# ---- design 1 ----
Fig. 1: design 1, the metal 1 layer
Bar = 20 um. Supply wires on this layer in gray. Cells faint in the background.
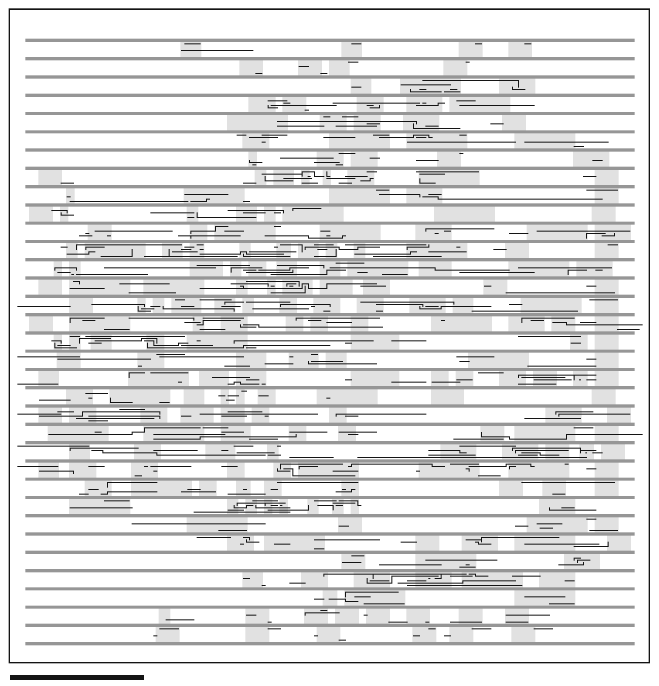

[src/rtl/cpu_pkg.sv]
// Shared CPU definitions: opcode field layout, default widths and fetch FSM encodings.
package cpu_pkg;

  localparam int ADDR_W_DEF  = 8;
  localparam int INSTR_W_DEF = 16;
  localparam int OPCODE_W    = 4;

  localparam logic [OPCODE_W-1:0] OP_NOP = 4'b1111;

  typedef enum logic [1:0] {
    S_IDLE    = 2'd0,
    S_REQ     = 2'd1,
    S_DISCARD = 2'd2
  } fetch_state_e;

endpackage

[src/rtl/fetch_perf_counter.sv]
// Saturating 16-bit event counter used for fetch performance statistics.
module fetch_perf_counter (
  input  logic        clk,
  input  logic        rst_n,
  input  logic        inc,
  output logic [15:0] count
);

  function automatic logic [15:0] sat_inc(input logic [15:0] v);
    return (v == 16'hFFFF) ? v : v + 16'd1;
  endfunction

  always_ff @(posedge clk or negedge rst_n) begin
    if (!rst_n) begin
      count <= '0;
    end else if (inc) begin
      count <= sat_inc(count);
    end
  end

endmodule

[src/rtl/instr_fetch_unit.sv]
// Instruction fetch stage: PC, imem req/ready handshake, IR and redirect/flush.
// Optional perf counters are enabled with FETCH_PERF_CNT_EN.
module instr_fetch_unit
  import cpu_pkg::*;
#(
  parameter int              ADDR_W   = ADDR_W_DEF,
  parameter int              INSTR_W  = INSTR_W_DEF,
  parameter logic [ADDR_W-1:0] RESET_PC = '0
) (
  input  logic               clk,
  input  logic               rst_n,
  output logic               imem_req,
  output logic [ADDR_W-1:0]  imem_addr,
  input  logic [INSTR_W-1:0] imem_rdata,
  input  logic               imem_ready,
  input  logic               stall,
  input  logic               pc_src,
  input  logic [ADDR_W-1:0]  branch_target,
  output logic               instr_valid,
  output logic [INSTR_W-1:0] instr,
  output logic [3:0]         opcode,
  output logic [ADDR_W-1:0]  pc
`ifdef FETCH_PERF_CNT_EN
  ,
  output logic [15:0]        perf_fetch_cnt,
  output logic [15:0]        perf_flush_cnt
`endif
);

  fetch_state_e       state_q, state_d;
  logic               pending_q, pending_d;
  logic [ADDR_W-1:0]  fetch_pc;
  logic [ADDR_W-1:0]  discard_addr;
  logic               consume;
  logic               redirect;
  logic               capture;
  logic               drop;

  assign consume  = instr_valid && !stall;
  assign redirect = consume && pc_src;
  assign capture  = (state_q == S_REQ) && imem_req && imem_ready && !redirect;
  assign drop     = (state_q == S_DISCARD) && imem_ready;
  assign opcode   = instr_valid ? instr[INSTR_W-1 -: 4] : OP_NOP;

  always_ff @(posedge clk or negedge rst_n) begin
    if (!rst_n) begin
      state_q   <= S_IDLE;
      pending_q <= 1'b0;
    end else begin
      state_q   <= state_d;
      pending_q <= pending_d;
    end
  end

  // A request once raised is remembered in pending_q so stall cannot withdraw it.
  always_comb begin
    state_d   = state_q;
    pending_d = 1'b0;
    imem_req  = 1'b0;
    imem_addr = fetch_pc;
    case (state_q)
      S_IDLE: begin
        state_d = S_REQ;
      end
      S_REQ: begin
        imem_req  = pending_q || !instr_valid || !stall;
        pending_d = imem_req && !imem_ready && !redirect;
        if (redirect && imem_req && !imem_ready) begin
          state_d = S_DISCARD;
        end
      end
      S_DISCARD: begin
        imem_req  = 1'b1;
        imem_addr = discard_addr;
        if (imem_ready) begin
          state_d = S_REQ;
        end
      end
      default: begin
        state_d = S_IDLE;
      end
    endcase
  end

  // discard_addr keeps the wrong-path address visible until memory accepts it.
  always_ff @(posedge clk or negedge rst_n) begin
    if (!rst_n) begin
      fetch_pc     <= RESET_PC;
      discard_addr <= RESET_PC;
      instr_valid  <= 1'b0;
      instr        <= '0;
      pc           <= '0;
    end else if (redirect) begin
      fetch_pc     <= branch_target;
      discard_addr <= fetch_pc;
      instr_valid  <= 1'b0;
    end else if (capture) begin
      instr        <= imem_rdata;
      pc           <= fetch_pc;
      instr_valid  <= 1'b1;
      fetch_pc     <= fetch_pc + {{(ADDR_W-1){1'b0}}, 1'b1};
    end else if (consume) begin
      instr_valid  <= 1'b0;
    end
  end

`ifdef FETCH_PERF_CNT_EN
  fetch_perf_counter u_fetch_cnt (
    .clk   (clk),
    .rst_n (rst_n),
    .inc   (capture),
    .count (perf_fetch_cnt)
  );

  fetch_perf_counter u_flush_cnt (
    .clk   (clk),
    .rst_n (rst_n),
    .inc   (redirect || drop),
    .count (perf_flush_cnt)
  );
`endif

endmodule

[config.mk]
export PLATFORM = sky130hd
export DESIGN_NAME = instr_fetch_unit
export DESIGN_NICKNAME = d
export VERILOG_FILES = /design/src/rtl/cpu_pkg.sv /design/src/rtl/fetch_perf_counter.sv /design/src/rtl/instr_fetch_unit.sv
export SDC_FILE = /design/constraint.sdc
export NUM_CORES = 1
export LEC_CHECK = 0
export ABC_AREA = 0
export ABC_CLOCK_PERIOD_IN_PS = 2100
export CAP_MARGIN = 30
export CELL_PAD_IN_SITES_DETAIL_PLACEMENT = 1
export CELL_PAD_IN_SITES_GLOBAL_PLACEMENT = 2
export CORE_AREA = 2 2 93 95
export DETAILED_ROUTE_END_ITERATION = 6
export DIE_AREA = 0 0 95 97
export GPL_TIMING_DRIVEN = 1
export PLACE_DENSITY = 0.75
export SLEW_MARGIN = 20
export SYNTH_ARGS = -nofsm -noshare
export SYNTH_HDL_FRONTEND = slang
export SYNTH_SLANG_ARGS = --single-unit
export TNS_END_PERCENT = 100
[constraint.sdc]
create_clock -name clk -period 2.1 [get_ports clk]
set_input_delay 0.21 -clock clk [delete_from_list [all_inputs] [get_ports clk]]
set_output_delay 0.21 -clock clk [all_outputs]
set_load 0.01 [all_outputs]
# ---- design 2 ----
## src/rtl/ck_square_acc_stage.sv

```systemverilog
// One LABS energy stage: C_k = L - 2*popcount(a^b), acc_out = acc_in + C_k^2.
// Define CK_SQACC_SATURATE_EN to saturate the accumulator instead of wrapping.
module ck_square_acc_stage #(
  parameter int SEQ_WIDTH   = 8,
  parameter int STAGE_WIDTH = 20,
  parameter int E_WIDTH     = 20
) (
  input  logic                 clk,
  input  logic                 rst,
  input  logic [SEQ_WIDTH-1:0] a,
  input  logic [SEQ_WIDTH-1:0] b,
  output logic [7:0]           ck,
  input  logic [E_WIDTH-1:0]   acc_in,
  output logic [E_WIDTH-1:0]   acc_out
);

  localparam int unsigned NCHUNK = (SEQ_WIDTH + STAGE_WIDTH - 1) / STAGE_WIDTH;
  localparam int unsigned PW     = NCHUNK * STAGE_WIDTH;
  localparam int unsigned CW     = $clog2(STAGE_WIDTH + 1);

  logic [PW-1:0]                diff;
  logic [NCHUNK-1:0][CW-1:0]    cnt_c;
  logic [NCHUNK-1:0][CW-1:0]    cnt_r;
  logic [7:0]                   m;
  logic [7:0]                   ck_c;
  logic signed [7:0]            ck_s;
  logic signed [15:0]           sq;
  logic [E_WIDTH-1:0]           acc_c;

  // Zero-padding the last chunk keeps every chunk loop the same length.
  always_comb begin
    diff = PW'(a ^ b);
    for (int unsigned c = 0; c < NCHUNK; c++) begin
      cnt_c[c] = '0;
      for (int unsigned i = 0; i < STAGE_WIDTH; i++)
        cnt_c[c] = cnt_c[c] + CW'(diff[c*STAGE_WIDTH + i]);
    end
  end

  always_comb begin
    m = '0;
    for (int unsigned c = 0; c < NCHUNK; c++)
      m = m + 8'(cnt_r[c]);
    ck_c = 8'(SEQ_WIDTH) - (m << 1);
  end

  always_comb begin
    ck_s = ck;
    sq   = ck_s * ck_s;
  end

`ifdef CK_SQACC_SATURATE_EN
  localparam int unsigned SW = ((E_WIDTH > 16) ? E_WIDTH : 16) + 1;
  logic [SW-1:0] sum;

  always_comb begin
    sum   = SW'(acc_in) + SW'($unsigned(sq));
    acc_c = (|sum[SW-1:E_WIDTH]) ? '1 : sum[E_WIDTH-1:0];
  end
`else
  always_comb begin
    acc_c = acc_in + E_WIDTH'($unsigned(sq));
  end
`endif

  always_ff @(posedge clk or negedge rst) begin
    if (!rst) begin
      cnt_r   <= '0;
      ck      <= '0;
      acc_out <= '0;
    end else begin
      cnt_r   <= cnt_c;
      ck      <= ck_c;
      acc_out <= acc_c;
    end
  end

endmodule

```

## config.mk

```make
export PLATFORM = sky130hd
export DESIGN_NAME = ck_square_acc_stage
export DESIGN_NICKNAME = d
export VERILOG_FILES = /design/src/rtl/ck_square_acc_stage.sv
export SDC_FILE = /design/constraint.sdc
export NUM_CORES = 1
export LEC_CHECK = 0
export CORE_MARGIN = 5
export CORE_UTILIZATION = 51
export CTS_CLUSTER_SIZE = 10
export DETAILED_ROUTE_END_ITERATION = 10
export HOLD_SLACK_MARGIN = 0.06
export MAX_ROUTING_LAYER = met4
export PLACE_DENSITY_LB_ADDON = 0.15
export SLEW_MARGIN = 15
export SYNTH_ARGS = -nofsm -noshare
export SYNTH_HDL_FRONTEND = slang
export SYNTH_SLANG_ARGS = --single-unit
```

## constraint.sdc

```tcl
create_clock -name clk -period 5.66 [get_ports clk]
set_input_delay 1.132 -clock clk [delete_from_list [all_inputs] [get_ports clk]]
set_output_delay 1.132 -clock clk [all_outputs]
set_load 0.01 [all_outputs]
```

# ---- design 3 ----
[src/rtl/fifo_uart_tx.sv]
// fifo_uart_tx: drains fifo_sync one byte at a time and serialises each byte as an async UART frame.
// Define PARITY_EN to insert an even-parity bit between the data bits and the stop bit.
module fifo_uart_tx #(
    parameter int CLKS_PER_BIT = 868,
    parameter int DATA_BITS    = 8
) (
    input  logic                 clk,
    input  logic                 reset,
    input  logic                 enable,
    input  logic                 fifo_empty,
    input  logic [DATA_BITS-1:0] fifo_data,
    output logic                 fifo_rd_en,
    output logic                 tx,
    output logic                 busy,
    output logic                 tx_done
);
    localparam int CW = $clog2(CLKS_PER_BIT);
    localparam int IW = $clog2(DATA_BITS + 1);
    localparam logic [CW-1:0] LAST_CNT = CW'(CLKS_PER_BIT - 1);
    localparam logic [CW-1:0] DONE_CNT = CW'(CLKS_PER_BIT - 2);
    localparam logic [IW-1:0] LAST_BIT = IW'(DATA_BITS - 1);
    localparam logic [2:0] IDLE   = 3'd0;
    localparam logic [2:0] POP    = 3'd1;
    localparam logic [2:0] WAIT   = 3'd2;
    localparam logic [2:0] START  = 3'd3;
    localparam logic [2:0] DATA   = 3'd4;
`ifdef PARITY_EN
    localparam logic [2:0] PARITY = 3'd5;
`endif
    localparam logic [2:0] STOP   = 3'd6;

    logic [2:0]           state;
    logic [CW-1:0]        cnt;
    logic [IW-1:0]        idx;
    logic [DATA_BITS-1:0] sh;
    logic                 wrap;
`ifdef PARITY_EN
    logic                 par;
`endif

    assign wrap       = cnt == LAST_CNT;
    assign fifo_rd_en = state == POP;
    assign busy       = state != IDLE;

    always_ff @(posedge clk or negedge reset) begin
        if (!reset) begin
            state   <= IDLE;
            cnt     <= '0;
            idx     <= '0;
            sh      <= '0;
            tx      <= 1'b1;
            tx_done <= 1'b0;
`ifdef PARITY_EN
            par     <= 1'b0;
`endif
        end else begin
            // states from START onward are bit-timed; everything before runs with the counter held at 0
            cnt     <= (state >= START && !wrap) ? cnt + 1'b1 : '0;
            tx_done <= state == STOP && cnt == DONE_CNT;
            case (state)
                IDLE: begin
                    tx <= 1'b1;
                    if (enable && !fifo_empty) state <= POP;
                end
                POP: state <= WAIT;
                WAIT: begin
                    sh    <= fifo_data;
                    idx   <= '0;
                    tx    <= 1'b0;
                    state <= START;
`ifdef PARITY_EN
                    par   <= ^fifo_data;
`endif
                end
                START: if (wrap) begin
                    tx    <= sh[0];
                    sh    <= sh >> 1;
                    state <= DATA;
                end
                DATA: if (wrap) begin
                    if (idx == LAST_BIT) begin
`ifdef PARITY_EN
                        tx    <= par;
                        state <= PARITY;
`else
                        tx    <= 1'b1;
                        state <= STOP;
`endif
                    end else begin
                        tx  <= sh[0];
                        sh  <= sh >> 1;
                        idx <= idx + 1'b1;
                    end
                end
`ifdef PARITY_EN
                PARITY: if (wrap) begin
                    tx    <= 1'b1;
                    state <= STOP;
                end
`endif
                STOP: if (wrap) state <= IDLE;
                default: begin
                    tx    <= 1'b1;
                    state <= IDLE;
                end
            endcase
        end
    end
endmodule

[config.mk]
export PLATFORM = sky130hd
export DESIGN_NAME = fifo_uart_tx
export DESIGN_NICKNAME = d
export VERILOG_FILES = /design/src/rtl/fifo_uart_tx.sv
export SDC_FILE = /design/constraint.sdc
export NUM_CORES = 1
export LEC_CHECK = 0
export CAP_MARGIN = 20
export CELL_PAD_IN_SITES_DETAIL_PLACEMENT = 1
export CELL_PAD_IN_SITES_GLOBAL_PLACEMENT = 1
export CORE_MARGIN = 5
export CORE_UTILIZATION = 47
export CTS_CLUSTER_DIAMETER = 30
export DETAILED_ROUTE_END_ITERATION = 8
export PLACE_DENSITY = 0.93
export SLEW_MARGIN = 20
export SYNTH_ARGS = -nofsm -noshare
export SYNTH_HDL_FRONTEND = slang
export SYNTH_SLANG_ARGS = --single-unit
[constraint.sdc]
create_clock -name clk -period 4.2 [get_ports clk]
set_input_delay 0.84 -clock clk [delete_from_list [all_inputs] [get_ports clk]]
set_output_delay 0.84 -clock clk [all_outputs]
set_load 0.03 [all_outputs]
# ---- design 4 ----
$ cat src/rtl/writeback_scoreboard.sv
// rtl/writeback_scoreboard.sv - writeback stage: load/ALU arbitration, load formatting, register busy scoreboard
module writeback_scoreboard #(
  parameter int XLEN           = 32,
  parameter int REG_ADDR_WIDTH = 5
) (
  input  logic                      i_Clock,
  input  logic                      i_Reset_N,
  input  logic                      i_Issue_Valid,
  input  logic                      i_Issue_Writes,
  input  logic [REG_ADDR_WIDTH-1:0] i_Issue_Rd,
  input  logic [REG_ADDR_WIDTH-1:0] i_Issue_Rs1,
  input  logic [REG_ADDR_WIDTH-1:0] i_Issue_Rs2,
  output logic                      o_Issue_Stall,
  input  logic                      i_Alu_Valid,
  output logic                      o_Alu_Ready,
  input  logic [REG_ADDR_WIDTH-1:0] i_Alu_Rd,
  input  logic [XLEN-1:0]           i_Alu_Data,
  input  logic                      i_Load_Valid,
  input  logic [REG_ADDR_WIDTH-1:0] i_Load_Rd,
  input  logic [XLEN-1:0]           i_Load_Data,
  input  logic [2:0]                i_Load_Funct3,
  input  logic [1:0]                i_Load_Addr_Low,
  output logic                      o_Write_Enable,
  output logic [REG_ADDR_WIDTH-1:0] o_Write_Addr,
  output logic [XLEN-1:0]           o_Write_Data,
  output logic                      o_Load_Fault,
  output logic                      o_Idle
);
  localparam int NUM_REGS = 2**REG_ADDR_WIDTH;

  logic [NUM_REGS-1:0]       busy_q, busy_d;
  logic                      pipe_valid_q;
  logic [7:0]                ld_byte;
  logic [15:0]               ld_half;
  logic [XLEN-1:0]           ld_value;
  logic                      ld_fault;
  logic                      alu_accept, issue_set;
  logic                      res_valid, res_fault;
  logic [REG_ADDR_WIDTH-1:0] res_rd;
  logic [XLEN-1:0]           res_data;

  always_comb begin
    ld_value = '0;
    ld_fault = 1'b0;
    unique case (i_Load_Addr_Low)
      2'd0:    ld_byte = i_Load_Data[7:0];
      2'd1:    ld_byte = i_Load_Data[15:8];
      2'd2:    ld_byte = i_Load_Data[23:16];
      default: ld_byte = i_Load_Data[31:24];
    endcase
    ld_half = i_Load_Addr_Low[1] ? i_Load_Data[31:16] : i_Load_Data[15:0];
    case (i_Load_Funct3)
      3'b000:  ld_value = {{(XLEN-8){ld_byte[7]}}, ld_byte};
      3'b001: begin
        ld_value = {{(XLEN-16){ld_half[15]}}, ld_half};
        ld_fault = i_Load_Addr_Low[0];
      end
      3'b010: begin
        ld_value = i_Load_Data;
        ld_fault = (i_Load_Addr_Low != 2'd0);
      end
      3'b100:  ld_value = {{(XLEN-8){1'b0}}, ld_byte};
      3'b101: begin
        ld_value = {{(XLEN-16){1'b0}}, ld_half};
        ld_fault = i_Load_Addr_Low[0];
      end
      default: ld_fault = 1'b1;
    endcase
  end

  // Loads cannot be back-pressured, so they always win the single write slot
  assign o_Alu_Ready = ~i_Load_Valid;
  assign alu_accept  = i_Alu_Valid & ~i_Load_Valid;
  assign res_valid   = i_Load_Valid | alu_accept;
  assign res_rd      = i_Load_Valid ? i_Load_Rd : i_Alu_Rd;
  assign res_data    = i_Load_Valid ? ld_value : i_Alu_Data;
  assign res_fault   = i_Load_Valid & ld_fault;

  assign o_Issue_Stall = i_Issue_Valid & (busy_q[i_Issue_Rs1] | busy_q[i_Issue_Rs2] |
                                          (i_Issue_Writes & busy_q[i_Issue_Rd]));
  assign issue_set     = i_Issue_Valid & i_Issue_Writes & ~o_Issue_Stall & (i_Issue_Rd != '0);
  assign o_Idle        = (busy_q == '0) & ~pipe_valid_q;

  // Retire clears first so a same-cycle issue to that register keeps it busy
  always_comb begin
    busy_d = busy_q;
    if (pipe_valid_q) busy_d[o_Write_Addr] = 1'b0;
    if (issue_set) busy_d[i_Issue_Rd] = 1'b1;
    busy_d[0] = 1'b0;
  end

  always_ff @(posedge i_Clock) begin
    if (!i_Reset_N) begin
      busy_q         <= '0;
      pipe_valid_q   <= 1'b0;
      o_Write_Enable <= 1'b0;
      o_Write_Addr   <= '0;
      o_Write_Data   <= '0;
      o_Load_Fault   <= 1'b0;
    end else begin
      busy_q         <= busy_d;
      pipe_valid_q   <= res_valid;
      o_Write_Enable <= res_valid & ~res_fault & (res_rd != '0);
      o_Load_Fault   <= res_fault;
      if (res_valid) begin
        o_Write_Addr <= res_rd;
        o_Write_Data <= res_data;
      end
    end
  end
endmodule

$ cat config.mk
export PLATFORM = sky130hd
export DESIGN_NAME = writeback_scoreboard
export DESIGN_NICKNAME = d
export VERILOG_FILES = /design/src/rtl/writeback_scoreboard.sv
export SDC_FILE = /design/constraint.sdc
export NUM_CORES = 1
export LEC_CHECK = 0
export ABC_AREA = 1
export CAP_MARGIN = 25
export CELL_PAD_IN_SITES_DETAIL_PLACEMENT = 1
export CELL_PAD_IN_SITES_GLOBAL_PLACEMENT = 2
export CORE_UTILIZATION = 23
export DETAILED_ROUTE_END_ITERATION = 16
export PLACE_DENSITY_LB_ADDON = 0.1
export SLEW_MARGIN = 20
export SYNTH_ARGS = -nofsm -noshare
export SYNTH_HDL_FRONTEND = slang
export SYNTH_SLANG_ARGS = --single-unit
$ cat constraint.sdc
create_clock -name i_Clock -period 1.58 [get_ports i_Clock]
set_input_delay 0.316 -clock i_Clock [delete_from_list [all_inputs] [get_ports i_Clock]]
set_output_delay 0.316 -clock i_Clock [all_outputs]
set_load 0.03 [all_outputs]
Fig. 2: design 2, wiring by layer
Only two layers are drawn.
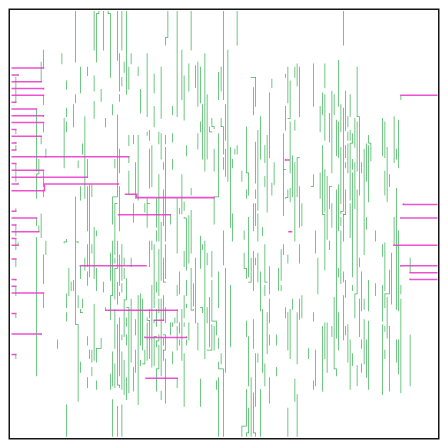
| color | layer | wire length |
|---|---|---|
| magenta | met3 | 269 um |
| green | met2 | 2990 um |
gr usage total: 18.4%
wire per inst: 13.9 um

==> run notes, design 2 <==
run results: outcome=finished clean, final antenna diode count=0, largest net degree at the start of global routing=31, Crit path depth=20, initial antenna violation count=0, yosys warns=0, drt total wl=between 6000 and 7000 um, Filler cells=450, Most Crowded Layer GR=met2, Buffers & Inverters on Critical Path=4, Max-cap violations=0, R2R Setup Slk=between 0.2 and 0.3 ns, HPWL after detailed placement=5050 um, commonest cells in the netlist=inv_1 (43), ha_1 (40), dfrtp_1 (30), fa_1 (23), xor2_1 (20), AND-OR/OR-AND Cells, Area Fraction=12.4%, H-tree depth=2, tool warnings=28
-- design 2: placed cells by master (no fill, tap or decap), types with 13 or more instances in the layout --
cell | Yosys | routed
a21oi_1 | 15 | 13
clkdlybuf4s50_1 | 0 | 64
dfrtp_1 | 30 | 27
fa_1 | 23 | 23
ha_1 | 40 | 37
inv_1 | 43 | 43
nand2_1 | 16 | 16
xnor2_1 | 18 | 17
xor2_1 | 20 | 20
-- design 2: sequential cells by signal, summed over array words and instances (netlist names) --
name     count
ck           6
acc_out     20
cnt_r        4
-- design 2: repair_timing --
item,in CTS,in global routing
hold buffers,0,0
gates resized,0,14
setup endpoints to repair,0,6
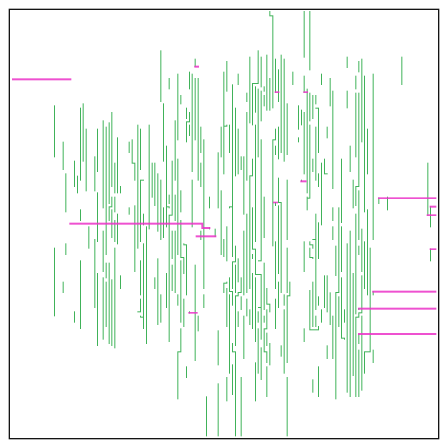
Fig. 3. Wiring by layer (design 3).
Only two layers are drawn.
| color | layer | wire length |
|---|---|---|
| magenta | met3 | 84.4 um |
| green | met2 | 2060 um |
via count: 1312
drt total wl: 3840 um
wire per inst: 16.9 um

==> run notes, design 3 <==
run results: outcome=finished clean, H-tree depth=1, setup_tns=0 ns, Layout Nets=around 200, final instance count without filler cells=between 200 and 250, Top Metal Used=met4, # placed instances=about 220, Core ar.=~3300 um^2, Hold Path Origin=cnt[0], Min-Delay Path Depth=1, ys cells=between 150 and 200, gpl congestion=between 0.8 and 0.9, Hold Path Sink=cnt[0], top_reg_cell synth=dfrtp_1, AND-OR/OR-AND Cells, Area Fraction=14.3%, met3 Resource Use GR=1.94%, NonClk Buf Share=between 8 and 9%, fp_density=48.3%, Most Crowded Layer GR=met2, Met3 Routed Length=84 um, Hold Vio Cnt, Final=0, clkbuf count=4, adder share=2.33%, Top reg by flops=cnt, worst setup margin=about 1.2 ns, AND/OR/NAND/NOR Cells, Area Fraction=between 20% and 30%, RSZ-0062 raised after global routing=false, clk latency of the worst-skew pair=between 0.3 and 0.4 ns, final antenna diode count=0, distinct lib cells=38, register area=677 um^2, post-CTS sizing=0, R2R depth=4, required time of the critical path=about 3.4 ns, post-cts hold-fix buffer tally=0, Top logic family=simple AND/OR/NAND/NOR gates
-- design 3: cells in the mapped netlist (all sizes together) (3+ instances only) --
cell type  instances
dfrtp             26
nor2              21
inv               14
o221ai            10
mux2i              9
nand3              8
nor3b              8
nand2              7
o21ai              7
xnor2              6
buf                5
clkbuf             5
nand2b             4
nor3               4
ha                 3
or2                3
-- design 3: worst max-delay path, cell delays in order, from the launching register on --
cell and delay, ns:
dfrtp_1 0.78, nand2b_1 0.24, nor2_1 0.13, clkdlybuf4s50_1 0.69
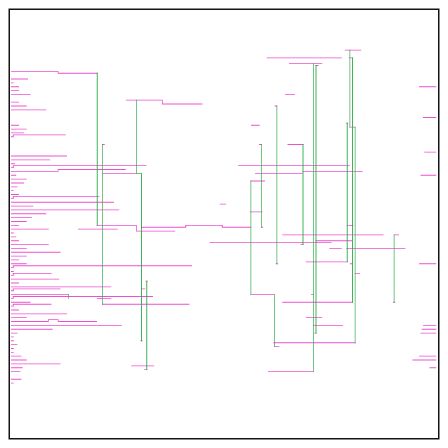
Fig. 4. Wiring by layer (design 4).
Only two layers are drawn.
| color | layer | wire length |
|---|---|---|
| green | met4 | 874 um |
| magenta | met3 | 1450 um |

Fig. 5: design 4, I/O nets highlighted
Bar = 50 um.
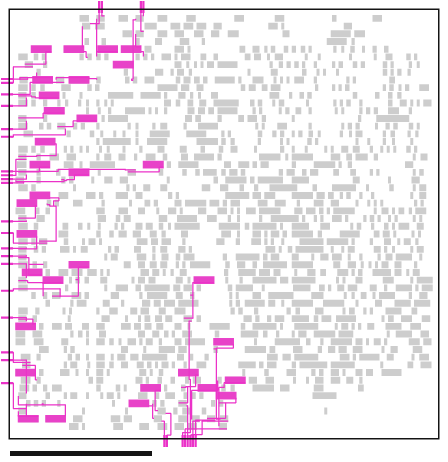
| color | port | bits | direction | edge | end cells | wire |
|---|---|---|---|---|---|---|
| magenta | o_Write_Data | 32 | output | 20 west, 8 south, 4 north | 32 | 976 um |
Port Buffers: 141
I/O pins: 142

==> run notes, design 4 <==
run results: flop share of the area=between 10% and 20%, Die W=roughly 150 um, Top Metal Used=met5, clkbuf count=13, # placed instances=around 1300, M1 GR Usage=26.1%, Seq cells=71, required time of the critical path=1.26 ns, highest-count logic cell in the final layout=nand2_1, M2 GR Usage=a little over two fifths, CP Cell Sequence=dlygate4sd2_1 > buf_6 > buf_4 > nand2_1 > nand2_1 > nand2_1 > nand2_1 > nor2_2 > a21boi_4 > o21ai_4 > inv_2 > buf_6, CTS buffer count=9, top_reg_cell synth=dfxtp_1, Layout Nets=around 1200, post-synthesis sequential area ratio=27.8%, worst setup margin=-0.464 ns, share of cells above drive strength 1=between 30% and 40%, via count=6739, setup_tns=-10.16 ns, Initial DRT Pass Iterations=4, met3 Resource Use GR=under 10%, antenna viol nets, final=0, first-pass GRT wire length=39600 um, failing checks=negative setup slack, row count=54, post-route cell area=roughly 8900 um^2, Hold Vio Cnt, Final=0, outcome=complete, but fails checks, Final Setup Violations=33, CTS clk-pin slew, worst paths=0.05 ns, HPWL after detailed placement=between 15000 and 20000 um, AND-OR/OR-AND Cells, Area Fraction=about a quarter, fp_density=23.5%
design 4: registers in the layout, indices dropped and copies added (netlist names):
signal and cells:
busy_q 31, o_Load_Fault 1, o_Write_Addr 5, o_Write_Data 32, o_Write_Enable 1, pipe_valid_q 1
design 4: what timing repair did:
action,CTS,global route
resized,177,82
hold endpoints to repair,0,0
pin swaps,30,36
hold buffers,0,0
gates cloned,7,0
setup endpoints to repair,99,60
buffers inserted,22,4
Fig. 6: design 1, sequential cells colored by netlist name
Bar = 20 um. Other sequential cells in the stronger gray, the rest of the logic in the fainter gray.
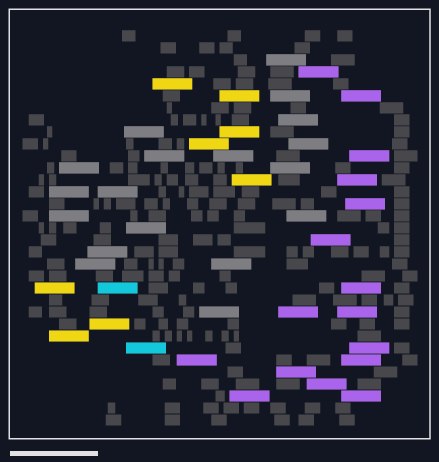
| color | signal | sequential cells |
|---|---|---|
| yellow | discard_addr | 8 |
| cyan | state_q | 2 |
| purple | instr | 16 |
not colored: 18

## Picture notes: Fig. 1
longest straight run: 34.0 um
nets with wire on the layer: 230
wire length on this layer: 2350 um
main direction: horizontal
drt total wl: 4960 um
via count: 1480
M1 GR Usage: 15.5%

==> run notes, design 1 <==
run results: Post-Synth XOR/XNOR Area=under 10%, R2R Setup Slk=0.19 ns, Max-area cell class=sequential cells, Critical Path Start=state_q[0], logic area=970 um^2, Buffers & Inverters on Critical Path=3, CP Data Arrival Time=between 1.5 and 2 ns, Cells after Synth=160, Die W=95 um, antenna viol nets, final=0, register area=1100 um^2, largest net degree at the start of global routing=21, CP Cell Sequence=inv_1 > ha_1 > buf_4 > mux2_2 > dlygate4sd2_1, Critical Path Sink=imem_addr[3], Filler cells=892, tool warnings=30, top_reg_cell synth=dfrtp_1, outcome=finished clean, Sink Count=44, M2 GR Usage=~18%, root buffer cell=clkbuf_8, I/O pins=between 60 and 70, Post-synth mux share=between 20% and 30%, Initial DRC Count=~75, Vias/cell=approximately 4.3, slowest stage delay, CP=0.39 ns, worst slack, placed=0.122 ns, initial antenna violation count=0, Crit Path Category=reg2out, worst setup margin=approximately 0.12 ns, required time of the critical path=around 1.9 ns, Max-cap violations=0
[design 1: state kept, by name, indices dropped and copies added (netlist names)]
signal        cells
fetch_pc          8
instr_valid       1
pc                8
state_q           2
pending_q         1
discard_addr      8
instr            16
[design 1: repair_timing]
| action | CTS | global route |
|---|---|---|
| endpoints found under the setup margin | 9 | 1 |
| gates resized | 9 | 1 |
| buffers inserted | 1 | 0 |
| hold buffers | 1 | 0 |
| hold endpoints to repair | 14 | 0 |

# ---- design 5 ----
--- config.mk ---
export PLATFORM = sky130hd
export DESIGN_NAME = vga_pattern_gen
export DESIGN_NICKNAME = d
export VERILOG_FILES = /design/src/rtl/vga_pattern_gen.sv
export SDC_FILE = /design/constraint.sdc
export NUM_CORES = 1
export LEC_CHECK = 0
export ABC_AREA = 1
export CAP_MARGIN = 40
export CORE_MARGIN = 3
export CORE_UTILIZATION = 58
export DETAILED_ROUTE_END_ITERATION = 10
export GPL_ROUTABILITY_DRIVEN = 0
export PLACE_DENSITY = 0.81
export SLEW_MARGIN = 20
export SYNTH_ARGS = -nofsm -noshare
export SYNTH_HDL_FRONTEND = slang
export SYNTH_SLANG_ARGS = --single-unit
--- constraint.sdc ---
create_clock -name clk -period 3.8 [get_ports clk]
set_input_delay 0.76 -clock clk [delete_from_list [all_inputs] [get_ports clk]]
set_output_delay 0.76 -clock clk [all_outputs]
set_load 0.02 [all_outputs]
--- src/rtl/vga_pattern_gen.sv ---
// VGA timing generator with a built-in test-pattern engine (chessboard, colour bars,
// solid colour, scrolling chessboard). All outputs are registered, one pixel clock domain.
module vga_pattern_gen #(
  parameter int H_ACTIVE = 640,
  parameter int H_FP     = 16,
  parameter int H_SYNC   = 96,
  parameter int H_BP     = 48,
  parameter int V_ACTIVE = 480,
  parameter int V_FP     = 10,
  parameter int V_SYNC   = 2,
  parameter int V_BP     = 33,
  parameter bit HS_POL   = 1'b0,
  parameter bit VS_POL   = 1'b0,
  parameter int R_W      = 3,
  parameter int G_W      = 3,
  parameter int B_W      = 2,
  parameter int SQ_LOG2  = 6,
  localparam int RGB_W   = R_W + G_W + B_W,
  localparam int H_TOTAL = H_ACTIVE + H_FP + H_SYNC + H_BP,
  localparam int V_TOTAL = V_ACTIVE + V_FP + V_SYNC + V_BP,
  localparam int X_W     = $clog2(H_TOTAL),
  localparam int Y_W     = $clog2(V_TOTAL)
) (
  input  logic             clk,
  input  logic             rst,
  input  logic [1:0]       mode,
  input  logic [RGB_W-1:0] fg_color,
  input  logic [RGB_W-1:0] bg_color,
  output logic [RGB_W-1:0] vga_rgb,
  output logic             vga_hs,
  output logic             vga_vs,
  output logic             vga_de,
  output logic             frame_start,
  output logic [X_W-1:0]   pix_x,
  output logic [Y_W-1:0]   pix_y
);

  logic             r_run;
  logic [X_W-1:0]   r_h;
  logic [Y_W-1:0]   r_v;
  logic [SQ_LOG2:0] r_off;
  logic [1:0]       r_mode;
  logic [RGB_W-1:0] r_fg;
  logic [RGB_W-1:0] r_bg;

  logic             w_frame_end;
  logic [31:0]      w_h32;
  logic [31:0]      w_v32;
  logic             w_active;
  logic             w_hs_on;
  logic             w_vs_on;
  logic [2:0]       w_bar;
  logic [2:0]       w_c;
  logic [SQ_LOG2:0] w_xs;
  logic             w_sq;
  logic [RGB_W-1:0] w_pix;

  assign w_frame_end = r_run && (r_h == X_W'(H_TOTAL - 1)) && (r_v == Y_W'(V_TOTAL - 1));

  // Counters, frame-boundary latching of mode/colours and the scroll offset
  always_ff @(posedge clk) begin
    if (rst) begin
      r_run  <= 1'b0;
      r_h    <= '0;
      r_v    <= '0;
      r_off  <= '0;
      r_mode <= 2'd0;
      r_fg   <= fg_color;
      r_bg   <= bg_color;
    end else begin
      r_run <= 1'b1;
      if (r_run) begin
        if (r_h == X_W'(H_TOTAL - 1)) begin
          r_h <= '0;
          r_v <= (r_v == Y_W'(V_TOTAL - 1)) ? '0 : r_v + 1'b1;
        end else begin
          r_h <= r_h + 1'b1;
        end
      end
      if (w_frame_end) begin
        if (r_mode == 2'd3) r_off <= r_off + 1'b1;
        r_mode <= mode;
        r_fg   <= fg_color;
        r_bg   <= bg_color;
      end
    end
  end

  // Pixel generation from the current counter position
  always_comb begin
    w_h32    = 32'(r_h);
    w_v32    = 32'(r_v);
    w_active = (w_h32 < 32'(H_ACTIVE)) && (w_v32 < 32'(V_ACTIVE));
    w_hs_on  = (w_h32 >= 32'(H_ACTIVE + H_FP)) && (w_h32 < 32'(H_ACTIVE + H_FP + H_SYNC));
    w_vs_on  = (w_v32 >= 32'(V_ACTIVE + V_FP)) && (w_v32 < 32'(V_ACTIVE + V_FP + V_SYNC));

    // Bar index by constant threshold compares; leftover pixels stay in bar 7
    w_bar = 3'd0;
    for (int m = 1; m < 8; m++) begin
      if (w_h32 >= 32'(m * (H_ACTIVE / 8))) w_bar = 3'(m);
    end
    w_c = 3'd7 - w_bar;

    w_xs = r_h[SQ_LOG2:0] + ((r_mode == 2'd3) ? r_off : '0);
    w_sq = w_xs[SQ_LOG2] ^ r_v[SQ_LOG2];

    case (r_mode)
      2'd1:    w_pix = {{R_W{w_c[2]}}, {G_W{w_c[1]}}, {B_W{w_c[0]}}};
      2'd2:    w_pix = r_fg;
      default: w_pix = w_sq ? r_fg : r_bg;
    endcase
  end

  // Output register stage; held at idle values during reset and the restart cycle
  always_ff @(posedge clk) begin
    if (rst || !r_run) begin
      vga_rgb     <= '0;
      vga_de      <= 1'b0;
      vga_hs      <= ~HS_POL;
      vga_vs      <= ~VS_POL;
      frame_start <= 1'b0;
      pix_x       <= '0;
      pix_y       <= '0;
    end else begin
      vga_rgb     <= w_active ? w_pix : '0;
      vga_de      <= w_active;
      vga_hs      <= w_hs_on ? HS_POL : ~HS_POL;
      vga_vs      <= w_vs_on ? VS_POL : ~VS_POL;
      frame_start <= (r_h == '0) && (r_v == '0);
      pix_x       <= r_h;
      pix_y       <= r_v;
    end
  end

endmodule

# ---- design 6 ----
$ cat src/rtl/os_xor_acc_ctrl.sv
// Output-stationary XOR2 accumulate controller: carry-less product per beat, XOR-folded into a held result.
// Optional product pipeline register (and DRAIN state) when OS_XOR_ACC_PIPE_EN is defined.
module os_xor_acc_ctrl #(
  parameter int W     = 8,
  parameter int LEN_W = 4
) (
  input  logic               clk,
  input  logic               rst_n,
  input  logic               start,
  input  logic [LEN_W-1:0]   cfg_len,
  output logic               busy,
  input  logic               in_valid,
  output logic               in_ready,
  input  logic [W-1:0]       in_a,
  input  logic [W-1:0]       in_b,
  output logic               out_valid,
  input  logic               out_ready,
  output logic [2*W-2:0]     out_y,
  output logic [LEN_W:0]     out_beats
);

`ifdef OS_XOR_ACC_PIPE_EN
  typedef enum logic [1:0] {IDLE, ACC, DRAIN, DONE} state_t;
`else
  typedef enum logic [1:0] {IDLE, ACC, DONE} state_t;
`endif

  state_t             state, state_nxt;
  logic [LEN_W-1:0]   len_q;
  logic [LEN_W-1:0]   cnt;
  logic [2*W-2:0]     acc;
  logic [2*W-2:0]     prod;
  logic               hs;
  logic               last;

  // GF(2) carry-less multiply: each output bit is the parity of its partial products
  always_comb begin
    prod = '0;
    for (int i = 0; i < W; i++) begin
      for (int j = 0; j < W; j++) begin
        prod[i+j] = prod[i+j] ^ (in_a[i] & in_b[j]);
      end
    end
  end

  assign in_ready  = (state == ACC);
  assign out_valid = (state == DONE);
  assign busy      = (state != IDLE);
  assign hs        = in_valid && in_ready;
  assign last      = hs && (cnt == len_q);
  assign out_y     = acc;
  assign out_beats = (state == DONE) ? ({1'b0, len_q} + (LEN_W+1)'(1)) : '0;

  always_comb begin
    state_nxt = state;
    case (state)
      IDLE: if (start) state_nxt = ACC;
`ifdef OS_XOR_ACC_PIPE_EN
      ACC:   if (last) state_nxt = DRAIN;
      DRAIN: state_nxt = DONE;
`else
      ACC:  if (last) state_nxt = DONE;
`endif
      DONE: if (out_ready) state_nxt = IDLE;
      default: state_nxt = IDLE;
    endcase
  end

  always_ff @(posedge clk or negedge rst_n) begin
    if (!rst_n) state <= IDLE;
    else        state <= state_nxt;
  end

`ifdef OS_XOR_ACC_PIPE_EN
  logic [2*W-2:0] prod_q;
  logic           prod_vld;

  // Product is registered on the handshake and folded into acc one cycle later
  always_ff @(posedge clk or negedge rst_n) begin
    if (!rst_n) begin
      len_q    <= '0;
      cnt      <= '0;
      acc      <= '0;
      prod_q   <= '0;
      prod_vld <= 1'b0;
    end else if (state == IDLE && start) begin
      len_q    <= cfg_len;
      cnt      <= '0;
      acc      <= '0;
      prod_vld <= 1'b0;
    end else begin
      prod_vld <= hs;
      if (hs) begin
        prod_q <= prod;
        cnt    <= cnt + 1'b1;
      end
      if (prod_vld) acc <= acc ^ prod_q;
    end
  end
`else
  always_ff @(posedge clk or negedge rst_n) begin
    if (!rst_n) begin
      len_q <= '0;
      cnt   <= '0;
      acc   <= '0;
    end else if (state == IDLE && start) begin
      len_q <= cfg_len;
      cnt   <= '0;
      acc   <= '0;
    end else if (hs) begin
      acc <= acc ^ prod;
      cnt <= cnt + 1'b1;
    end
  end
`endif

endmodule

$ cat config.mk
export PLATFORM = sky130hd
export DESIGN_NAME = os_xor_acc_ctrl
export DESIGN_NICKNAME = d
export VERILOG_FILES = /design/src/rtl/os_xor_acc_ctrl.sv
export SDC_FILE = /design/constraint.sdc
export NUM_CORES = 1
export LEC_CHECK = 0
export CORE_UTILIZATION = 53
export CTS_CLUSTER_SIZE = 30
export DETAILED_ROUTE_END_ITERATION = 8
export DONT_BUFFER_PORTS = 1
export PLACE_DENSITY = 0.79
export SYNTH_ARGS = -nofsm -noshare
export SYNTH_HDL_FRONTEND = slang
export SYNTH_SLANG_ARGS = --single-unit
$ cat constraint.sdc
create_clock -name clk -period 4.15 [get_ports clk]
set_clock_uncertainty 0.2 [all_clocks]
set_input_delay 0.6225 -clock clk [delete_from_list [all_inputs] [get_ports clk]]
set_output_delay 0.6225 -clock clk [all_outputs]
set_load 0.03 [all_outputs]
Fig. 7: design 6, routing congestion map
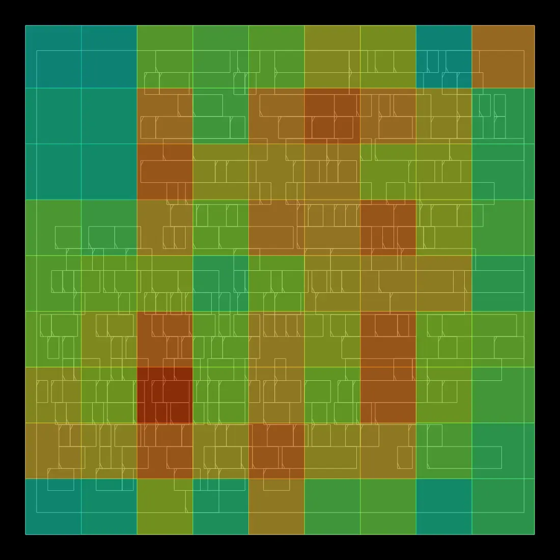
met3 Resource Use GR: 4.93%
M2 GR Usage: 32.8%
gr usage total: 20.5%
Core Util, Final: 57.5%
wire per inst: 14.0 um

==> run notes, design 6 <==
run results: register area=between 600 and 700 um^2, Post-synth mux share=under 10%, comb pwr=between 400 and 500 uW, Post-Syn Area=around 2000 um^2, outcome=finished clean, Post-CTS Repair Setup Buffers=0, post-synthesis sequential area ratio=about a third, CTS buffer count=3, CP Cell Sequence=nand2b_1 > inv_1 > and2_1, Crit Path Category=reg2out, NonClk Buf Share=about 1.9%, f_max=roughly 0.43 GHz, I/O pins=48, most numerous cell in the Yosys netlist=nand2_1, Layout Nets=259, post-CTS sizing=0, Hold Path Origin=out_ready, Slew @ Worst Pin=between 0.5 and 0.6 ns
-- design 6: layout by cell type (no fill, tap or decap), types with 2 or more instances in the layout --
cell and count:
ha_1 2, clkbuf_8 3, and2_1 2, inv_1 2, nand3_1 4, xnor2_1 43, o21ai_0 12, a21oi_1 8
nor2_1 12, xor2_1 19, nand2_1 72, dfrtp_1 25, mux2_1 3, or3_1 7, mux2i_1 4
-- design 6: routing by layer --
layer | up-vias | wire length (um)
met4 | 0 | 55
met1 | 702 | 1700
met3 | 5 | 219
li1 | 735 | -
met5 | - | 0
met2 | 41 | 1900
Fig. 8: design 5, sequential cells colored by netlist name
Bar = 20 um. Other sequential cells in the stronger gray, the rest of the logic in the fainter gray.
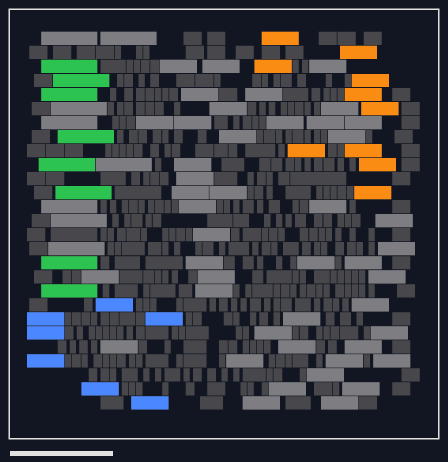
| color | signal | sequential cells |
|---|---|---|
| blue | r_off | 7 |
| orange | pix_y | 10 |
| green | r_fg | 8 |
not colored: 53

==> run notes, design 5 <==
run results: Top logic family=simple AND/OR/NAND/NOR gates, drt total wl=around 7400 um, Vias/cell=between 5 and 6, outcome=finished clean, via count=about 3000, R2R Setup Slk=1.38 ns, combinational share of cell area=between 30% and 40%, Filler cells=approximately 450, Power Clock=~700 uW, Min-Delay Path Depth=2, top cells, area=dfxtp_1 (36%), edfxtp_1 (14%), nand2_1 (9.6%), NonClk Buf Share=between 10% and 20%, DRC violations left=0, Seq cells=between 70 and 80, Core ar.=~5600 um^2, register area=1720 um^2
[design 5: layer usage]
layer	GRT usage, %	vias to the layer above	part of all wire (%)
met5	0	-	0
met4	12.2	0	3.0
met2	39.6	129	50
met1	26.3	1354	41
li1	-	1504	-
met3	3.67	19	5.8
[design 5: flip-flops by register name (all words and copies together), names as in the netlist]
name / cells
r_off: 7
frame_start: 1
vga_vs: 1
r_h: 10
pix_x: 10
r_v: 10
vga_de: 1
pix_y: 10
vga_rgb: 8
r_fg: 8
vga_hs: 1
r_mode: 2
r_run: 1
r_bg: 8

## Gallery

Wiring by layer.
Only two layers are drawn.
shot_01.png
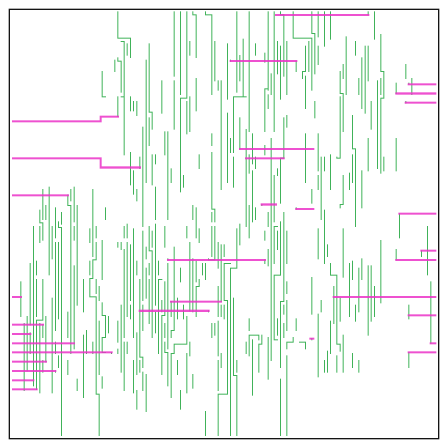
shot_02.png
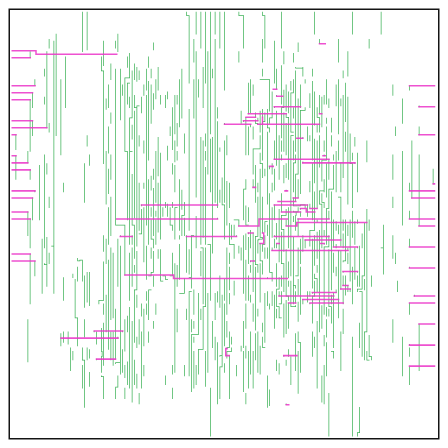
- most wire: shot_02.png
shot_01.png is design 6.
shot_02.png is design 5.

Key to shot_02.png:
| color | layer | wire length |
|---|---|---|
| magenta | met3 | 432 um |
| green | met2 | 3700 um |


# ---- design 7 ----
Fig. 9: design 7, the metal 1 layer
Bar = 20 um. Supply wires on this layer in gray. Cells faint in the background.
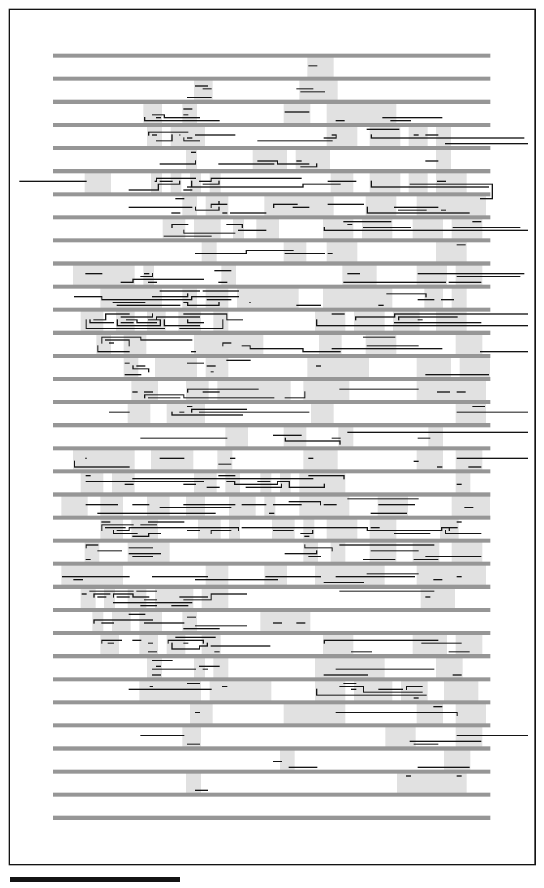

`src/rtl/fifo_wr_arbiter.sv`:
```
// Round-robin arbiter sharing one synchronous FIFO write port among NUM_REQ requesters.
// Grants are registered and bounded to MAX_BURST beats; the write data path is combinational.
module fifo_wr_arbiter #(
    parameter int unsigned NUM_REQ    = 4,
    parameter int unsigned DATA_WIDTH = 8,
    parameter int unsigned MAX_BURST  = 4
) (
    input  logic                          clk,
    input  logic                          rst_n,
    input  logic [NUM_REQ-1:0]            req_valid,
    input  logic [NUM_REQ*DATA_WIDTH-1:0] req_data,
    output logic [NUM_REQ-1:0]            req_ready,
    output logic [DATA_WIDTH-1:0]         fifo_din,
    output logic                          fifo_wr_en,
    input  logic                          fifo_full,
    output logic [$clog2(NUM_REQ)-1:0]    grant_id,
    output logic                          busy
);

    localparam int unsigned IdW  = $clog2(NUM_REQ);
    localparam int unsigned CntW = $clog2(MAX_BURST) + 1;

    localparam logic [CntW-1:0] LastBeat = CntW'(MAX_BURST - 1);
    localparam logic [IdW-1:0]  LastIdx  = IdW'(NUM_REQ - 1);

    localparam logic [0:0] StIdle  = 1'b0;
    localparam logic [0:0] StGrant = 1'b1;

    logic [0:0]      state_q, state_d;
    logic [IdW-1:0]  grant_q, grant_d;
    logic [IdW-1:0]  last_q, last_d;
    logic [CntW-1:0] cnt_q, cnt_d;

    logic            active;
    logic            owner_valid;
    logic            found;
    logic [IdW-1:0]  next_owner;
    int unsigned     idx;

    // Gating on rst_n keeps a beat from slipping out during the reset cycle itself.
    assign active     = rst_n && (state_q == StGrant);
    assign busy       = active;
    assign grant_id   = grant_q;
    assign fifo_wr_en = |req_ready;

    always_comb begin
        req_ready   = '0;
        fifo_din    = '0;
        owner_valid = 1'b0;
        for (int i = 0; i < int'(NUM_REQ); i++) begin
            if (grant_q == IdW'(i)) begin
                owner_valid  = req_valid[i];
                req_ready[i] = active && req_valid[i] && !fifo_full;
                if (active) begin
                    fifo_din = req_data[i*DATA_WIDTH +: DATA_WIDTH];
                end
            end
        end
    end

    // Search starts just after the previous owner so every requester gets a turn.
    always_comb begin
        found      = 1'b0;
        next_owner = grant_q;
        idx        = 0;
        for (int unsigned k = 1; k <= NUM_REQ; k++) begin
            idx = (32'(last_q) + k) % NUM_REQ;
            if (!found && req_valid[IdW'(idx)]) begin
                found      = 1'b1;
                next_owner = IdW'(idx);
            end
        end
    end

    always_comb begin
        state_d = state_q;
        grant_d = grant_q;
        last_d  = last_q;
        cnt_d   = cnt_q;
        case (state_q)
            StIdle: begin
                if (found) begin
                    grant_d = next_owner;
                    cnt_d   = '0;
                    state_d = StGrant;
                end
            end
            StGrant: begin
                if (!owner_valid) begin
                    state_d = StIdle;
                    last_d  = grant_q;
                    cnt_d   = '0;
                end else if (fifo_wr_en) begin
                    if (cnt_q == LastBeat) begin
                        state_d = StIdle;
                        last_d  = grant_q;
                        cnt_d   = '0;
                    end else begin
                        cnt_d = cnt_q + 1'b1;
                    end
                end
            end
            default: state_d = StIdle;
        endcase
    end

    always_ff @(posedge clk) begin
        if (!rst_n) begin
            state_q <= StIdle;
            grant_q <= '0;
            last_q  <= LastIdx;
            cnt_q   <= '0;
        end else begin
            state_q <= state_d;
            grant_q <= grant_d;
            last_q  <= last_d;
            cnt_q   <= cnt_d;
        end
    end

endmodule

```
`config.mk`:
```
export PLATFORM = sky130hd
export DESIGN_NAME = fifo_wr_arbiter
export DESIGN_NICKNAME = d
export VERILOG_FILES = /design/src/rtl/fifo_wr_arbiter.sv
export SDC_FILE = /design/constraint.sdc
export NUM_CORES = 1
export LEC_CHECK = 0
export ABC_CLOCK_PERIOD_IN_PS = 1800
export CAP_MARGIN = 20
export CELL_PAD_IN_SITES_DETAIL_PLACEMENT = 1
export CELL_PAD_IN_SITES_GLOBAL_PLACEMENT = 2
export CORE_ASPECT_RATIO = 1.75
export CORE_MARGIN = 5
export CORE_UTILIZATION = 19
export DETAILED_ROUTE_END_ITERATION = 10
export GPL_TIMING_DRIVEN = 1
export HOLD_SLACK_MARGIN = 0.15
export PLACE_DENSITY_LB_ADDON = 0.1
export REMOVE_ABC_BUFFERS = 1
export SYNTH_ARGS = -nofsm -noshare
export SYNTH_HDL_FRONTEND = slang
export SYNTH_SLANG_ARGS = --single-unit
```
`constraint.sdc`:
```
create_clock -name clk -period 1.8 [get_ports clk]
set_input_delay 0.36 -clock clk [delete_from_list [all_inputs] [get_ports clk]]
set_output_delay 0.36 -clock clk [all_outputs]
set_load 0.01 [all_outputs]
```
# ---- design 8 ----
===== src/rtl/irq_pkg.sv =====
// Shared interrupt-line width and vector type, common to the source bank,
// daisy chain and CSR blocks.
package irq_pkg;
    localparam int IRQ_N = 16;
    typedef logic [IRQ_N-1:0] irq_vec_t;
endpackage


===== src/rtl/irq_source_bank_if.sv =====
// Signal bundle between the peripheral source bank and its driver:
// raw lines, mode/mask controls, chain handshake and status readback.
interface irq_source_bank_if
    import irq_pkg::*;
#(
    parameter int N = IRQ_N
);
    logic [N-1:0] irq_src_i;
    logic [N-1:0] edge_mode_i;
    logic [N-1:0] mie_i;
    logic         irq_ack_i;
    logic [N-1:0] irq_cause_i;
    logic [N-1:0] irq_ret_i;
    logic [N-1:0] sw_clear_i;
    logic [N-1:0] masked_irq_o;
    logic [N-1:0] pending_o;
    logic [N-1:0] in_service_o;
    logic [N-1:0] overflow_o;

    modport master (
        output irq_src_i, edge_mode_i, mie_i, irq_ack_i, irq_cause_i,
               irq_ret_i, sw_clear_i,
        input  masked_irq_o, pending_o, in_service_o, overflow_o
    );

    modport slave (
        input  irq_src_i, edge_mode_i, mie_i, irq_ack_i, irq_cause_i,
               irq_ret_i, sw_clear_i,
        output masked_irq_o, pending_o, in_service_o, overflow_o
    );
endinterface


===== src/rtl/irq_sync.sv =====
// Multi-bit flop synchronizer for asynchronous request lines; each bit is
// independent, so no cross-bit coherence is implied.
module irq_sync #(
    parameter int WIDTH  = 1,
    parameter int STAGES = 2
) (
    input  logic             clk,
    input  logic             rst_n,
    input  logic [WIDTH-1:0] d,
    output logic [WIDTH-1:0] q
);
    logic [WIDTH-1:0] chain [STAGES];

    always_ff @(posedge clk or negedge rst_n) begin
        if (!rst_n) begin
            for (int s = 0; s < STAGES; s++) chain[s] <= '0;
        end else begin
            chain[0] <= d;
            for (int s = 1; s < STAGES; s++) chain[s] <= chain[s-1];
        end
    end

    assign q = chain[STAGES-1];
endmodule


===== src/rtl/irq_source_bank.sv =====
// Peripheral side of the interrupt handshake: captures raw lines into pending
// bits, tracks in-service/overflow, and feeds masked requests to the chain.
module irq_source_bank
    import irq_pkg::*;
#(
    parameter int N           = IRQ_N,
    parameter int SYNC_STAGES = 2
) (
    input  logic               clk_i,
    input  logic               rst_ni,
    irq_source_bank_if.slave   bus
);
    logic [N-1:0] sync, prev, mode_q;
    logic [N-1:0] pending, in_service, overflow;
    logic [N-1:0] rise, mode_chg, retire, edge_pend;
    logic [N-1:0] pending_nxt, overflow_nxt, in_service_nxt;

    irq_sync #(.WIDTH(N), .STAGES(SYNC_STAGES)) u_sync (
        .clk   (clk_i),
        .rst_n (rst_ni),
        .d     (bus.irq_src_i),
        .q     (sync)
    );

    // A line still high at reset release shows up as one edge, since prev starts at 0.
    always_comb begin
        rise           = sync & ~prev;
        mode_chg       = bus.edge_mode_i ^ mode_q;
        retire         = bus.irq_ret_i | bus.sw_clear_i;
        edge_pend      = rise | (pending & ~retire);
        pending_nxt    = ~mode_chg & ((bus.edge_mode_i & edge_pend) |
                                      (~bus.edge_mode_i & sync));
        overflow_nxt   = ~mode_chg & bus.edge_mode_i &
                         ((rise & pending & ~retire) | (overflow & ~bus.sw_clear_i));
        in_service_nxt = ({N{bus.irq_ack_i}} & bus.irq_cause_i) |
                         (in_service & ~bus.irq_ret_i);
    end

    // prev always tracks sync, so a mode switch never manufactures an edge.
    always_ff @(posedge clk_i or negedge rst_ni) begin
        if (!rst_ni) begin
            prev       <= '0;
            mode_q     <= '0;
            pending    <= '0;
            overflow   <= '0;
            in_service <= '0;
        end else begin
            prev       <= sync;
            mode_q     <= bus.edge_mode_i;
            pending    <= pending_nxt;
            overflow   <= overflow_nxt;
            in_service <= in_service_nxt;
        end
    end

    assign bus.masked_irq_o = pending & bus.mie_i & ~in_service;
    assign bus.pending_o    = pending;
    assign bus.in_service_o = in_service;
    assign bus.overflow_o   = overflow;
endmodule


===== src/flat_wrapper.sv =====
// flat-port wrapper written by rule: the top's interface ports become plain ports
module irq_source_bank_flat import irq_pkg::*;
#(
    parameter int N           = IRQ_N,
    parameter int SYNC_STAGES = 2
)
  (clk_i, rst_ni, bus_irq_src_i, bus_edge_mode_i, bus_mie_i, bus_irq_ack_i, bus_irq_cause_i, bus_irq_ret_i, bus_sw_clear_i, bus_masked_irq_o, bus_pending_o, bus_in_service_o, bus_overflow_o);
  irq_source_bank_if #(.N(N)) bus_i ();
  input  logic clk_i;
  input  logic rst_ni;
  input wire logic [$bits(bus_i.irq_src_i)-1:0] bus_irq_src_i;
  input wire logic [$bits(bus_i.edge_mode_i)-1:0] bus_edge_mode_i;
  input wire logic [$bits(bus_i.mie_i)-1:0] bus_mie_i;
  input wire logic [$bits(bus_i.irq_ack_i)-1:0] bus_irq_ack_i;
  input wire logic [$bits(bus_i.irq_cause_i)-1:0] bus_irq_cause_i;
  input wire logic [$bits(bus_i.irq_ret_i)-1:0] bus_irq_ret_i;
  input wire logic [$bits(bus_i.sw_clear_i)-1:0] bus_sw_clear_i;
  output wire logic [$bits(bus_i.masked_irq_o)-1:0] bus_masked_irq_o;
  output wire logic [$bits(bus_i.pending_o)-1:0] bus_pending_o;
  output wire logic [$bits(bus_i.in_service_o)-1:0] bus_in_service_o;
  output wire logic [$bits(bus_i.overflow_o)-1:0] bus_overflow_o;
  assign bus_i.irq_src_i = bus_irq_src_i;
  assign bus_i.edge_mode_i = bus_edge_mode_i;
  assign bus_i.mie_i = bus_mie_i;
  assign bus_i.irq_ack_i = bus_irq_ack_i;
  assign bus_i.irq_cause_i = bus_irq_cause_i;
  assign bus_i.irq_ret_i = bus_irq_ret_i;
  assign bus_i.sw_clear_i = bus_sw_clear_i;
  assign bus_masked_irq_o = bus_i.masked_irq_o;
  assign bus_pending_o = bus_i.pending_o;
  assign bus_in_service_o = bus_i.in_service_o;
  assign bus_overflow_o = bus_i.overflow_o;
  irq_source_bank #(.N(N), .SYNC_STAGES(SYNC_STAGES)) u_core (.clk_i(clk_i), .rst_ni(rst_ni), .bus(bus_i));
endmodule

===== config.mk =====
export PLATFORM = sky130hd
export DESIGN_NAME = irq_source_bank_flat
export DESIGN_NICKNAME = d
export VERILOG_FILES = /design/src/rtl/irq_pkg.sv /design/src/rtl/irq_source_bank_if.sv /design/src/rtl/irq_sync.sv /design/src/rtl/irq_source_bank.sv /design/src/flat_wrapper.sv
export SDC_FILE = /design/constraint.sdc
export NUM_CORES = 1
export LEC_CHECK = 0
export CAP_MARGIN = 0
export CELL_PAD_IN_SITES_DETAIL_PLACEMENT = 1
export CELL_PAD_IN_SITES_GLOBAL_PLACEMENT = 2
export CORE_MARGIN = 2
export CORE_UTILIZATION = 28
export DETAILED_ROUTE_END_ITERATION = 12
export PLACE_DENSITY = 0.76
export SKIP_CTS_REPAIR_TIMING = 1
export SLEW_MARGIN = 10
export SYNTH_ARGS = -nofsm -noshare
export SYNTH_HDL_FRONTEND = slang
export SYNTH_SLANG_ARGS = --single-unit

===== constraint.sdc =====
create_clock -name clk_i -period 1.1 [get_ports clk_i]
set_input_delay 0.33 -clock clk_i [delete_from_list [all_inputs] [get_ports clk_i]]
set_output_delay 0.33 -clock clk_i [all_outputs]
set_load 0.01 [all_outputs]

# ---- design 9 ----
**src/rtl/tt_lut_eval.sv**
```systemverilog
// tt_lut_eval: runtime-reprogrammable N_IN-input truth-table evaluator.
//   Evaluates input vectors over a valid/ready stream with a registered result.
//   The table is reloaded atomically from a serial MSB-first bit stream.
//   A sweep mode walks every input code 0..W-1 for characterisation.
// Ports:
//   clk, rst_n                     clock, async active-low reset
//   in_valid/in_ready/in_data      input vector stream (in_data[0] = index LSB)
//   out_valid/out_ready            result stream
//   out_data/out_idx/out_last      table bit, index that produced it, final sweep entry
//   cfg_valid/cfg_ready/cfg_bit/cfg_last  serial table load; cfg_err = bad bit count
//   tt_active                      currently active table
//   sweep_start/sweep_busy/sweep_done     sweep control and status
module tt_lut_eval #(
  parameter int                      N_IN     = 4,
  parameter logic [(1<<N_IN)-1:0]    TT_RESET = 16'h1858
) (
  input  logic                   clk,
  input  logic                   rst_n,
  input  logic                   in_valid,
  output logic                   in_ready,
  input  logic [N_IN-1:0]        in_data,
  output logic                   out_valid,
  input  logic                   out_ready,
  output logic                   out_data,
  output logic [N_IN-1:0]        out_idx,
  output logic                   out_last,
  input  logic                   cfg_valid,
  output logic                   cfg_ready,
  input  logic                   cfg_bit,
  input  logic                   cfg_last,
  output logic                   cfg_err,
  output logic [(1<<N_IN)-1:0]   tt_active,
  input  logic                   sweep_start,
  output logic                   sweep_busy,
  output logic                   sweep_done
);
  localparam int W  = 1 << N_IN;
  localparam int CW = $clog2(W) + 1;

  typedef enum logic {IDLE, SWEEP} state_t;
  state_t state, state_nx;

  logic [W-1:0]    shadow;
  logic [CW-1:0]   cfg_cnt;
  logic [N_IN-1:0] sw_cnt;

  logic slot_free, in_fire, sw_load, sw_final, cfg_fire, cnt_ok;

  assign slot_free  = ~out_valid | out_ready;
  // A same-cycle sweep_start wins over an input vector.
  assign in_ready   = (state == IDLE) & slot_free & ~sweep_start;
  assign cfg_ready  = (state == IDLE);
  assign sweep_busy = (state == SWEEP);
  assign in_fire    = in_valid & in_ready;
  assign sw_load    = (state == SWEEP) & slot_free;
  assign sw_final   = sw_load & (&sw_cnt);
  assign cfg_fire   = cfg_valid & cfg_ready;
  // The bit being shifted in now is counted: a full load has W-1 prior bits.
  assign cnt_ok     = (cfg_cnt + CW'(1)) == CW'(W);

  always_comb begin
    state_nx = state;
    case (state)
      IDLE:    if (sweep_start) state_nx = SWEEP;
      SWEEP:   if (sw_final)    state_nx = IDLE;
      default: state_nx = IDLE;
    endcase
  end

  always_ff @(posedge clk or negedge rst_n) begin
    if (!rst_n) state <= IDLE;
    else        state <= state_nx;
  end

  // Sweep counter stops at W-1 and is rearmed on the final entry.
  always_ff @(posedge clk or negedge rst_n) begin
    if (!rst_n)        sw_cnt <= '0;
    else if (sw_final) sw_cnt <= '0;
    else if (sw_load)  sw_cnt <= sw_cnt + 1'b1;
  end

  // Result register. Loads never overlap: eval only in IDLE, sweep only in SWEEP.
  // The result reads tt_active before any same-cycle commit lands.
  always_ff @(posedge clk or negedge rst_n) begin
    if (!rst_n) begin
      out_valid  <= 1'b0;
      out_data   <= 1'b0;
      out_idx    <= '0;
      out_last   <= 1'b0;
      sweep_done <= 1'b0;
    end else begin
      sweep_done <= sw_final;
      if (sw_load) begin
        out_valid <= 1'b1;
        out_data  <= tt_active[sw_cnt];
        out_idx   <= sw_cnt;
        out_last  <= &sw_cnt;
      end else if (in_fire) begin
        out_valid <= 1'b1;
        out_data  <= tt_active[in_data];
        out_idx   <= in_data;
        out_last  <= 1'b0;
      end else if (slot_free) begin
        out_valid <= 1'b0;
      end
    end
  end

  // Serial table load into a shadow; committed only on an exact-length load.
  always_ff @(posedge clk or negedge rst_n) begin
    if (!rst_n) begin
      tt_active <= TT_RESET;
      shadow    <= '0;
      cfg_cnt   <= '0;
      cfg_err   <= 1'b0;
    end else begin
      cfg_err <= 1'b0;
      if (cfg_fire) begin
        shadow <= {shadow[W-2:0], cfg_bit};
        if (cfg_last) begin
          cfg_cnt <= '0;
          if (cnt_ok) tt_active <= {shadow[W-2:0], cfg_bit};
          else        cfg_err   <= 1'b1;
        end else if (cfg_cnt != CW'(W)) begin
          cfg_cnt <= cfg_cnt + CW'(1);
        end
      end
    end
  end

endmodule

```
**config.mk**
```make
export PLATFORM = sky130hd
export DESIGN_NAME = tt_lut_eval
export DESIGN_NICKNAME = d
export VERILOG_FILES = /design/src/rtl/tt_lut_eval.sv
export SDC_FILE = /design/constraint.sdc
export NUM_CORES = 1
export LEC_CHECK = 0
export CORE_ASPECT_RATIO = 1.75
export CORE_MARGIN = 5
export CORE_UTILIZATION = 35
export CTS_CLUSTER_DIAMETER = 150
export DETAILED_ROUTE_END_ITERATION = 6
export PLACE_DENSITY = 0.56
export SYNTH_ARGS = -nofsm -noshare
export SYNTH_HDL_FRONTEND = slang
export SYNTH_SLANG_ARGS = --single-unit
```
**constraint.sdc**
```tcl
create_clock -name clk -period 2.3 [get_ports clk]
set_input_delay 0.345 -clock clk [delete_from_list [all_inputs] [get_ports clk]]
set_output_delay 0.345 -clock clk [all_outputs]
set_load 0.005 [all_outputs]
```
# ---- design 10 ----
==> src/rtl/seg_anim_seq_pkg.sv <==
// Shared constants, types and helpers for the segment animation sequencer.
package seg_anim_pkg;

  localparam logic [1:0] MODE_LOOP     = 2'b00;
  localparam logic [1:0] MODE_LOOP_NB  = 2'b01;
  localparam logic [1:0] MODE_PINGPONG = 2'b10;
  localparam logic [1:0] MODE_ONESHOT  = 2'b11;

  localparam logic [7:0] SEG_BLANK = 8'hFF;

  typedef enum logic {DirUp, DirDown} dir_e;

  function automatic int unsigned clog2(input int unsigned val);
    int unsigned res;
    res = 0;
    while ((64'd1 << res) < 64'(val)) res++;
    return res;
  endfunction

endpackage

==> src/rtl/seg_anim_seq_if.sv <==
// Control, table-write and status bundle between a host and seg_anim_seq.
interface seg_anim_seq_if #(
  parameter int unsigned NUM_DIGITS = 4,
  parameter int unsigned NUM_STAGES = 4,
  parameter int unsigned DWELL_W    = 18
);
  localparam int unsigned STAGE_W = seg_anim_pkg::clog2(NUM_STAGES + 1);
  localparam int unsigned DIGIT_W = (NUM_DIGITS > 1) ? seg_anim_pkg::clog2(NUM_DIGITS) : 1;

  logic                    run;
  logic                    restart;
  logic [1:0]              mode;
  logic [DWELL_W-1:0]      dwell_len;
  logic                    wr_en;
  logic [STAGE_W-1:0]      wr_stage;
  logic [DIGIT_W-1:0]      wr_digit;
  logic [7:0]              wr_data;
  logic [NUM_DIGITS*8-1:0] dig;
  logic [STAGE_W-1:0]      stage;
  logic                    busy;
  logic                    done;

  modport master (
    output run, restart, mode, dwell_len, wr_en, wr_stage, wr_digit, wr_data,
    input  dig, stage, busy, done
  );

  modport slave (
    input  run, restart, mode, dwell_len, wr_en, wr_stage, wr_digit, wr_data,
    output dig, stage, busy, done
  );
endinterface

==> src/rtl/seg_anim_seq_tick.sv <==
// Free-running prescaler: one-cycle tick every PRESCALE_MAX+1 enabled clocks.
module seg_anim_tick
  import seg_anim_pkg::*;
#(
  parameter int unsigned PRESCALE_MAX = 1389000
) (
  input  logic i_clk,
  input  logic i_rst,
  input  logic i_en,
  input  logic i_clr,
  output logic o_tick
);
  localparam int unsigned CNT_W = (clog2(PRESCALE_MAX + 1) < 1) ? 1 : clog2(PRESCALE_MAX + 1);

  logic [CNT_W-1:0] r_cnt;
  logic             w_term;

  assign w_term = (r_cnt == CNT_W'(PRESCALE_MAX));
  assign o_tick = i_en & w_term;

  always_ff @(posedge i_clk or posedge i_rst) begin
    if (i_rst) begin
      r_cnt <= '0;
    end else if (i_clr) begin
      r_cnt <= '0;
    end else if (i_en) begin
      r_cnt <= w_term ? '0 : r_cnt + 1'b1;
    end
  end
endmodule

==> src/rtl/seg_anim_seq.sv <==
// Pattern-table 7-segment animator: stage sequencing, writable table, registered digits.
module seg_anim_seq
  import seg_anim_pkg::*;
#(
  parameter int unsigned NUM_DIGITS   = 4,
  parameter int unsigned NUM_STAGES   = 4,
  parameter int unsigned PRESCALE_MAX = 1389000,
  parameter int unsigned DWELL_W      = 18
) (
  input  logic           i_clk,
  input  logic           i_rst,
  seg_anim_seq_if.slave  bus
);
  localparam int unsigned STAGE_W = clog2(NUM_STAGES + 1);
  localparam int unsigned DIGIT_W = (NUM_DIGITS > 1) ? clog2(NUM_DIGITS) : 1;
  localparam logic [STAGE_W-1:0] LAST = STAGE_W'(NUM_STAGES);

  logic [DWELL_W-1:0]      r_dwell;
  logic [STAGE_W-1:0]      r_stage;
  dir_e                    r_dir;
  logic                    r_halted;
  logic                    r_done;
  logic [NUM_DIGITS*8-1:0] r_dig;
  logic [7:0]              r_table [NUM_STAGES][NUM_DIGITS];

  logic                    w_tick;
  logic [STAGE_W-1:0]      w_nxt_stage;
  dir_e                    w_nxt_dir;
  logic [NUM_DIGITS*8-1:0] w_row;

  seg_anim_tick #(
    .PRESCALE_MAX(PRESCALE_MAX)
  ) u_tick (
    .i_clk (i_clk),
    .i_rst (i_rst),
    .i_en  (bus.run & ~r_halted),
    .i_clr (bus.restart),
    .o_tick(w_tick)
  );

  always_comb begin
    w_nxt_stage = r_stage;
    w_nxt_dir   = r_dir;
    case (bus.mode)
      MODE_LOOP, MODE_ONESHOT: w_nxt_stage = (r_stage == LAST) ? '0 : r_stage + 1'b1;
      MODE_LOOP_NB:            w_nxt_stage = (r_stage == LAST) ? STAGE_W'(1) : r_stage + 1'b1;
      MODE_PINGPONG: begin
        if (r_stage == '0 || NUM_STAGES == 1) begin
          w_nxt_stage = STAGE_W'(1);
          w_nxt_dir   = DirUp;
        end else if (r_dir == DirUp) begin
          // >= / <= guard against a stage left out of range by a mode switch
          if (r_stage >= LAST) begin
            w_nxt_stage = LAST - 1'b1;
            w_nxt_dir   = DirDown;
          end else begin
            w_nxt_stage = r_stage + 1'b1;
          end
        end else if (r_stage <= STAGE_W'(1)) begin
          w_nxt_stage = STAGE_W'(2);
          w_nxt_dir   = DirUp;
        end else begin
          w_nxt_stage = r_stage - 1'b1;
        end
      end
      default: ;
    endcase
  end

  always_ff @(posedge i_clk or posedge i_rst) begin
    if (i_rst) begin
      r_dwell  <= '0;
      r_stage  <= '0;
      r_dir    <= DirUp;
      r_halted <= 1'b0;
      r_done   <= 1'b0;
    end else if (bus.restart) begin
      r_dwell  <= '0;
      r_stage  <= '0;
      r_dir    <= DirUp;
      r_halted <= 1'b0;
      r_done   <= 1'b0;
    end else begin
      r_done <= 1'b0;
      if (r_halted && bus.mode != MODE_ONESHOT) r_halted <= 1'b0;
      if (w_tick) begin
        if (r_dwell >= bus.dwell_len) begin
          r_dwell <= '0;
          r_stage <= w_nxt_stage;
          r_dir   <= w_nxt_dir;
          if (bus.mode == MODE_ONESHOT && r_stage == LAST) begin
            r_halted <= 1'b1;
            r_done   <= 1'b1;
          end
        end else begin
          r_dwell <= r_dwell + 1'b1;
        end
      end
    end
  end

  always_ff @(posedge i_clk or posedge i_rst) begin
    if (i_rst) begin
      for (int s = 0; s < NUM_STAGES; s++)
        for (int d = 0; d < NUM_DIGITS; d++) r_table[s][d] <= SEG_BLANK;
    end else if (bus.wr_en) begin
      for (int s = 0; s < NUM_STAGES; s++)
        for (int d = 0; d < NUM_DIGITS; d++)
          if (bus.wr_stage == STAGE_W'(s + 1) && bus.wr_digit == DIGIT_W'(d))
            r_table[s][d] <= bus.wr_data;
    end
  end

  // Stage 0 has no table entry and always reads as blank.
  always_comb begin
    w_row = {NUM_DIGITS{SEG_BLANK}};
    for (int s = 0; s < NUM_STAGES; s++)
      if (r_stage == STAGE_W'(s + 1))
        for (int d = 0; d < NUM_DIGITS; d++) w_row[8*d +: 8] = r_table[s][d];
  end

  always_ff @(posedge i_clk or posedge i_rst) begin
    if (i_rst) begin
      r_dig <= {NUM_DIGITS{SEG_BLANK}};
    end else if (bus.restart) begin
      r_dig <= {NUM_DIGITS{SEG_BLANK}};
    end else begin
      r_dig <= w_row;
    end
  end

  assign bus.dig   = r_dig;
  assign bus.stage = r_stage;
  assign bus.busy  = bus.run & ~r_halted;
  assign bus.done  = r_done;
endmodule

==> src/flat_wrapper.sv <==
// flat-port wrapper written by rule: the top's interface ports become plain ports
module seg_anim_seq_flat import seg_anim_pkg::*;
#(
  parameter int unsigned NUM_DIGITS   = 4,
  parameter int unsigned NUM_STAGES   = 4,
  parameter int unsigned PRESCALE_MAX = 1389000,
  parameter int unsigned DWELL_W      = 18
)
  (i_clk, i_rst, bus_run, bus_restart, bus_mode, bus_dwell_len, bus_wr_en, bus_wr_stage, bus_wr_digit, bus_wr_data, bus_dig, bus_stage, bus_busy, bus_done);
  seg_anim_seq_if #(.NUM_DIGITS(NUM_DIGITS), .NUM_STAGES(NUM_STAGES), .DWELL_W(DWELL_W)) bus_i ();
  input  logic i_clk;
  input  logic i_rst;
  input wire logic [$bits(bus_i.run)-1:0] bus_run;
  input wire logic [$bits(bus_i.restart)-1:0] bus_restart;
  input wire logic [$bits(bus_i.mode)-1:0] bus_mode;
  input wire logic [$bits(bus_i.dwell_len)-1:0] bus_dwell_len;
  input wire logic [$bits(bus_i.wr_en)-1:0] bus_wr_en;
  input wire logic [$bits(bus_i.wr_stage)-1:0] bus_wr_stage;
  input wire logic [$bits(bus_i.wr_digit)-1:0] bus_wr_digit;
  input wire logic [$bits(bus_i.wr_data)-1:0] bus_wr_data;
  output wire logic [$bits(bus_i.dig)-1:0] bus_dig;
  output wire logic [$bits(bus_i.stage)-1:0] bus_stage;
  output wire logic [$bits(bus_i.busy)-1:0] bus_busy;
  output wire logic [$bits(bus_i.done)-1:0] bus_done;
  assign bus_i.run = bus_run;
  assign bus_i.restart = bus_restart;
  assign bus_i.mode = bus_mode;
  assign bus_i.dwell_len = bus_dwell_len;
  assign bus_i.wr_en = bus_wr_en;
  assign bus_i.wr_stage = bus_wr_stage;
  assign bus_i.wr_digit = bus_wr_digit;
  assign bus_i.wr_data = bus_wr_data;
  assign bus_dig = bus_i.dig;
  assign bus_stage = bus_i.stage;
  assign bus_busy = bus_i.busy;
  assign bus_done = bus_i.done;
  seg_anim_seq #(.NUM_DIGITS(NUM_DIGITS), .NUM_STAGES(NUM_STAGES), .PRESCALE_MAX(PRESCALE_MAX), .DWELL_W(DWELL_W)) u_core (.i_clk(i_clk), .i_rst(i_rst), .bus(bus_i));
endmodule
==> config.mk <==
export PLATFORM = sky130hd
export DESIGN_NAME = seg_anim_seq_flat
export DESIGN_NICKNAME = d
export VERILOG_FILES = /design/src/rtl/seg_anim_seq_pkg.sv /design/src/rtl/seg_anim_seq_if.sv /design/src/rtl/seg_anim_seq_tick.sv /design/src/rtl/seg_anim_seq.sv /design/src/flat_wrapper.sv
export SDC_FILE = /design/constraint.sdc
export NUM_CORES = 1
export LEC_CHECK = 0
export CAP_MARGIN = 20
export CORE_MARGIN = 2
export CORE_UTILIZATION = 53
export CTS_CLUSTER_SIZE = 28
export DETAILED_ROUTE_END_ITERATION = 16
export PLACE_DENSITY = 0.76
export SLEW_MARGIN = 10
export SYNTH_ARGS = -nofsm -noshare
export SYNTH_HDL_FRONTEND = slang
export SYNTH_SLANG_ARGS = --single-unit
==> constraint.sdc <==
create_clock -name i_clk -period 5.55 [get_ports i_clk]
set_clock_uncertainty 0.2 [all_clocks]
set_input_delay 0.555 -clock i_clk [delete_from_list [all_inputs] [get_ports i_clk]]
set_output_delay 0.555 -clock i_clk [all_outputs]
set_load 0.005 [all_outputs]
Fig. 10: design 10, routing congestion map
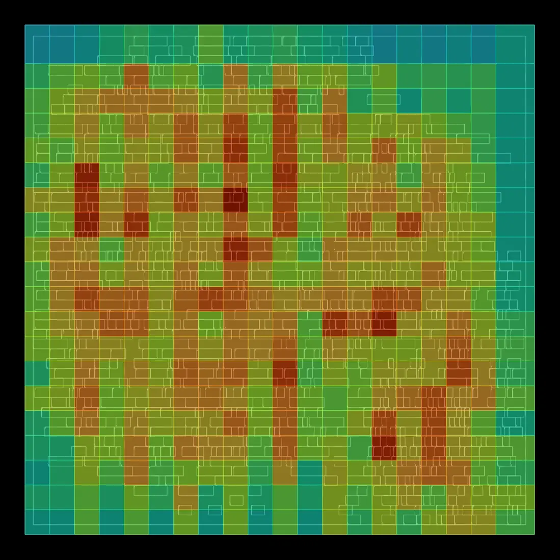
gr usage total: 21.7%
met3 Resource Use GR: 3.71%
M2 GR Usage: 36.8%
wire per inst: 17.6 um

==> run notes, design 10 <==
run results: fp_density=between 50% and 60%, outcome=finished clean, Port Buffers=approximately 74, final instance count without filler cells=~1200, clock group share of total power=between 30% and 40%, most frequent cells in the layout=dfstp_2 (160), nand2_1 (134), mux2_2 (130), AND-OR/OR-AND Cells, Area Fraction=11.7%, Area growth syn-to-layout=15.8%, Buffers & Inverters on Critical Path=3, via count=between 7000 and 8000, Yosys top cell by area=dfstp_2, Post-Syn Area=10100 um^2, Crit path depth=7, max reg flops=about 130, largest net degree at the start of global routing=between 90 and 100, Cells after Synth=897, Worst Hold Class=reg2reg, CTS tree=yes, setup_tns=0 ns, RSZ-0062 raised after global routing=false, row count=around 50, most numerous cell in the Yosys netlist=dfstp_2, Layout Nets=1024, antenna viol nets, final=0, comb pwr=about 730 uW, top cells, area=dfstp_2 (42%), mux2_2 (15%), dfrtp_1 (11%), worst hold slack=between 0.3 and 0.4 ns, gpl congestion=0.816, Power Clock=about 1400 uW, ys cells=897, combinational share of power=17.5%, Worst Setup End Kind=register, clk latency of the worst-skew pair=between 0.5 and 0.6 ns, tool warnings=34, Async S/R FF share, synth=100%, Slew Limit Fails=0
## design 10: layout make-up
class	count	area, um^2
Clock buffer	33	632
Clock inverter	6	55.1
Fill cell	1510	6990
Inverter	34	131
Multi-Input combinational cell	610	4400
Sequential cell	205	5330
Tap cell	234	293
Timing Repair Buffer	82	811
## design 10: layer usage
metal,vias to the layer above,wire [um]
met1,3535,9580
met5,-,0
met2,154,10300
met4,0,326
li1,3310,-
met3,28,1050
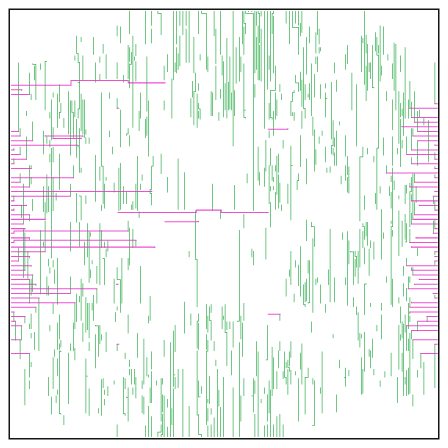
Fig. 11. Wiring by layer (design 8).
Only two layers are drawn.
| color | layer | wire length |
|---|---|---|
| green | met2 | 4930 um |
| magenta | met3 | 834 um |

==> run notes, design 8 <==
run results: Clock Path Buffers=2, root buffer cell=clkbuf_16, Top logic family=simple AND/OR/NAND/NOR gates, internal power=6850 uW, gpl congestion=just over 0.7, CP Data Arrival Time=1.16 ns, Buffers & Inverters on Critical Path=3, row count=around 44, gr usage total=13.7%, Post-Synth XOR/XNOR Area=0%, tool warnings=27, AND-OR/OR-AND Cells, Area Fraction=a little under an eighth, final instance count without filler cells=702, Die W=126 um, M1 GR Usage=between 15 and 20%, most frequent cells in the layout=dfrtp_1 (112), clkdlybuf4s50_1 (97), buf_4 (39), worst slack, placed=-0.724 ns, Worst path slowest cell=dfrtp_1, Crit path depth=4, required time of the critical path=approximately 0.77 ns, slew margin rel.=a little over four fifths, Sw Pwr=between 2000 and 2500 uW, largest net degree at the start of global routing=31, Leakage=0.00338 uW, CP Cell Sequence=buf_6 > inv_2 > and3_4 > buf_6, CP dominant cell by count=buf_6, post-route cell area=6590 um^2, synthesized area per cell=~14 um^2, R2R depth=4, Port Buffers=between 150 and 200, Final Setup Violations=67, Core ar.=14500 um^2, Crit path max-delay family=flip-flops, Final Total Pwr=between 8000 and 9000 uW, Async S/R FF share, synth=100%, outcome=complete, but fails checks, H-tree depth=3, final antenna diode count=0, failing checks=negative setup slack, share of cells above drive strength 1=about a third, Max-cap violations=0, M2 GR Usage=approximately a fifth, worst setup margin=-0.391 ns, Layout Nets=between 600 and 700
## design 8: routing by layer
metal | wire length [um] | vias to the layer above
met5 | 0 | -
met4 | 164 | 0
met3 | 833 | 9
met2 | 4930 | 109
met1 | 4690 | 1559
li1 | - | 1473
## design 8: final cells by class
class	count	area, um^2
well taps	184	230
flip-flops and latches	112	2800
repair buffers	214	1890
fillers	1544	7950
multi-input cells	144	1250
inverters	32	120
clock inverters	7	72.6
clock buffers	9	225
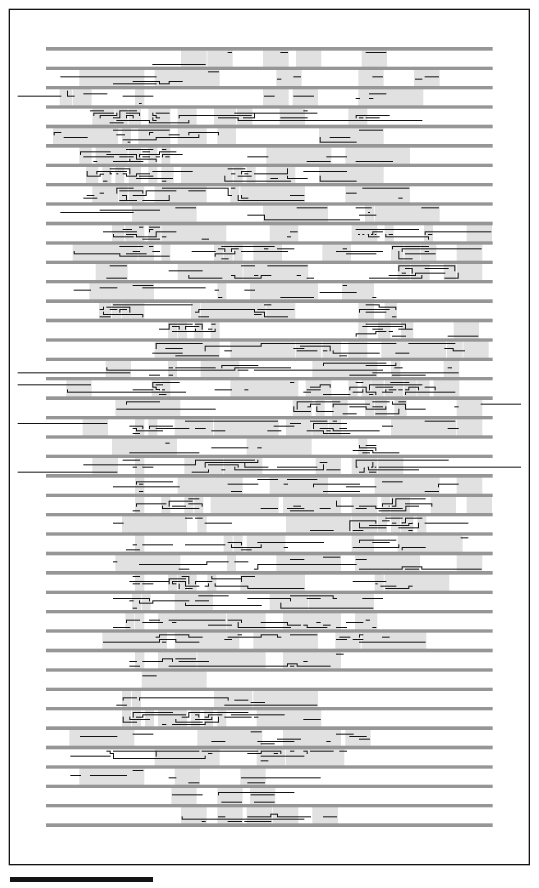
Fig. 12. The metal 1 layer (design 9).
Bar = 20 um. Supply wires on this layer in gray. Cells faint in the background.
longest straight run: 25.8 um
share of all routed wire: 39%
main direction: horizontal
nets with wire on the layer: 242

==> run notes, design 9 <==
run results: outcome=finished clean, Core ar.=slightly below 7000 um^2, Post-CTS Repair Setup Buffers=0, worst hold slack=0.153 ns, flop share of the area=about 42%, Worst Hold Class=in2async, Critical Path Sink=in_ready, Max-cap violations=0, Die ar.=between 8000 and 9000 um^2, flops & latches, synth=approximately 50, Clock Path Buffers=2, Inverters, non-clock=7, tool warnings=27, adder share=between 1.5 and 2%, NonClk Buf Share=around 15%, Worst Setup End Kind=output port, I/O pins=40, required time of the critical path=about 2.0 ns, clk tree area frac=under 10%, Seq cells=approximately 50, CP Cell Sequence=clkdlybuf4s50_1 > nor2b_1 > nor3_1 > clkdlybuf4s50_1, clock group share of total power=~28%, via count=around 1700, most numerous cell in the Yosys netlist=nand2_1, Power Sequential=1210 uW, AND/OR/NAND/NOR Cells, Area Fraction=~16%, peak supply drop=0.361 mV, Worst path slowest cell=clkdlybuf4s50_1, minimum clock period=1.94 ns, worst-path maximum fanout=5, internal power=1740 uW, comb pwr=around 600 uW, root buffer cell=clkbuf_16, share of cells above drive strength 1=around 18%, first-pass GRT wire length=around 8900 um, DRC violations left=0, Top Consumer=sequential cells, Slew Limit Fails=0, Initial DRT Pass Iterations=4, Area growth syn-to-layout=25.8%, Top logic family=multiplexers, Flop pwr share=between 40% and 50%, Comb gates=147
design 9: sequential cells by signal, summed over array words and instances, names as in the netlist:
name and flops:
tt_active 16, sweep_done 1, shadow 15, cfg_err 1, out_valid 1, cfg_cnt 5, out_data 1, out_last 1
sweep_busy 1, out_idx 4, sw_cnt 4
design 9: routing by layer:
metal | wire length, um | global-route usage (%) | vias to the layer above | part of all wire [%]
met5 | 0 | 0 | - | 0
met1 | 2130 | 15.7 | 867 | 39
met4 | 166 | 7.39 | 0 | 3.1
met3 | 226 | 2.77 | 11 | 4.2
li1 | - | - | 820 | -
met2 | 2870 | 22.2 | 40 | 53
Fig. 13: design 7, I/O nets highlighted
Bar = 20 um.
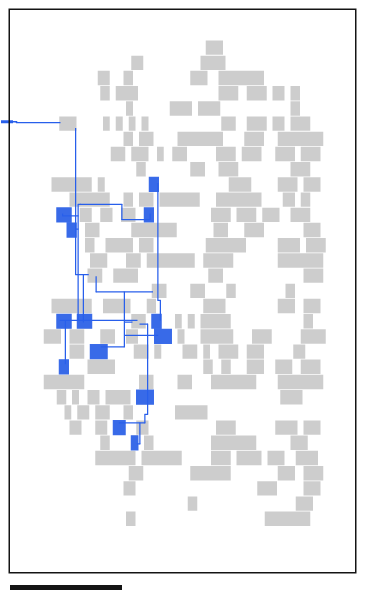
| color | port | bits | direction | edge | end cells | wire |
|---|---|---|---|---|---|---|
| blue | rst_n | 1 | input | west | 13 | 196 um |
Port Buffers: 54
I/O pins: 55

About Fig. 9:
main direction: horizontal
longest straight run: 24.8 um
nets with wire on the layer: 182
drt total wl: 3930 um
via count: 1108
M1 GR Usage: 12.9%

==> run notes, design 7 <==
run results: outcome=complete, but fails checks, failing checks=negative setup slack, comb pwr=435 uW, register area=between 150 and 200 um^2, Final Setup Violations=9, clock skew=0.00301 ns, Crit Path Category=in2out, Worst setup SP type=input port, clk tree area frac=2.41%, combinational share of power=roughly half, CTS clk-pin slew, worst paths=around 0.040 ns, Sw Share=30.2%, gpl congestion=~0.76, worst setup margin=-0.0712 ns, highest-count logic cell in the final layout=clkdlybuf4s50_1, distinct lib cells=37, clkbuf count=3, logic area=699 um^2, ys cells=~100, CTS buffer count=3, Tcrit/Tclk final=104%, worst-path maximum fanout=2, largest net degree at the start of global routing=10, CP Data Arrival Time=between 1.5 and 2 ns, total grt overflow=0
design 7: metrics by stage:
step	cells	setup TNS (ns)
after global placement	219	-8.01
after CTS	226	-0.623
after detailed placement	219	-8.45
after floorplan	91	-0.604
after global routing	226	-0.795
final	226	-0.452
design 7: state kept, by name, indices dropped and copies added, names as in the netlist:
register / flops
cnt_q: 3
grant_id: 2
last_q: 2
state_q: 1
design 7: final timing paths:
check / startpoint / end / cells after the start
hold reg to reg: cnt_q[2] / cnt_q[2] / 2
setup reg to reg: grant_id[0] / last_q[1] / 7
setup / recovery: req_valid[0] / fifo_wr_en / 6
hold / removal: cnt_q[2] / cnt_q[2] / 2

==> notes/layouts.md <==
Pictures saved along the way, in no particular order.

Sequential cells colored by netlist name.
(a)
Bar = 20 um. Other sequential cells in the stronger gray, the rest of the logic in the fainter gray.
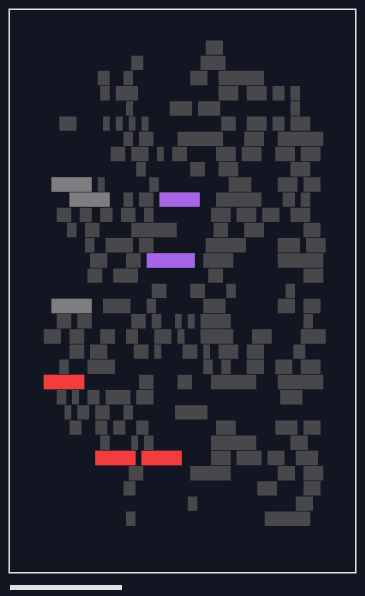
(b)
Bar = 50 um. Other sequential cells in the stronger gray, the rest of the logic in the fainter gray.
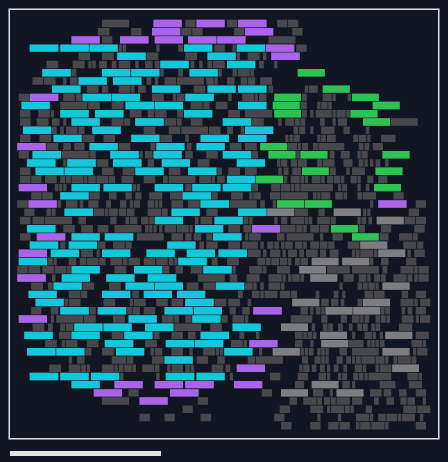
(c)
Bar = 20 um. Other sequential cells in the stronger gray, the rest of the logic in the fainter gray.
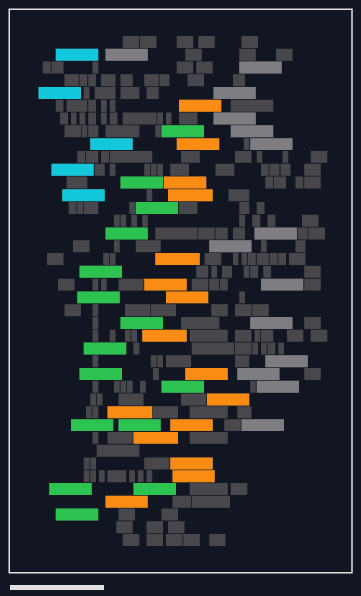
- fewest sequential cells: (a)
- fewest cells: (a)
- design 9 = (c)
- design 10 = (b)
- design 7 = (a)

Key to (b):
| color | signal | sequential cells |
|---|---|---|
| green | u_core.u_tick.r_cnt | 21 |
| purple | u_core.bus.dig | 32 |
| cyan | u_core.r_table | 128 |


# ---- design 11 ----
Fig. 14: design 11, routing congestion map
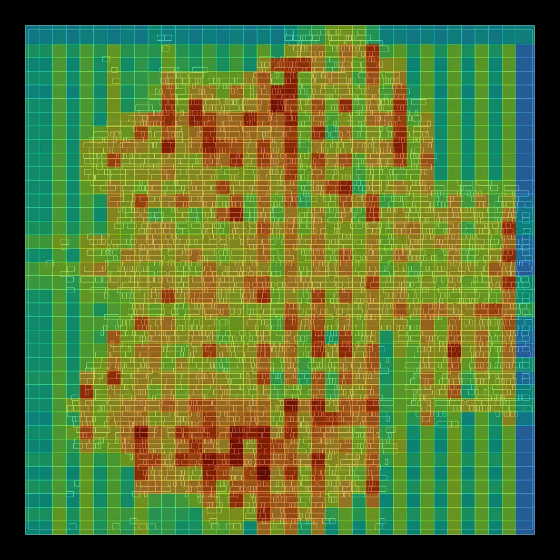

===== src/rtl/fft_bin_power_pkg.sv =====
// fft_bin_power_pkg: shared constants, stage tag struct and bin-width helper for the BPM FFT power stage
package bpm_fft_pkg;

    localparam int DEF_W     = 16;
    localparam int DEF_NBINS = 1024;
    localparam int MAX_BIN_W = 16;

    // Sideband carried alongside the data through every pipeline stage
    typedef struct packed {
        logic                 valid;
        logic                 sop;
        logic                 eop;
        logic [MAX_BIN_W-1:0] bin;
    } stage_t;

    function automatic int BIN_W(input int nbins);
        return $clog2(nbins);
    endfunction

endpackage


===== src/rtl/fft_bin_power_if.sv =====
// fft_bin_power_if: streaming bins in (valid/ready, sop/eop, re/im) and power beats out (valid/ready, power, sat, bin, sop/eop)
interface fft_bin_power_if #(
    parameter int W  = 16,
    parameter int OW = 2*W+1,
    parameter int BW = 10
);
    logic                 in_valid;
    logic                 in_ready;
    logic                 in_sop;
    logic                 in_eop;
    logic signed [W-1:0]  in_real;
    logic signed [W-1:0]  in_imag;
    logic                 out_valid;
    logic                 out_ready;
    logic [OW-1:0]        out_power;
    logic                 out_sat;
    logic [BW-1:0]        out_bin;
    logic                 out_sop;
    logic                 out_eop;

    modport master (
        output in_valid, in_sop, in_eop, in_real, in_imag, out_ready,
        input  in_ready, out_valid, out_power, out_sat, out_bin, out_sop, out_eop
    );

    modport slave (
        input  in_valid, in_sop, in_eop, in_real, in_imag, out_ready,
        output in_ready, out_valid, out_power, out_sat, out_bin, out_sop, out_eop
    );
endinterface


===== src/rtl/fft_bin_power_sat_shift.sv =====
// sat_shift: combinational right shift by SHIFT then saturate to OW bits (x in, y/sat out)
module sat_shift #(
    parameter int IW    = 33,
    parameter int SHIFT = 0,
    parameter int OW    = 33
) (
    input  logic [IW-1:0] x,
    output logic [OW-1:0] y,
    output logic          sat
);
    logic [IW-1:0] sh;

    always_comb begin
        sh  = x >> SHIFT;
        sat = |(sh >> OW);
        y   = sat ? '1 : sh[OW-1:0];
    end
endmodule


===== src/rtl/fft_bin_power.sv =====
// fft_bin_power: 3-stage |X|^2 per FFT bin with shift/saturate, bin tagging, framing-error flag and frame counter
//   clk, reset     : clock, synchronous active-high reset
//   bus            : input bin stream and output power stream (fft_bin_power_if.slave)
//   err_clr        : clears the sticky frame_err
//   frame_err      : sticky framing error
//   frame_cnt      : frames delivered downstream, wraps at 16 bits
module fft_bin_power
    import bpm_fft_pkg::*;
#(
    parameter int W     = DEF_W,
    parameter int NBINS = DEF_NBINS,
    parameter int SHIFT = 0,
    parameter int OW    = 2*W+1
) (
    input  logic                 clk,
    input  logic                 reset,
    fft_bin_power_if.slave       bus,
    input  logic                 err_clr,
    output logic                 frame_err,
    output logic [15:0]          frame_cnt
);
    localparam int BW = BIN_W(NBINS);
    localparam int PW = 2*W+1;

    logic                  en;
    logic                  acc;
    stage_t                s1_d, s1_q, s2_d, s2_q, s3_d, s3_q;
    logic signed [2*W-1:0] re2_d, re2_q, im2_d, im2_q;
    logic [PW-1:0]         raw_d, raw_q;
    logic [OW-1:0]         power_d, power_q, sat_y;
    logic                  sat_d, sat_q, sat_s;
    logic [BW-1:0]         bin_d, bin_q, tag;
    logic                  need_sop_d, need_sop_q;
    logic                  err_set;
    logic                  frame_err_d, frame_err_q;
    logic [15:0]           frame_cnt_d, frame_cnt_q;
    logic                  bin_unused;

    // One global stall: the whole pipe advances only when the last stage can drain
    assign en           = !s3_q.valid || bus.out_ready;
    assign acc          = bus.in_valid && en;
    assign bus.in_ready = en;

    sat_shift #(.IW(PW), .SHIFT(SHIFT), .OW(OW)) u_sat (
        .x   (raw_q),
        .y   (sat_y),
        .sat (sat_s)
    );

    always_comb begin
        tag     = bus.in_sop ? '0 : bin_q;
        s1_d    = s1_q;
        re2_d   = re2_q;
        im2_d   = im2_q;
        s2_d    = s2_q;
        raw_d   = raw_q;
        s3_d    = s3_q;
        power_d = power_q;
        sat_d   = sat_q;
        if (en) begin
            s1_d             = '0;
            s1_d.valid       = bus.in_valid;
            s1_d.sop         = bus.in_valid && bus.in_sop;
            s1_d.eop         = bus.in_valid && bus.in_eop;
            s1_d.bin[BW-1:0] = tag;
            re2_d            = (2*W)'(bus.in_real) * (2*W)'(bus.in_real);
            im2_d            = (2*W)'(bus.in_imag) * (2*W)'(bus.in_imag);
            s2_d             = s1_q;
            raw_d            = {1'b0, re2_q} + {1'b0, im2_q};
            s3_d             = s2_q;
            power_d          = sat_y;
            sat_d            = sat_s;
        end
    end

    // need_sop marks "between frames": after reset or an accepted eop
    always_comb begin
        bin_d       = acc ? (bus.in_sop ? BW'(1) : bin_q + 1'b1) : bin_q;
        need_sop_d  = acc ? bus.in_eop : need_sop_q;
        err_set     = acc && ((bus.in_sop && !need_sop_q && bin_q != '0)
                           || (bus.in_eop && tag != BW'(NBINS-1))
                           || (!bus.in_sop && need_sop_q && bin_q == '0));
        frame_err_d = err_set || (frame_err_q && !err_clr);
        frame_cnt_d = frame_cnt_q + 16'(s3_q.valid && bus.out_ready && s3_q.eop);
    end

    always_ff @(posedge clk) begin
        if (reset) begin
            s1_q        <= '0;
            s2_q        <= '0;
            s3_q        <= '0;
            re2_q       <= '0;
            im2_q       <= '0;
            raw_q       <= '0;
            power_q     <= '0;
            sat_q       <= 1'b0;
            bin_q       <= '0;
            need_sop_q  <= 1'b1;
            frame_err_q <= 1'b0;
            frame_cnt_q <= '0;
        end else begin
            s1_q        <= s1_d;
            s2_q        <= s2_d;
            s3_q        <= s3_d;
            re2_q       <= re2_d;
            im2_q       <= im2_d;
            raw_q       <= raw_d;
            power_q     <= power_d;
            sat_q       <= sat_d;
            bin_q       <= bin_d;
            need_sop_q  <= need_sop_d;
            frame_err_q <= frame_err_d;
            frame_cnt_q <= frame_cnt_d;
        end
    end

    // Bin bits above BW are always zero in the stage struct
    assign bin_unused    = ^s3_q.bin;
    assign bus.out_valid = s3_q.valid;
    assign bus.out_power = power_q;
    assign bus.out_sat   = sat_q;
    assign bus.out_bin   = s3_q.bin[BW-1:0];
    assign bus.out_sop   = s3_q.sop;
    assign bus.out_eop   = s3_q.eop;
    assign frame_err     = frame_err_q;
    assign frame_cnt     = frame_cnt_q;
endmodule


===== src/flat_wrapper.sv =====
// flat-port wrapper written by rule: the top's interface ports become plain ports
module fft_bin_power_flat import bpm_fft_pkg::*;
#(
    parameter int W     = DEF_W,
    parameter int NBINS = DEF_NBINS,
    parameter int SHIFT = 0,
    parameter int OW    = 2*W+1
)
  (clk, reset, err_clr, frame_err, frame_cnt, bus_in_valid, bus_in_sop, bus_in_eop, bus_in_real, bus_in_imag, bus_out_ready, bus_in_ready, bus_out_valid, bus_out_power, bus_out_sat, bus_out_bin, bus_out_sop, bus_out_eop);
  fft_bin_power_if #(.W(W), .OW(OW), .BW((10))) bus_i ();
  input  logic clk;
  input  logic reset;
  input  logic err_clr;
  output logic frame_err;
  output logic [15:0] frame_cnt;
  input wire logic [$bits(bus_i.in_valid)-1:0] bus_in_valid;
  input wire logic [$bits(bus_i.in_sop)-1:0] bus_in_sop;
  input wire logic [$bits(bus_i.in_eop)-1:0] bus_in_eop;
  input wire logic [$bits(bus_i.in_real)-1:0] bus_in_real;
  input wire logic [$bits(bus_i.in_imag)-1:0] bus_in_imag;
  input wire logic [$bits(bus_i.out_ready)-1:0] bus_out_ready;
  output wire logic [$bits(bus_i.in_ready)-1:0] bus_in_ready;
  output wire logic [$bits(bus_i.out_valid)-1:0] bus_out_valid;
  output wire logic [$bits(bus_i.out_power)-1:0] bus_out_power;
  output wire logic [$bits(bus_i.out_sat)-1:0] bus_out_sat;
  output wire logic [$bits(bus_i.out_bin)-1:0] bus_out_bin;
  output wire logic [$bits(bus_i.out_sop)-1:0] bus_out_sop;
  output wire logic [$bits(bus_i.out_eop)-1:0] bus_out_eop;
  assign bus_i.in_valid = bus_in_valid;
  assign bus_i.in_sop = bus_in_sop;
  assign bus_i.in_eop = bus_in_eop;
  assign bus_i.in_real = bus_in_real;
  assign bus_i.in_imag = bus_in_imag;
  assign bus_i.out_ready = bus_out_ready;
  assign bus_in_ready = bus_i.in_ready;
  assign bus_out_valid = bus_i.out_valid;
  assign bus_out_power = bus_i.out_power;
  assign bus_out_sat = bus_i.out_sat;
  assign bus_out_bin = bus_i.out_bin;
  assign bus_out_sop = bus_i.out_sop;
  assign bus_out_eop = bus_i.out_eop;
  fft_bin_power #(.W(W), .NBINS(NBINS), .SHIFT(SHIFT), .OW(OW)) u_core (.clk(clk), .reset(reset), .bus(bus_i), .err_clr(err_clr), .frame_err(frame_err), .frame_cnt(frame_cnt));
endmodule

===== config.mk =====
export PLATFORM = sky130hd
export DESIGN_NAME = fft_bin_power_flat
export DESIGN_NICKNAME = d
export VERILOG_FILES = /design/src/rtl/fft_bin_power_pkg.sv /design/src/rtl/fft_bin_power_if.sv /design/src/rtl/fft_bin_power_sat_shift.sv /design/src/rtl/fft_bin_power.sv /design/src/flat_wrapper.sv
export SDC_FILE = /design/constraint.sdc
export NUM_CORES = 2
export LEC_CHECK = 0
export CAP_MARGIN = 20
export CORE_UTILIZATION = 40
export CTS_BUF_LIST = sky130_fd_sc_hd__clkbuf_4 sky130_fd_sc_hd__clkbuf_8
export CTS_CLUSTER_SIZE = 16
export DETAILED_ROUTE_END_ITERATION = 8
export PLACE_DENSITY = 0.67
export SLEW_MARGIN = 20
export SYNTH_ARGS = -nofsm -noshare
export SYNTH_HDL_FRONTEND = slang
export SYNTH_HIERARCHICAL = 1
export SYNTH_SLANG_ARGS = --single-unit

===== constraint.sdc =====
create_clock -name clk -period 12.54 [get_ports clk]
set_clock_uncertainty 0.15 [all_clocks]
set_input_delay 2.508 -clock clk [delete_from_list [all_inputs] [get_ports clk]]
set_output_delay 2.508 -clock clk [all_outputs]
set_load 0.01 [all_outputs]

# ---- design 12 ----
==> src/rtl/bus_arb_pkg.sv <==
// Shared types and helpers for the round-robin packet bus arbiter.
package bus_arb_pkg;

    typedef enum logic [1:0] {
        IDLE  = 2'd0,
        POP   = 2'd1,
        ROUTE = 2'd2,
        PUSH  = 2'd3
    } arb_state_t;

    localparam int DEST_W    = 8;
    // Widest packet the helpers accept; callers zero-extend into this width.
    localparam int MAX_PKT_W = 256;

    function automatic logic [DEST_W-1:0] dest_of(input logic [MAX_PKT_W-1:0] pkt,
                                                  input int                   pkt_w);
        logic [MAX_PKT_W-1:0] shifted;
        shifted = pkt >> (pkt_w - DEST_W);
        return shifted[DEST_W-1:0];
    endfunction

    function automatic logic [15:0] sat_inc16(input logic [15:0] cnt);
        return (cnt == 16'hFFFF) ? cnt : cnt + 16'd1;
    endfunction

endpackage

==> src/rtl/rr_picker.sv <==
// Combinational rotating-priority encoder: first set request at or above ptr, wrapping.
module rr_picker #(
    parameter int drvrs = 4,
    parameter int PW    = $clog2(drvrs)
) (
    input  logic [drvrs-1:0] req,
    input  logic [PW-1:0]    ptr,
    output logic [PW-1:0]    grant,
    output logic             any
);

    logic [PW-1:0] cand;

    always_comb begin
        grant = '0;
        any   = 1'b0;
        cand  = '0;
        for (int i = 0; i < drvrs; i++) begin
            cand = PW'((int'(ptr) + i) % drvrs);
            if (!any && req[cand]) begin
                any   = 1'b1;
                grant = cand;
            end
        end
    end

endmodule

==> src/rtl/bus_rr_arbiter.sv <==
// Round-robin arbiter/router for the multi-driver packet bus with receiver backpressure.
// Define BUS_ARB_TIMEOUT_EN to drop packets whose receivers stay busy for `timeout` cycles.
module bus_rr_arbiter
    import bus_arb_pkg::*;
#(
    parameter int          drvrs     = 4,
    parameter int          pckg_sz   = 16,
    parameter logic [7:0]  broadcast = 8'hFF,
    parameter int          timeout   = 64
) (
    input  logic                            clk,
    input  logic                            reset,
    input  logic [drvrs-1:0]                pndng,
    input  logic [drvrs-1:0][pckg_sz-1:0]   D_pop,
    output logic [drvrs-1:0]                pop,
    input  logic [drvrs-1:0]                rdy,
    output logic [drvrs-1:0]                push,
    output logic [pckg_sz-1:0]              D_push,
    output logic [15:0]                     err_cnt,
    output logic [15:0]                     drop_cnt
);

    localparam int PW = $clog2(drvrs);
`ifdef BUS_ARB_TIMEOUT_EN
    localparam bit TO_EN = 1'b1;
`else
    localparam bit TO_EN = 1'b0;
`endif
    localparam logic [31:0] TO_LAST = 32'(timeout - 1);

    arb_state_t           state_q, state_d;
    logic [PW-1:0]        ptr_q, ptr_d;
    logic [PW-1:0]        grant_q, grant_d;
    logic [pckg_sz-1:0]   pkt_q, pkt_d;
    logic [drvrs-1:0]     mask_q, mask_d;
    logic [drvrs-1:0]     pop_q, pop_d;
    logic [drvrs-1:0]     push_q, push_d;
    logic [pckg_sz-1:0]   dpush_q, dpush_d;
    logic [15:0]          err_cnt_q, err_cnt_d;
    logic [15:0]          drop_cnt_q, drop_cnt_d;
    logic                 err_pend_q, err_pend_d;
    logic [31:0]          tcnt_q, tcnt_d;

    logic [PW-1:0]        pick_grant;
    logic                 pick_any;
    logic [drvrs-1:0]     pick_onehot;
    logic [drvrs-1:0]     bcast_mask;
    logic [drvrs-1:0]     ucast_mask;
    logic [DEST_W-1:0]    dest;
    logic [PW-1:0]        next_ptr;

    rr_picker #(
        .drvrs (drvrs),
        .PW    (PW)
    ) u_picker (
        .req   (pndng),
        .ptr   (ptr_q),
        .grant (pick_grant),
        .any   (pick_any)
    );

    assign dest     = dest_of(MAX_PKT_W'(D_pop[grant_q]), pckg_sz);
    assign next_ptr = (int'(grant_q) == drvrs - 1) ? '0 : grant_q + 1'b1;

    for (genvar gi = 0; gi < drvrs; gi++) begin : g_masks
        assign pick_onehot[gi] = (int'(pick_grant) == gi);
        assign bcast_mask[gi]  = (int'(grant_q) != gi);
        assign ucast_mask[gi]  = (int'(dest) == gi);
    end

    always_comb begin
        state_d    = state_q;
        ptr_d      = ptr_q;
        grant_d    = grant_q;
        pkt_d      = pkt_q;
        mask_d     = mask_q;
        pop_d      = '0;
        push_d     = '0;
        dpush_d    = '0;
        err_pend_d = 1'b0;
        tcnt_d     = tcnt_q;
        drop_cnt_d = drop_cnt_q;
        // Error accounting lags the POP decision by one edge.
        err_cnt_d  = err_pend_q ? sat_inc16(err_cnt_q) : err_cnt_q;

        case (state_q)
            IDLE: begin
                if (pick_any) begin
                    grant_d = pick_grant;
                    pop_d   = pick_onehot;
                    state_d = POP;
                end
            end
            POP: begin
                pkt_d = D_pop[grant_q];
                if (dest == broadcast) begin
                    mask_d  = bcast_mask;
                    state_d = ROUTE;
                end else if (int'(dest) < drvrs && int'(dest) != int'(grant_q)) begin
                    mask_d  = ucast_mask;
                    state_d = ROUTE;
                end else begin
                    err_pend_d = 1'b1;
                    ptr_d      = next_ptr;
                    state_d    = IDLE;
                end
            end
            ROUTE: begin
                if ((rdy & mask_q) == mask_q) begin
                    push_d  = mask_q;
                    dpush_d = pkt_q;
                    tcnt_d  = '0;
                    state_d = PUSH;
                end else if (TO_EN && tcnt_q == TO_LAST) begin
                    drop_cnt_d = sat_inc16(drop_cnt_q);
                    tcnt_d     = '0;
                    ptr_d      = next_ptr;
                    state_d    = IDLE;
                end else if (TO_EN) begin
                    tcnt_d = tcnt_q + 32'd1;
                end
            end
            PUSH: begin
                ptr_d   = next_ptr;
                state_d = IDLE;
            end
            default: state_d = IDLE;
        endcase
    end

    always_ff @(posedge clk) begin
        if (reset) begin
            state_q    <= IDLE;
            ptr_q      <= '0;
            grant_q    <= '0;
            pkt_q      <= '0;
            mask_q     <= '0;
            pop_q      <= '0;
            push_q     <= '0;
            dpush_q    <= '0;
            err_cnt_q  <= '0;
            drop_cnt_q <= '0;
            err_pend_q <= 1'b0;
            tcnt_q     <= '0;
        end else begin
            state_q    <= state_d;
            ptr_q      <= ptr_d;
            grant_q    <= grant_d;
            pkt_q      <= pkt_d;
            mask_q     <= mask_d;
            pop_q      <= pop_d;
            push_q     <= push_d;
            dpush_q    <= dpush_d;
            err_cnt_q  <= err_cnt_d;
            drop_cnt_q <= drop_cnt_d;
            err_pend_q <= err_pend_d;
            tcnt_q     <= tcnt_d;
        end
    end

    assign pop      = pop_q;
    assign push     = push_q;
    assign D_push   = dpush_q;
    assign err_cnt  = err_cnt_q;
    assign drop_cnt = drop_cnt_q;

endmodule

==> config.mk <==
export PLATFORM = sky130hd
export DESIGN_NAME = bus_rr_arbiter
export DESIGN_NICKNAME = d
export VERILOG_FILES = /design/src/rtl/bus_arb_pkg.sv /design/src/rtl/rr_picker.sv /design/src/rtl/bus_rr_arbiter.sv
export SDC_FILE = /design/constraint.sdc
export NUM_CORES = 1
export LEC_CHECK = 0
export CORE_UTILIZATION = 38
export CTS_CLUSTER_DIAMETER = 80
export DETAILED_ROUTE_END_ITERATION = 16
export PLACE_DENSITY = 0.72
export RECOVER_POWER = 25
export SYNTH_ARGS = -nofsm -noshare
export SYNTH_HDL_FRONTEND = slang
export SYNTH_HIERARCHICAL = 1
export SYNTH_SLANG_ARGS = --single-unit
==> constraint.sdc <==
create_clock -name clk -period 3.67 [get_ports clk]
set_input_delay 0.734 -clock clk [delete_from_list [all_inputs] [get_ports clk]]
set_output_delay 0.734 -clock clk [all_outputs]
set_load 0.03 [all_outputs]
# ---- design 13 ----
File: config.mk
export PLATFORM = sky130hd
export DESIGN_NAME = fetch_stage
export DESIGN_NICKNAME = d
export VERILOG_FILES = /design/src/rtl/fetch_stage.sv
export SDC_FILE = /design/constraint.sdc
export NUM_CORES = 1
export LEC_CHECK = 0
export CAP_MARGIN = 20
export CORE_UTILIZATION = 44
export CTS_BUF_LIST = sky130_fd_sc_hd__clkbuf_2 sky130_fd_sc_hd__clkbuf_4 sky130_fd_sc_hd__clkbuf_8
export DETAILED_ROUTE_END_ITERATION = 7
export GPL_ROUTABILITY_DRIVEN = 0
export PLACE_DENSITY = 0.86
export SETUP_SLACK_MARGIN = 0.2
export SLEW_MARGIN = 30
export SYNTH_ARGS = -nofsm -noshare
export SYNTH_HDL_FRONTEND = slang
export SYNTH_SLANG_ARGS = --single-unit
File: constraint.sdc
create_clock -name clk -period 2.3 [get_ports clk]
set_input_delay 0.46 -clock clk [delete_from_list [all_inputs] [get_ports clk]]
set_output_delay 0.46 -clock clk [all_outputs]
set_load 0.01 [all_outputs]
File: src/rtl/fetch_stage.sv
// fetch_stage
//   Instruction-fetch stage of the five-stage MIPS pipeline. Owns the program
//   counter, drives the instruction memory chip-enable and byte address, and
//   captures the returned word into the IF/ID pipeline register. Branch/jump
//   redirects from ID keep delay-slot semantics (the word fetched in the
//   redirect cycle still enters ID). Exception redirects flush IF/ID and
//   override a hazard stall.
//
// Ports
//   clk         in   system clock, all state updates on the rising edge
//   rst         in   synchronous active-high reset
//   stall       in   hazard unit: hold PC and IF/ID
//   br_taken    in   ID: branch/jump resolved taken this cycle
//   br_target   in   ID: redirect address
//   exc_req     in   exception unit: redirect and flush
//   exc_target  in   exception handler / EPC address
//   inst_ce     out  instruction memory chip-enable
//   inst_addr   out  instruction memory byte address (current PC)
//   inst_data   in   instruction memory read data (combinational from inst_addr)
//   id_pc       out  PC of the instruction held in IF/ID
//   id_inst     out  instruction held in IF/ID
//   id_valid    out  IF/ID holds a real fetched instruction
//   id_adel     out  IF/ID entry was fetched from a misaligned PC
module fetch_stage #(
  parameter logic [31:0] RESET_PC = 32'h0000_0000,
  parameter logic [31:0] NOP_WORD = 32'h0000_0000
) (
  input  logic        clk,
  input  logic        rst,
  input  logic        stall,
  input  logic        br_taken,
  input  logic [31:0] br_target,
  input  logic        exc_req,
  input  logic [31:0] exc_target,
  output logic        inst_ce,
  output logic [31:0] inst_addr,
  input  logic [31:0] inst_data,
  output logic [31:0] id_pc,
  output logic [31:0] id_inst,
  output logic        id_valid,
  output logic        id_adel
);

  logic [31:0] pc_q,       pc_d;
  logic        ce_q,       ce_d;
  logic [31:0] id_pc_q,    id_pc_d;
  logic [31:0] id_inst_q,  id_inst_d;
  logic        id_valid_q, id_valid_d;
  logic        id_adel_q,  id_adel_d;

  logic        pc_misaligned_s;
  logic [31:0] fetch_word_s;
  logic [31:0] pc_plus4_s;

  assign pc_misaligned_s = (pc_q[1:0] != 2'b00);
  // A misaligned fetch never reaches memory, so substitute the NOP word.
  assign fetch_word_s    = pc_misaligned_s ? NOP_WORD : inst_data;
  // Natural 32-bit wrap: 0xFFFF_FFFC + 4 -> 0x0000_0000.
  assign pc_plus4_s      = pc_q + 32'd4;

  assign inst_addr = pc_q;
  assign inst_ce   = ce_q & ~pc_misaligned_s;
  assign id_pc     = id_pc_q;
  assign id_inst   = id_inst_q;
  assign id_valid  = id_valid_q;
  assign id_adel   = id_adel_q;

  // Next-state selection: exception > stall > boot bubble > normal fetch.
  always_comb begin
    pc_d       = pc_q;
    ce_d       = ce_q;
    id_pc_d    = id_pc_q;
    id_inst_d  = id_inst_q;
    id_valid_d = id_valid_q;
    id_adel_d  = id_adel_q;
    if (exc_req) begin
      pc_d       = exc_target;
      ce_d       = 1'b1;
      id_pc_d    = 32'h0000_0000;
      id_inst_d  = NOP_WORD;
      id_valid_d = 1'b0;
      id_adel_d  = 1'b0;
    end else if (stall) begin
      // Hold everything; a br_taken seen here is re-presented by ID later.
      pc_d = pc_q;
    end else if (!ce_q) begin
      // First cycle after reset: enable memory, push a bubble into ID.
      ce_d       = 1'b1;
      id_inst_d  = NOP_WORD;
      id_valid_d = 1'b0;
    end else begin
      // Delay slot: the word fetched this cycle enters ID even on a redirect.
      id_pc_d    = pc_q;
      id_inst_d  = fetch_word_s;
      id_valid_d = 1'b1;
      id_adel_d  = pc_misaligned_s;
      pc_d       = br_taken ? br_target : pc_plus4_s;
    end
  end

  // State registers with synchronous reset taking priority over all requests.
  always_ff @(posedge clk) begin
    if (rst) begin
      pc_q       <= RESET_PC;
      ce_q       <= 1'b0;
      id_pc_q    <= 32'h0000_0000;
      id_inst_q  <= NOP_WORD;
      id_valid_q <= 1'b0;
      id_adel_q  <= 1'b0;
    end else begin
      pc_q       <= pc_d;
      ce_q       <= ce_d;
      id_pc_q    <= id_pc_d;
      id_inst_q  <= id_inst_d;
      id_valid_q <= id_valid_d;
      id_adel_q  <= id_adel_d;
    end
  end

endmodule

Fig. 15: design 12, the metal 1 layer
Bar = 20 um. Supply wires on this layer in gray. Cells faint in the background.
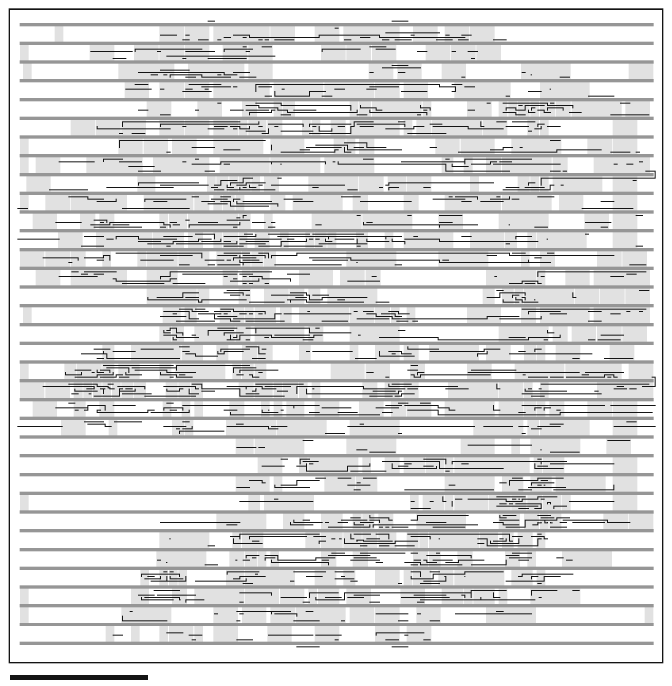
main direction: horizontal
nets with wire on the layer: 471
share of all routed wire: 42%
wire length on this layer: 3390 um
longest straight run: 30.8 um

==> run notes, design 12 <==
run results: outcome=finished clean, final antenna diode count=0, Crit Path Category=reg2reg, gr usage total=a little under a fifth, Critical Path Start=grant_q[0], worst-path maximum fanout=14, Seq cells=between 60 and 70, Comb gates=257, adder share=a little under 2%, worst setup margin=just over 0.8 ns, CP Data Arrival Time=slightly above 3 ns, post-route cell area=4620 um^2, logic area=between 1500 and 2000 um^2, commonest cells in the netlist=dfxtp_1 (67), nand2_1 (46), a21oi_1 (26), nor2_1 (26), and2_1 (18), setup_tns=0 ns, Core ar.=8260 um^2, Top Metal Used=met4, synthesized area per cell=9.15 um^2, CTS tree=yes, largest net degree at the start of global routing=a little under 50, combinational share of cell area=37.5%, post-CTS sizing=0, Top logic family=simple AND/OR/NAND/NOR gates, R2R Setup Slk=0.82 ns, Filler cells=~740, Die W=between 90 and 100 um, M1 GR Usage=roughly 22%, total grt overflow=0, flops & latches, synth=between 60 and 70, initial antenna violation count=0, Async S/R FF share, synth=0%, f_max=approximately 0.35 GHz, root buffer cell=clkbuf_8, Post-Syn Area=between 3000 and 4000 um^2, metal1 wirelength=about 3400 um, AND-OR/OR-AND Cells, Area Fraction=around 9.7%, Layout Nets=~550, Vias/cell=~5.0
-- design 12: final timing paths --
path | to
setup / recovery | ptr_q[1]
hold / removal | D_push[13]
setup reg to reg | ptr_q[1]
hold reg to reg | D_push[13]
-- design 12: per-stage QoR --
| step | cells | utilization, % | hold WS (ns) |
|---|---|---|---|
| floorplan | 371 | - | 0.430 |
| global placement | 561 | 53.6 | 0.434 |
| detailed placement | 561 | 53.6 | 0.438 |
| CTS | 577 | 56.0 | 0.452 |
| global route | 577 | 56.0 | 0.468 |
| finish | 577 | 56.0 | 0.452 |
Fig. 16: design 11, wiring by layer
Only two layers are drawn.
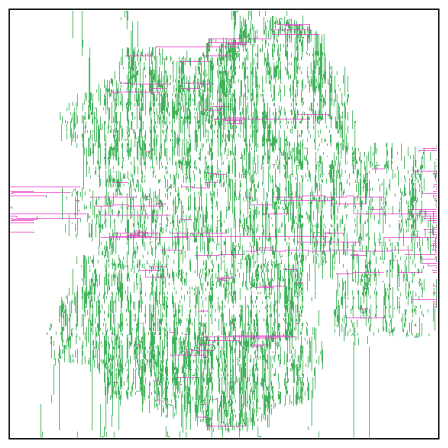
| color | layer | wire length |
|---|---|---|
| green | met2 | 27.3 mm |
| magenta | met3 | 2310 um |
drt total wl: 55400 um
gr usage total: 17.5%

## Picture notes: Fig. 14
M1 GR Usage: 23.3%
M2 GR Usage: 30.1%
Most Crowded Layer GR: met2
Core Util, Final: 43.6%
wire per inst: 14.4 um

==> run notes, design 11 <==
run results: first-pass GRT wire length=about 95000 um, ys cells=2971, flops & latches, synth=196, initial antenna violation count=0, R2R Setup Slk=around 9.4 ns, Post-Synth XOR/XNOR Area=about 3.8%, slowest stage delay, CP=0.96 ns, Post-Syn Area=around 26000 um^2, Tcrit/Tclk final=roughly three quarters, top_reg_cell synth=dfxtp_1, Post-synth mux share=less than 1%, outcome=finished clean, Core ar.=64600 um^2, Max-area cell class=combinational gates, Max-cap violations=0, Hold Vio Cnt, Final=0, most numerous cell in the Yosys netlist=inv_1, post-route cell area=about 28000 um^2, Initial DRC Count=roughly 1100, flop share of the area=13.9%, Worst path slowest cell=clkdlybuf4s50_1, distinct lib cells=69, R2R Path End=u_core/raw_q[31], combinational share of cell area=slightly below 70%, R2R depth=8, Final Setup Violations=0, Clock Path Buffers=2, bufs w/o clock=around 110, yosys warns=6, final instance count without filler cells=approximately 3800, register area=3920 um^2, AND-OR/OR-AND Cells, Area Fraction=roughly 9.9%, HPWL after detailed placement=~45000 um, CP Cell Sequence=clkdlybuf4s50_1 > inv_1 > nor2_1 > fa_1 > fa_1 > fa_1 > fa_1 > fa_1 > inv_1 > fa_1 > inv_1 > ha_1 > a211oi_1 > nand2_1 > a2111oi_0 > or2_2 > o21ai_1 > a221o_1, Inverters, non-clock=~640, Syn Nets=3695
## design 11: placed cells by master (no fill, tap or decap), drive strengths merged, types with 14 or more instances in the layout
master,count
inv,645
fa,467
nand2,417
ha,218
dfxtp,196
a21oi,176
nor2,161
clkdlybuf4s50,102
and2,71
xnor2,70
o21ai,59
xor2,45
a21o,42
nand3,26
a211oi,20
nor3,19
or3,18
clkbuf,17
and3,16
nand2b,14
## design 11: per-layer routing
layer  share of wire, %  routed length, um  up-vias
met1                 45              24800     9199
met2                 49              27300      342
met3                4.2               2310       70
met5                  0                  0        -
li1                   -                  -     9090
met4                1.8                988        0
Fig. 17: design 13, PDN straps and rails
Pins as bars on the die edge. Tap cells in gray.
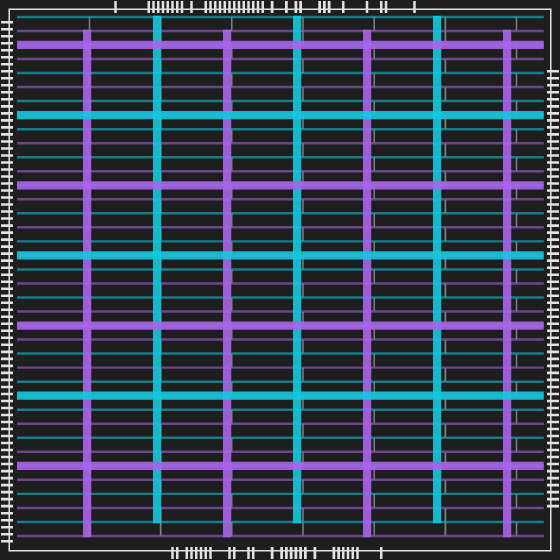
| color | net |
|---|---|
| purple | VSS |
| cyan | VDD |
met5 straps: 7
met1 rails: 38

==> run notes, design 13 <==
run results: outcome=finished clean, Tcrit/Tclk final=~85%, post-synthesis sequential area ratio=a little over two fifths, via count=4966, slowest stage delay, CP=0.60 ns, area share, top type=approximately 43%, CTS clk-pin slew, worst paths=~0.1 ns, drt total wl=15200 um, most frequent cells in the layout=clkdlybuf4s50_1 (197), nand2_1 (103), dfxtp_1 (99), initial antenna violation count=0, Max-cap violations=0, largest net degree at the start of global routing=64, I/O pins=200, Worst path slowest cell=clkdlybuf4s50_1, Crit Path Category=reg2out, Hold Path Origin=id_pc[3], Die W=approximately 100 um, Initial DRT Pass Iterations=5, final antenna diode count=0, Syn Nets=671, RSZ-0062 raised after global routing=false, post-cts hold-fix buffer tally=0, Worst setup SP type=register, Sink Count=99, AND/OR/NAND/NOR Cells, Area Fraction=roughly a quarter, Post-CTS Repair Setup Buffers=0, CTS tree=yes, vias in the first global route=between 4000 and 5000, slew margin rel.=slightly above 70%, Port Buffers=about 200, distinct lib cells=around 56, clock skew=~0.013 ns, Met3 Routed Length=roughly 1500 um, f_max=around 0.51 GHz
[design 13: final cells by class]
class                      instances  area (um^2)
sequential                        99         1980
clock buffer                      11          151
clock inverter                     4         50.0
tap                              136          170
timing repair buffer             218         2190
multi-input combinational        420         2410
inverter                           5         18.8
fill                             834         3300
[design 13: stage by stage]
step,cell area [um^2],util (%)
floorplan,4640,-
global placement,6780,65.9
detailed placement,6780,65.9
CTS,6980,67.9
global route,6980,67.9
finish,6980,67.9
[design 13: sequential cells by signal (all words and copies together), names as in the netlist]
register	flops
id_inst	32
id_adel	1
ce_q	1
id_valid	1
id_pc	32
inst_addr	32

# ---- design 14 ----
Fig. 18: design 14, routing congestion map
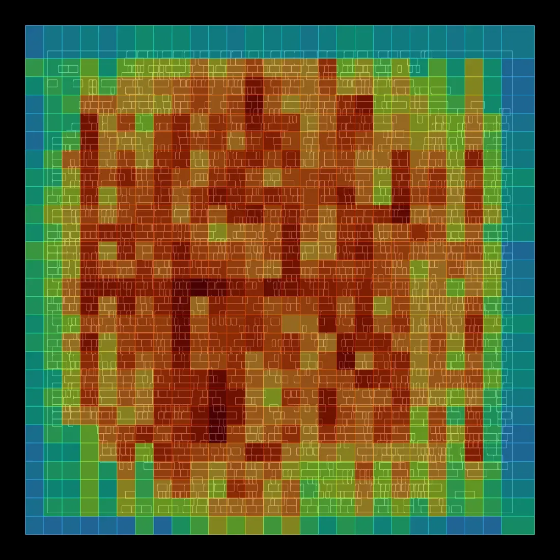

**src/rtl/rv_csr_rmw_if.sv**
```systemverilog
// Request/response and trap/export bundle between CSR decode, counter mux,
// fetch/interrupt logic and the rv_csr_rmw engine.
interface rv_csr_rmw_if;
  logic        i_flush;
  logic        i_valid;
  logic        o_ready;
  logic [11:0] i_idx;
  logic [1:0]  i_op;
  logic        i_sel;
  logic [4:0]  i_imm;
  logic [31:0] i_data;
  logic [31:0] i_ext_rdata;
  logic        o_valid;
  logic        i_ready;
  logic [31:0] o_rdata;
  logic        o_illegal;
  logic        i_trap;
  logic [31:0] i_trap_cause;
  logic [31:0] i_trap_pc;
  logic [31:0] i_trap_val;
  logic        i_mret;
  logic [31:0] o_mtvec;
  logic [31:0] o_mepc;
  logic        o_mie_global;

  modport master (
    output i_flush, i_valid, i_idx, i_op, i_sel, i_imm, i_data, i_ext_rdata,
           i_ready, i_trap, i_trap_cause, i_trap_pc, i_trap_val, i_mret,
    input  o_ready, o_valid, o_rdata, o_illegal, o_mtvec, o_mepc, o_mie_global
  );

  modport slave (
    input  i_flush, i_valid, i_idx, i_op, i_sel, i_imm, i_data, i_ext_rdata,
           i_ready, i_trap, i_trap_cause, i_trap_pc, i_trap_val, i_mret,
    output o_ready, o_valid, o_rdata, o_illegal, o_mtvec, o_mepc, o_mie_global
  );
endinterface

```
**src/rtl/rv_csr_rmw.sv**
```systemverilog
// Machine-mode CSR storage with a four-step read-modify-write sequencer,
// plus trap-entry and mret side effects on mstatus/mepc/mcause/mtval.
//
// state | meaning
// IDLE  | ready; latch request on i_valid
// READ  | capture old value, classify legality
// EXEC  | compute and commit new value, load response
// RESP  | hold response until i_ready
module rv_csr_rmw #(
  parameter logic [31:0] MISA_VALUE  = 32'h40000100,
  parameter logic [31:0] MTVEC_RESET = 32'h00000000
) (
  input  logic        i_clk,
  input  logic        i_reset,
  rv_csr_rmw_if.slave bus
);

  typedef enum logic [1:0] {S_IDLE, S_READ, S_EXEC, S_RESP} state_t;

  localparam logic [1:0] OP_RW = 2'b01;
  localparam logic [1:0] OP_RS = 2'b10;
  localparam logic [1:0] OP_RC = 2'b11;

  localparam logic [11:0] A_MSTATUS  = 12'h300;
  localparam logic [11:0] A_MISA     = 12'h301;
  localparam logic [11:0] A_MIE      = 12'h304;
  localparam logic [11:0] A_MTVEC    = 12'h305;
  localparam logic [11:0] A_MSCRATCH = 12'h340;
  localparam logic [11:0] A_MEPC     = 12'h341;
  localparam logic [11:0] A_MCAUSE   = 12'h342;
  localparam logic [11:0] A_MTVAL    = 12'h343;
  localparam logic [11:0] A_MIP      = 12'h344;

  localparam logic [31:0] MIE_MASK = 32'h00000888;

  state_t state, state_nxt;

  logic [11:0] idx_q;
  logic [1:0]  op_q;
  logic        sel_q;
  logic [4:0]  imm_q;
  logic [31:0] data_q;
  logic [31:0] old_q;
  logic        illegal_q;
  logic [31:0] rdata_q;
  logic        illegal_out_q;

  logic        mst_mie, mst_mpie;
  logic [31:0] mie_q, mtvec_q, mscratch_q, mepc_q, mcause_q, mtval_q;

  logic        abort;
  logic        local_hit, ext_hit, wr_en, illegal_rd, commit;
  logic [31:0] local_rdata, src, new_val;

  // A trap behaves as a flush of whatever is in flight.
  assign abort = bus.i_flush | bus.i_trap;

  always_comb begin
    local_hit   = 1'b1;
    local_rdata = 32'h0;
    case (idx_q)
      A_MSTATUS:  local_rdata = {24'h0, mst_mpie, 3'b000, mst_mie, 3'b000};
      A_MISA:     local_rdata = MISA_VALUE;
      A_MIE:      local_rdata = mie_q;
      A_MTVEC:    local_rdata = mtvec_q;
      A_MSCRATCH: local_rdata = mscratch_q;
      A_MEPC:     local_rdata = mepc_q;
      A_MCAUSE:   local_rdata = mcause_q;
      A_MTVAL:    local_rdata = mtval_q;
      A_MIP:      local_rdata = 32'h0;
      default:    local_hit   = 1'b0;
    endcase
  end

  assign ext_hit    = (idx_q[11:8] == 4'hB) || (idx_q[11:8] == 4'hC);
  assign wr_en      = (op_q == OP_RW) || (((op_q == OP_RS) || (op_q == OP_RC)) && (imm_q != 5'd0));
  assign illegal_rd = !(local_hit || ext_hit) || ((idx_q[11:10] == 2'b11) && wr_en);
  assign src        = sel_q ? {27'h0, imm_q} : data_q;

  always_comb begin
    new_val = src;
    case (op_q)
      OP_RS:   new_val = old_q | src;
      OP_RC:   new_val = old_q & ~src;
      default: new_val = src;
    endcase
  end

  assign commit = (state == S_EXEC) && !abort && wr_en && !illegal_q;

  always_ff @(posedge i_clk) begin
    if (i_reset) state <= S_IDLE;
    else         state <= state_nxt;
  end

  always_comb begin
    state_nxt = state;
    case (state)
      S_IDLE: if (bus.i_valid && !abort) state_nxt = S_READ;
      S_READ: state_nxt = abort ? S_IDLE : S_EXEC;
      S_EXEC: state_nxt = abort ? S_IDLE : S_RESP;
      S_RESP: if (abort || bus.i_ready) state_nxt = S_IDLE;
      default: state_nxt = S_IDLE;
    endcase
  end

  always_ff @(posedge i_clk) begin
    if (i_reset) begin
      idx_q         <= 12'h0;
      op_q          <= 2'b00;
      sel_q         <= 1'b0;
      imm_q         <= 5'd0;
      data_q        <= 32'h0;
      old_q         <= 32'h0;
      illegal_q     <= 1'b0;
      rdata_q       <= 32'h0;
      illegal_out_q <= 1'b0;
      mst_mie       <= 1'b0;
      mst_mpie      <= 1'b0;
      mie_q         <= 32'h0;
      mtvec_q       <= MTVEC_RESET;
      mscratch_q    <= 32'h0;
      mepc_q        <= 32'h0;
      mcause_q      <= 32'h0;
      mtval_q       <= 32'h0;
    end else begin
      if ((state == S_IDLE) && bus.i_valid && !abort) begin
        idx_q  <= bus.i_idx;
        op_q   <= bus.i_op;
        sel_q  <= bus.i_sel;
        imm_q  <= bus.i_imm;
        data_q <= bus.i_data;
      end
      if (state == S_READ) begin
        old_q     <= ext_hit ? bus.i_ext_rdata : local_rdata;
        illegal_q <= illegal_rd;
      end
      if ((state == S_EXEC) && !abort) begin
        rdata_q       <= illegal_q ? 32'h0 : old_q;
        illegal_out_q <= illegal_q;
      end
      // misa, mip and counter writes fall through to default and are dropped.
      if (commit) begin
        case (idx_q)
          A_MSTATUS: if (!bus.i_mret) begin
            mst_mie  <= new_val[3];
            mst_mpie <= new_val[7];
          end
          A_MIE:      mie_q      <= new_val & MIE_MASK;
          A_MTVEC:    mtvec_q    <= {new_val[31:2], 2'b00};
          A_MSCRATCH: mscratch_q <= new_val;
          A_MEPC:     mepc_q     <= {new_val[31:2], 2'b00};
          A_MCAUSE:   mcause_q   <= new_val;
          A_MTVAL:    mtval_q    <= new_val;
          default: ;
        endcase
      end
      if (bus.i_trap) begin
        mepc_q   <= {bus.i_trap_pc[31:2], 2'b00};
        mcause_q <= bus.i_trap_cause;
        mtval_q  <= bus.i_trap_val;
        mst_mpie <= mst_mie;
        mst_mie  <= 1'b0;
      end else if (bus.i_mret) begin
        mst_mie  <= mst_mpie;
        mst_mpie <= 1'b1;
      end
    end
  end

  assign bus.o_ready      = (state == S_IDLE);
  assign bus.o_valid      = (state == S_RESP);
  assign bus.o_rdata      = rdata_q;
  assign bus.o_illegal    = illegal_out_q;
  assign bus.o_mtvec      = mtvec_q;
  assign bus.o_mepc       = mepc_q;
  assign bus.o_mie_global = mst_mie;

endmodule
```
**src/flat_wrapper.sv**
```systemverilog
// flat-port wrapper written by rule: the top's interface ports become plain ports
module rv_csr_rmw_flat 
#(
  parameter logic [31:0] MISA_VALUE  = 32'h40000100,
  parameter logic [31:0] MTVEC_RESET = 32'h00000000
)
  (i_clk, i_reset, bus_i_flush, bus_i_valid, bus_i_idx, bus_i_op, bus_i_sel, bus_i_imm, bus_i_data, bus_i_ext_rdata, bus_i_ready, bus_i_trap, bus_i_trap_cause, bus_i_trap_pc, bus_i_trap_val, bus_i_mret, bus_o_ready, bus_o_valid, bus_o_rdata, bus_o_illegal, bus_o_mtvec, bus_o_mepc, bus_o_mie_global);
  rv_csr_rmw_if bus_i ();
  input  logic i_clk;
  input  logic i_reset;
  input wire logic [$bits(bus_i.i_flush)-1:0] bus_i_flush;
  input wire logic [$bits(bus_i.i_valid)-1:0] bus_i_valid;
  input wire logic [$bits(bus_i.i_idx)-1:0] bus_i_idx;
  input wire logic [$bits(bus_i.i_op)-1:0] bus_i_op;
  input wire logic [$bits(bus_i.i_sel)-1:0] bus_i_sel;
  input wire logic [$bits(bus_i.i_imm)-1:0] bus_i_imm;
  input wire logic [$bits(bus_i.i_data)-1:0] bus_i_data;
  input wire logic [$bits(bus_i.i_ext_rdata)-1:0] bus_i_ext_rdata;
  input wire logic [$bits(bus_i.i_ready)-1:0] bus_i_ready;
  input wire logic [$bits(bus_i.i_trap)-1:0] bus_i_trap;
  input wire logic [$bits(bus_i.i_trap_cause)-1:0] bus_i_trap_cause;
  input wire logic [$bits(bus_i.i_trap_pc)-1:0] bus_i_trap_pc;
  input wire logic [$bits(bus_i.i_trap_val)-1:0] bus_i_trap_val;
  input wire logic [$bits(bus_i.i_mret)-1:0] bus_i_mret;
  output wire logic [$bits(bus_i.o_ready)-1:0] bus_o_ready;
  output wire logic [$bits(bus_i.o_valid)-1:0] bus_o_valid;
  output wire logic [$bits(bus_i.o_rdata)-1:0] bus_o_rdata;
  output wire logic [$bits(bus_i.o_illegal)-1:0] bus_o_illegal;
  output wire logic [$bits(bus_i.o_mtvec)-1:0] bus_o_mtvec;
  output wire logic [$bits(bus_i.o_mepc)-1:0] bus_o_mepc;
  output wire logic [$bits(bus_i.o_mie_global)-1:0] bus_o_mie_global;
  assign bus_i.i_flush = bus_i_flush;
  assign bus_i.i_valid = bus_i_valid;
  assign bus_i.i_idx = bus_i_idx;
  assign bus_i.i_op = bus_i_op;
  assign bus_i.i_sel = bus_i_sel;
  assign bus_i.i_imm = bus_i_imm;
  assign bus_i.i_data = bus_i_data;
  assign bus_i.i_ext_rdata = bus_i_ext_rdata;
  assign bus_i.i_ready = bus_i_ready;
  assign bus_i.i_trap = bus_i_trap;
  assign bus_i.i_trap_cause = bus_i_trap_cause;
  assign bus_i.i_trap_pc = bus_i_trap_pc;
  assign bus_i.i_trap_val = bus_i_trap_val;
  assign bus_i.i_mret = bus_i_mret;
  assign bus_o_ready = bus_i.o_ready;
  assign bus_o_valid = bus_i.o_valid;
  assign bus_o_rdata = bus_i.o_rdata;
  assign bus_o_illegal = bus_i.o_illegal;
  assign bus_o_mtvec = bus_i.o_mtvec;
  assign bus_o_mepc = bus_i.o_mepc;
  assign bus_o_mie_global = bus_i.o_mie_global;
  rv_csr_rmw #(.MISA_VALUE(MISA_VALUE), .MTVEC_RESET(MTVEC_RESET)) u_core (.i_clk(i_clk), .i_reset(i_reset), .bus(bus_i));
endmodule
```
**config.mk**
```make
export PLATFORM = sky130hd
export DESIGN_NAME = rv_csr_rmw_flat
export DESIGN_NICKNAME = d
export VERILOG_FILES = /design/src/rtl/rv_csr_rmw_if.sv /design/src/rtl/rv_csr_rmw.sv /design/src/flat_wrapper.sv
export SDC_FILE = /design/constraint.sdc
export NUM_CORES = 1
export LEC_CHECK = 0
export CORE_MARGIN = 8
export CORE_UTILIZATION = 45
export CTS_BUF_LIST = sky130_fd_sc_hd__clkbuf_8
export DETAILED_ROUTE_END_ITERATION = 10
export GPL_TIMING_DRIVEN = 0
export PLACE_DENSITY = 0.78
export SLEW_MARGIN = 20
export SYNTH_ARGS = -nofsm -noshare
export SYNTH_HDL_FRONTEND = slang
export SYNTH_SLANG_ARGS = --single-unit
```
**constraint.sdc**
```tcl
create_clock -name i_clk -period 3.2 [get_ports i_clk]
set_input_delay 0.64 -clock i_clk [delete_from_list [all_inputs] [get_ports i_clk]]
set_output_delay 0.64 -clock i_clk [all_outputs]
set_load 0.05 [all_outputs]
```
# ---- design 15 ----
File: src/rtl/par_to_serial_tx.sv
// Parallel-in, serial-out transmitter, LSB first.
// SHIFT qualifies each bit; optional idle gap after every bit.
module par_to_serial_tx #(
  parameter int WIDTH   = 4,
  parameter int BIT_GAP = 0
) (
  input  logic             CLK,
  input  logic             CLR_N,
  input  logic [WIDTH-1:0] DataIn,
  input  logic             LOAD,
  input  logic             ABORT,
  output logic             READY,
  output logic             SerialOut,
  output logic             SHIFT,
  output logic             DONE
);

  localparam int BW = $clog2(WIDTH);
  localparam int GW =
    (BIT_GAP > 0) ? $clog2(BIT_GAP + 1) : 1;
  localparam logic [BW-1:0] LAST_BIT =
    BW'(WIDTH - 1);
  localparam logic [GW-1:0] GAP_INIT =
    (BIT_GAP > 0) ? GW'(BIT_GAP - 1) : '0;
  localparam bit HAS_GAP = (BIT_GAP > 0);

  typedef enum logic [1:0] {
    IDLE,
    BIT,
    GAP
  } state_t;

  state_t           state, state_d;
  logic [WIDTH-1:0] sreg, sreg_d;
  logic [BW-1:0]    bcnt, bcnt_d;
  logic [GW-1:0]    gcnt, gcnt_d;
  logic             last, last_d;
  logic             ser_d;
  logic             shift_d;
  logic             done_d;
  logic             ready_d;
  logic             bit_last;
  logic             gap_end;

  assign bit_last = (bcnt == LAST_BIT);
  assign gap_end  = (gcnt == '0);

  always_ff @(posedge CLK or negedge CLR_N) begin
    if (!CLR_N) begin
      state     <= IDLE;
      sreg      <= '0;
      bcnt      <= '0;
      gcnt      <= '0;
      last      <= 1'b0;
      READY     <= 1'b1;
      SerialOut <= 1'b0;
      SHIFT     <= 1'b0;
      DONE      <= 1'b0;
    end else begin
      state     <= state_d;
      sreg      <= sreg_d;
      bcnt      <= bcnt_d;
      gcnt      <= gcnt_d;
      last      <= last_d;
      READY     <= ready_d;
      SerialOut <= ser_d;
      SHIFT     <= shift_d;
      DONE      <= done_d;
    end
  end

  always_comb begin
    state_d = state;
    unique case (state)
      IDLE: begin
        if (LOAD && !ABORT)
          state_d = BIT;
      end
      BIT: begin
        if (ABORT)
          state_d = IDLE;
        else if (HAS_GAP)
          state_d = GAP;
        else if (bit_last)
          state_d = IDLE;
        else
          state_d = BIT;
      end
      GAP: begin
        if (ABORT)
          state_d = IDLE;
        else if (gap_end)
          state_d = last ? IDLE : BIT;
      end
      default: state_d = IDLE;
    endcase
  end

  // Outputs are computed one cycle early and registered.
  always_comb begin
    sreg_d  = sreg;
    bcnt_d  = bcnt;
    gcnt_d  = gcnt;
    last_d  = last;
    ser_d   = SerialOut;
    done_d  = 1'b0;
    ready_d = (state_d == IDLE);
    shift_d = (state_d == BIT);
    unique case (state)
      IDLE: begin
        if (LOAD && !ABORT) begin
          sreg_d = DataIn;
          bcnt_d = '0;
          gcnt_d = '0;
          last_d = 1'b0;
          ser_d  = DataIn[0];
        end
      end
      BIT: begin
        if (ABORT) begin
          bcnt_d = '0;
          gcnt_d = '0;
          last_d = 1'b0;
        end else begin
          sreg_d = sreg >> 1;
          bcnt_d = bit_last ? '0 : bcnt + BW'(1);
          if (HAS_GAP) begin
            gcnt_d = GAP_INIT;
            last_d = bit_last;
          end else if (bit_last) begin
            done_d = 1'b1;
          end else begin
            ser_d = sreg[1];
          end
        end
      end
      GAP: begin
        if (ABORT) begin
          bcnt_d = '0;
          gcnt_d = '0;
          last_d = 1'b0;
        end else if (!gap_end) begin
          gcnt_d = gcnt - GW'(1);
        end else if (last) begin
          last_d = 1'b0;
          done_d = 1'b1;
        end else begin
          ser_d = sreg[0];
        end
      end
      default: begin
        bcnt_d = '0;
        gcnt_d = '0;
        last_d = 1'b0;
      end
    endcase
  end

endmodule
File: config.mk
export PLATFORM = sky130hd
export DESIGN_NAME = par_to_serial_tx
export DESIGN_NICKNAME = d
export VERILOG_FILES = /design/src/rtl/par_to_serial_tx.sv
export SDC_FILE = /design/constraint.sdc
export NUM_CORES = 1
export LEC_CHECK = 0
export ABC_AREA = 1
export CAP_MARGIN = 20
export CORE_UTILIZATION = 25
export CTS_CLUSTER_SIZE = 14
export DETAILED_ROUTE_END_ITERATION = 16
export PLACE_DENSITY = 0.52
export SYNTH_ARGS = -nofsm -noshare
export SYNTH_HDL_FRONTEND = slang
export SYNTH_SLANG_ARGS = --single-unit
File: constraint.sdc
create_clock -name CLK -period 1.4 [get_ports CLK]
set_clock_uncertainty 0.1 [all_clocks]
set_input_delay 0.21 -clock CLK [delete_from_list [all_inputs] [get_ports CLK]]
set_output_delay 0.21 -clock CLK [all_outputs]
set_load 0.01 [all_outputs]
# ---- design 16 ----
File: src/rtl/subc_restoring_div.sv
// rtl/subc_restoring_div.sv - iterative unsigned restoring divider reusing one SubC subtractor
// Optional macro SUBC_RESTORING_DIV_DIVZERO_FAST_EN: zero divisor skips straight to DONE.

module subc #(
    parameter int width = 9,
    parameter int speed = 0
) (
    input  logic [width-1:0] a_i,
    input  logic [width-1:0] b_i,
    input  logic             ci_i,
    output logic [width-1:0] s_o,
    output logic             co_o
);
    localparam int LG = $clog2(width);

    logic [width-1:0] g;
    logic [width-1:0] p;
    logic [width-1:0] x;
    logic [width-1:0] c;

    // A - B - CI computed as A + ~B + ~CI; co_o is the borrow (inverted carry).
    always_comb begin
        int j;
        j = 0;
        x = a_i ^ ~b_i;
        g = a_i & ~b_i;
        p = x;
        g[0] = g[0] | (p[0] & ~ci_i);
        if (speed == 1) begin
            for (int l = 0; l < LG; l++) begin
                for (int i = (2 << l) - 1; i < width; i += (2 << l)) begin
                    j = i - (1 << l);
                    g[i] = g[i] | (p[i] & g[j]);
                    p[i] = p[i] & p[j];
                end
            end
            for (int l = LG - 1; l >= 0; l--) begin
                for (int i = 3 * (1 << l) - 1; i < width; i += (2 << l)) begin
                    j = i - (1 << l);
                    g[i] = g[i] | (p[i] & g[j]);
                    p[i] = p[i] & p[j];
                end
            end
        end else if (speed == 2) begin
            for (int l = 0; l < LG; l++) begin
                for (int i = 0; i < width; i++) begin
                    if (((i >> l) & 1) == 1) begin
                        j = ((i >> l) << l) - 1;
                        g[i] = g[i] | (p[i] & g[j]);
                        p[i] = p[i] & p[j];
                    end
                end
            end
        end else begin
            for (int i = 1; i < width; i++) begin
                g[i] = g[i] | (p[i] & g[i-1]);
                p[i] = p[i] & p[i-1];
            end
        end
        c = {g[width-2:0], ~ci_i};
        s_o = x ^ c;
        co_o = ~g[width-1];
    end
endmodule

module subc_restoring_div #(
    parameter int width = 8,
    parameter int speed = 0
) (
    input  logic             clk_i,
    input  logic             rst_ni,
    input  logic             in_valid_i,
    output logic             in_ready_o,
    input  logic [width-1:0] dividend_i,
    input  logic [width-1:0] divisor_i,
    output logic             out_valid_o,
    input  logic             out_ready_i,
    output logic [width-1:0] quotient_o,
    output logic [width-1:0] remainder_o,
    output logic             div_zero_o,
    output logic             busy_o
);
    localparam int CW = $clog2(width + 1);

    typedef enum logic [1:0] {IDLE, RUN, DONE} state_t;

    state_t           state_q, state_d;
    logic [width-1:0] r_q, r_d;
    logic [width-1:0] q_q, q_d;
    logic [width-1:0] d_q, d_d;
    logic [CW-1:0]    count_q, count_d;
    logic             dz_q, dz_d;

    logic [width:0]   sub_s;
    logic             sub_co;
    logic             unused_sub_msb;

    subc #(.width(width + 1), .speed(speed)) u_subc (
        .a_i  ({r_q, q_q[width-1]}),
        .b_i  ({1'b0, d_q}),
        .ci_i (1'b0),
        .s_o  (sub_s),
        .co_o (sub_co)
    );

    // The trial difference always fits in width bits when no borrow occurs.
    assign unused_sub_msb = sub_s[width];

    always_ff @(posedge clk_i or negedge rst_ni) begin
        if (!rst_ni) begin
            state_q <= IDLE;
            r_q     <= '0;
            q_q     <= '0;
            d_q     <= '0;
            count_q <= '0;
            dz_q    <= 1'b0;
        end else begin
            state_q <= state_d;
            r_q     <= r_d;
            q_q     <= q_d;
            d_q     <= d_d;
            count_q <= count_d;
            dz_q    <= dz_d;
        end
    end

    always_comb begin
        state_d = state_q;
        r_d     = r_q;
        q_d     = q_q;
        d_d     = d_q;
        count_d = count_q;
        dz_d    = dz_q;
        case (state_q)
            IDLE: begin
                if (in_valid_i) begin
                    r_d     = '0;
                    q_d     = dividend_i;
                    d_d     = divisor_i;
                    dz_d    = (divisor_i == '0);
                    count_d = CW'(width);
                    state_d = RUN;
`ifdef SUBC_RESTORING_DIV_DIVZERO_FAST_EN
                    if (divisor_i == '0) begin
                        q_d     = '1;
                        r_d     = dividend_i;
                        state_d = DONE;
                    end
`endif
                end
            end
            RUN: begin
                // Borrow means the shifted remainder is below D and its MSB is zero.
                r_d     = sub_co ? {r_q[width-2:0], q_q[width-1]} : sub_s[width-1:0];
                q_d     = {q_q[width-2:0], ~sub_co};
                count_d = count_q - CW'(1);
                if (count_q == CW'(1)) begin
                    state_d = DONE;
                end
            end
            DONE: begin
                if (out_ready_i) begin
                    state_d = IDLE;
                end
            end
            default: state_d = IDLE;
        endcase
    end

    assign in_ready_o  = (state_q == IDLE);
    assign out_valid_o = (state_q == DONE);
    assign busy_o      = (state_q != IDLE);
    assign quotient_o  = q_q;
    assign remainder_o = r_q;
    assign div_zero_o  = dz_q;
endmodule

File: config.mk
export PLATFORM = sky130hd
export DESIGN_NAME = subc_restoring_div
export DESIGN_NICKNAME = d
export VERILOG_FILES = /design/src/rtl/subc_restoring_div.sv
export SDC_FILE = /design/constraint.sdc
export NUM_CORES = 1
export LEC_CHECK = 0
export ABC_AREA = 1
export CORE_MARGIN = 2
export CORE_UTILIZATION = 33
export CTS_BUF_LIST = sky130_fd_sc_hd__clkbuf_16
export DETAILED_ROUTE_END_ITERATION = 10
export GPL_TIMING_DRIVEN = 0
export PLACE_DENSITY_LB_ADDON = 0.3
export SLEW_MARGIN = 20
export SYNTH_ARGS = -nofsm -noshare
export SYNTH_HDL_FRONTEND = slang
export SYNTH_SLANG_ARGS = --single-unit
File: constraint.sdc
create_clock -name clk_i -period 5 [get_ports clk_i]
set_input_delay 1 -clock clk_i [delete_from_list [all_inputs] [get_ports clk_i]]
set_output_delay 1 -clock clk_i [all_outputs]
set_load 0.01 [all_outputs]
# ---- design 17 ----
===== src/rtl/tx_flags_controller.sv =====
// ---------------------------------------------------------------------------
// tx_flags_controller
//
// Packet transmit controller with per-destination flow-control flags.
// A core requests to send one packet of PACKET_WORDS words to a destination.
// The request is granted only when that destination is not already awaiting
// a ready-to-receive (rtr) return. Once granted, the destination's flag is
// set and the packet is streamed word by word onto the link. Each remote rtr
// clears the flag of its destination again.
//
// Ports:
//   clk, reset      single clock, synchronous active-high reset
//   tx_request      core wants to send a packet (held until tx_grant)
//   tx_address      destination of the requested packet
//   tx_data         current packet word from the core
//   word_read       core advances to its next word this cycle
//   tx_grant        one-cycle pulse: request accepted
//   tx_blocked      request pending to a destination still awaiting rtr
//   link_valid      link word valid
//   link_last       final word of the packet
//   link_address    destination of the link word
//   link_data       link word
//   link_ready      link accepts the word this cycle
//   rtr_valid       remote ready-to-receive return
//   rtr_address     destination the rtr refers to
//   busy            packet in flight
//   flags           per-destination outstanding flags (1 = awaiting rtr)
//   rtr_error       one-cycle pulse: rtr for a destination that was not
//                   awaiting one
// ---------------------------------------------------------------------------
module tx_flags_controller #(
    parameter int ADDR_WIDTH_RF = 1,
    parameter int DATA_WIDTH    = 32,
    parameter int PACKET_WORDS  = 4
) (
    input  logic                            clk,
    input  logic                            reset,
    input  logic                            tx_request,
    input  logic [ADDR_WIDTH_RF-1:0]        tx_address,
    input  logic [DATA_WIDTH-1:0]           tx_data,
    output logic                            word_read,
    output logic                            tx_grant,
    output logic                            tx_blocked,
    output logic                            link_valid,
    output logic                            link_last,
    output logic [ADDR_WIDTH_RF-1:0]        link_address,
    output logic [DATA_WIDTH-1:0]           link_data,
    input  logic                            link_ready,
    input  logic                            rtr_valid,
    input  logic [ADDR_WIDTH_RF-1:0]        rtr_address,
    output logic                            busy,
    output logic [(2**ADDR_WIDTH_RF)-1:0]   flags,
    output logic                            rtr_error
);

    localparam int NDEST = 2 ** ADDR_WIDTH_RF;
    // A one-word packet still needs a 1-bit counter.
    localparam int CNT_W = (PACKET_WORDS > 1) ? $clog2(PACKET_WORDS) : 1;
    localparam logic [CNT_W-1:0] CNT_LAST = CNT_W'(PACKET_WORDS - 1);

    typedef enum logic {
        IDLE = 1'b0,
        SEND = 1'b1
    } state_t;

    state_t                   state_q, state_d;
    logic [CNT_W-1:0]         cnt_q, cnt_d;
    logic [ADDR_WIDTH_RF-1:0] dest_q, dest_d;
    logic [NDEST-1:0]         flags_q, flags_d;

    always_ff @(posedge clk) begin
        if (reset) begin
            state_q <= IDLE;
            cnt_q   <= '0;
            dest_q  <= '0;
            flags_q <= '0;
        end else begin
            state_q <= state_d;
            cnt_q   <= cnt_d;
            dest_q  <= dest_d;
            flags_q <= flags_d;
        end
    end

    always_comb begin
        state_d      = state_q;
        cnt_d        = cnt_q;
        dest_d       = dest_q;
        flags_d      = flags_q;
        tx_grant     = 1'b0;
        tx_blocked   = 1'b0;
        link_valid   = 1'b0;
        link_last    = 1'b0;
        link_address = '0;
        link_data    = '0;
        word_read    = 1'b0;
        rtr_error    = 1'b0;

        case (state_q)
            IDLE: begin
                if (tx_request) begin
                    if (flags_q[tx_address]) begin
                        tx_blocked = 1'b1;
                    end else begin
                        tx_grant = 1'b1;
                        dest_d   = tx_address;
                        cnt_d    = '0;
                        state_d  = SEND;
                    end
                end
            end
            SEND: begin
                // Core word is passed straight through; the core only
                // advances when the link actually takes it.
                link_valid   = 1'b1;
                link_address = dest_q;
                link_data    = tx_data;
                link_last    = (cnt_q == CNT_LAST);
                if (link_ready) begin
                    word_read = 1'b1;
                    if (cnt_q == CNT_LAST) begin
                        cnt_d   = '0;
                        state_d = IDLE;
                    end else begin
                        cnt_d = cnt_q + CNT_W'(1);
                    end
                end
            end
            default: begin
                state_d = IDLE;
            end
        endcase

        if (rtr_valid) begin
            if (flags_q[rtr_address]) begin
                flags_d[rtr_address] = 1'b0;
            end else begin
                rtr_error = 1'b1;
            end
        end

        // Applied after the rtr clear so that a grant and an rtr to the
        // same destination in one cycle leave the flag set.
        if (tx_grant) begin
            flags_d[tx_address] = 1'b1;
        end

        // All outputs are forced low while reset is asserted.
        if (reset) begin
            tx_grant     = 1'b0;
            tx_blocked   = 1'b0;
            link_valid   = 1'b0;
            link_last    = 1'b0;
            link_address = '0;
            link_data    = '0;
            word_read    = 1'b0;
            rtr_error    = 1'b0;
        end
    end

    assign busy  = (state_q == SEND) && !reset;
    assign flags = reset ? '0 : flags_q;

endmodule


===== config.mk =====
export PLATFORM = sky130hd
export DESIGN_NAME = tx_flags_controller
export DESIGN_NICKNAME = d
export VERILOG_FILES = /design/src/rtl/tx_flags_controller.sv
export SDC_FILE = /design/constraint.sdc
export NUM_CORES = 1
export LEC_CHECK = 0
export ABC_AREA = 1
export CORE_ASPECT_RATIO = 0.8
export CORE_UTILIZATION = 26
export CTS_CLUSTER_SIZE = 10
export DETAILED_ROUTE_END_ITERATION = 16
export GPL_ROUTABILITY_DRIVEN = 0
export PLACE_DENSITY = 0.79
export SLEW_MARGIN = 20
export SYNTH_ARGS = -nofsm -noshare
export SYNTH_HDL_FRONTEND = slang
export SYNTH_SLANG_ARGS = --single-unit
export TNS_END_PERCENT = 50

===== constraint.sdc =====
create_clock -name clk -period 1.06 [get_ports clk]
set_input_delay 0.159 -clock clk [delete_from_list [all_inputs] [get_ports clk]]
set_output_delay 0.159 -clock clk [all_outputs]
set_load 0.01 [all_outputs]

Fig. 19: design 15, the metal 1 layer
Bar = 20 um. Supply wires on this layer in gray. Cells faint in the background.
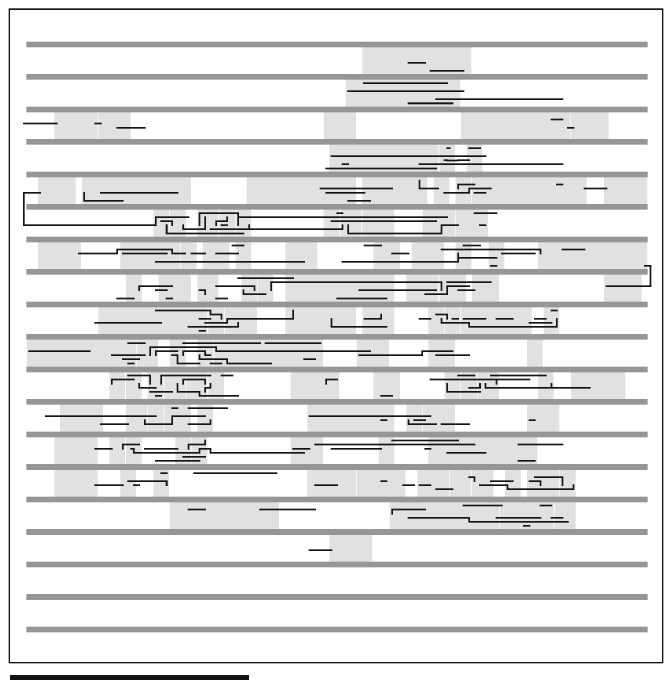
wire length on this layer: 670 um
share of all routed wire: 48%
longest straight run: 17.5 um
nets with wire on the layer: 103
main direction: horizontal

Fig. 20: design 15, I/O nets highlighted
Bar = 20 um.
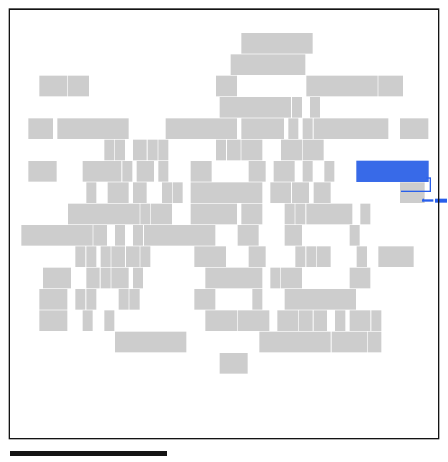
| color | port | bits | direction | edge | end cells | wire |
|---|---|---|---|---|---|---|
| blue | DONE | 1 | output | east | 1 | 7.20 um |
I/O pins: 12
Port Buffers: 11

==> run notes, design 15 <==
run results: outcome=finished clean, DRC violations left=0, R2R Path End=sreg[2], met3 Resource Use GR=under 10%, Slew Limit Fails=0, Initial DRC Count=3, Final Total Pwr=around 1800 uW, Tcrit/Tclk final=between 90 and 100%, commonest cells in the netlist=nand2_1 (31), dfrtp_1 (11), inv_1 (7), nor2_1 (7), nand3_1 (6), Max-cap violations=0, post-CTS sizing=12, Die ar.=approximately 3000 um^2, combinational share of cell area=~40%, clkbuf count=4, Core ar.=around 2500 um^2, clk tree area frac=3.50%, Post-CTS Repair Setup Buffers=1, NonClk Buf Share=about a fifth, clk latency of the worst-skew pair=0.27 ns, CP dominant cell by count=nand2_1, Worst Hold Class=in2async, CTS clk-pin slew, worst paths=roughly 0.080 ns, Crit Path Category=reg2reg, top cells, area=dfrtp_1 (40%), nand2_1 (17%), ha_1 (9.1%), Top logic family=simple AND/OR/NAND/NOR gates, post-synthesis sequential area ratio=between 40% and 50%, CTS buffer count=3, flop share of the area=between 20% and 30%, final antenna diode count=0, adder share=9.06%, TAP cells=30, Cells after Synth=85, worst hold slack=around 0.13 ns, HPWL after detailed placement=between 1000 and 1500 um, wire per inst=around 9.8 um, worst slack, placed=-0.200 ns, slowest stage delay, CP=around 0.40 ns
## design 15: state kept, by name (all words and copies together) (netlist names)
| signal | flops |
|---|---|
| sreg | 4 |
| bcnt | 2 |
| READY | 1 |
| state | 2 |
| DONE | 1 |
| SerialOut | 1 |
| SHIFT | 1 |
## design 15: worst register-to-register path: cells and delay by family (launching register included)
family	cells	cell delay, ns
DFF	1	0.40
buffers and inverters	3	0.34
and+or+nand+nor	4	0.23
adders and majority gates	1	0.21
## design 15: power breakdown
part / total [uW] / switching, uW / internal, uW
Sequential: 564 / 77.0 / 487
Combinational: 982 / 498 / 483
Clock: 279 / 121 / 158
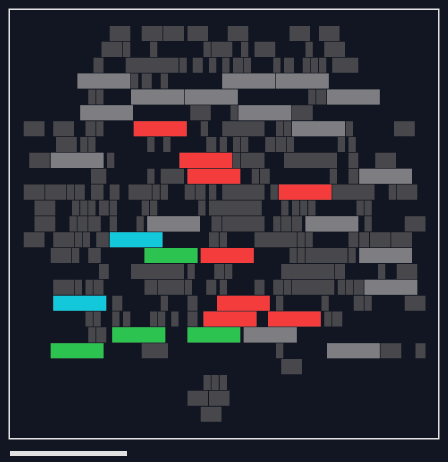
Fig. 21. Sequential cells colored by netlist name (design 16).
Bar = 20 um. Other sequential cells in the stronger gray, the rest of the logic in the fainter gray.
| color | signal | sequential cells |
|---|---|---|
| green | count_q | 4 |
| cyan | state_q | 2 |
| red | d_q | 8 |
not colored: 17
Core Util, Final: 46.3%
register area: 776 um^2
Power Sequential: 465 uW
flop share of the area: 35.7%

Fig. 22: design 16, the metal 1 layer
Bar = 20 um. Supply wires on this layer in gray. Cells faint in the background.
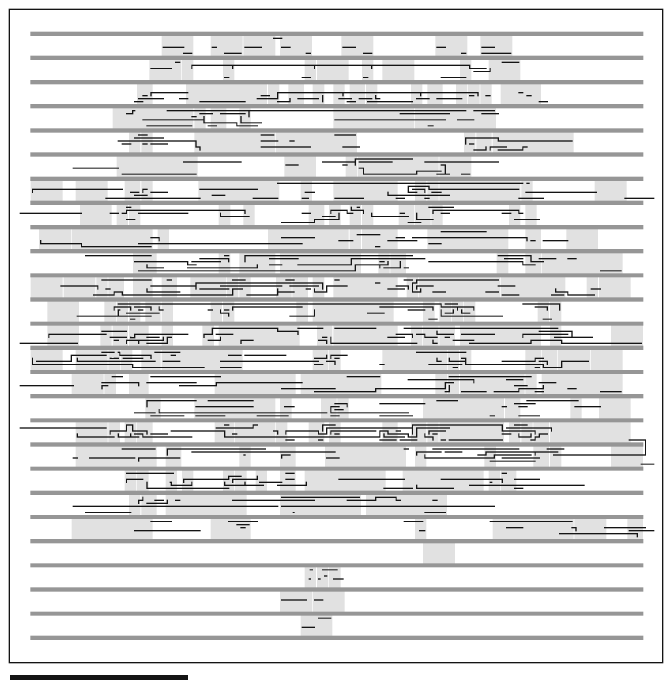
main direction: horizontal
nets with wire on the layer: 232
wire length on this layer: 1850 um
via count: 1340
M1 GR Usage: 20.0%

==> run notes, design 16 <==
run results: Post-Syn Area=1590 um^2, root buffer cell=clkbuf_16, Max-area cell class=sequential cells, synthesized area per cell=roughly 8.5 um^2, Flop pwr share=30.0%, required time of the critical path=5.15 ns, Crit path max-delay family=adder cells, CP Cell Sequence=inv_1 > ha_1 > fa_1 > fa_1 > fa_1 > fa_1 > fa_1 > fa_1 > inv_1 > fa_1 > nor2_4 > inv_1 > nand2_1 > nand3_1 > o21ai_1, Hold Path Origin=count_q[2], flops & latches, synth=31, Initial DRT Pass Iterations=4, outcome=finished clean, distinct lib cells=19, Top Metal Used=met4, Cells after Synth=about 190, Leakage=between 0.001 and 0.0015 uW, most numerous cell in the Yosys netlist=nand2_1, Die W=73.4 um, I/O pins=40, clk tree area frac=just under 6%, combinational share of power=between 50% and 60%, NonClk Buf Share=19.3%, most frequent cells in the layout=nand2_1 (61), clkdlybuf4s50_1 (38), dfrtp_1 (31), vias in the first global route=1326, clk latency of the worst-skew pair=0.27 ns, Worst setup SP type=register, largest net degree at the start of global routing=32, Port Buffers=39, gr usage total=15.0%, met3 Resource Use GR=under 10%, TAP cells=~54, Critical Path Sink=remainder_o[3]
design 16: power by group through the flow:
stage | clock network [uW] | registers (uW) | logic, uW
final | 272 | 465 | 814
after global placement | 0 | 466 | 800
after CTS | 277 | 467 | 824
after detailed placement | 0 | 469 | 822
after floorplan | 0 | 485 | 505
after global routing | 287 | 485 | 934
design 16: cell families after synthesis:
| logic type | Yosys count | synth area share (%) |
|---|---|---|
| flip-flops | 31 | 48.8 |
| buffers and inverters | 29 | 7.95 |
| AND-OR/OR-AND | 19 | 6.22 |
| adder cells (fa/ha/maj) | 10 | 11.2 |
| AND/OR/NAND/NOR | 98 | 25.8 |
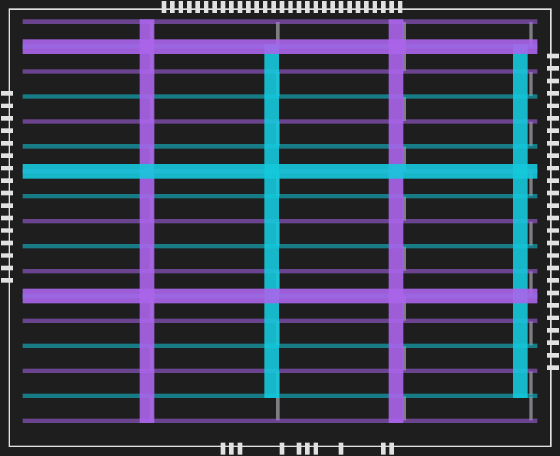
Fig. 23. PDN straps and rails (design 17).
Pins as bars on the die edge. Tap cells in gray.
| color | net |
|---|---|
| cyan | VDD |
| purple | VSS |
met1 rails: 17
met5 straps: 3
rows: 16
met4 straps: 4
peak supply drop: 0.534 mV
Die W: 58.9 um
chip height: 47.5 um
Core ar.: 2440 um^2

==> run notes, design 17 <==
run results: met3 Resource Use GR=under 10%, Core Util, Final=between 60% and 70%, largest net degree at the start of global routing=26, CTS buffer count=3, worst setup margin=-0.240 ns, flops & latches, synth=6, placed cell areas=between 1500 and 2000 um^2, first-pass GRT wire length=~3900 um, root buffer cell=clkbuf_4, required time of the critical path=~0.90 ns, Leakage=between 0.0008 and 0.0009 uW, Comb gates=between 100 and 150, I/O pins=between 80 and 90, Seq cells=6, post-cts hold-fix buffer tally=0, Sw Pwr=around 470 uW, R2R Setup Slk=-0.08 ns, metal1 wirelength=around 1200 um, total grt overflow=0, outcome=complete, but fails checks, flop share of the area=8.20%, Critical Path Sink=tx_grant, Slew Limit Fails=0, Final Setup Violations=approximately 42, failing checks=negative setup slack, share of cells above drive strength 1=~48%, Power Sequential=288 uW, internal power=781 uW, register area=129 um^2, Top Metal Used=met4, slew margin rel.=about 89%, post-route cell area=~1600 um^2, area share, top type=around 25%, # placed instances=between 200 and 300, wire per inst=11.3 um
-- design 17: kinds of logic after synthesis --
| family | synth area share (%) |
|---|---|
| compound gates | 7.06 |
| fa+ha+maj | 1.86 |
| buf+inv | 16.7 |
| flops | 17.8 |
| simple gates | 56.5 |
-- design 17: synth_stat cells --
cell and number:
a211oi_1 1, buf_2 3, inv_2 1, dfxtp_1 6, nand3_1 4, ha_1 1, a21oi_1 5, o21ai_0 3
nor2_2 2, nand2_1 44, buf_4 6, nand3_2 1, inv_1 10, nor2_1 41, buf_6 1, or2_1 1
nand2_2 2
Fig. 24: design 14, wiring by layer
Only two layers are drawn.
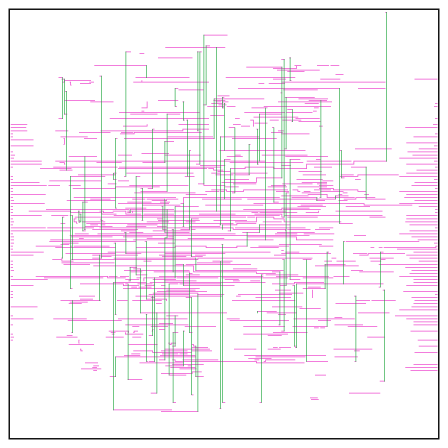
| color | layer | wire length |
|---|---|---|
| green | met4 | 2890 um |
| magenta | met3 | 8340 um |

Notes on Fig. 18 above:
met3 Resource Use GR: 9.39%
gr usage total: 34.1%
Most Crowded Layer GR: met2
Core Util, Final: 59.6%

==> run notes, design 14 <==
run results: Leakage=roughly 0.0058 uW, clock skew=0.0199 ns, Final Total Pwr=between 8000 and 9000 uW, slew margin rel.=between 20% and 30%, gpl congestion=between 0.9 and 1, CTS tree=yes, Worst Hold Class=reg2reg, share of cells above drive strength 1=approximately 7.2%, Hold Path Sink=u_core.bus.o_rdata[1], Tcrit/Tclk final=between 90% and 100%, logic area=about 7400 um^2, Vias/cell=about 6.5, fp_density=between 40% and 50%, required time of the critical path=around 3.7 ns, top_reg_cell synth=dfxtp_1, clock group share of total power=between 40% and 50%, clk latency of the worst-skew pair=0.60 ns, yosys warns=0, Final Setup Violations=0, most numerous cell in the Yosys netlist=dfxtp_1, wire per inst=around 27 um, Comb gates=about 1200, outcome=finished clean, CP Cell Sequence=clkdlybuf4s50_1 > or4b_1 > buf_4 > a2111oi_2 > buf_2 > nand3_1 > a311oi_1, Filler cells=2795, top cells, area=dfxtp_1 (40%), a21oi_1 (5.5%), nand2_1 (4.8%), comb pwr=1030 uW, synthesized area per cell=8.18 um^2, highest-count logic cell in the final layout=dfxtp_1, Area growth syn-to-layout=30.8%, slowest stage delay, CP=approximately 0.96 ns, R2R Setup Slk=about 0.060 ns, Post-synth EDFFs=0, Min-Delay Path Depth=2
## design 14: kinds of logic (layout without fill, tap and decap cells)
| group | Yosys count | in the layout | synth area share (%) |
|---|---|---|---|
| AND/OR/NAND/NOR | 598 | 598 | 20.6 |
| multiplexers | 46 | 46 | 3.36 |
| buffers and inverters | 208 | 572 | 6.28 |
| AND-OR/OR-AND | 567 | 567 | 29.3 |
| flip-flops | 281 | 281 | 40.4 |
| other | 1 | 5 | 0.0270 |
## design 14: per-layer routing
layer	routed length, um	global-route usage (%)
met3	8340	9.39
met5	68	1.10
met4	2890	14.9
met2	28800	52.6
met1	25400	43.9

==> gallery <==
Routing congestion map.
picture 1
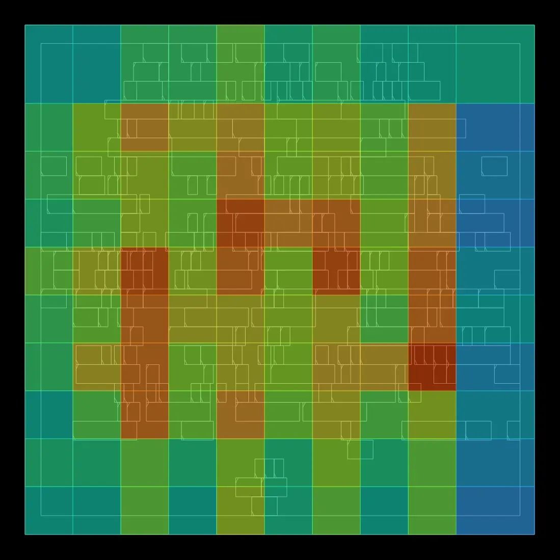
picture 2
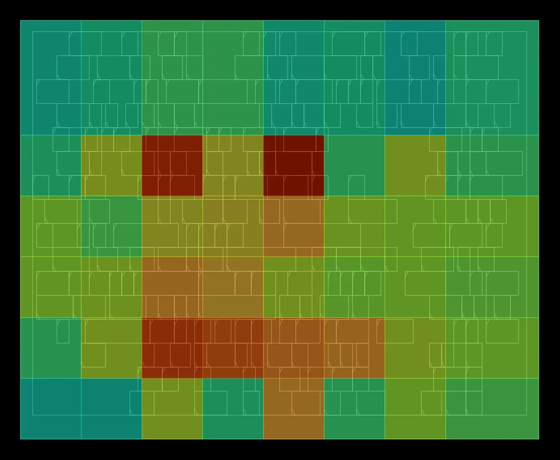
picture 3
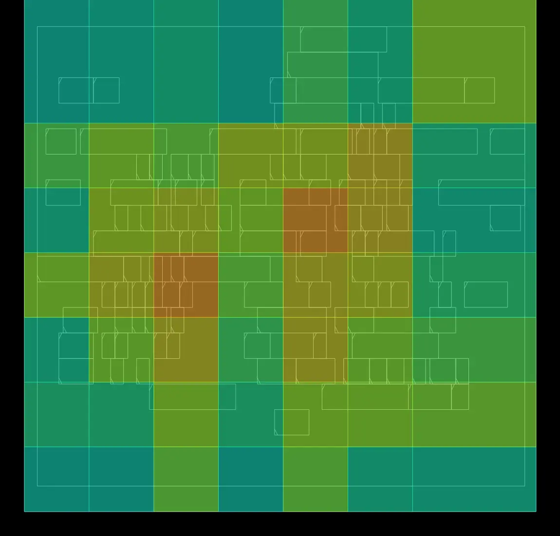
| from | picture |
|---|---|
| design 15 | picture 3 |
| design 16 | picture 1 |
| design 17 | picture 2 |


# ---- design 18 ----
[src/rtl/serial_adder_ctrl.sv]
// Bit-serial adder: WIDTH-bit a + b + c_in through one shared full-adder cell, LSB first.
// Optional signed-overflow output enabled by defining SERIAL_ADDER_OVF_EN.

module FullAdder (
   input  logic a_i,
   input  logic b_i,
   input  logic c_i,
   output logic s_o,
   output logic c_o
);
   assign s_o = a_i ^ b_i ^ c_i;
   assign c_o = (a_i & b_i) | (a_i & c_i) | (b_i & c_i);
endmodule

module serial_adder_ctrl #(
   parameter int unsigned WIDTH = 8
) (
   input  logic             clk,
   input  logic             rst,
   input  logic             start,
   input  logic [WIDTH-1:0] a,
   input  logic [WIDTH-1:0] b,
   input  logic             c_in,
   output logic             busy,
   output logic             done,
   output logic [WIDTH-1:0] sum,
   output logic             c_out
`ifdef SERIAL_ADDER_OVF_EN
  ,output logic             ovf
`endif
);
   localparam int unsigned CNT_W = (WIDTH > 1) ? $clog2(WIDTH) : 1;

   typedef enum logic [1:0] {IDLE, RUN, DONE} state_t;

   state_t             state_q, state_d;
   logic [CNT_W-1:0]   cnt_q, cnt_d;
   logic [WIDTH-1:0]   a_q, a_d, b_q, b_d;
   logic [WIDTH-2:0]   psum_q, psum_d;
   logic [WIDTH-1:0]   psum_next;
   logic               carry_q, carry_d;
   logic [WIDTH-1:0]   sum_q, sum_d;
   logic               c_out_q, c_out_d;
   logic               fa_s, fa_co;
`ifdef SERIAL_ADDER_OVF_EN
   logic               ovf_q, ovf_d;
`endif

   FullAdder u_fa (
      .a_i (a_q[0]),
      .b_i (b_q[0]),
      .c_i (carry_q),
      .s_o (fa_s),
      .c_o (fa_co)
   );

   // Partial sum keeps only the WIDTH-1 settled bits; the current cell output completes it.
   assign psum_next = {fa_s, psum_q};

   always_comb begin
      state_d = state_q;
      cnt_d   = cnt_q;
      a_d     = a_q;
      b_d     = b_q;
      psum_d  = psum_q;
      carry_d = carry_q;
      sum_d   = sum_q;
      c_out_d = c_out_q;
`ifdef SERIAL_ADDER_OVF_EN
      ovf_d   = ovf_q;
`endif
      unique case (state_q)
         IDLE: begin
            if (start) begin
               a_d     = a;
               b_d     = b;
               carry_d = c_in;
               cnt_d   = '0;
               state_d = RUN;
            end
         end
         RUN: begin
            a_d     = a_q >> 1;
            b_d     = b_q >> 1;
            psum_d  = psum_next[WIDTH-1:1];
            carry_d = fa_co;
            cnt_d   = cnt_q + CNT_W'(1);
            if (cnt_q == CNT_W'(WIDTH - 1)) begin
               sum_d   = psum_next;
               c_out_d = fa_co;
`ifdef SERIAL_ADDER_OVF_EN
               // carry_q is the carry into the MSB during the final bit
               ovf_d   = carry_q ^ fa_co;
`endif
               state_d = DONE;
            end
         end
         DONE:    state_d = IDLE;
         default: state_d = IDLE;
      endcase
   end

   always_ff @(posedge clk or posedge rst) begin
      if (rst) begin
         state_q <= IDLE;
         cnt_q   <= '0;
         a_q     <= '0;
         b_q     <= '0;
         psum_q  <= '0;
         carry_q <= 1'b0;
         sum_q   <= '0;
         c_out_q <= 1'b0;
`ifdef SERIAL_ADDER_OVF_EN
         ovf_q   <= 1'b0;
`endif
      end else begin
         state_q <= state_d;
         cnt_q   <= cnt_d;
         a_q     <= a_d;
         b_q     <= b_d;
         psum_q  <= psum_d;
         carry_q <= carry_d;
         sum_q   <= sum_d;
         c_out_q <= c_out_d;
`ifdef SERIAL_ADDER_OVF_EN
         ovf_q   <= ovf_d;
`endif
      end
   end

   assign busy  = (state_q != IDLE);
   assign done  = (state_q == DONE);
   assign sum   = sum_q;
   assign c_out = c_out_q;
`ifdef SERIAL_ADDER_OVF_EN
   assign ovf   = ovf_q;
`endif

endmodule
[config.mk]
export PLATFORM = sky130hd
export DESIGN_NAME = serial_adder_ctrl
export DESIGN_NICKNAME = d
export VERILOG_FILES = /design/src/rtl/serial_adder_ctrl.sv
export SDC_FILE = /design/constraint.sdc
export NUM_CORES = 1
export LEC_CHECK = 0
export ABC_AREA = 1
export CORE_MARGIN = 2
export CORE_UTILIZATION = 56
export CTS_CLUSTER_DIAMETER = 120
export CTS_CLUSTER_SIZE = 25
export DETAILED_ROUTE_END_ITERATION = 8
export PLACE_DENSITY = 0.9
export SYNTH_ARGS = -nofsm -noshare
export SYNTH_HDL_FRONTEND = slang
export SYNTH_SLANG_ARGS = --single-unit
export TNS_END_PERCENT = 30
[constraint.sdc]
create_clock -name clk -period 2.28 [get_ports clk]
set_input_delay 0.684 -clock clk [delete_from_list [all_inputs] [get_ports clk]]
set_output_delay 0.684 -clock clk [all_outputs]
set_load 0.01 [all_outputs]
# ---- design 19 ----
File: src/rtl/display_mux.sv
// Two-digit time multiplexer feeding the seven_segment decoder, with blanking between digits.
// Optional build macro LEADING_ZERO_BLANK_EN keeps digit 1 dark while it would show zero.
module display_mux #(
    parameter int unsigned REFRESH_CYCLES = 24_000,
    parameter int unsigned BLANK_CYCLES   = 120
) (
    input  logic       clk,
    input  logic       reset,
    input  logic [3:0] s0,
    input  logic [3:0] s1,
    output logic [3:0] num,
    output logic [1:0] an,
    output logic       frame
);

    localparam int unsigned MAX_LEN =
        (REFRESH_CYCLES > BLANK_CYCLES) ?
            ((REFRESH_CYCLES > 2) ? REFRESH_CYCLES : 2) :
            ((BLANK_CYCLES > 2) ? BLANK_CYCLES : 2);
    localparam int unsigned CNT_W = $clog2(MAX_LEN);

    localparam logic [CNT_W-1:0] REFRESH_LAST = CNT_W'(REFRESH_CYCLES - 1);
    localparam logic [CNT_W-1:0] BLANK_LAST   =
        CNT_W'((BLANK_CYCLES == 0) ? 0 : BLANK_CYCLES - 1);
    localparam bit NO_BLANK = (BLANK_CYCLES == 0);

    typedef enum logic [1:0] {
        StShow0,
        StBlank0,
        StShow1,
        StBlank1
    } state_t;

    state_t           state;
    state_t           next_state;
    logic [CNT_W-1:0] cnt;
    logic             last;
    logic             target0;
    logic [3:0]       num_next;
    logic [1:0]       an_next;

    // A blank state with zero length is only reachable from reset and leaves on the first edge.
    always_comb begin
        last = 1'b0;
        unique case (state)
            StShow0, StShow1: last = (cnt == REFRESH_LAST);
            StBlank0, StBlank1: last = NO_BLANK || (cnt == BLANK_LAST);
        endcase
    end

    always_comb begin
        next_state = state;
        if (last) begin
            unique case (state)
                StShow0:  next_state = NO_BLANK ? StShow1 : StBlank0;
                StBlank0: next_state = StShow1;
                StShow1:  next_state = NO_BLANK ? StShow0 : StBlank1;
                StBlank1: next_state = StShow0;
            endcase
        end
    end

    // num is loaded for the digit about to be shown, so it is settled before that anode lights.
    always_comb begin
        target0  = (next_state == StShow0) || (next_state == StBlank1);
        num_next = target0 ? s0 : s1;
        an_next  = 2'b11;
        unique case (next_state)
            StShow0: an_next = 2'b10;
`ifdef LEADING_ZERO_BLANK_EN
            StShow1: an_next = (num_next == 4'h0) ? 2'b11 : 2'b01;
`else
            StShow1: an_next = 2'b01;
`endif
            StBlank0, StBlank1: an_next = 2'b11;
        endcase
    end

    always_ff @(posedge clk or posedge reset) begin
        if (reset) begin
            state <= StBlank1;
            cnt   <= '0;
            an    <= 2'b11;
            num   <= 4'h0;
            frame <= 1'b0;
        end else begin
            state <= next_state;
            cnt   <= last ? '0 : cnt + CNT_W'(1);
            an    <= an_next;
            num   <= num_next;
            frame <= last && (next_state == StShow0);
        end
    end

endmodule

File: config.mk
export PLATFORM = sky130hd
export DESIGN_NAME = display_mux
export DESIGN_NICKNAME = d
export VERILOG_FILES = /design/src/rtl/display_mux.sv
export SDC_FILE = /design/constraint.sdc
export NUM_CORES = 1
export LEC_CHECK = 0
export ABC_AREA = 0
export CAP_MARGIN = 25
export CORE_ASPECT_RATIO = 0.6
export CORE_MARGIN = 3
export CORE_UTILIZATION = 52
export DETAILED_ROUTE_END_ITERATION = 16
export PLACE_DENSITY = 0.77
export SLEW_MARGIN = 20
export SYNTH_ARGS = -nofsm -noshare
export SYNTH_HDL_FRONTEND = slang
export SYNTH_SLANG_ARGS = --single-unit
export TNS_END_PERCENT = 1
File: constraint.sdc
create_clock -name clk -period 2.6 [get_ports clk]
set_input_delay 0.65 -clock clk [delete_from_list [all_inputs] [get_ports clk]]
set_output_delay 0.65 -clock clk [all_outputs]
set_load 0.1 [all_outputs]
Fig. 25: design 19, the metal 1 layer
Bar = 20 um. Supply wires on this layer in gray. Cells faint in the background.
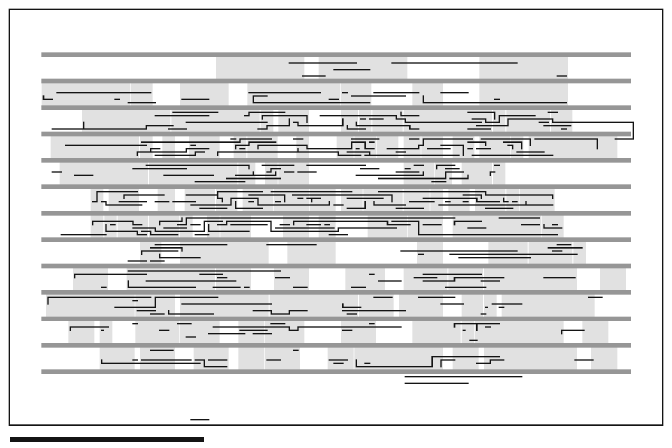
main direction: horizontal
longest straight run: 27.6 um
share of all routed wire: 53%
drt total wl: 2020 um
M1 GR Usage: 26.7%
via count: 767

Fig. 26: design 19, sequential cells colored by netlist name
Bar = 20 um. Other sequential cells in the stronger gray, the rest of the logic in the fainter gray.
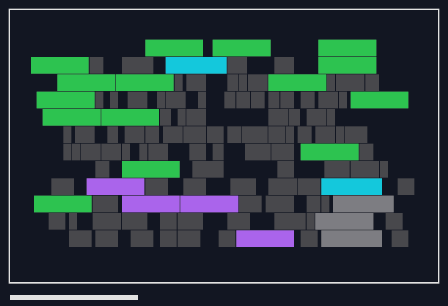
| color | signal | sequential cells |
|---|---|---|
| green | cnt | 15 |
| cyan | state | 2 |
| purple | num | 4 |
not colored: 3
register area: 606 um^2
Power Sequential: 377 uW
flop share of the area: 43.8%
Core Util, Final: 69.7%

==> run notes, design 19 <==
run results: adder share=5.36%, Initial DRC Count=between 50 and 60, Top logic family=simple AND/OR/NAND/NOR gates, Port Buffers=16, Syn Nets=roughly 120, CTS tree=yes, comb pwr=between 50 and 60 uW, metal1 wirelength=1070 um, yosys warns=0, area share, top type=between 40 and 50%, antenna viol nets, final=0, Hold Path Origin=cnt[0], Top Consumer=sequential cells, outcome=finished clean, Post-Synth XOR/XNOR Area=under 10%, Sink Count=24, Crit Path Category=reg2reg, Yosys top cell by area=dfrtp_1, AND/OR/NAND/NOR Cells, Area Fraction=a little over 20%, RSZ-0062 raised after global routing=false, commonest cells in the netlist=dfrtp_1 (20), xor2_1 (12), nor2_1 (11), Layout Nets=approximately 140, CTS buffer count=3, Async S/R FF share, synth=100%, post-cts hold-fix buffer tally=0
## design 19: flip-flops by register name (all words and copies together), names as in the netlist
name	cells
num	4
frame	1
an	2
cnt	15
state	2
## design 19: stage by stage
stage / utilization (%) / hold WS [ns] / area [um^2] / setup WS [ns]
5_1_grt: 69.7 / 0.544 / 1380 / 0.230
2_1_floorplan: - / 0.445 / 1170 / 0.488
3_3_place_gp: 67.4 / 0.459 / 1340 / 0.421
3_5_place_dp: 67.4 / 0.496 / 1340 / 0.378
4_1_cts: 69.7 / 0.507 / 1380 / 0.355
6_report: 69.7 / 0.502 / 1380 / 0.364
Fig. 27: design 18, routing congestion map
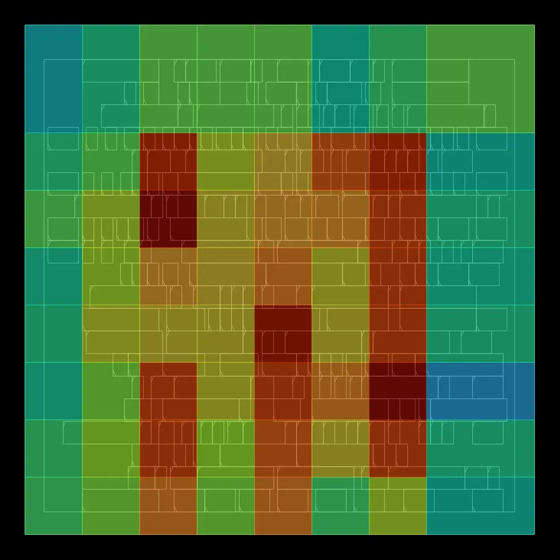
gr usage total: 22.7%
M2 GR Usage: 34.3%
Core Util, Final: 73.6%
Most Crowded Layer GR: met2
wire per inst: 11.9 um

==> run notes, design 18 <==
run results: largest net degree at the start of global routing=39, Cells after Synth=221, Top logic family=simple AND/OR/NAND/NOR gates, outcome=finished clean, worst hold slack=a little under 0.5 ns, most frequent cells in the layout=nand2_1 (77), dfrtp_1 (37), inv_1 (36), Worst path slowest cell=clkdlybuf4s50_1, Hold Vio Cnt, Final=0, Pwr per Cell Area=around 1300 nW/um^2, combinational share of power=46.3%, Syn Nets=244, drt total wl=~3600 um, Leakage=about 0.0012 uW, TAP cells=about 44, CTS buffer count=5, Max-area cell class=sequential cells, clk tree area frac=between 2 and 3%
design 18: synthesized netlist by cell type:
cell type,n
nor2_1,2
nand4_1,1
inv_4,1
ha_1,2
nand2_1,77
nand2_2,2
dfrtp_1,38
nand2_4,2
a21oi_1,1
buf_4,3
nand3_1,29
nor2_4,1
fa_1,1
a21oi_2,1
o21ai_2,7
clkbuf_1,1
buf_2,2
o21ai_0,9
buf_6,4
inv_1,37
design 18: routing by layer:
layer  wire (um)  up-vias  GRT usage (%)
met5           0        -              0
met4          92        0           9.32
met3         236        8           7.98
met2        1740       56           34.3
met1        1560      667           30.0
li1            -      747              -

# ---- design 20 ----
==> src/rtl/leds_sequencer.sv <==
// leds_sequencer: command-driven pattern controller for an 8-LED bank.
// Takes {mode, repeat} commands over valid/ready, steps the pattern once every
// DELAY_TICKS clocks, runs the requested number of passes, then pulses done.
module leds_sequencer #(
  parameter logic [31:0] DELAY_TICKS = 32'd50
) (
  input  logic       clock,
  input  logic       reset_n,
  input  logic       cmd_valid,
  output logic       cmd_ready,
  input  logic [1:0] cmd_mode,
  input  logic [7:0] cmd_repeat,
  input  logic       stop,
  output logic [7:0] leds,
  output logic       busy,
  output logic       done
);

  // A zero delay would never reach its terminal count, so clamp it to one.
  localparam logic [31:0] DelayEff  = (DELAY_TICKS == 32'd0) ? 32'd1 : DELAY_TICKS;
  localparam logic [31:0] TickLast  = DelayEff - 32'd1;

  typedef enum logic [0:0] {StIdle, StRun} state_e;

  typedef enum logic [1:0] {
    ModeOff    = 2'd0,
    ModeScan   = 2'd1,
    ModeBounce = 2'd2,
    ModeBlink  = 2'd3
  } mode_e;

  // Bounce direction: left moves the lit bit towards bit 7.
  typedef enum logic [0:0] {DirLeft, DirRight} dir_e;

  state_e      state_q, state_d;
  mode_e       mode_q, mode_d;
  dir_e        dir_q, dir_d;
  logic [7:0]  repeat_q, repeat_d;
  logic [7:0]  leds_q, leds_d;
  logic [31:0] tick_q, tick_d;
  logic [3:0]  step_q, step_d;
  logic [7:0]  passes_q, passes_d;
  logic        done_q, done_d;

  // Index of the step that closes a pass for each mode.
  function automatic logic [3:0] last_step(input mode_e m);
    unique case (m)
      ModeScan:   last_step = 4'd7;
      ModeBounce: last_step = 4'd13;
      ModeBlink:  last_step = 4'd1;
      default:    last_step = 4'd0;
    endcase
  endfunction

  // Pattern value shown right after a command is accepted.
  function automatic logic [7:0] first_pattern(input mode_e m);
    first_pattern = (m == ModeBlink) ? 8'hFF : 8'h01;
  endfunction

  // Next pattern value for one step.
  function automatic logic [7:0] next_pattern(input mode_e m, input logic [7:0] cur,
                                              input dir_e d);
    logic [7:0] nxt;
    nxt = cur;
    unique case (m)
      ModeScan:   nxt = {cur[6:0], cur[7]};
      ModeBlink:  nxt = ~cur;
      ModeBounce: begin
        // Reverse at the endpoints so neither end is shown twice in a row.
        if (d == DirLeft) begin
          nxt = (cur == 8'h80) ? {1'b0, cur[7:1]} : {cur[6:0], 1'b0};
        end else begin
          nxt = (cur == 8'h01) ? {cur[6:0], 1'b0} : {1'b0, cur[7:1]};
        end
      end
      default:    nxt = 8'h00;
    endcase
    next_pattern = nxt;
  endfunction

  // Next bounce direction for one step.
  function automatic dir_e next_dir(input mode_e m, input logic [7:0] cur, input dir_e d);
    dir_e nd;
    nd = d;
    if (m == ModeBounce) begin
      if (d == DirLeft && cur == 8'h80) begin
        nd = DirRight;
      end else if (d == DirRight && cur == 8'h01) begin
        nd = DirLeft;
      end
    end
    next_dir = nd;
  endfunction

  // State and datapath registers with synchronous active-low reset.
  always_ff @(posedge clock) begin
    if (!reset_n) begin
      state_q  <= StIdle;
      mode_q   <= ModeOff;
      dir_q    <= DirLeft;
      repeat_q <= 8'h00;
      leds_q   <= 8'h00;
      tick_q   <= 32'd0;
      step_q   <= 4'd0;
      passes_q <= 8'h00;
      done_q   <= 1'b0;
    end else begin
      state_q  <= state_d;
      mode_q   <= mode_d;
      dir_q    <= dir_d;
      repeat_q <= repeat_d;
      leds_q   <= leds_d;
      tick_q   <= tick_d;
      step_q   <= step_d;
      passes_q <= passes_d;
      done_q   <= done_d;
    end
  end

  // Next-state logic: command accept, tick/step timing, pass accounting, stop.
  always_comb begin
    state_d  = state_q;
    mode_d   = mode_q;
    dir_d    = dir_q;
    repeat_d = repeat_q;
    leds_d   = leds_q;
    tick_d   = tick_q;
    step_d   = step_q;
    passes_d = passes_q;
    done_d   = 1'b0;

    unique case (state_q)
      StIdle: begin
        if (cmd_valid) begin
          mode_d   = mode_e'(cmd_mode);
          repeat_d = cmd_repeat;
          if (mode_e'(cmd_mode) == ModeOff) begin
            leds_d = 8'h00;
            done_d = 1'b1;
          end else begin
            state_d  = StRun;
            tick_d   = 32'd0;
            step_d   = 4'd0;
            passes_d = 8'h00;
            dir_d    = DirLeft;
            leds_d   = first_pattern(mode_e'(cmd_mode));
          end
        end
      end

      StRun: begin
        if (stop) begin
          // Stop beats a coinciding final step: no done pulse.
          state_d = StIdle;
          leds_d  = 8'h00;
          tick_d  = 32'd0;
        end else if (tick_q == TickLast) begin
          tick_d = 32'd0;
          if (step_q == last_step(mode_q)) begin
            if (repeat_q != 8'h00 && passes_q + 8'd1 == repeat_q) begin
              // Final pass: finish instead of advancing the pattern.
              state_d  = StIdle;
              leds_d   = 8'h00;
              done_d   = 1'b1;
              passes_d = passes_q + 8'd1;
            end else begin
              passes_d = passes_q + 8'd1;
              step_d   = 4'd0;
              leds_d   = next_pattern(mode_q, leds_q, dir_q);
              dir_d    = next_dir(mode_q, leds_q, dir_q);
            end
          end else begin
            step_d = step_q + 4'd1;
            leds_d = next_pattern(mode_q, leds_q, dir_q);
            dir_d  = next_dir(mode_q, leds_q, dir_q);
          end
        end else begin
          tick_d = tick_q + 32'd1;
        end
      end

      default: begin
        state_d = StIdle;
        leds_d  = 8'h00;
      end
    endcase
  end

  // Outputs: handshake and busy decode straight from the state register.
  always_comb begin
    cmd_ready = (state_q == StIdle);
    busy      = (state_q == StRun);
    leds      = leds_q;
    done      = done_q;
  end

endmodule
==> config.mk <==
export PLATFORM = sky130hd
export DESIGN_NAME = leds_sequencer
export DESIGN_NICKNAME = d
export VERILOG_FILES = /design/src/rtl/leds_sequencer.sv
export SDC_FILE = /design/constraint.sdc
export NUM_CORES = 1
export LEC_CHECK = 0
export CORE_ASPECT_RATIO = 1.4
export CORE_MARGIN = 3
export CORE_UTILIZATION = 26
export DETAILED_ROUTE_END_ITERATION = 10
export MAX_ROUTING_LAYER = met4
export SYNTH_ARGS = -nofsm -noshare
export SYNTH_HDL_FRONTEND = slang
export SYNTH_SLANG_ARGS = --single-unit
==> constraint.sdc <==
create_clock -name clock -period 4.8 [get_ports clock]
set_clock_uncertainty 0.1 [all_clocks]
set_input_delay 0.96 -clock clock [delete_from_list [all_inputs] [get_ports clock]]
set_output_delay 0.96 -clock clock [all_outputs]
set_load 0.02 [all_outputs]
# ---- design 21 ----
===== src/rtl/n_serial_rx_framer_if.sv =====
// rtl/n_serial_rx_framer_if.sv - serial wire input and decoded frame event outputs
interface n_serial_rx_framer_if;
    logic rx;
    logic rx_start;
    logic rx_strobe;
    logic rx_data;
    logic rx_stop;
    logic rx_error;

    modport master (
        input  rx,
        output rx_start,
        output rx_strobe,
        output rx_data,
        output rx_stop,
        output rx_error
    );

    modport slave (
        output rx,
        input  rx_start,
        input  rx_strobe,
        input  rx_data,
        input  rx_stop,
        input  rx_error
    );
endinterface


===== src/rtl/n_serial_rx_framer.sv =====
// rtl/n_serial_rx_framer.sv - pulse-width serial frame decoder (start, data strobes, stop, error)
module n_serial_rx_framer #(
    parameter int SAMPLE_POINT = 50,
    parameter int LOW_MAX      = 100,
    parameter int IDLE_TIMEOUT = 125
) (
    input  logic                   clk,
    input  logic                   reset,
    n_serial_rx_framer_if.master   bus
);
    localparam logic [7:0] SP   = 8'(SAMPLE_POINT);
    localparam logic [7:0] LMAX = 8'(LOW_MAX);
    localparam logic [7:0] ITO  = 8'(IDLE_TIMEOUT);

    typedef enum logic [1:0] {RECOVER, IDLE, LOW, HIGH} state_t;

    state_t     state, state_nxt;
    logic [7:0] cnt, cnt_nxt;
    logic       rx_q;
    logic       pend_flag, pend_flag_nxt;
    logic       pend_bit, pend_bit_nxt;
    logic       start_r, strobe_r, data_r, stop_r, error_r;
    logic       start_nxt, strobe_nxt, data_nxt, stop_nxt, error_nxt;
    logic       fall, rise;

    assign fall = rx_q & ~bus.rx;
    assign rise = ~rx_q & bus.rx;

    always_comb begin
        state_nxt     = state;
        cnt_nxt       = fall ? 8'd0 : ((cnt == 8'hff) ? cnt : cnt + 8'd1);
        pend_flag_nxt = pend_flag;
        pend_bit_nxt  = pend_bit;
        start_nxt     = 1'b0;
        strobe_nxt    = 1'b0;
        data_nxt      = data_r;
        stop_nxt      = 1'b0;
        error_nxt     = 1'b0;

        // A short-low bit has already risen by the sample point, so sampling runs in HIGH too
        if ((state == LOW || state == HIGH) && cnt == SP) begin
            pend_bit_nxt  = bus.rx;
            pend_flag_nxt = 1'b1;
        end

        case (state)
            RECOVER: begin
                if (!bus.rx) begin
                    cnt_nxt = 8'd0;
                end else if (cnt >= ITO) begin
                    state_nxt = IDLE;
                end
            end
            IDLE: begin
                if (fall) begin
                    start_nxt     = 1'b1;
                    pend_flag_nxt = 1'b0;
                    state_nxt     = LOW;
                end
            end
            LOW: begin
                if (rise) begin
                    state_nxt = HIGH;
                end else if (!bus.rx && cnt == LMAX) begin
                    error_nxt = 1'b1;
                    state_nxt = RECOVER;
                end
            end
            HIGH: begin
                if (fall) begin
                    if (cnt < SP) begin
                        error_nxt = 1'b1;
                        state_nxt = RECOVER;
                    end else begin
                        // The bit just starting is not known yet; release the previous one
                        if (pend_flag) begin
                            strobe_nxt = 1'b1;
                            data_nxt   = pend_bit;
                        end
                        state_nxt = LOW;
                    end
                end else if (cnt == ITO) begin
                    if (pend_bit) stop_nxt  = 1'b1;
                    else          error_nxt = 1'b1;
                    state_nxt = IDLE;
                end
            end
            default: state_nxt = RECOVER;
        endcase
    end

    always_ff @(posedge clk or posedge reset) begin
        if (reset) begin
            state     <= RECOVER;
            cnt       <= 8'd0;
            rx_q      <= 1'b1;
            pend_flag <= 1'b0;
            pend_bit  <= 1'b0;
            start_r   <= 1'b0;
            strobe_r  <= 1'b0;
            data_r    <= 1'b0;
            stop_r    <= 1'b0;
            error_r   <= 1'b0;
        end else begin
            state     <= state_nxt;
            cnt       <= cnt_nxt;
            rx_q      <= bus.rx;
            pend_flag <= pend_flag_nxt;
            pend_bit  <= pend_bit_nxt;
            start_r   <= start_nxt;
            strobe_r  <= strobe_nxt;
            data_r    <= data_nxt;
            stop_r    <= stop_nxt;
            error_r   <= error_nxt;
        end
    end

    assign bus.rx_start  = start_r;
    assign bus.rx_strobe = strobe_r;
    assign bus.rx_data   = data_r;
    assign bus.rx_stop   = stop_r;
    assign bus.rx_error  = error_r;
endmodule

===== src/flat_wrapper.sv =====
// flat-port wrapper written by rule: the top's interface ports become plain ports
module n_serial_rx_framer_flat 
#(
    parameter int SAMPLE_POINT = 50,
    parameter int LOW_MAX      = 100,
    parameter int IDLE_TIMEOUT = 125
)
  (clk, reset, bus_rx, bus_rx_start, bus_rx_strobe, bus_rx_data, bus_rx_stop, bus_rx_error);
  n_serial_rx_framer_if bus_i ();
  input  logic clk;
  input  logic reset;
  input wire logic [$bits(bus_i.rx)-1:0] bus_rx;
  output wire logic [$bits(bus_i.rx_start)-1:0] bus_rx_start;
  output wire logic [$bits(bus_i.rx_strobe)-1:0] bus_rx_strobe;
  output wire logic [$bits(bus_i.rx_data)-1:0] bus_rx_data;
  output wire logic [$bits(bus_i.rx_stop)-1:0] bus_rx_stop;
  output wire logic [$bits(bus_i.rx_error)-1:0] bus_rx_error;
  assign bus_i.rx = bus_rx;
  assign bus_rx_start = bus_i.rx_start;
  assign bus_rx_strobe = bus_i.rx_strobe;
  assign bus_rx_data = bus_i.rx_data;
  assign bus_rx_stop = bus_i.rx_stop;
  assign bus_rx_error = bus_i.rx_error;
  n_serial_rx_framer #(.SAMPLE_POINT(SAMPLE_POINT), .LOW_MAX(LOW_MAX), .IDLE_TIMEOUT(IDLE_TIMEOUT)) u_core (.clk(clk), .reset(reset), .bus(bus_i));
endmodule

===== config.mk =====
export PLATFORM = sky130hd
export DESIGN_NAME = n_serial_rx_framer_flat
export DESIGN_NICKNAME = d
export VERILOG_FILES = /design/src/rtl/n_serial_rx_framer_if.sv /design/src/rtl/n_serial_rx_framer.sv /design/src/flat_wrapper.sv
export SDC_FILE = /design/constraint.sdc
export NUM_CORES = 1
export LEC_CHECK = 0
export ABC_AREA = 1
export CAP_MARGIN = 20
export CELL_PAD_IN_SITES_DETAIL_PLACEMENT = 0
export CELL_PAD_IN_SITES_GLOBAL_PLACEMENT = 1
export CORE_ASPECT_RATIO = 1.75
export CORE_MARGIN = 2
export CORE_UTILIZATION = 38
export CTS_CLUSTER_DIAMETER = 60
export DETAILED_ROUTE_END_ITERATION = 6
export PLACE_DENSITY = 0.85
export SLEW_MARGIN = 15
export SYNTH_ARGS = -nofsm -noshare
export SYNTH_HDL_FRONTEND = slang
export SYNTH_SLANG_ARGS = --single-unit

===== constraint.sdc =====
create_clock -name clk -period 1.3 [get_ports clk]
set_input_delay 0.26 -clock clk [delete_from_list [all_inputs] [get_ports clk]]
set_output_delay 0.26 -clock clk [all_outputs]
set_load 0.005 [all_outputs]

# ---- design 22 ----
--- src/rtl/seg_display_pkg.sv ---
// Shared constants and types for the seven-segment display path.
// Segment patterns are active-high, bit order {g,f,e,d,c,b,a}.
package seg_display_pkg;

  localparam logic [3:0] BCD_BLANK = 4'd15;
  localparam logic [3:0] BCD_MINUS = 4'd10;

  localparam logic [6:0] SEG_0     = 7'b0111111;
  localparam logic [6:0] SEG_1     = 7'b0000110;
  localparam logic [6:0] SEG_2     = 7'b1011011;
  localparam logic [6:0] SEG_3     = 7'b1001111;
  localparam logic [6:0] SEG_4     = 7'b1100110;
  localparam logic [6:0] SEG_5     = 7'b1101101;
  localparam logic [6:0] SEG_6     = 7'b1111101;
  localparam logic [6:0] SEG_7     = 7'b0000111;
  localparam logic [6:0] SEG_8     = 7'b1111111;
  localparam logic [6:0] SEG_9     = 7'b1101111;
  localparam logic [6:0] SEG_MINUS = 7'b1000000;
  localparam logic [6:0] SEG_E     = 7'b1111001;
  localparam logic [6:0] SEG_OFF   = 7'b0000000;

  typedef enum logic [1:0] {
    IDLE,
    BLANK,
    SHOW
  } scan_state_e;

endpackage

--- src/rtl/seg7_decoder.sv ---
// Combinational digit code to active-high segment pattern.
// Codes 11-14 render as 'E'; 15 and anything unmapped render dark.
module seg7_decoder
  import seg_display_pkg::*;
(
  input  logic [3:0] code,
  output logic [6:0] seg
);

  always_comb begin
    seg = SEG_OFF;
    case (code)
      4'd0:                      seg = SEG_0;
      4'd1:                      seg = SEG_1;
      4'd2:                      seg = SEG_2;
      4'd3:                      seg = SEG_3;
      4'd4:                      seg = SEG_4;
      4'd5:                      seg = SEG_5;
      4'd6:                      seg = SEG_6;
      4'd7:                      seg = SEG_7;
      4'd8:                      seg = SEG_8;
      4'd9:                      seg = SEG_9;
      BCD_MINUS:                 seg = SEG_MINUS;
      4'd11, 4'd12, 4'd13, 4'd14: seg = SEG_E;
      default:                   seg = SEG_OFF;
    endcase
  end

endmodule

--- src/rtl/seg_scan_driver.sv ---
// Time-multiplexed common-anode display scanner with per-slot dead time, blink and
// frame-aligned input capture. All pin outputs are registered.
module seg_scan_driver
  import seg_display_pkg::*;
#(
  parameter int unsigned CLK_FREQ_HZ    = 100_000_000,
  parameter int unsigned SCAN_HZ        = 1000,
  parameter int unsigned NUM_DIGITS     = 4,
  parameter int unsigned BLANK_CYCLES   = 16,
  parameter int unsigned BLINK_HZ       = 2,
  parameter int unsigned SEG_ACTIVE_LOW = 1,
  parameter int unsigned AN_ACTIVE_LOW  = 1
) (
  input  logic                            clk,
  input  logic                            rst,
  input  logic                            enable,
  input  logic [0:NUM_DIGITS-1][3:0]      bcd_in,
  input  logic [NUM_DIGITS-1:0]           dp_in,
  input  logic [NUM_DIGITS-1:0]           blink_mask,
  output logic [6:0]                      seg_out,
  output logic                            dp_out,
  output logic [NUM_DIGITS-1:0]           an_out,
  output logic                            frame_done
);

  localparam int unsigned DIGIT_PERIOD = CLK_FREQ_HZ / SCAN_HZ;
  localparam int unsigned SHOW_CYCLES  = DIGIT_PERIOD - BLANK_CYCLES;
  localparam int unsigned BLINK_HALF   = CLK_FREQ_HZ / (2 * BLINK_HZ);
  localparam int unsigned SLOT_W  = (DIGIT_PERIOD > 1) ? $clog2(DIGIT_PERIOD) : 1;
  localparam int unsigned BLINK_W = (BLINK_HALF > 1) ? $clog2(BLINK_HALF) : 1;
  localparam int unsigned DIG_W   = (NUM_DIGITS > 1) ? $clog2(NUM_DIGITS) : 1;
  localparam logic SEG_INV = (SEG_ACTIVE_LOW != 0);
  localparam logic AN_INV  = (AN_ACTIVE_LOW != 0);

  scan_state_e                 state_q, state_d;
  logic [DIG_W-1:0]            digit_q, digit_d;
  logic [SLOT_W-1:0]           slot_q, slot_d;
  logic [BLINK_W-1:0]          blink_cnt_q;
  logic                        blink_on_q;
  logic [0:NUM_DIGITS-1][3:0]  shadow_bcd_q;
  logic [NUM_DIGITS-1:0]       shadow_dp_q;
  logic [NUM_DIGITS-1:0]       shadow_blink_q;

  logic                        capture;
  logic                        wrap;
  logic                        blanked;
  logic [3:0]                  seg_code;
  logic                        dp_act;
  logic [NUM_DIGITS-1:0]       an_act;
  logic [6:0]                  seg_pat;

  // A blinking digit keeps its anode slot but renders dark during the off phase.
  assign blanked = ~blink_on_q & shadow_blink_q[digit_q];

  always_comb begin
    state_d  = state_q;
    digit_d  = digit_q;
    slot_d   = slot_q;
    capture  = 1'b0;
    wrap     = 1'b0;
    an_act   = '0;
    seg_code = BCD_BLANK;
    dp_act   = 1'b0;
    if (!enable) begin
      state_d = IDLE;
      digit_d = '0;
      slot_d  = '0;
    end else begin
      unique case (state_q)
        IDLE: begin
          capture = 1'b1;
          digit_d = '0;
          slot_d  = '0;
          state_d = BLANK;
        end
        BLANK: begin
          if (slot_q == SLOT_W'(BLANK_CYCLES - 1)) begin
            slot_d  = '0;
            state_d = SHOW;
          end else begin
            slot_d = slot_q + 1'b1;
          end
        end
        SHOW: begin
          an_act[digit_q] = 1'b1;
          seg_code = blanked ? BCD_BLANK : shadow_bcd_q[digit_q];
          dp_act   = shadow_dp_q[digit_q] & ~blanked;
          if (slot_q == SLOT_W'(SHOW_CYCLES - 1)) begin
            slot_d  = '0;
            state_d = BLANK;
            if (digit_q == DIG_W'(NUM_DIGITS - 1)) begin
              digit_d = '0;
              wrap    = 1'b1;
              capture = 1'b1;
            end else begin
              digit_d = digit_q + 1'b1;
            end
          end else begin
            slot_d = slot_q + 1'b1;
          end
        end
        default: state_d = IDLE;
      endcase
    end
  end

  seg7_decoder u_decoder (
    .code (seg_code),
    .seg  (seg_pat)
  );

  always_ff @(posedge clk) begin
    if (rst) begin
      state_q <= IDLE;
      digit_q <= '0;
      slot_q  <= '0;
    end else begin
      state_q <= state_d;
      digit_q <= digit_d;
      slot_q  <= slot_d;
    end
  end

  // Free-running, independent of enable.
  always_ff @(posedge clk) begin
    if (rst) begin
      blink_cnt_q <= '0;
      blink_on_q  <= 1'b1;
    end else if (blink_cnt_q == BLINK_W'(BLINK_HALF - 1)) begin
      blink_cnt_q <= '0;
      blink_on_q  <= ~blink_on_q;
    end else begin
      blink_cnt_q <= blink_cnt_q + 1'b1;
    end
  end

  always_ff @(posedge clk) begin
    if (rst) begin
      shadow_bcd_q   <= {NUM_DIGITS{BCD_BLANK}};
      shadow_dp_q    <= '0;
      shadow_blink_q <= '0;
    end else if (capture) begin
      shadow_bcd_q   <= bcd_in;
      shadow_dp_q    <= dp_in;
      shadow_blink_q <= blink_mask;
    end
  end

  always_ff @(posedge clk) begin
    if (rst) begin
      seg_out    <= {7{SEG_INV}};
      dp_out     <= SEG_INV;
      an_out     <= {NUM_DIGITS{AN_INV}};
      frame_done <= 1'b0;
    end else begin
      seg_out    <= seg_pat ^ {7{SEG_INV}};
      dp_out     <= dp_act ^ SEG_INV;
      an_out     <= an_act ^ {NUM_DIGITS{AN_INV}};
      frame_done <= wrap;
    end
  end

endmodule
--- config.mk ---
export PLATFORM = sky130hd
export DESIGN_NAME = seg_scan_driver
export DESIGN_NICKNAME = d
export VERILOG_FILES = /design/src/rtl/seg_display_pkg.sv /design/src/rtl/seg7_decoder.sv /design/src/rtl/seg_scan_driver.sv
export SDC_FILE = /design/constraint.sdc
export NUM_CORES = 1
export LEC_CHECK = 0
export CAP_MARGIN = 20
export CORE_UTILIZATION = 52
export DETAILED_ROUTE_END_ITERATION = 10
export GPL_ROUTABILITY_DRIVEN = 0
export PLACE_DENSITY = 0.84
export SLEW_MARGIN = 20
export SYNTH_ARGS = -nofsm -noshare
export SYNTH_HDL_FRONTEND = slang
export SYNTH_SLANG_ARGS = --single-unit
export TNS_END_PERCENT = 30
--- constraint.sdc ---
create_clock -name clk -period 2.5 [get_ports clk]
set_input_delay 0.25 -clock clk [delete_from_list [all_inputs] [get_ports clk]]
set_output_delay 0.25 -clock clk [all_outputs]
set_load 0.05 [all_outputs]
Fig. 28: design 20, routing congestion map
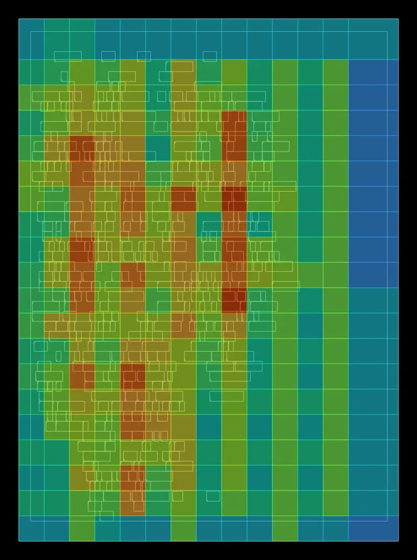
Most Crowded Layer GR: met2
Core Util, Final: 32.1%
M2 GR Usage: 19.7%
met3 Resource Use GR: 3.14%
wire per inst: 13.0 um

==> run notes, design 20 <==
run results: outcome=finished clean, RSZ-0062 raised after global routing=false, combinational share of power=9.2%, worst slack, placed=about 1.4 ns, most frequent cells in the layout=dfxtp_1 (65), nor2_1 (48), nand2_1 (46), Die ar.=about 15000 um^2, AND-OR/OR-AND Cells, Area Fraction=approximately 17%, Hold Vio Cnt, Final=0, peak supply drop=between 0.15 and 0.2 mV, Crit path depth=2, Max-area cell class=combinational gates, placed cell areas=between 3000 and 4000 um^2, CP Data Arrival Time=2.09 ns, Async S/R FF share, synth=0%, f_max=about 0.32 GHz, area share, top type=37.8%, combinational share of cell area=between 40% and 50%, register area=~1300 um^2, Flop pwr share=between 40% and 50%, Power Clock=approximately 640 uW, minimum clock period=between 3 and 4 ns, adder share=approximately 2.9%, R2R depth=7, Power Sequential=around 570 uW, Area growth syn-to-layout=20.6%, Tcrit/Tclk final=roughly 66%, chip height=142 um, post-cts hold-fix buffer tally=0, flop share of the area=roughly 31%, Initial DRT Pass Iterations=4, Syn Nets=about 430, Slew Limit Fails=0, post-synthesis chip area from yosys=between 3000 and 4000 um^2, Comb gates=about 330, CTS buffer count=9, Clock Path Buffers=2, Filler cells=1386, Post-Synth XOR/XNOR Area=around an eighth
design 20: metal layers:
metal  vias to the layer above  routed length [um]  GRT usage (%)
li1                       1518                   -              -
met1                      1422                3410           13.3
met2                        44                4200           19.7
met3                        12                 253           3.14
met4                         0                 148           5.53
met5                         -                   0              -
design 20: registers in the layout, summed over array words and instances, names as in the netlist:
register / flops
leds: 8
mode_q: 2
tick_q: 32
passes_q: 8
busy: 1
done: 1
step_q: 4
repeat_q: 8
dir_q: 1
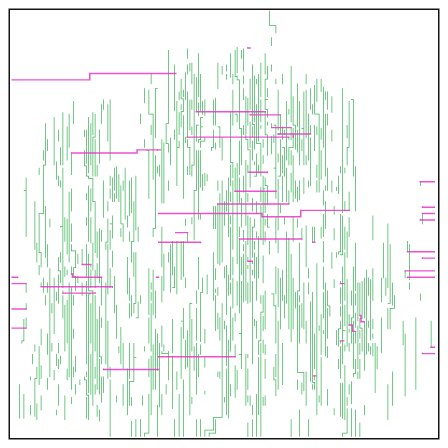
Fig. 29. Wiring by layer (design 22).
Only two layers are drawn.
| color | layer | wire length |
|---|---|---|
| magenta | met3 | 318 um |
| green | met2 | 4270 um |

==> run notes, design 22 <==
run results: Syn Nets=490, Worst path slowest cell=mux4_2, commonest cells in the netlist=dfxtp_1 (84), nor2_1 (50), nand2_1 (43), nor2b_1 (25), xnor2_1 (19), flop share of the area=between 30% and 40%, yosys warns=0, final instance count without filler cells=just under 600, CP Data Arrival Time=around 2.6 ns, R2R Setup Slk=about 0.16 ns, I/O pins=40, CTS buffer count=9, root buffer cell=clkbuf_8, Seq cells=84, Leakage=approximately 0.0018 uW, Initial DRC Count=between 200 and 250, CTS clk-pin slew, worst paths=about 0.080 ns, drt total wl=~9000 um, DRC violations left=0, area share, top type=between 40% and 50%, Inverters, non-clock=14, tool warnings=37, largest net degree at the start of global routing=around 41, Yosys top cell by area=dfxtp_1, Max-cap violations=0, share of cells above drive strength 1=9.16%, Post-Synth XOR/XNOR Area=about 5.5%, Min-Delay Path Depth=1, bufs w/o clock=between 40 and 50, flops & latches, synth=between 80 and 90, Critical Path Start=digit_q[0], worst slack, placed=between 0.15 and 0.2 ns, CP Cell Sequence=mux4_2 > a21oi_4 > and2b_4 > inv_1 > ha_1 > nor2_1 > a21oi_1 > a211o_1, Critical Path Sink=seg_out[4], Hold Vio Cnt, Final=0, outcome=finished clean, most numerous cell in the Yosys netlist=dfxtp_1, Comb gates=~330, placed cell areas=around 4600 um^2, Crit Path Category=reg2reg, Die ar.=~8400 um^2, Clock Path Buffers=2, H-tree depth=3, distinct lib cells=approximately 57
==> design 22: per-layer routing <==
| metal | part of all wire, % | track usage, % |
|---|---|---|
| met1 | 46 | 28.9 |
| met2 | 49 | 36.9 |
| met3 | 3.6 | 4.86 |
| met4 | 1.7 | 6.61 |
| met5 | 0 | 0 |
==> design 22: power breakdown <==
part	internal [uW]	total, uW	switching, uW
clock	590	1070	484
sequential	1380	1410	26.4
combinational	123	244	121
total	2090	2720	632
Fig. 30: design 21, the metal 1 layer
Bar = 10 um. Supply wires on this layer in gray. Cells faint in the background.
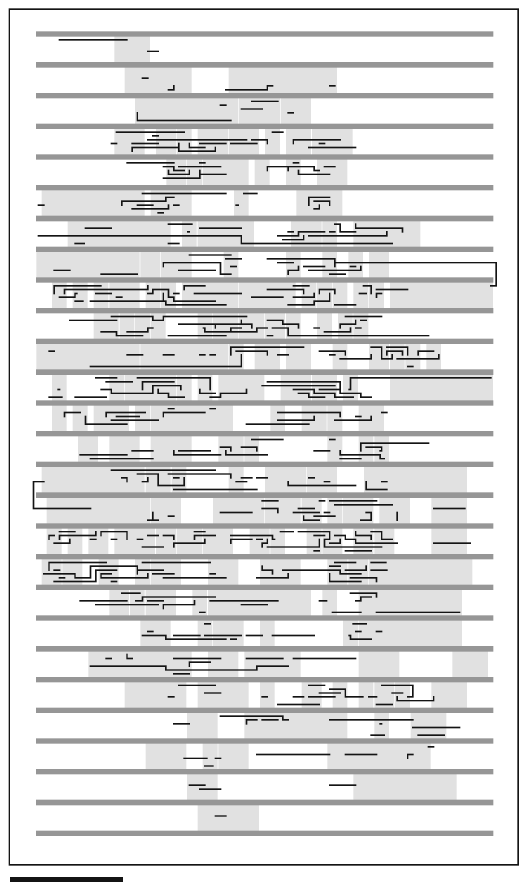
longest straight run: 17.9 um
share of all routed wire: 36%

==> run notes, design 21 <==
run results: outcome=complete, but fails checks, failing checks=negative setup slack, Hold Vio Cnt, Final=0, Flop pwr share=between 30% and 40%, clock group share of total power=a little over a fifth, initial antenna violation count=0, Pwr per Cell Area=around 1400 nW/um^2, CP Cell Sequence=inv_2 > ha_4 > nand2_1 > nor2_2 > nand2_2 > a21oi_4 > nand2_1 > nand2_1 > nand2_1, most frequent cells in the layout=nand2_1 (38), buf_4 (23), inv_1 (17), dfrtp_1 (17), nand3_1 (10), share of cells above drive strength 1=a little over a third, R2R depth=9, R2R Path End=u_core.state[0], antenna viol nets, final=0, Core ar.=roughly 2900 um^2, Yosys top cell by area=dfrtp_1, logic area=around 650 um^2, Area growth syn-to-layout=37.2%, RSZ-0062 raised after global routing=true, Comb gates=103, tool warnings=33, Most Crowded Layer GR=met2, chip height=about 76 um, Final Setup Violations=2, Final Total Pwr=2190 uW, Worst Setup End Kind=register, via count=between 1000 and 1500, vias in the first global route=1103, Critical Path Sink=u_core.state[0], NonClk Buf Share=roughly 16%, Worst Hold Class=in2async, Top logic family=simple AND/OR/NAND/NOR gates, Buffers & Inverters on Critical Path=1, worst setup margin=-0.0262 ns, HPWL after detailed placement=1980 um, minimum clock period=around 1.3 ns
design 21: worst min-delay path by stage:
stage                    endpoint  cells past startpoint  slack [ns]          startpoint
4_1_cts           u_core.state[0]                      3        0.32               reset
3_5_place_dp   u_core.bus.rx_data                      2        0.49  u_core.bus.rx_data
5_1_grt           u_core.state[0]                      3        0.34               reset
6_report          u_core.state[0]                      3        0.31               reset
3_3_place_gp   u_core.bus.rx_data                      2        0.48  u_core.bus.rx_data
2_1_floorplan  u_core.bus.rx_data                      1        0.20               reset

==> notes/layouts.md <==
Pictures saved along the way, in no particular order.

I/O nets highlighted.
panel A
Bar = 10 um.
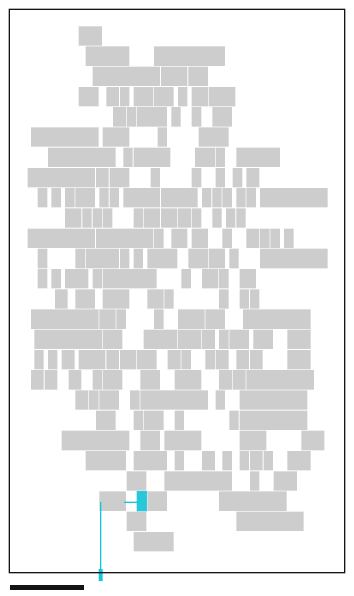
panel B
Bar = 20 um.
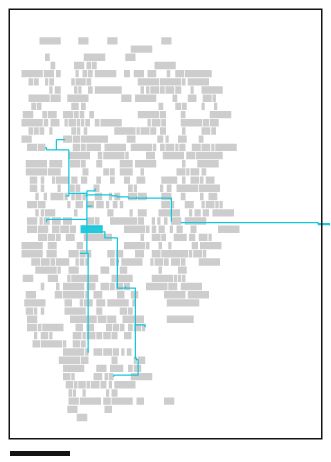
panel C
Bar = 20 um.
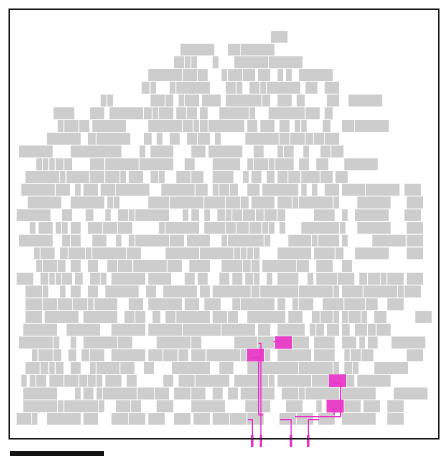
The one with the smallest die is panel A.
The one with the fewest cells is panel A.
- panel A = design 21
- panel C = design 22
- panel B = design 20


# ---- design 23 ----
Fig. 31: design 23, the metal 1 layer
Bar = 20 um. Supply wires on this layer in gray. Cells faint in the background.
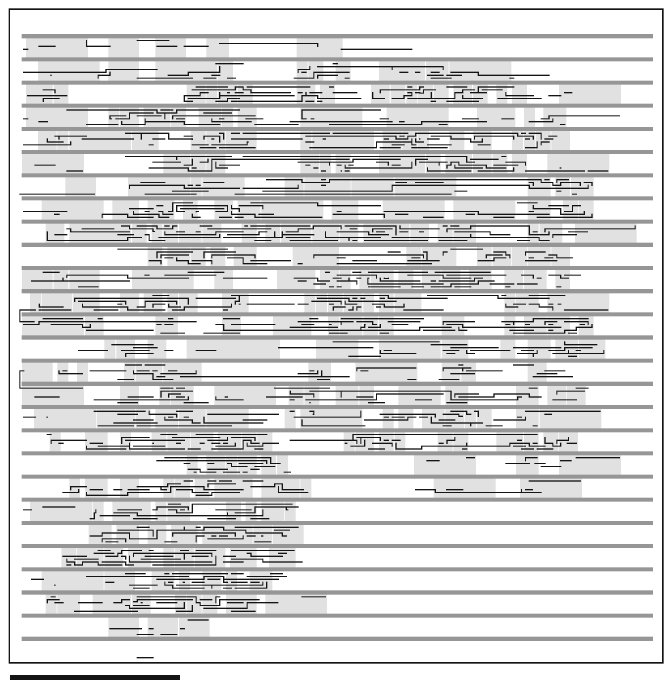

--- src/rtl/pin_guard.sv ---
// pin_guard
//
// Purpose:
//   Consumes the per-attempt verdict of the PIN entry block. It counts
//   consecutive failed attempts and holds the wallet lock state. Every
//   LOCK_FAILS failures it imposes a timed lockout. When the count reaches
//   WIPE_FAILS it issues a one-shot erase command and parks in a terminal
//   wiped state until reset. Every output comes straight from a flop.
//
// Ports:
//   clk_i       system clock, rising edge
//   rst_i       synchronous active-high reset, overrides every other input
//   done_i      one-cycle pulse, a 4-digit attempt has completed
//   match_i     attempt verdict, meaningful only while done_i=1
//   lock_req_i  request to re-lock an unlocked wallet
//   unlock_o    level, wallet unlocked
//   lockout_o   level, lockout timer running and attempts refused
//   wiped_o     level, terminal wiped state
//   wipe_o      one-cycle pulse, erase command to key storage
//   reject_o    one-cycle pulse, an attempt arrived while not accepted
//   fail_cnt_o  current consecutive failure count, saturating at WIPE_FAILS

module pin_guard #(
  parameter int LOCK_FAILS  = 3,
  parameter int WIPE_FAILS  = 9,
  parameter int LOCK_CYCLES = 50000000
) (
  input  logic                                clk_i,
  input  logic                                rst_i,
  input  logic                                done_i,
  input  logic                                match_i,
  input  logic                                lock_req_i,
  output logic                                unlock_o,
  output logic                                lockout_o,
  output logic                                wiped_o,
  output logic                                wipe_o,
  output logic                                reject_o,
  output logic [$clog2(WIPE_FAILS+1)-1:0]     fail_cnt_o
);

  localparam int CNT_W = $clog2(WIPE_FAILS + 1);
  localparam int TMR_W = $clog2(LOCK_CYCLES + 1);

  localparam logic [CNT_W-1:0] WIPE_N   = CNT_W'(WIPE_FAILS);
  localparam logic [CNT_W-1:0] LOCK_N   = CNT_W'(LOCK_FAILS);
  localparam logic [TMR_W-1:0] TMR_LOAD = TMR_W'(LOCK_CYCLES);

  typedef enum logic [1:0] {
    ST_LOCKED,
    ST_UNLOCKED,
    ST_LOCKOUT,
    ST_WIPED
  } state_t;

  state_t           state, state_next;
  logic [TMR_W-1:0] timer, timer_next;
  logic [CNT_W-1:0] cnt_next;
  logic [CNT_W-1:0] cnt_inc;
  logic             wipe_next;
  logic             reject_next;

  // The count can never pass WIPE_FAILS because reaching it ends in the
  // wiped state. The clamp keeps it from wrapping even if that ever changes.
  assign cnt_inc = (fail_cnt_o == WIPE_N) ? WIPE_N : fail_cnt_o + CNT_W'(1);

  // Next-state logic. Reaching the wipe threshold takes priority over the
  // lockout trigger, even when the count is also a multiple of LOCK_FAILS.
  // The lockout timer is loaded with the full duration on entry. Lockout
  // ends on the cycle in which the timer would count down to zero, so
  // lockout_o stays high for exactly LOCK_CYCLES cycles.
  always_comb begin
    state_next  = state;
    timer_next  = timer;
    cnt_next    = fail_cnt_o;
    wipe_next   = 1'b0;
    reject_next = 1'b0;

    case (state)
      ST_LOCKED: begin
        if (done_i) begin
          if (match_i) begin
            state_next = ST_UNLOCKED;
            cnt_next   = '0;
          end else begin
            cnt_next = cnt_inc;
            if (cnt_inc == WIPE_N) begin
              state_next = ST_WIPED;
              wipe_next  = 1'b1;
            end else if ((cnt_inc % LOCK_N) == '0) begin
              state_next = ST_LOCKOUT;
              timer_next = TMR_LOAD;
            end
          end
        end
      end

      ST_UNLOCKED: begin
        if (lock_req_i) begin
          state_next = ST_LOCKED;
        end
      end

      ST_LOCKOUT: begin
        if (done_i) begin
          reject_next = 1'b1;
        end
        if (timer <= TMR_W'(1)) begin
          state_next = ST_LOCKED;
          timer_next = '0;
        end else begin
          timer_next = timer - TMR_W'(1);
        end
      end

      ST_WIPED: begin
        if (done_i) begin
          reject_next = 1'b1;
        end
      end

      default: begin
        state_next = ST_LOCKED;
        timer_next = '0;
      end
    endcase
  end

  // State, timer and output registers. The level outputs are registered
  // decodes of the next state, so they line up with the state register
  // and no input can reach an output combinationally.
  always_ff @(posedge clk_i) begin
    if (rst_i) begin
      state      <= ST_LOCKED;
      timer      <= '0;
      fail_cnt_o <= '0;
      unlock_o   <= 1'b0;
      lockout_o  <= 1'b0;
      wiped_o    <= 1'b0;
      wipe_o     <= 1'b0;
      reject_o   <= 1'b0;
    end else begin
      state      <= state_next;
      timer      <= timer_next;
      fail_cnt_o <= cnt_next;
      unlock_o   <= (state_next == ST_UNLOCKED);
      lockout_o  <= (state_next == ST_LOCKOUT);
      wiped_o    <= (state_next == ST_WIPED);
      wipe_o     <= wipe_next;
      reject_o   <= reject_next;
    end
  end

endmodule

--- config.mk ---
export PLATFORM = sky130hd
export DESIGN_NAME = pin_guard
export DESIGN_NICKNAME = d
export VERILOG_FILES = /design/src/rtl/pin_guard.sv
export SDC_FILE = /design/constraint.sdc
export NUM_CORES = 1
export LEC_CHECK = 0
export ABC_CLOCK_PERIOD_IN_PS = 10600
export CORE_UTILIZATION = 45
export DETAILED_ROUTE_END_ITERATION = 7
export HOLD_SLACK_MARGIN = 0.1
export PLACE_DENSITY = 0.71
export SLEW_MARGIN = 20
export SYNTH_ARGS = -nofsm -noshare
export SYNTH_HDL_FRONTEND = slang
export SYNTH_SLANG_ARGS = --single-unit
--- constraint.sdc ---
create_clock -name clk_i -period 10.6 [get_ports clk_i]
set_input_delay 1.06 -clock clk_i [delete_from_list [all_inputs] [get_ports clk_i]]
set_output_delay 1.06 -clock clk_i [all_outputs]
set_load 0.01 [all_outputs]
# ---- design 24 ----
===== config.mk =====
export PLATFORM = sky130hd
export DESIGN_NAME = gshare_pht_ctrl_flat
export DESIGN_NICKNAME = d
export VERILOG_FILES = /design/src/rtl/gshare_pht_ctrl_if.sv /design/src/rtl/gshare_pht_ctrl.sv /design/src/flat_wrapper.sv
export SDC_FILE = /design/constraint.sdc
export NUM_CORES = 1
export LEC_CHECK = 0
export CAP_MARGIN = 10
export CORE_ASPECT_RATIO = 1.5
export CORE_UTILIZATION = 49
export DETAILED_ROUTE_END_ITERATION = 7
export GPL_TIMING_DRIVEN = 0
export PLACE_DENSITY = 0.81
export SYNTH_ARGS = -nofsm -noshare
export SYNTH_HDL_FRONTEND = slang
export SYNTH_SLANG_ARGS = --single-unit

===== constraint.sdc =====
create_clock -name clk -period 3.4 [get_ports clk]
set_clock_uncertainty 0.1 [all_clocks]
set_input_delay 0.68 -clock clk [delete_from_list [all_inputs] [get_ports clk]]
set_output_delay 0.68 -clock clk [all_outputs]
set_load 0.005 [all_outputs]

===== src/rtl/gshare_pht_ctrl_if.sv =====
// gshare PHT controller bundle: fetch prediction handshake, branch
// resolve, status flags and the PHT read/write port.
interface gshare_pht_ctrl_if #(
    parameter int ENTRY = 8,
    parameter int PC_W  = 32
);
    logic             pred_req;
    logic [PC_W-1:0]  pred_pc;
    logic             pred_ready;
    logic             pred_taken;
    logic             res_valid;
    logic             res_taken;
    logic             mispredict;
    logic             res_err;
    logic             init_done;
    logic [ENTRY-1:0] pht_read_index;
    logic [1:0]       pht_rdata;
    logic [ENTRY-1:0] pht_write_index;
    logic [1:0]       pht_cur_state;
    logic             pht_load;
    logic [1:0]       pht_wdata;

    modport slave (
        input  pred_req, pred_pc, res_valid, res_taken,
        input  pht_rdata, pht_cur_state,
        output pred_ready, pred_taken, mispredict, res_err,
        output init_done, pht_read_index, pht_write_index,
        output pht_load, pht_wdata
    );

    modport master (
        output pred_req, pred_pc, res_valid, res_taken,
        output pht_rdata, pht_cur_state,
        input  pred_ready, pred_taken, mispredict, res_err,
        input  init_done, pht_read_index, pht_write_index,
        input  pht_load, pht_wdata
    );
endinterface


===== src/rtl/gshare_pht_ctrl.sv =====
// gshare PHT controller: GHR, index hashing, in-flight queue, counter
// updates, mispredict repair and post-reset table sweep.
// Ports: clk, reset_n (sync, active-low), bus (gshare_pht_ctrl_if.slave)
//   pred_req/pred_pc/pred_ready/pred_taken  fetch prediction handshake
//   res_valid/res_taken                     in-order branch resolve
//   mispredict/res_err/init_done            status (registered)
//   pht_read_index/pht_rdata                PHT read port
//   pht_write_index/pht_cur_state/pht_load/pht_wdata  PHT write port
module gshare_pht_ctrl #(
    parameter int         ENTRY      = 8,
    parameter int         HIST       = 8,
    parameter int         PC_W       = 32,
    parameter int         DEPTH      = 4,
    parameter logic [1:0] INIT_STATE = 2'b11
) (
    input logic            clk,
    input logic            reset_n,
    gshare_pht_ctrl_if.slave bus
);
    localparam int PW = (DEPTH > 1) ? $clog2(DEPTH) : 1;
    localparam int CW = $clog2(DEPTH + 1);

    typedef enum logic {INIT, RUN} state_t;

    state_t           state_q;
    logic [ENTRY-1:0] sweep_q;
    logic [HIST-1:0]  ghr_q;
    logic [ENTRY-1:0] q_idx  [DEPTH];
    logic [HIST-1:0]  q_ghr  [DEPTH];
    logic             q_pred [DEPTH];
    logic [PW-1:0]    rd_q, wr_q;
    logic [CW-1:0]    cnt_q;
    logic             mis_q, err_q, done_q;

    logic             run, empty, full;
    logic             res_ok, mis, ready, accept, taken;
    logic [ENTRY-1:0] rd_idx;
    logic [1:0]       upd;

    function automatic logic [HIST-1:0] shl(
        input logic [HIST-1:0] g,
        input logic            b
    );
        logic [HIST:0] t;
        t = {g, b};
        return t[HIST-1:0];
    endfunction

    function automatic logic [PW-1:0] inc(input logic [PW-1:0] p);
        return (p == PW'(DEPTH - 1)) ? '0 : p + PW'(1);
    endfunction

    function automatic logic [1:0] sat(
        input logic [1:0] s,
        input logic       t
    );
        if (t) return (s == 2'b11) ? s : s + 2'b01;
        return (s == 2'b00) ? s : s - 2'b01;
    endfunction

    assign run    = (state_q == RUN);
    assign empty  = (cnt_q == '0);
    assign full   = (cnt_q == CW'(DEPTH));
    assign rd_idx = bus.pred_pc[ENTRY+1:2] ^ ENTRY'(ghr_q);
    // a resolve only counts when there is an in-flight entry to retire
    assign res_ok = bus.res_valid & run & ~empty;
    assign mis    = res_ok & (bus.res_taken != q_pred[rd_q]);
    assign ready  = run & ~full & ~mis;
    assign accept = bus.pred_req & ready;
    assign taken  = accept & bus.pht_rdata[1];
    assign upd    = sat(bus.pht_cur_state, bus.res_taken);

    assign bus.pred_ready      = ready;
    assign bus.pred_taken      = taken;
    assign bus.pht_read_index  = rd_idx;
    assign bus.pht_load        = ~run | res_ok;
    assign bus.pht_write_index = run ? q_idx[rd_q] : sweep_q;
    assign bus.pht_wdata       = run ? upd : INIT_STATE;
    assign bus.mispredict      = mis_q;
    assign bus.res_err         = err_q;
    assign bus.init_done       = done_q;

    wire unused_bits = ^{bus.pred_pc[PC_W-1:ENTRY+2],
                         bus.pred_pc[1:0], bus.pht_rdata[0]};

    always_ff @(posedge clk) begin
        if (!reset_n) begin
            state_q <= INIT;
            sweep_q <= '0;
            ghr_q   <= '0;
            rd_q    <= '0;
            wr_q    <= '0;
            cnt_q   <= '0;
            mis_q   <= 1'b0;
            err_q   <= 1'b0;
            done_q  <= 1'b0;
        end else begin
            mis_q <= mis;
            if (bus.res_valid & ~res_ok) err_q <= 1'b1;
            unique case (state_q)
                INIT: begin
                    sweep_q <= sweep_q + ENTRY'(1);
                    if (sweep_q == '1) begin
                        state_q <= RUN;
                        done_q  <= 1'b1;
                    end
                end
                RUN: begin
                    if (mis) begin
                        // repair from the snapshot, drop all younger work
                        ghr_q <= shl(q_ghr[rd_q], bus.res_taken);
                        rd_q  <= wr_q;
                        cnt_q <= '0;
                    end else begin
                        if (accept) begin
                            q_idx[wr_q]  <= rd_idx;
                            q_ghr[wr_q]  <= ghr_q;
                            q_pred[wr_q] <= taken;
                            wr_q         <= inc(wr_q);
                            ghr_q        <= shl(ghr_q, taken);
                        end
                        if (res_ok) rd_q <= inc(rd_q);
                        cnt_q <= cnt_q + CW'(accept) - CW'(res_ok);
                    end
                end
                default: state_q <= INIT;
            endcase
        end
    end
endmodule


===== src/flat_wrapper.sv =====
// flat-port wrapper written by rule: the top's interface ports become plain ports
module gshare_pht_ctrl_flat 
#(
    parameter int         ENTRY      = 8,
    parameter int         HIST       = 8,
    parameter int         PC_W       = 32,
    parameter int         DEPTH      = 4,
    parameter logic [1:0] INIT_STATE = 2'b11
)
  (clk, reset_n, bus_pred_req, bus_pred_pc, bus_res_valid, bus_res_taken, bus_pht_rdata, bus_pht_cur_state, bus_pred_ready, bus_pred_taken, bus_mispredict, bus_res_err, bus_init_done, bus_pht_read_index, bus_pht_write_index, bus_pht_load, bus_pht_wdata);
  gshare_pht_ctrl_if #(.ENTRY(ENTRY), .PC_W(PC_W)) bus_i ();
  input logic clk;
  input logic reset_n;
  input wire logic [$bits(bus_i.pred_req)-1:0] bus_pred_req;
  input wire logic [$bits(bus_i.pred_pc)-1:0] bus_pred_pc;
  input wire logic [$bits(bus_i.res_valid)-1:0] bus_res_valid;
  input wire logic [$bits(bus_i.res_taken)-1:0] bus_res_taken;
  input wire logic [$bits(bus_i.pht_rdata)-1:0] bus_pht_rdata;
  input wire logic [$bits(bus_i.pht_cur_state)-1:0] bus_pht_cur_state;
  output wire logic [$bits(bus_i.pred_ready)-1:0] bus_pred_ready;
  output wire logic [$bits(bus_i.pred_taken)-1:0] bus_pred_taken;
  output wire logic [$bits(bus_i.mispredict)-1:0] bus_mispredict;
  output wire logic [$bits(bus_i.res_err)-1:0] bus_res_err;
  output wire logic [$bits(bus_i.init_done)-1:0] bus_init_done;
  output wire logic [$bits(bus_i.pht_read_index)-1:0] bus_pht_read_index;
  output wire logic [$bits(bus_i.pht_write_index)-1:0] bus_pht_write_index;
  output wire logic [$bits(bus_i.pht_load)-1:0] bus_pht_load;
  output wire logic [$bits(bus_i.pht_wdata)-1:0] bus_pht_wdata;
  assign bus_i.pred_req = bus_pred_req;
  assign bus_i.pred_pc = bus_pred_pc;
  assign bus_i.res_valid = bus_res_valid;
  assign bus_i.res_taken = bus_res_taken;
  assign bus_i.pht_rdata = bus_pht_rdata;
  assign bus_i.pht_cur_state = bus_pht_cur_state;
  assign bus_pred_ready = bus_i.pred_ready;
  assign bus_pred_taken = bus_i.pred_taken;
  assign bus_mispredict = bus_i.mispredict;
  assign bus_res_err = bus_i.res_err;
  assign bus_init_done = bus_i.init_done;
  assign bus_pht_read_index = bus_i.pht_read_index;
  assign bus_pht_write_index = bus_i.pht_write_index;
  assign bus_pht_load = bus_i.pht_load;
  assign bus_pht_wdata = bus_i.pht_wdata;
  gshare_pht_ctrl #(.ENTRY(ENTRY), .HIST(HIST), .PC_W(PC_W), .DEPTH(DEPTH), .INIT_STATE(INIT_STATE)) u_core (.clk(clk), .reset_n(reset_n), .bus(bus_i));
endmodule

# ---- design 25 ----
===== src/rtl/pipe_stage_skid.sv =====
// pipe_stage_skid
//   Generic pipeline stage register with a valid/ready handshake and a
//   2-entry skid buffer. The upstream ready comes only from registered
//   state and local controls, so a long combinational ready chain through
//   consecutive stages is avoided. The block also provides stall sources,
//   flush, WFI drain and a saturating stall-cycle counter.
//
//   Ports
//     clk        : clock; all state updates on the rising edge
//     rst        : synchronous reset, active low
//     stall_vec  : per-source stall requests (OR-combined)
//     flush      : invalidate all entries (main/skid <= RST_VAL)
//     wfi        : block intake, keep draining held entries
//     in_valid   : upstream payload valid
//     in_data    : upstream payload
//     in_ready   : stage accepts in_data this cycle
//     out_valid  : out_data valid
//     out_data   : payload presented downstream (main register)
//     out_ready  : downstream accepts out_data
//     occupancy  : entries held (0, 1 or 2)
//     stall_cnt  : saturating count of stalled cycles while holding data
//
//   state   | meaning
//   --------+-----------------------------------------------
//   S_EMPTY | no entry held
//   S_ONE   | one entry, held in r_main
//   S_TWO   | two entries: oldest in r_main, newest in r_skid

module pipe_stage_skid #(
  parameter int                DATA_W    = 64,
  parameter int                NUM_STALL = 2,
  parameter logic [DATA_W-1:0] RST_VAL   = '0,
  parameter int                CNT_W     = 16
) (
  input  logic                 clk,
  input  logic                 rst,
  input  logic [NUM_STALL-1:0] stall_vec,
  input  logic                 flush,
  input  logic                 wfi,
  input  logic                 in_valid,
  input  logic [DATA_W-1:0]    in_data,
  output logic                 in_ready,
  output logic                 out_valid,
  output logic [DATA_W-1:0]    out_data,
  input  logic                 out_ready,
  output logic [1:0]           occupancy,
  output logic [CNT_W-1:0]     stall_cnt
);

  typedef enum logic [1:0] {
    S_EMPTY = 2'd0,
    S_ONE   = 2'd1,
    S_TWO   = 2'd2
  } state_t;

  state_t            r_state;
  state_t            w_state_nxt;
  logic [DATA_W-1:0] r_main;
  logic [DATA_W-1:0] r_skid;
  logic [DATA_W-1:0] w_main_nxt;
  logic [DATA_W-1:0] w_skid_nxt;
  logic [CNT_W-1:0]  r_stall_cnt;

  logic w_stall;
  logic w_in_fire;
  logic w_out_fire;
  logic w_cnt_inc;

  assign w_stall    = |stall_vec;
  assign in_ready   = (r_state != S_TWO) & ~w_stall & ~wfi & ~flush;
  assign out_valid  = (r_state != S_EMPTY) & ~w_stall;
  assign w_in_fire  = in_valid & in_ready;
  // Downstream must ignore out_valid while flush is high; nothing leaves.
  assign w_out_fire = out_valid & out_ready & ~flush;

  assign out_data  = r_main;
  assign stall_cnt = r_stall_cnt;

  // Counts whenever data is held under stall, flush or not; saturates.
  assign w_cnt_inc = w_stall & (r_state != S_EMPTY) & (r_stall_cnt != {CNT_W{1'b1}});

  always_ff @(posedge clk) begin
    if (!rst) begin
      r_state     <= S_EMPTY;
      r_main      <= RST_VAL;
      r_skid      <= RST_VAL;
      r_stall_cnt <= '0;
    end else begin
      r_state <= w_state_nxt;
      r_main  <= w_main_nxt;
      r_skid  <= w_skid_nxt;
      if (w_cnt_inc) begin
        r_stall_cnt <= r_stall_cnt + CNT_W'(1);
      end
    end
  end

  always_comb begin
    w_state_nxt = r_state;
    w_main_nxt  = r_main;
    w_skid_nxt  = r_skid;
    if (flush) begin
      w_state_nxt = S_EMPTY;
      w_main_nxt  = RST_VAL;
      w_skid_nxt  = RST_VAL;
    end else if (!w_stall) begin
      case (r_state)
        S_EMPTY: begin
          if (w_in_fire) begin
            w_state_nxt = S_ONE;
            w_main_nxt  = in_data;
          end
        end
        S_ONE: begin
          if (w_in_fire && w_out_fire) begin
            w_main_nxt = in_data;
          end else if (w_in_fire) begin
            w_state_nxt = S_TWO;
            w_skid_nxt  = in_data;
          end else if (w_out_fire) begin
            w_state_nxt = S_EMPTY;
          end
        end
        S_TWO: begin
          // in_ready is low here, so only the drain side can move.
          if (w_out_fire) begin
            w_state_nxt = S_ONE;
            w_main_nxt  = r_skid;
          end
        end
        default: begin
          w_state_nxt = S_EMPTY;
        end
      endcase
    end
  end

  always_comb begin
    occupancy = 2'd0;
    case (r_state)
      S_ONE:   occupancy = 2'd1;
      S_TWO:   occupancy = 2'd2;
      default: occupancy = 2'd0;
    endcase
  end

endmodule


===== config.mk =====
export PLATFORM = sky130hd
export DESIGN_NAME = pipe_stage_skid
export DESIGN_NICKNAME = d
export VERILOG_FILES = /design/src/rtl/pipe_stage_skid.sv
export SDC_FILE = /design/constraint.sdc
export NUM_CORES = 1
export LEC_CHECK = 0
export CORE_ASPECT_RATIO = 1.2
export CORE_MARGIN = 4
export CORE_UTILIZATION = 40
export CTS_CLUSTER_SIZE = 20
export DETAILED_ROUTE_END_ITERATION = 7
export GPL_ROUTABILITY_DRIVEN = 0
export PLACE_DENSITY = 0.67
export SLEW_MARGIN = 40
export SYNTH_ARGS = -nofsm -noshare
export SYNTH_HDL_FRONTEND = slang
export SYNTH_SLANG_ARGS = --single-unit

===== constraint.sdc =====
create_clock -name clk -period 3.1 [get_ports clk]
set_input_delay 0.62 -clock clk [delete_from_list [all_inputs] [get_ports clk]]
set_output_delay 0.62 -clock clk [all_outputs]
set_load 0.03 [all_outputs]

Fig. 32: design 24, I/O nets highlighted
Bar = 20 um.
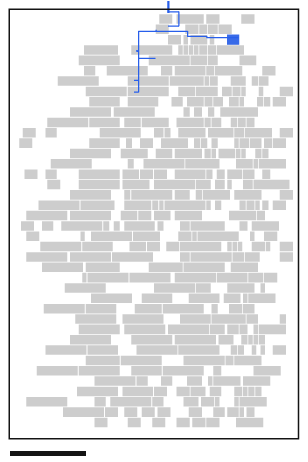
| color | port | bits | direction | edge | end cells | wire |
|---|---|---|---|---|---|---|
| blue | bus_pred_taken | 1 | output | north | 1 | 61.2 um |

==> run notes, design 24 <==
run results: drt total wl=8020 um, Worst Hold Class=reg2reg, Final Total Pwr=approximately 2200 uW, setup_tns=0 ns, Initial DRT Pass Iterations=4, Hold Vio Cnt, Final=0, minimum clock period=3.36 ns, internal power=1740 uW, top_reg_cell synth=edfxtp_1, clock group share of total power=about two fifths, Filler cells=604, bufs w/o clock=between 50 and 60, Top Consumer=sequential cells, Port Buffers=39, most frequent cells in the layout=edfxtp_1 (64), clkdlybuf4s50_1 (38), dfxtp_1 (29), chip height=roughly 110 um, Crit path max-delay family=buffers and inverters, largest registers=u_core.q_idx (32), u_core.q_ghr (28), flops & latches, synth=around 93, root buffer cell=clkbuf_16, I/O pins=approximately 65, Crit path depth=6, gpl congestion=between 0.7 and 0.8, adder share=under 10%, post-synthesis sequential area ratio=62.7%, post-synthesis chip area from yosys=about 4000 um^2, top cells, area=edfxtp_1 (48%), dfxtp_1 (15%), mux4_2 (9.0%), final instance count without filler cells=between 400 and 500, share of cells above drive strength 1=roughly a fifth, Core Util, Final=approximately three fifths, outcome=finished clean
[design 24: worst paths after layout]
kind	to	slack, ns	start
min	u_core.bus.res_err	0.38	u_core.bus.res_err
min reg2reg	u_core.bus.res_err	0.38	u_core.bus.res_err
max	bus_pred_taken	0.04	register
max reg2reg	u_core.cnt_q[2]	0.39	register
[design 24: routing by layer]
layer	vias to the layer above	GRT usage, %	share of wire (%)
li1	1115	-	-
met1	1181	25.1	40
met2	64	36.0	54
met3	16	3.59	3.4
met4	0	11.1	2.5
met5	-	0	0
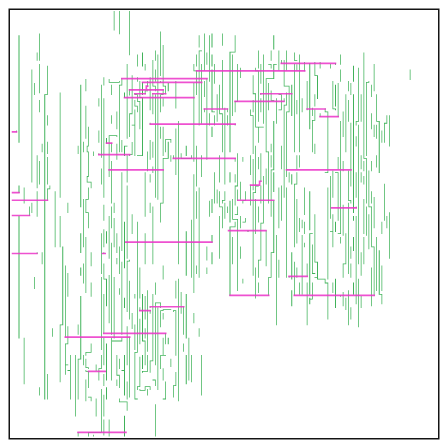
Fig. 33. Wiring by layer (design 23).
Only two layers are drawn.
| color | layer | wire length |
|---|---|---|
| green | met2 | 2750 um |
| magenta | met3 | 274 um |
via count: 2414
gr usage total: 21.5%

Fig. 34: design 23, I/O nets highlighted
Bar = 20 um.
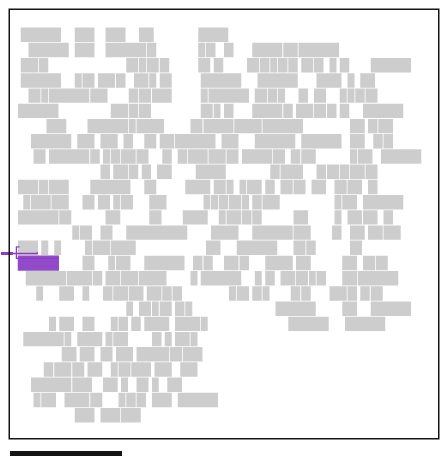
| color | port | bits | direction | edge | end cells | wire |
|---|---|---|---|---|---|---|
| purple | reject_o | 1 | output | west | 1 | 14.4 um |
Port Buffers: 13
I/O pins: 14

About Fig. 31:
wire length on this layer: 2950 um
nets with wire on the layer: 312
main direction: horizontal

==> run notes, design 23 <==
run results: Post-synth mux share=0%, Post-Synth XOR/XNOR Area=less than 1%, largest net degree at the start of global routing=38, clk latency of the worst-skew pair=about 0.28 ns, row count=26, Cells after Synth=319, Hold Path Sink=timer[24], Post-synth EDFFs=0, R2R depth=17, required time of the critical path=between 10 and 15 ns, Syn Nets=between 300 and 400, final instance count without filler cells=388, Worst Setup End Kind=register, synthesized area per cell=7.83 um^2, Layout Nets=330, most frequent cells in the layout=a21oi_1 (37), dfxtp_1 (37), nor2_1 (25), clock group share of total power=between 30% and 40%, metal1 wirelength=approximately 2900 um, top_reg_cell synth=dfxtp_1, f_max=between 0.2 and 0.25 GHz, R2R Path End=timer[15], outcome=finished clean, worst slack, placed=around 6.2 ns, max reg flops=26
==> design 23: area by class of cell <==
class | count | area, um^2
flip-flops and latches | 37 | 741
inverters | 14 | 52.6
fillers | 494 | 2510
clock inverters | 2 | 35.0
repair buffers | 14 | 138
clock buffers | 5 | 68.8
multi-input cells | 246 | 1610
well taps | 70 | 87.6
==> design 23: tightest hold or removal path, stage by stage, from the launching register on <==
cell and delay (ns):
dfxtp_1 0.33, nand3b_1 0.09, a21oi_1 0.06
Fig. 35: design 25, the metal 1 layer
Bar = 20 um. Supply wires on this layer in gray. Cells faint in the background.
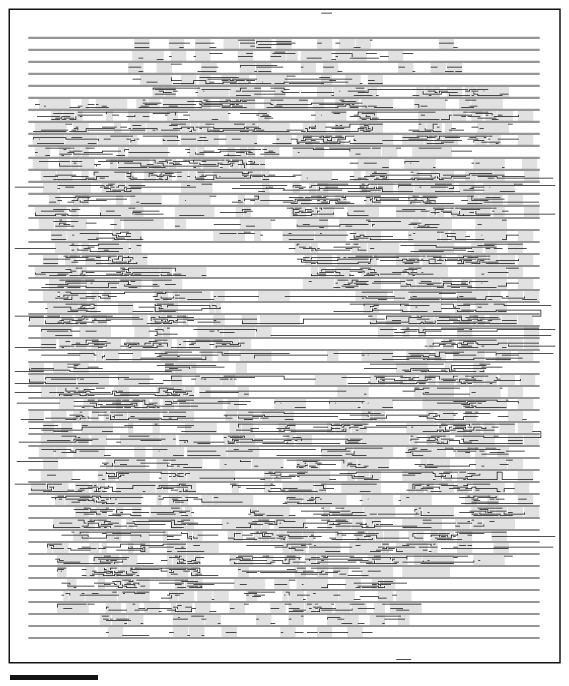
share of all routed wire: 42%
wire length on this layer: 8170 um
main direction: horizontal

Fig. 36: design 25, wiring by layer
Only two layers are drawn.
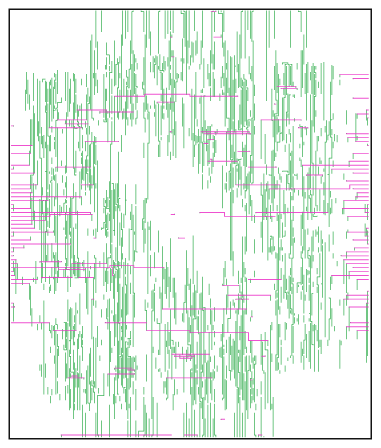
| color | layer | wire length |
|---|---|---|
| green | met2 | 9580 um |
| magenta | met3 | 1210 um |

==> run notes, design 25 <==
run results: Sw Share=approximately a fifth, combinational share of cell area=36.9%, clock group share of total power=slightly below 50%, Yosys top cell by area=dfxtp_1, Port Buffers=between 150 and 200, flops & latches, synth=about 150, antenna viol nets, final=0, clk tree area frac=under 10%, outcome=finished clean, setup_tns=0 ns, slowest stage delay, CP=about 0.83 ns, share of cells above drive strength 1=approximately 7.6%, worst setup margin=0.238 ns, DRC violations left=0, via count=6167, gr usage total=between 20% and 30%, initial antenna violation count=0, Hold Vio Cnt, Final=0
==> design 25: cells by family (layout without fill, tap and decap cells) <==
logic type                 Yosys count  after routing  synth area share [%]
buffers and inverters               86            213                  5.69
and+or+nand+nor                    127            127                  10.4
AOI/OAI and AO/OA                  290            290                  28.2
muxes                               69             69                  10.6
adders and majority gates            1              1                 0.192
DFF                                146            146                  44.9
==> design 25: layer usage <==
metal,vias to the layer above,track usage (%),wire length [um]
met5,-,0,0
met4,0,8.61,486
met3,30,5.60,1210
met2,205,35.8,9580
met1,2956,25.1,8170
li1,2976,-,-

## Gallery

Routing congestion map.
Plate I
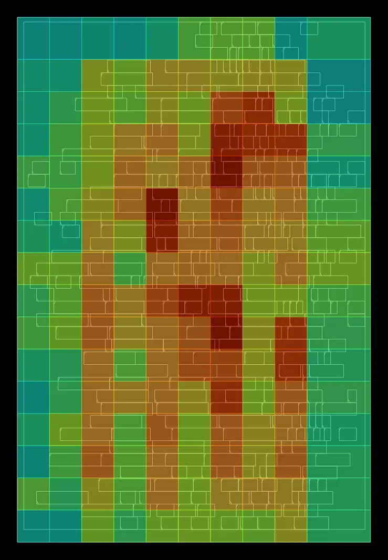
Plate II
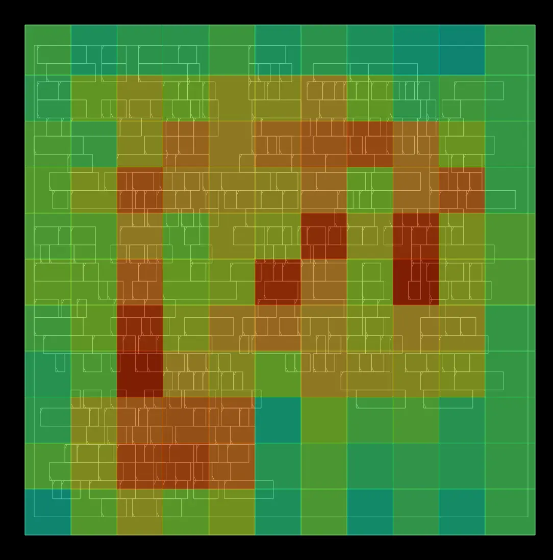
Plate III
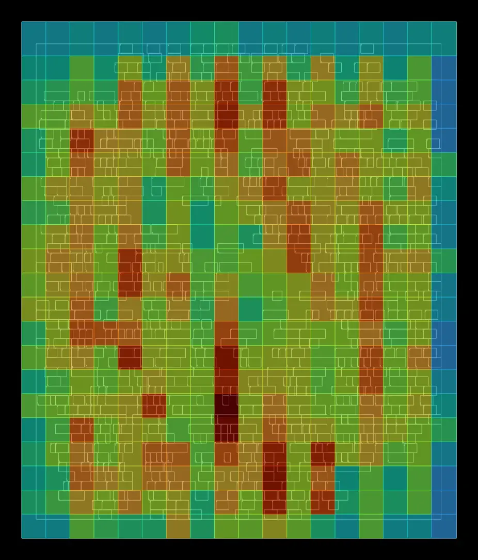
- design 25 = Plate III
- design 24 = Plate I
- design 23 = Plate II
Of these, least wire per cell: Plate II


# ---- design 26 ----
--- config.mk ---
export PLATFORM = sky130hd
export DESIGN_NAME = hazard_scheduler
export DESIGN_NICKNAME = d
export VERILOG_FILES = /design/src/rtl/hazard_scheduler.sv
export SDC_FILE = /design/constraint.sdc
export NUM_CORES = 1
export LEC_CHECK = 0
export ABC_AREA = 1
export CORE_AREA = 2 2 87 89
export CTS_BUF_LIST = sky130_fd_sc_hd__clkbuf_4 sky130_fd_sc_hd__clkbuf_8 sky130_fd_sc_hd__clkbuf_16
export DETAILED_ROUTE_END_ITERATION = 10
export DIE_AREA = 0 0 89 91
export PLACE_DENSITY = 0.87
export SETUP_SLACK_MARGIN = 0.3
export SLEW_MARGIN = 20
export SYNTH_ARGS = -nofsm -noshare
export SYNTH_HDL_FRONTEND = slang
export SYNTH_SLANG_ARGS = --single-unit
--- constraint.sdc ---
create_clock -name clk -period 4.3 [get_ports clk]
set_input_delay 0.43 -clock clk [delete_from_list [all_inputs] [get_ports clk]]
set_output_delay 0.43 -clock clk [all_outputs]
set_load 0.01 [all_outputs]
--- src/rtl/hazard_scheduler.sv ---
// rtl/hazard_scheduler.sv - forwarding selects, load/branch/mult-div stalls, flush and stall accounting
// for a five-stage MIPS-style pipeline; all decisions are combinational apart from the mult/div FSM.
module hazard_scheduler #(
    parameter int MD_LATENCY = 32
) (
    input  logic        clk,
    input  logic        rst_n,
    input  logic [4:0]  IF_ID_Rs,
    input  logic [4:0]  IF_ID_Rt,
    input  logic        ID_Branch,
    input  logic        ID_UsesRt,
    input  logic        ID_MdStart,
    input  logic        ID_MdRead,
    input  logic [4:0]  ID_EX_Rs,
    input  logic [4:0]  ID_EX_Rt,
    input  logic [4:0]  ID_EX_Rd,
    input  logic        ID_EX_RegWrite,
    input  logic        ID_EX_MemRead,
    input  logic [4:0]  EX_MEM_Rd,
    input  logic        EX_MEM_RegWrite,
    input  logic        EX_MEM_MemRead,
    input  logic [4:0]  MEM_WB_Rd,
    input  logic        MEM_WB_RegWrite,
    input  logic        BranchTaken,
    output logic [1:0]  ForwardA,
    output logic [1:0]  ForwardB,
    output logic [1:0]  ForwardC,
    output logic        PC_Write,
    output logic        IF_ID_Write,
    output logic        ID_EX_Bubble,
    output logic        IF_Flush,
    output logic        MdBusy,
    output logic [31:0] StallCount
);

    localparam logic [0:0] ST_RUN     = 1'b0;
    localparam logic [0:0] ST_MD_BUSY = 1'b1;

    localparam logic [7:0] MD_LOAD = 8'(MD_LATENCY - 1);

    logic [0:0]  state_q, state_d;
    logic [7:0]  md_cnt_q, md_cnt_d;
    logic [31:0] stall_count_q, stall_count_d;

    logic [1:0] fwd_a, fwd_b, fwd_c;
    logic       ex_mem_alu;
    logic       br_fwd_rs, br_fwd_rt;
    logic       br_ex_dep, br_load_dep;
    logic       load_use_stall, br_stall, md_stall, stall;

    // $0 is hardwired, so it never counts as a producer/consumer match.
    function automatic logic reg_hit(input logic [4:0] dst, input logic [4:0] src);
        return (dst != 5'd0) && (dst == src);
    endfunction

    always_comb begin
        fwd_a = 2'b00;
        if (EX_MEM_RegWrite && reg_hit(EX_MEM_Rd, ID_EX_Rs)) begin
            fwd_a = 2'b10;
        end else if (MEM_WB_RegWrite && reg_hit(MEM_WB_Rd, ID_EX_Rs)) begin
            fwd_a = 2'b01;
        end

        fwd_b = 2'b00;
        if (EX_MEM_RegWrite && reg_hit(EX_MEM_Rd, ID_EX_Rt)) begin
            fwd_b = 2'b10;
        end else if (MEM_WB_RegWrite && reg_hit(MEM_WB_Rd, ID_EX_Rt)) begin
            fwd_b = 2'b01;
        end
    end

    always_comb begin
        ex_mem_alu  = EX_MEM_RegWrite && !EX_MEM_MemRead;
        br_fwd_rs   = ex_mem_alu && reg_hit(EX_MEM_Rd, IF_ID_Rs);
        br_fwd_rt   = ex_mem_alu && reg_hit(EX_MEM_Rd, IF_ID_Rt);
        br_ex_dep   = ID_EX_RegWrite &&
                      (reg_hit(ID_EX_Rd, IF_ID_Rs) || reg_hit(ID_EX_Rd, IF_ID_Rt));
        br_load_dep = EX_MEM_MemRead &&
                      (reg_hit(EX_MEM_Rd, IF_ID_Rs) || reg_hit(EX_MEM_Rd, IF_ID_Rt));

        load_use_stall = ID_EX_MemRead &&
                         (reg_hit(ID_EX_Rd, IF_ID_Rs) ||
                          (ID_UsesRt && reg_hit(ID_EX_Rd, IF_ID_Rt)));
        // The compare path has only one forwarding mux input, so a double dependency waits.
        br_stall = ID_Branch && (br_ex_dep || br_load_dep || (br_fwd_rs && br_fwd_rt));
        md_stall = (state_q == ST_MD_BUSY) && (ID_MdRead || ID_MdStart);
        stall    = load_use_stall || br_stall || md_stall;

        fwd_c = 2'b00;
        if (ID_Branch && !(br_fwd_rs && br_fwd_rt)) begin
            if (br_fwd_rs) begin
                fwd_c = 2'b01;
            end else if (br_fwd_rt) begin
                fwd_c = 2'b10;
            end
        end
    end

    always_comb begin
        ForwardA     = 2'b00;
        ForwardB     = 2'b00;
        ForwardC     = 2'b00;
        PC_Write     = 1'b0;
        IF_ID_Write  = 1'b0;
        ID_EX_Bubble = 1'b1;
        IF_Flush     = 1'b0;
        MdBusy       = 1'b0;
        if (rst_n) begin
            ForwardA     = fwd_a;
            ForwardB     = fwd_b;
            ForwardC     = fwd_c;
            PC_Write     = !stall;
            IF_ID_Write  = !stall;
            ID_EX_Bubble = stall;
            IF_Flush     = ID_Branch && BranchTaken && !stall;
            MdBusy       = (state_q == ST_MD_BUSY);
        end
        StallCount = stall_count_q;
    end

    always_comb begin
        state_d       = state_q;
        md_cnt_d      = md_cnt_q;
        stall_count_d = stall_count_q;

        case (state_q)
            ST_RUN: begin
                if (ID_MdStart && !stall) begin
                    state_d  = ST_MD_BUSY;
                    md_cnt_d = MD_LOAD;
                end
            end
            ST_MD_BUSY: begin
                if (md_cnt_q == 8'd0) begin
                    state_d = ST_RUN;
                end else begin
                    md_cnt_d = md_cnt_q - 8'd1;
                end
            end
            default: begin
                state_d  = ST_RUN;
                md_cnt_d = 8'd0;
            end
        endcase

        if (stall && (stall_count_q != 32'hFFFF_FFFF)) begin
            stall_count_d = stall_count_q + 32'd1;
        end
    end

    always_ff @(posedge clk or negedge rst_n) begin
        if (!rst_n) begin
            state_q       <= ST_RUN;
            md_cnt_q      <= 8'd0;
            stall_count_q <= 32'd0;
        end else begin
            state_q       <= state_d;
            md_cnt_q      <= md_cnt_d;
            stall_count_q <= stall_count_d;
        end
    end

endmodule
Fig. 37: design 26, sequential cells colored by netlist name
Bar = 20 um. Other sequential cells in the stronger gray, the rest of the logic in the fainter gray.
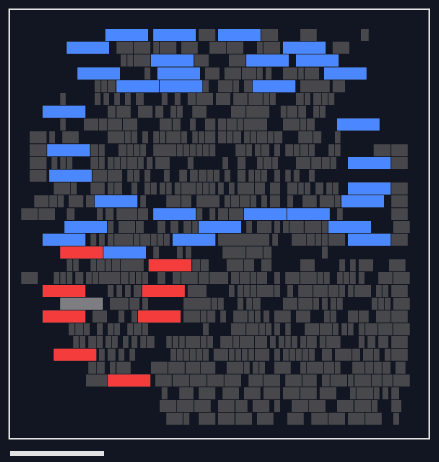
| color | signal | sequential cells |
|---|---|---|
| blue | StallCount | 32 |
| red | md_cnt_q | 8 |
not colored: 1

stage by stage:
step	utilization [%]	area, um^2	setup slack [ns]
3_5_place_dp	61.6	4390	0.952
5_1_grt	63.2	4510	0.746
3_3_place_gp	61.6	4390	1.06
4_1_cts	63.2	4510	0.956
2_1_floorplan	-	3510	2.12
6_report	63.2	4510	0.916
sequential cells by signal (all words and copies together), names as in the netlist:
signal and flops:
StallCount 32, md_cnt_q 8, state_q 1
power by group through the flow:
stage,combinational (uW),sequential [uW],clock [uW]
floorplan,312,518,0
global placement,443,522,0
detailed placement,466,524,0
CTS,470,519,335
global route,529,530,346
finish,470,521,329
==> run notes <==
run results: Syn Nets=about 560, total grt overflow=0, Cells after Synth=slightly above 500, gpl congestion=slightly above 0.9, top cells, area=dfrtp_1 (29%), nand2_1 (18%), xor2_1 (7.5%), Yosys top cell by area=dfrtp_1, Buffers & Inverters on Critical Path=3, outcome=finished clean, Tcrit/Tclk final=between 70% and 80%, row count=31, CTS buffer count=5, Max-cap violations=0, M1 GR Usage=30.6%, Vias/cell=between 5 and 6, NonClk Buf Share=between 10% and 20%, most frequent cells in the layout=nand2_1 (164), clkdlybuf4s50_1 (88), nor2_1 (52), HPWL after detailed placement=around 7300 um, TAP cells=around 99, I/O pins=approximately 90, synthesized area per cell=just under 7 um^2, Comb gates=slightly above 400


## Gallery

Sequential cells colored by netlist name.
image #1
Bar = 20 um. Other sequential cells in the stronger gray, the rest of the logic in the fainter gray.
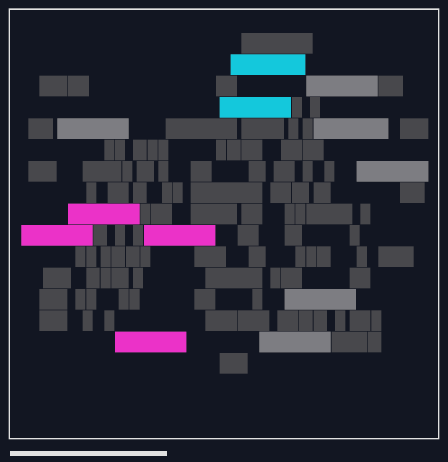
image #2
Bar = 20 um. Other sequential cells in the stronger gray, the rest of the logic in the fainter gray.
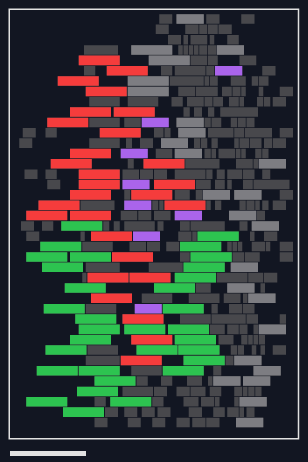
image #3
Bar = 10 um. Other sequential cells in the stronger gray, the rest of the logic in the fainter gray.
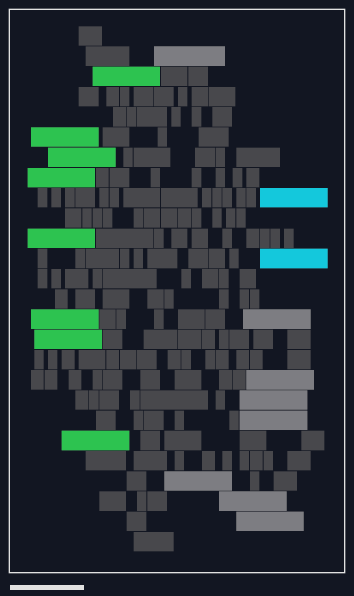
image #4
Bar = 20 um. Other sequential cells in the stronger gray, the rest of the logic in the fainter gray.
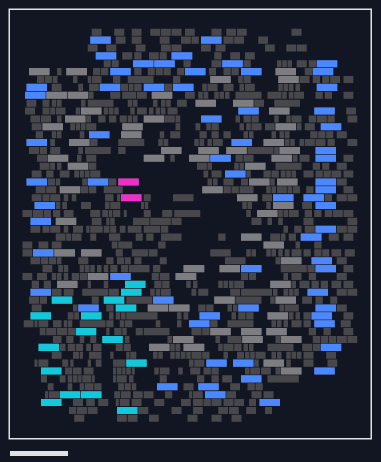
image #5
Bar = 20 um. Other sequential cells in the stronger gray, the rest of the logic in the fainter gray.
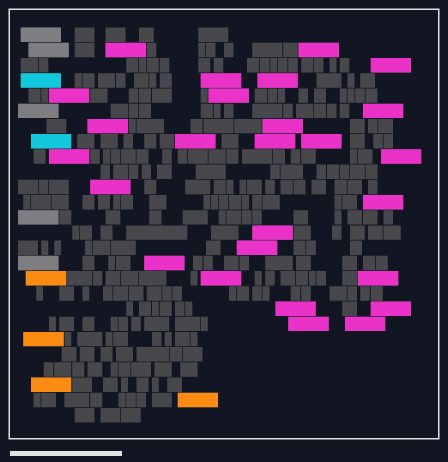
image #6
Bar = 20 um. Other sequential cells in the stronger gray, the rest of the logic in the fainter gray.
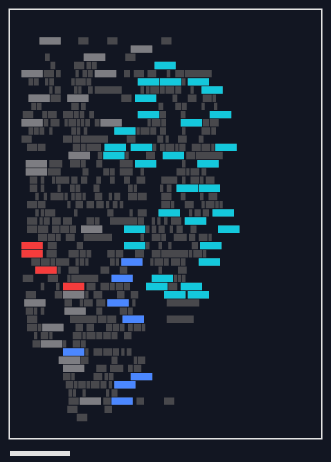
| picture | from |
|---|---|
| image #1 | design 15 |
| image #6 | design 20 |
| image #4 | design 25 |
| image #2 | design 24 |
| image #3 | design 21 |
| image #5 | design 23 |
The one with the fewest sequential cells is image #1.

Key to image #4:
| color | signal | sequential cells |
|---|---|---|
| blue | out_data | 64 |
| cyan | stall_cnt | 16 |
| magenta | r_state | 2 |
not colored: 64


## Gallery

Sequential cells colored by netlist name.
shot_01.png
Bar = 20 um. Other sequential cells in the stronger gray, the rest of the logic in the fainter gray.
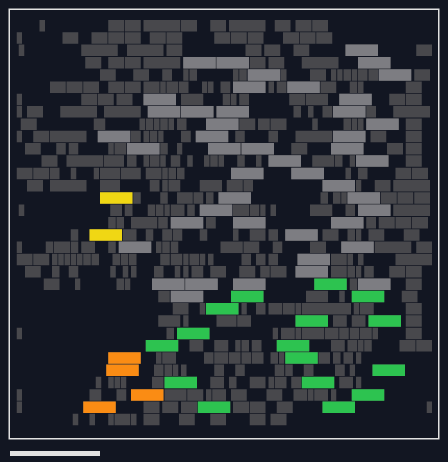
shot_02.png
Bar = 20 um. Other cells in gray.
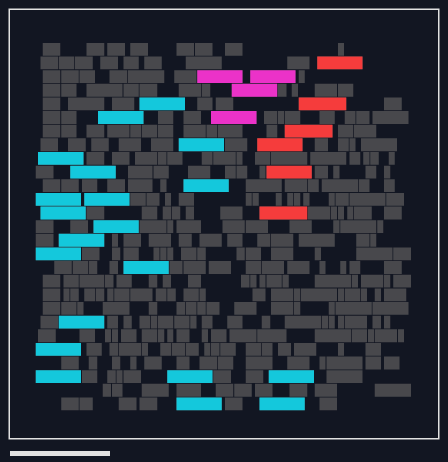
shot_03.png
Bar = 20 um. Other sequential cells in the stronger gray, the rest of the logic in the fainter gray.
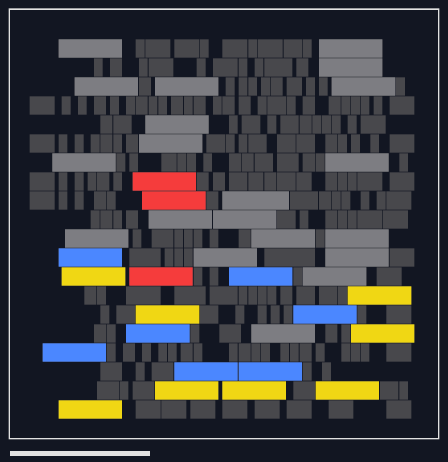
shot_04.png
Bar = 50 um. Other sequential cells in the stronger gray, the rest of the logic in the fainter gray.
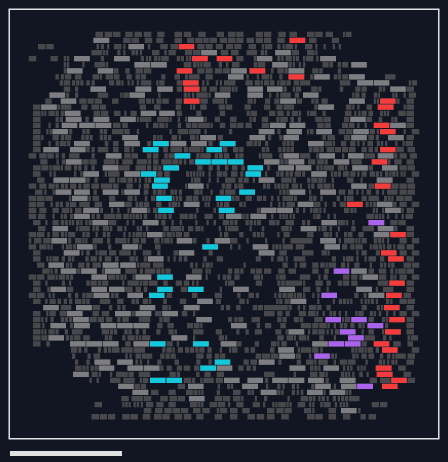
shot_05.png
Bar = 20 um. Other sequential cells in the stronger gray, the rest of the logic in the fainter gray.
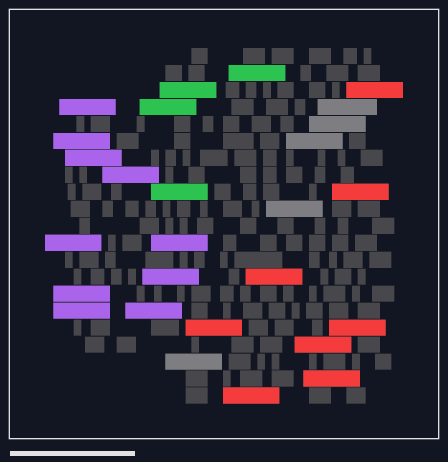
shot_06.png
Bar = 50 um. Other sequential cells in the stronger gray, the rest of the logic in the fainter gray.
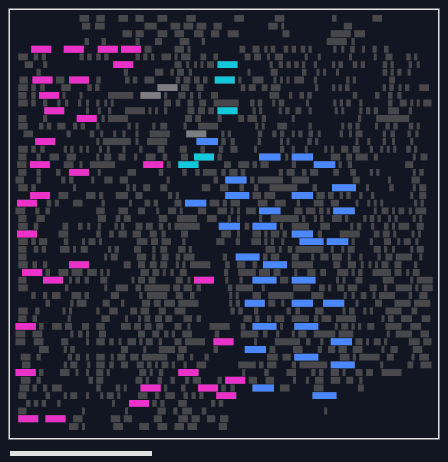
Of these, most sequential cells: shot_04.png
Of these, largest die: shot_04.png
shot_04.png: design 14
shot_02.png: design 2
shot_01.png: design 12
shot_03.png: design 18
shot_05.png: design 3
shot_06.png: design 4

Key to shot_03.png:
| color | signal | sequential cells |
|---|---|---|
| yellow | sum | 8 |
| blue | psum_q | 7 |
| red | cnt_q | 3 |
not colored: 20

Power is estimated from default activity; no workload was simulated.
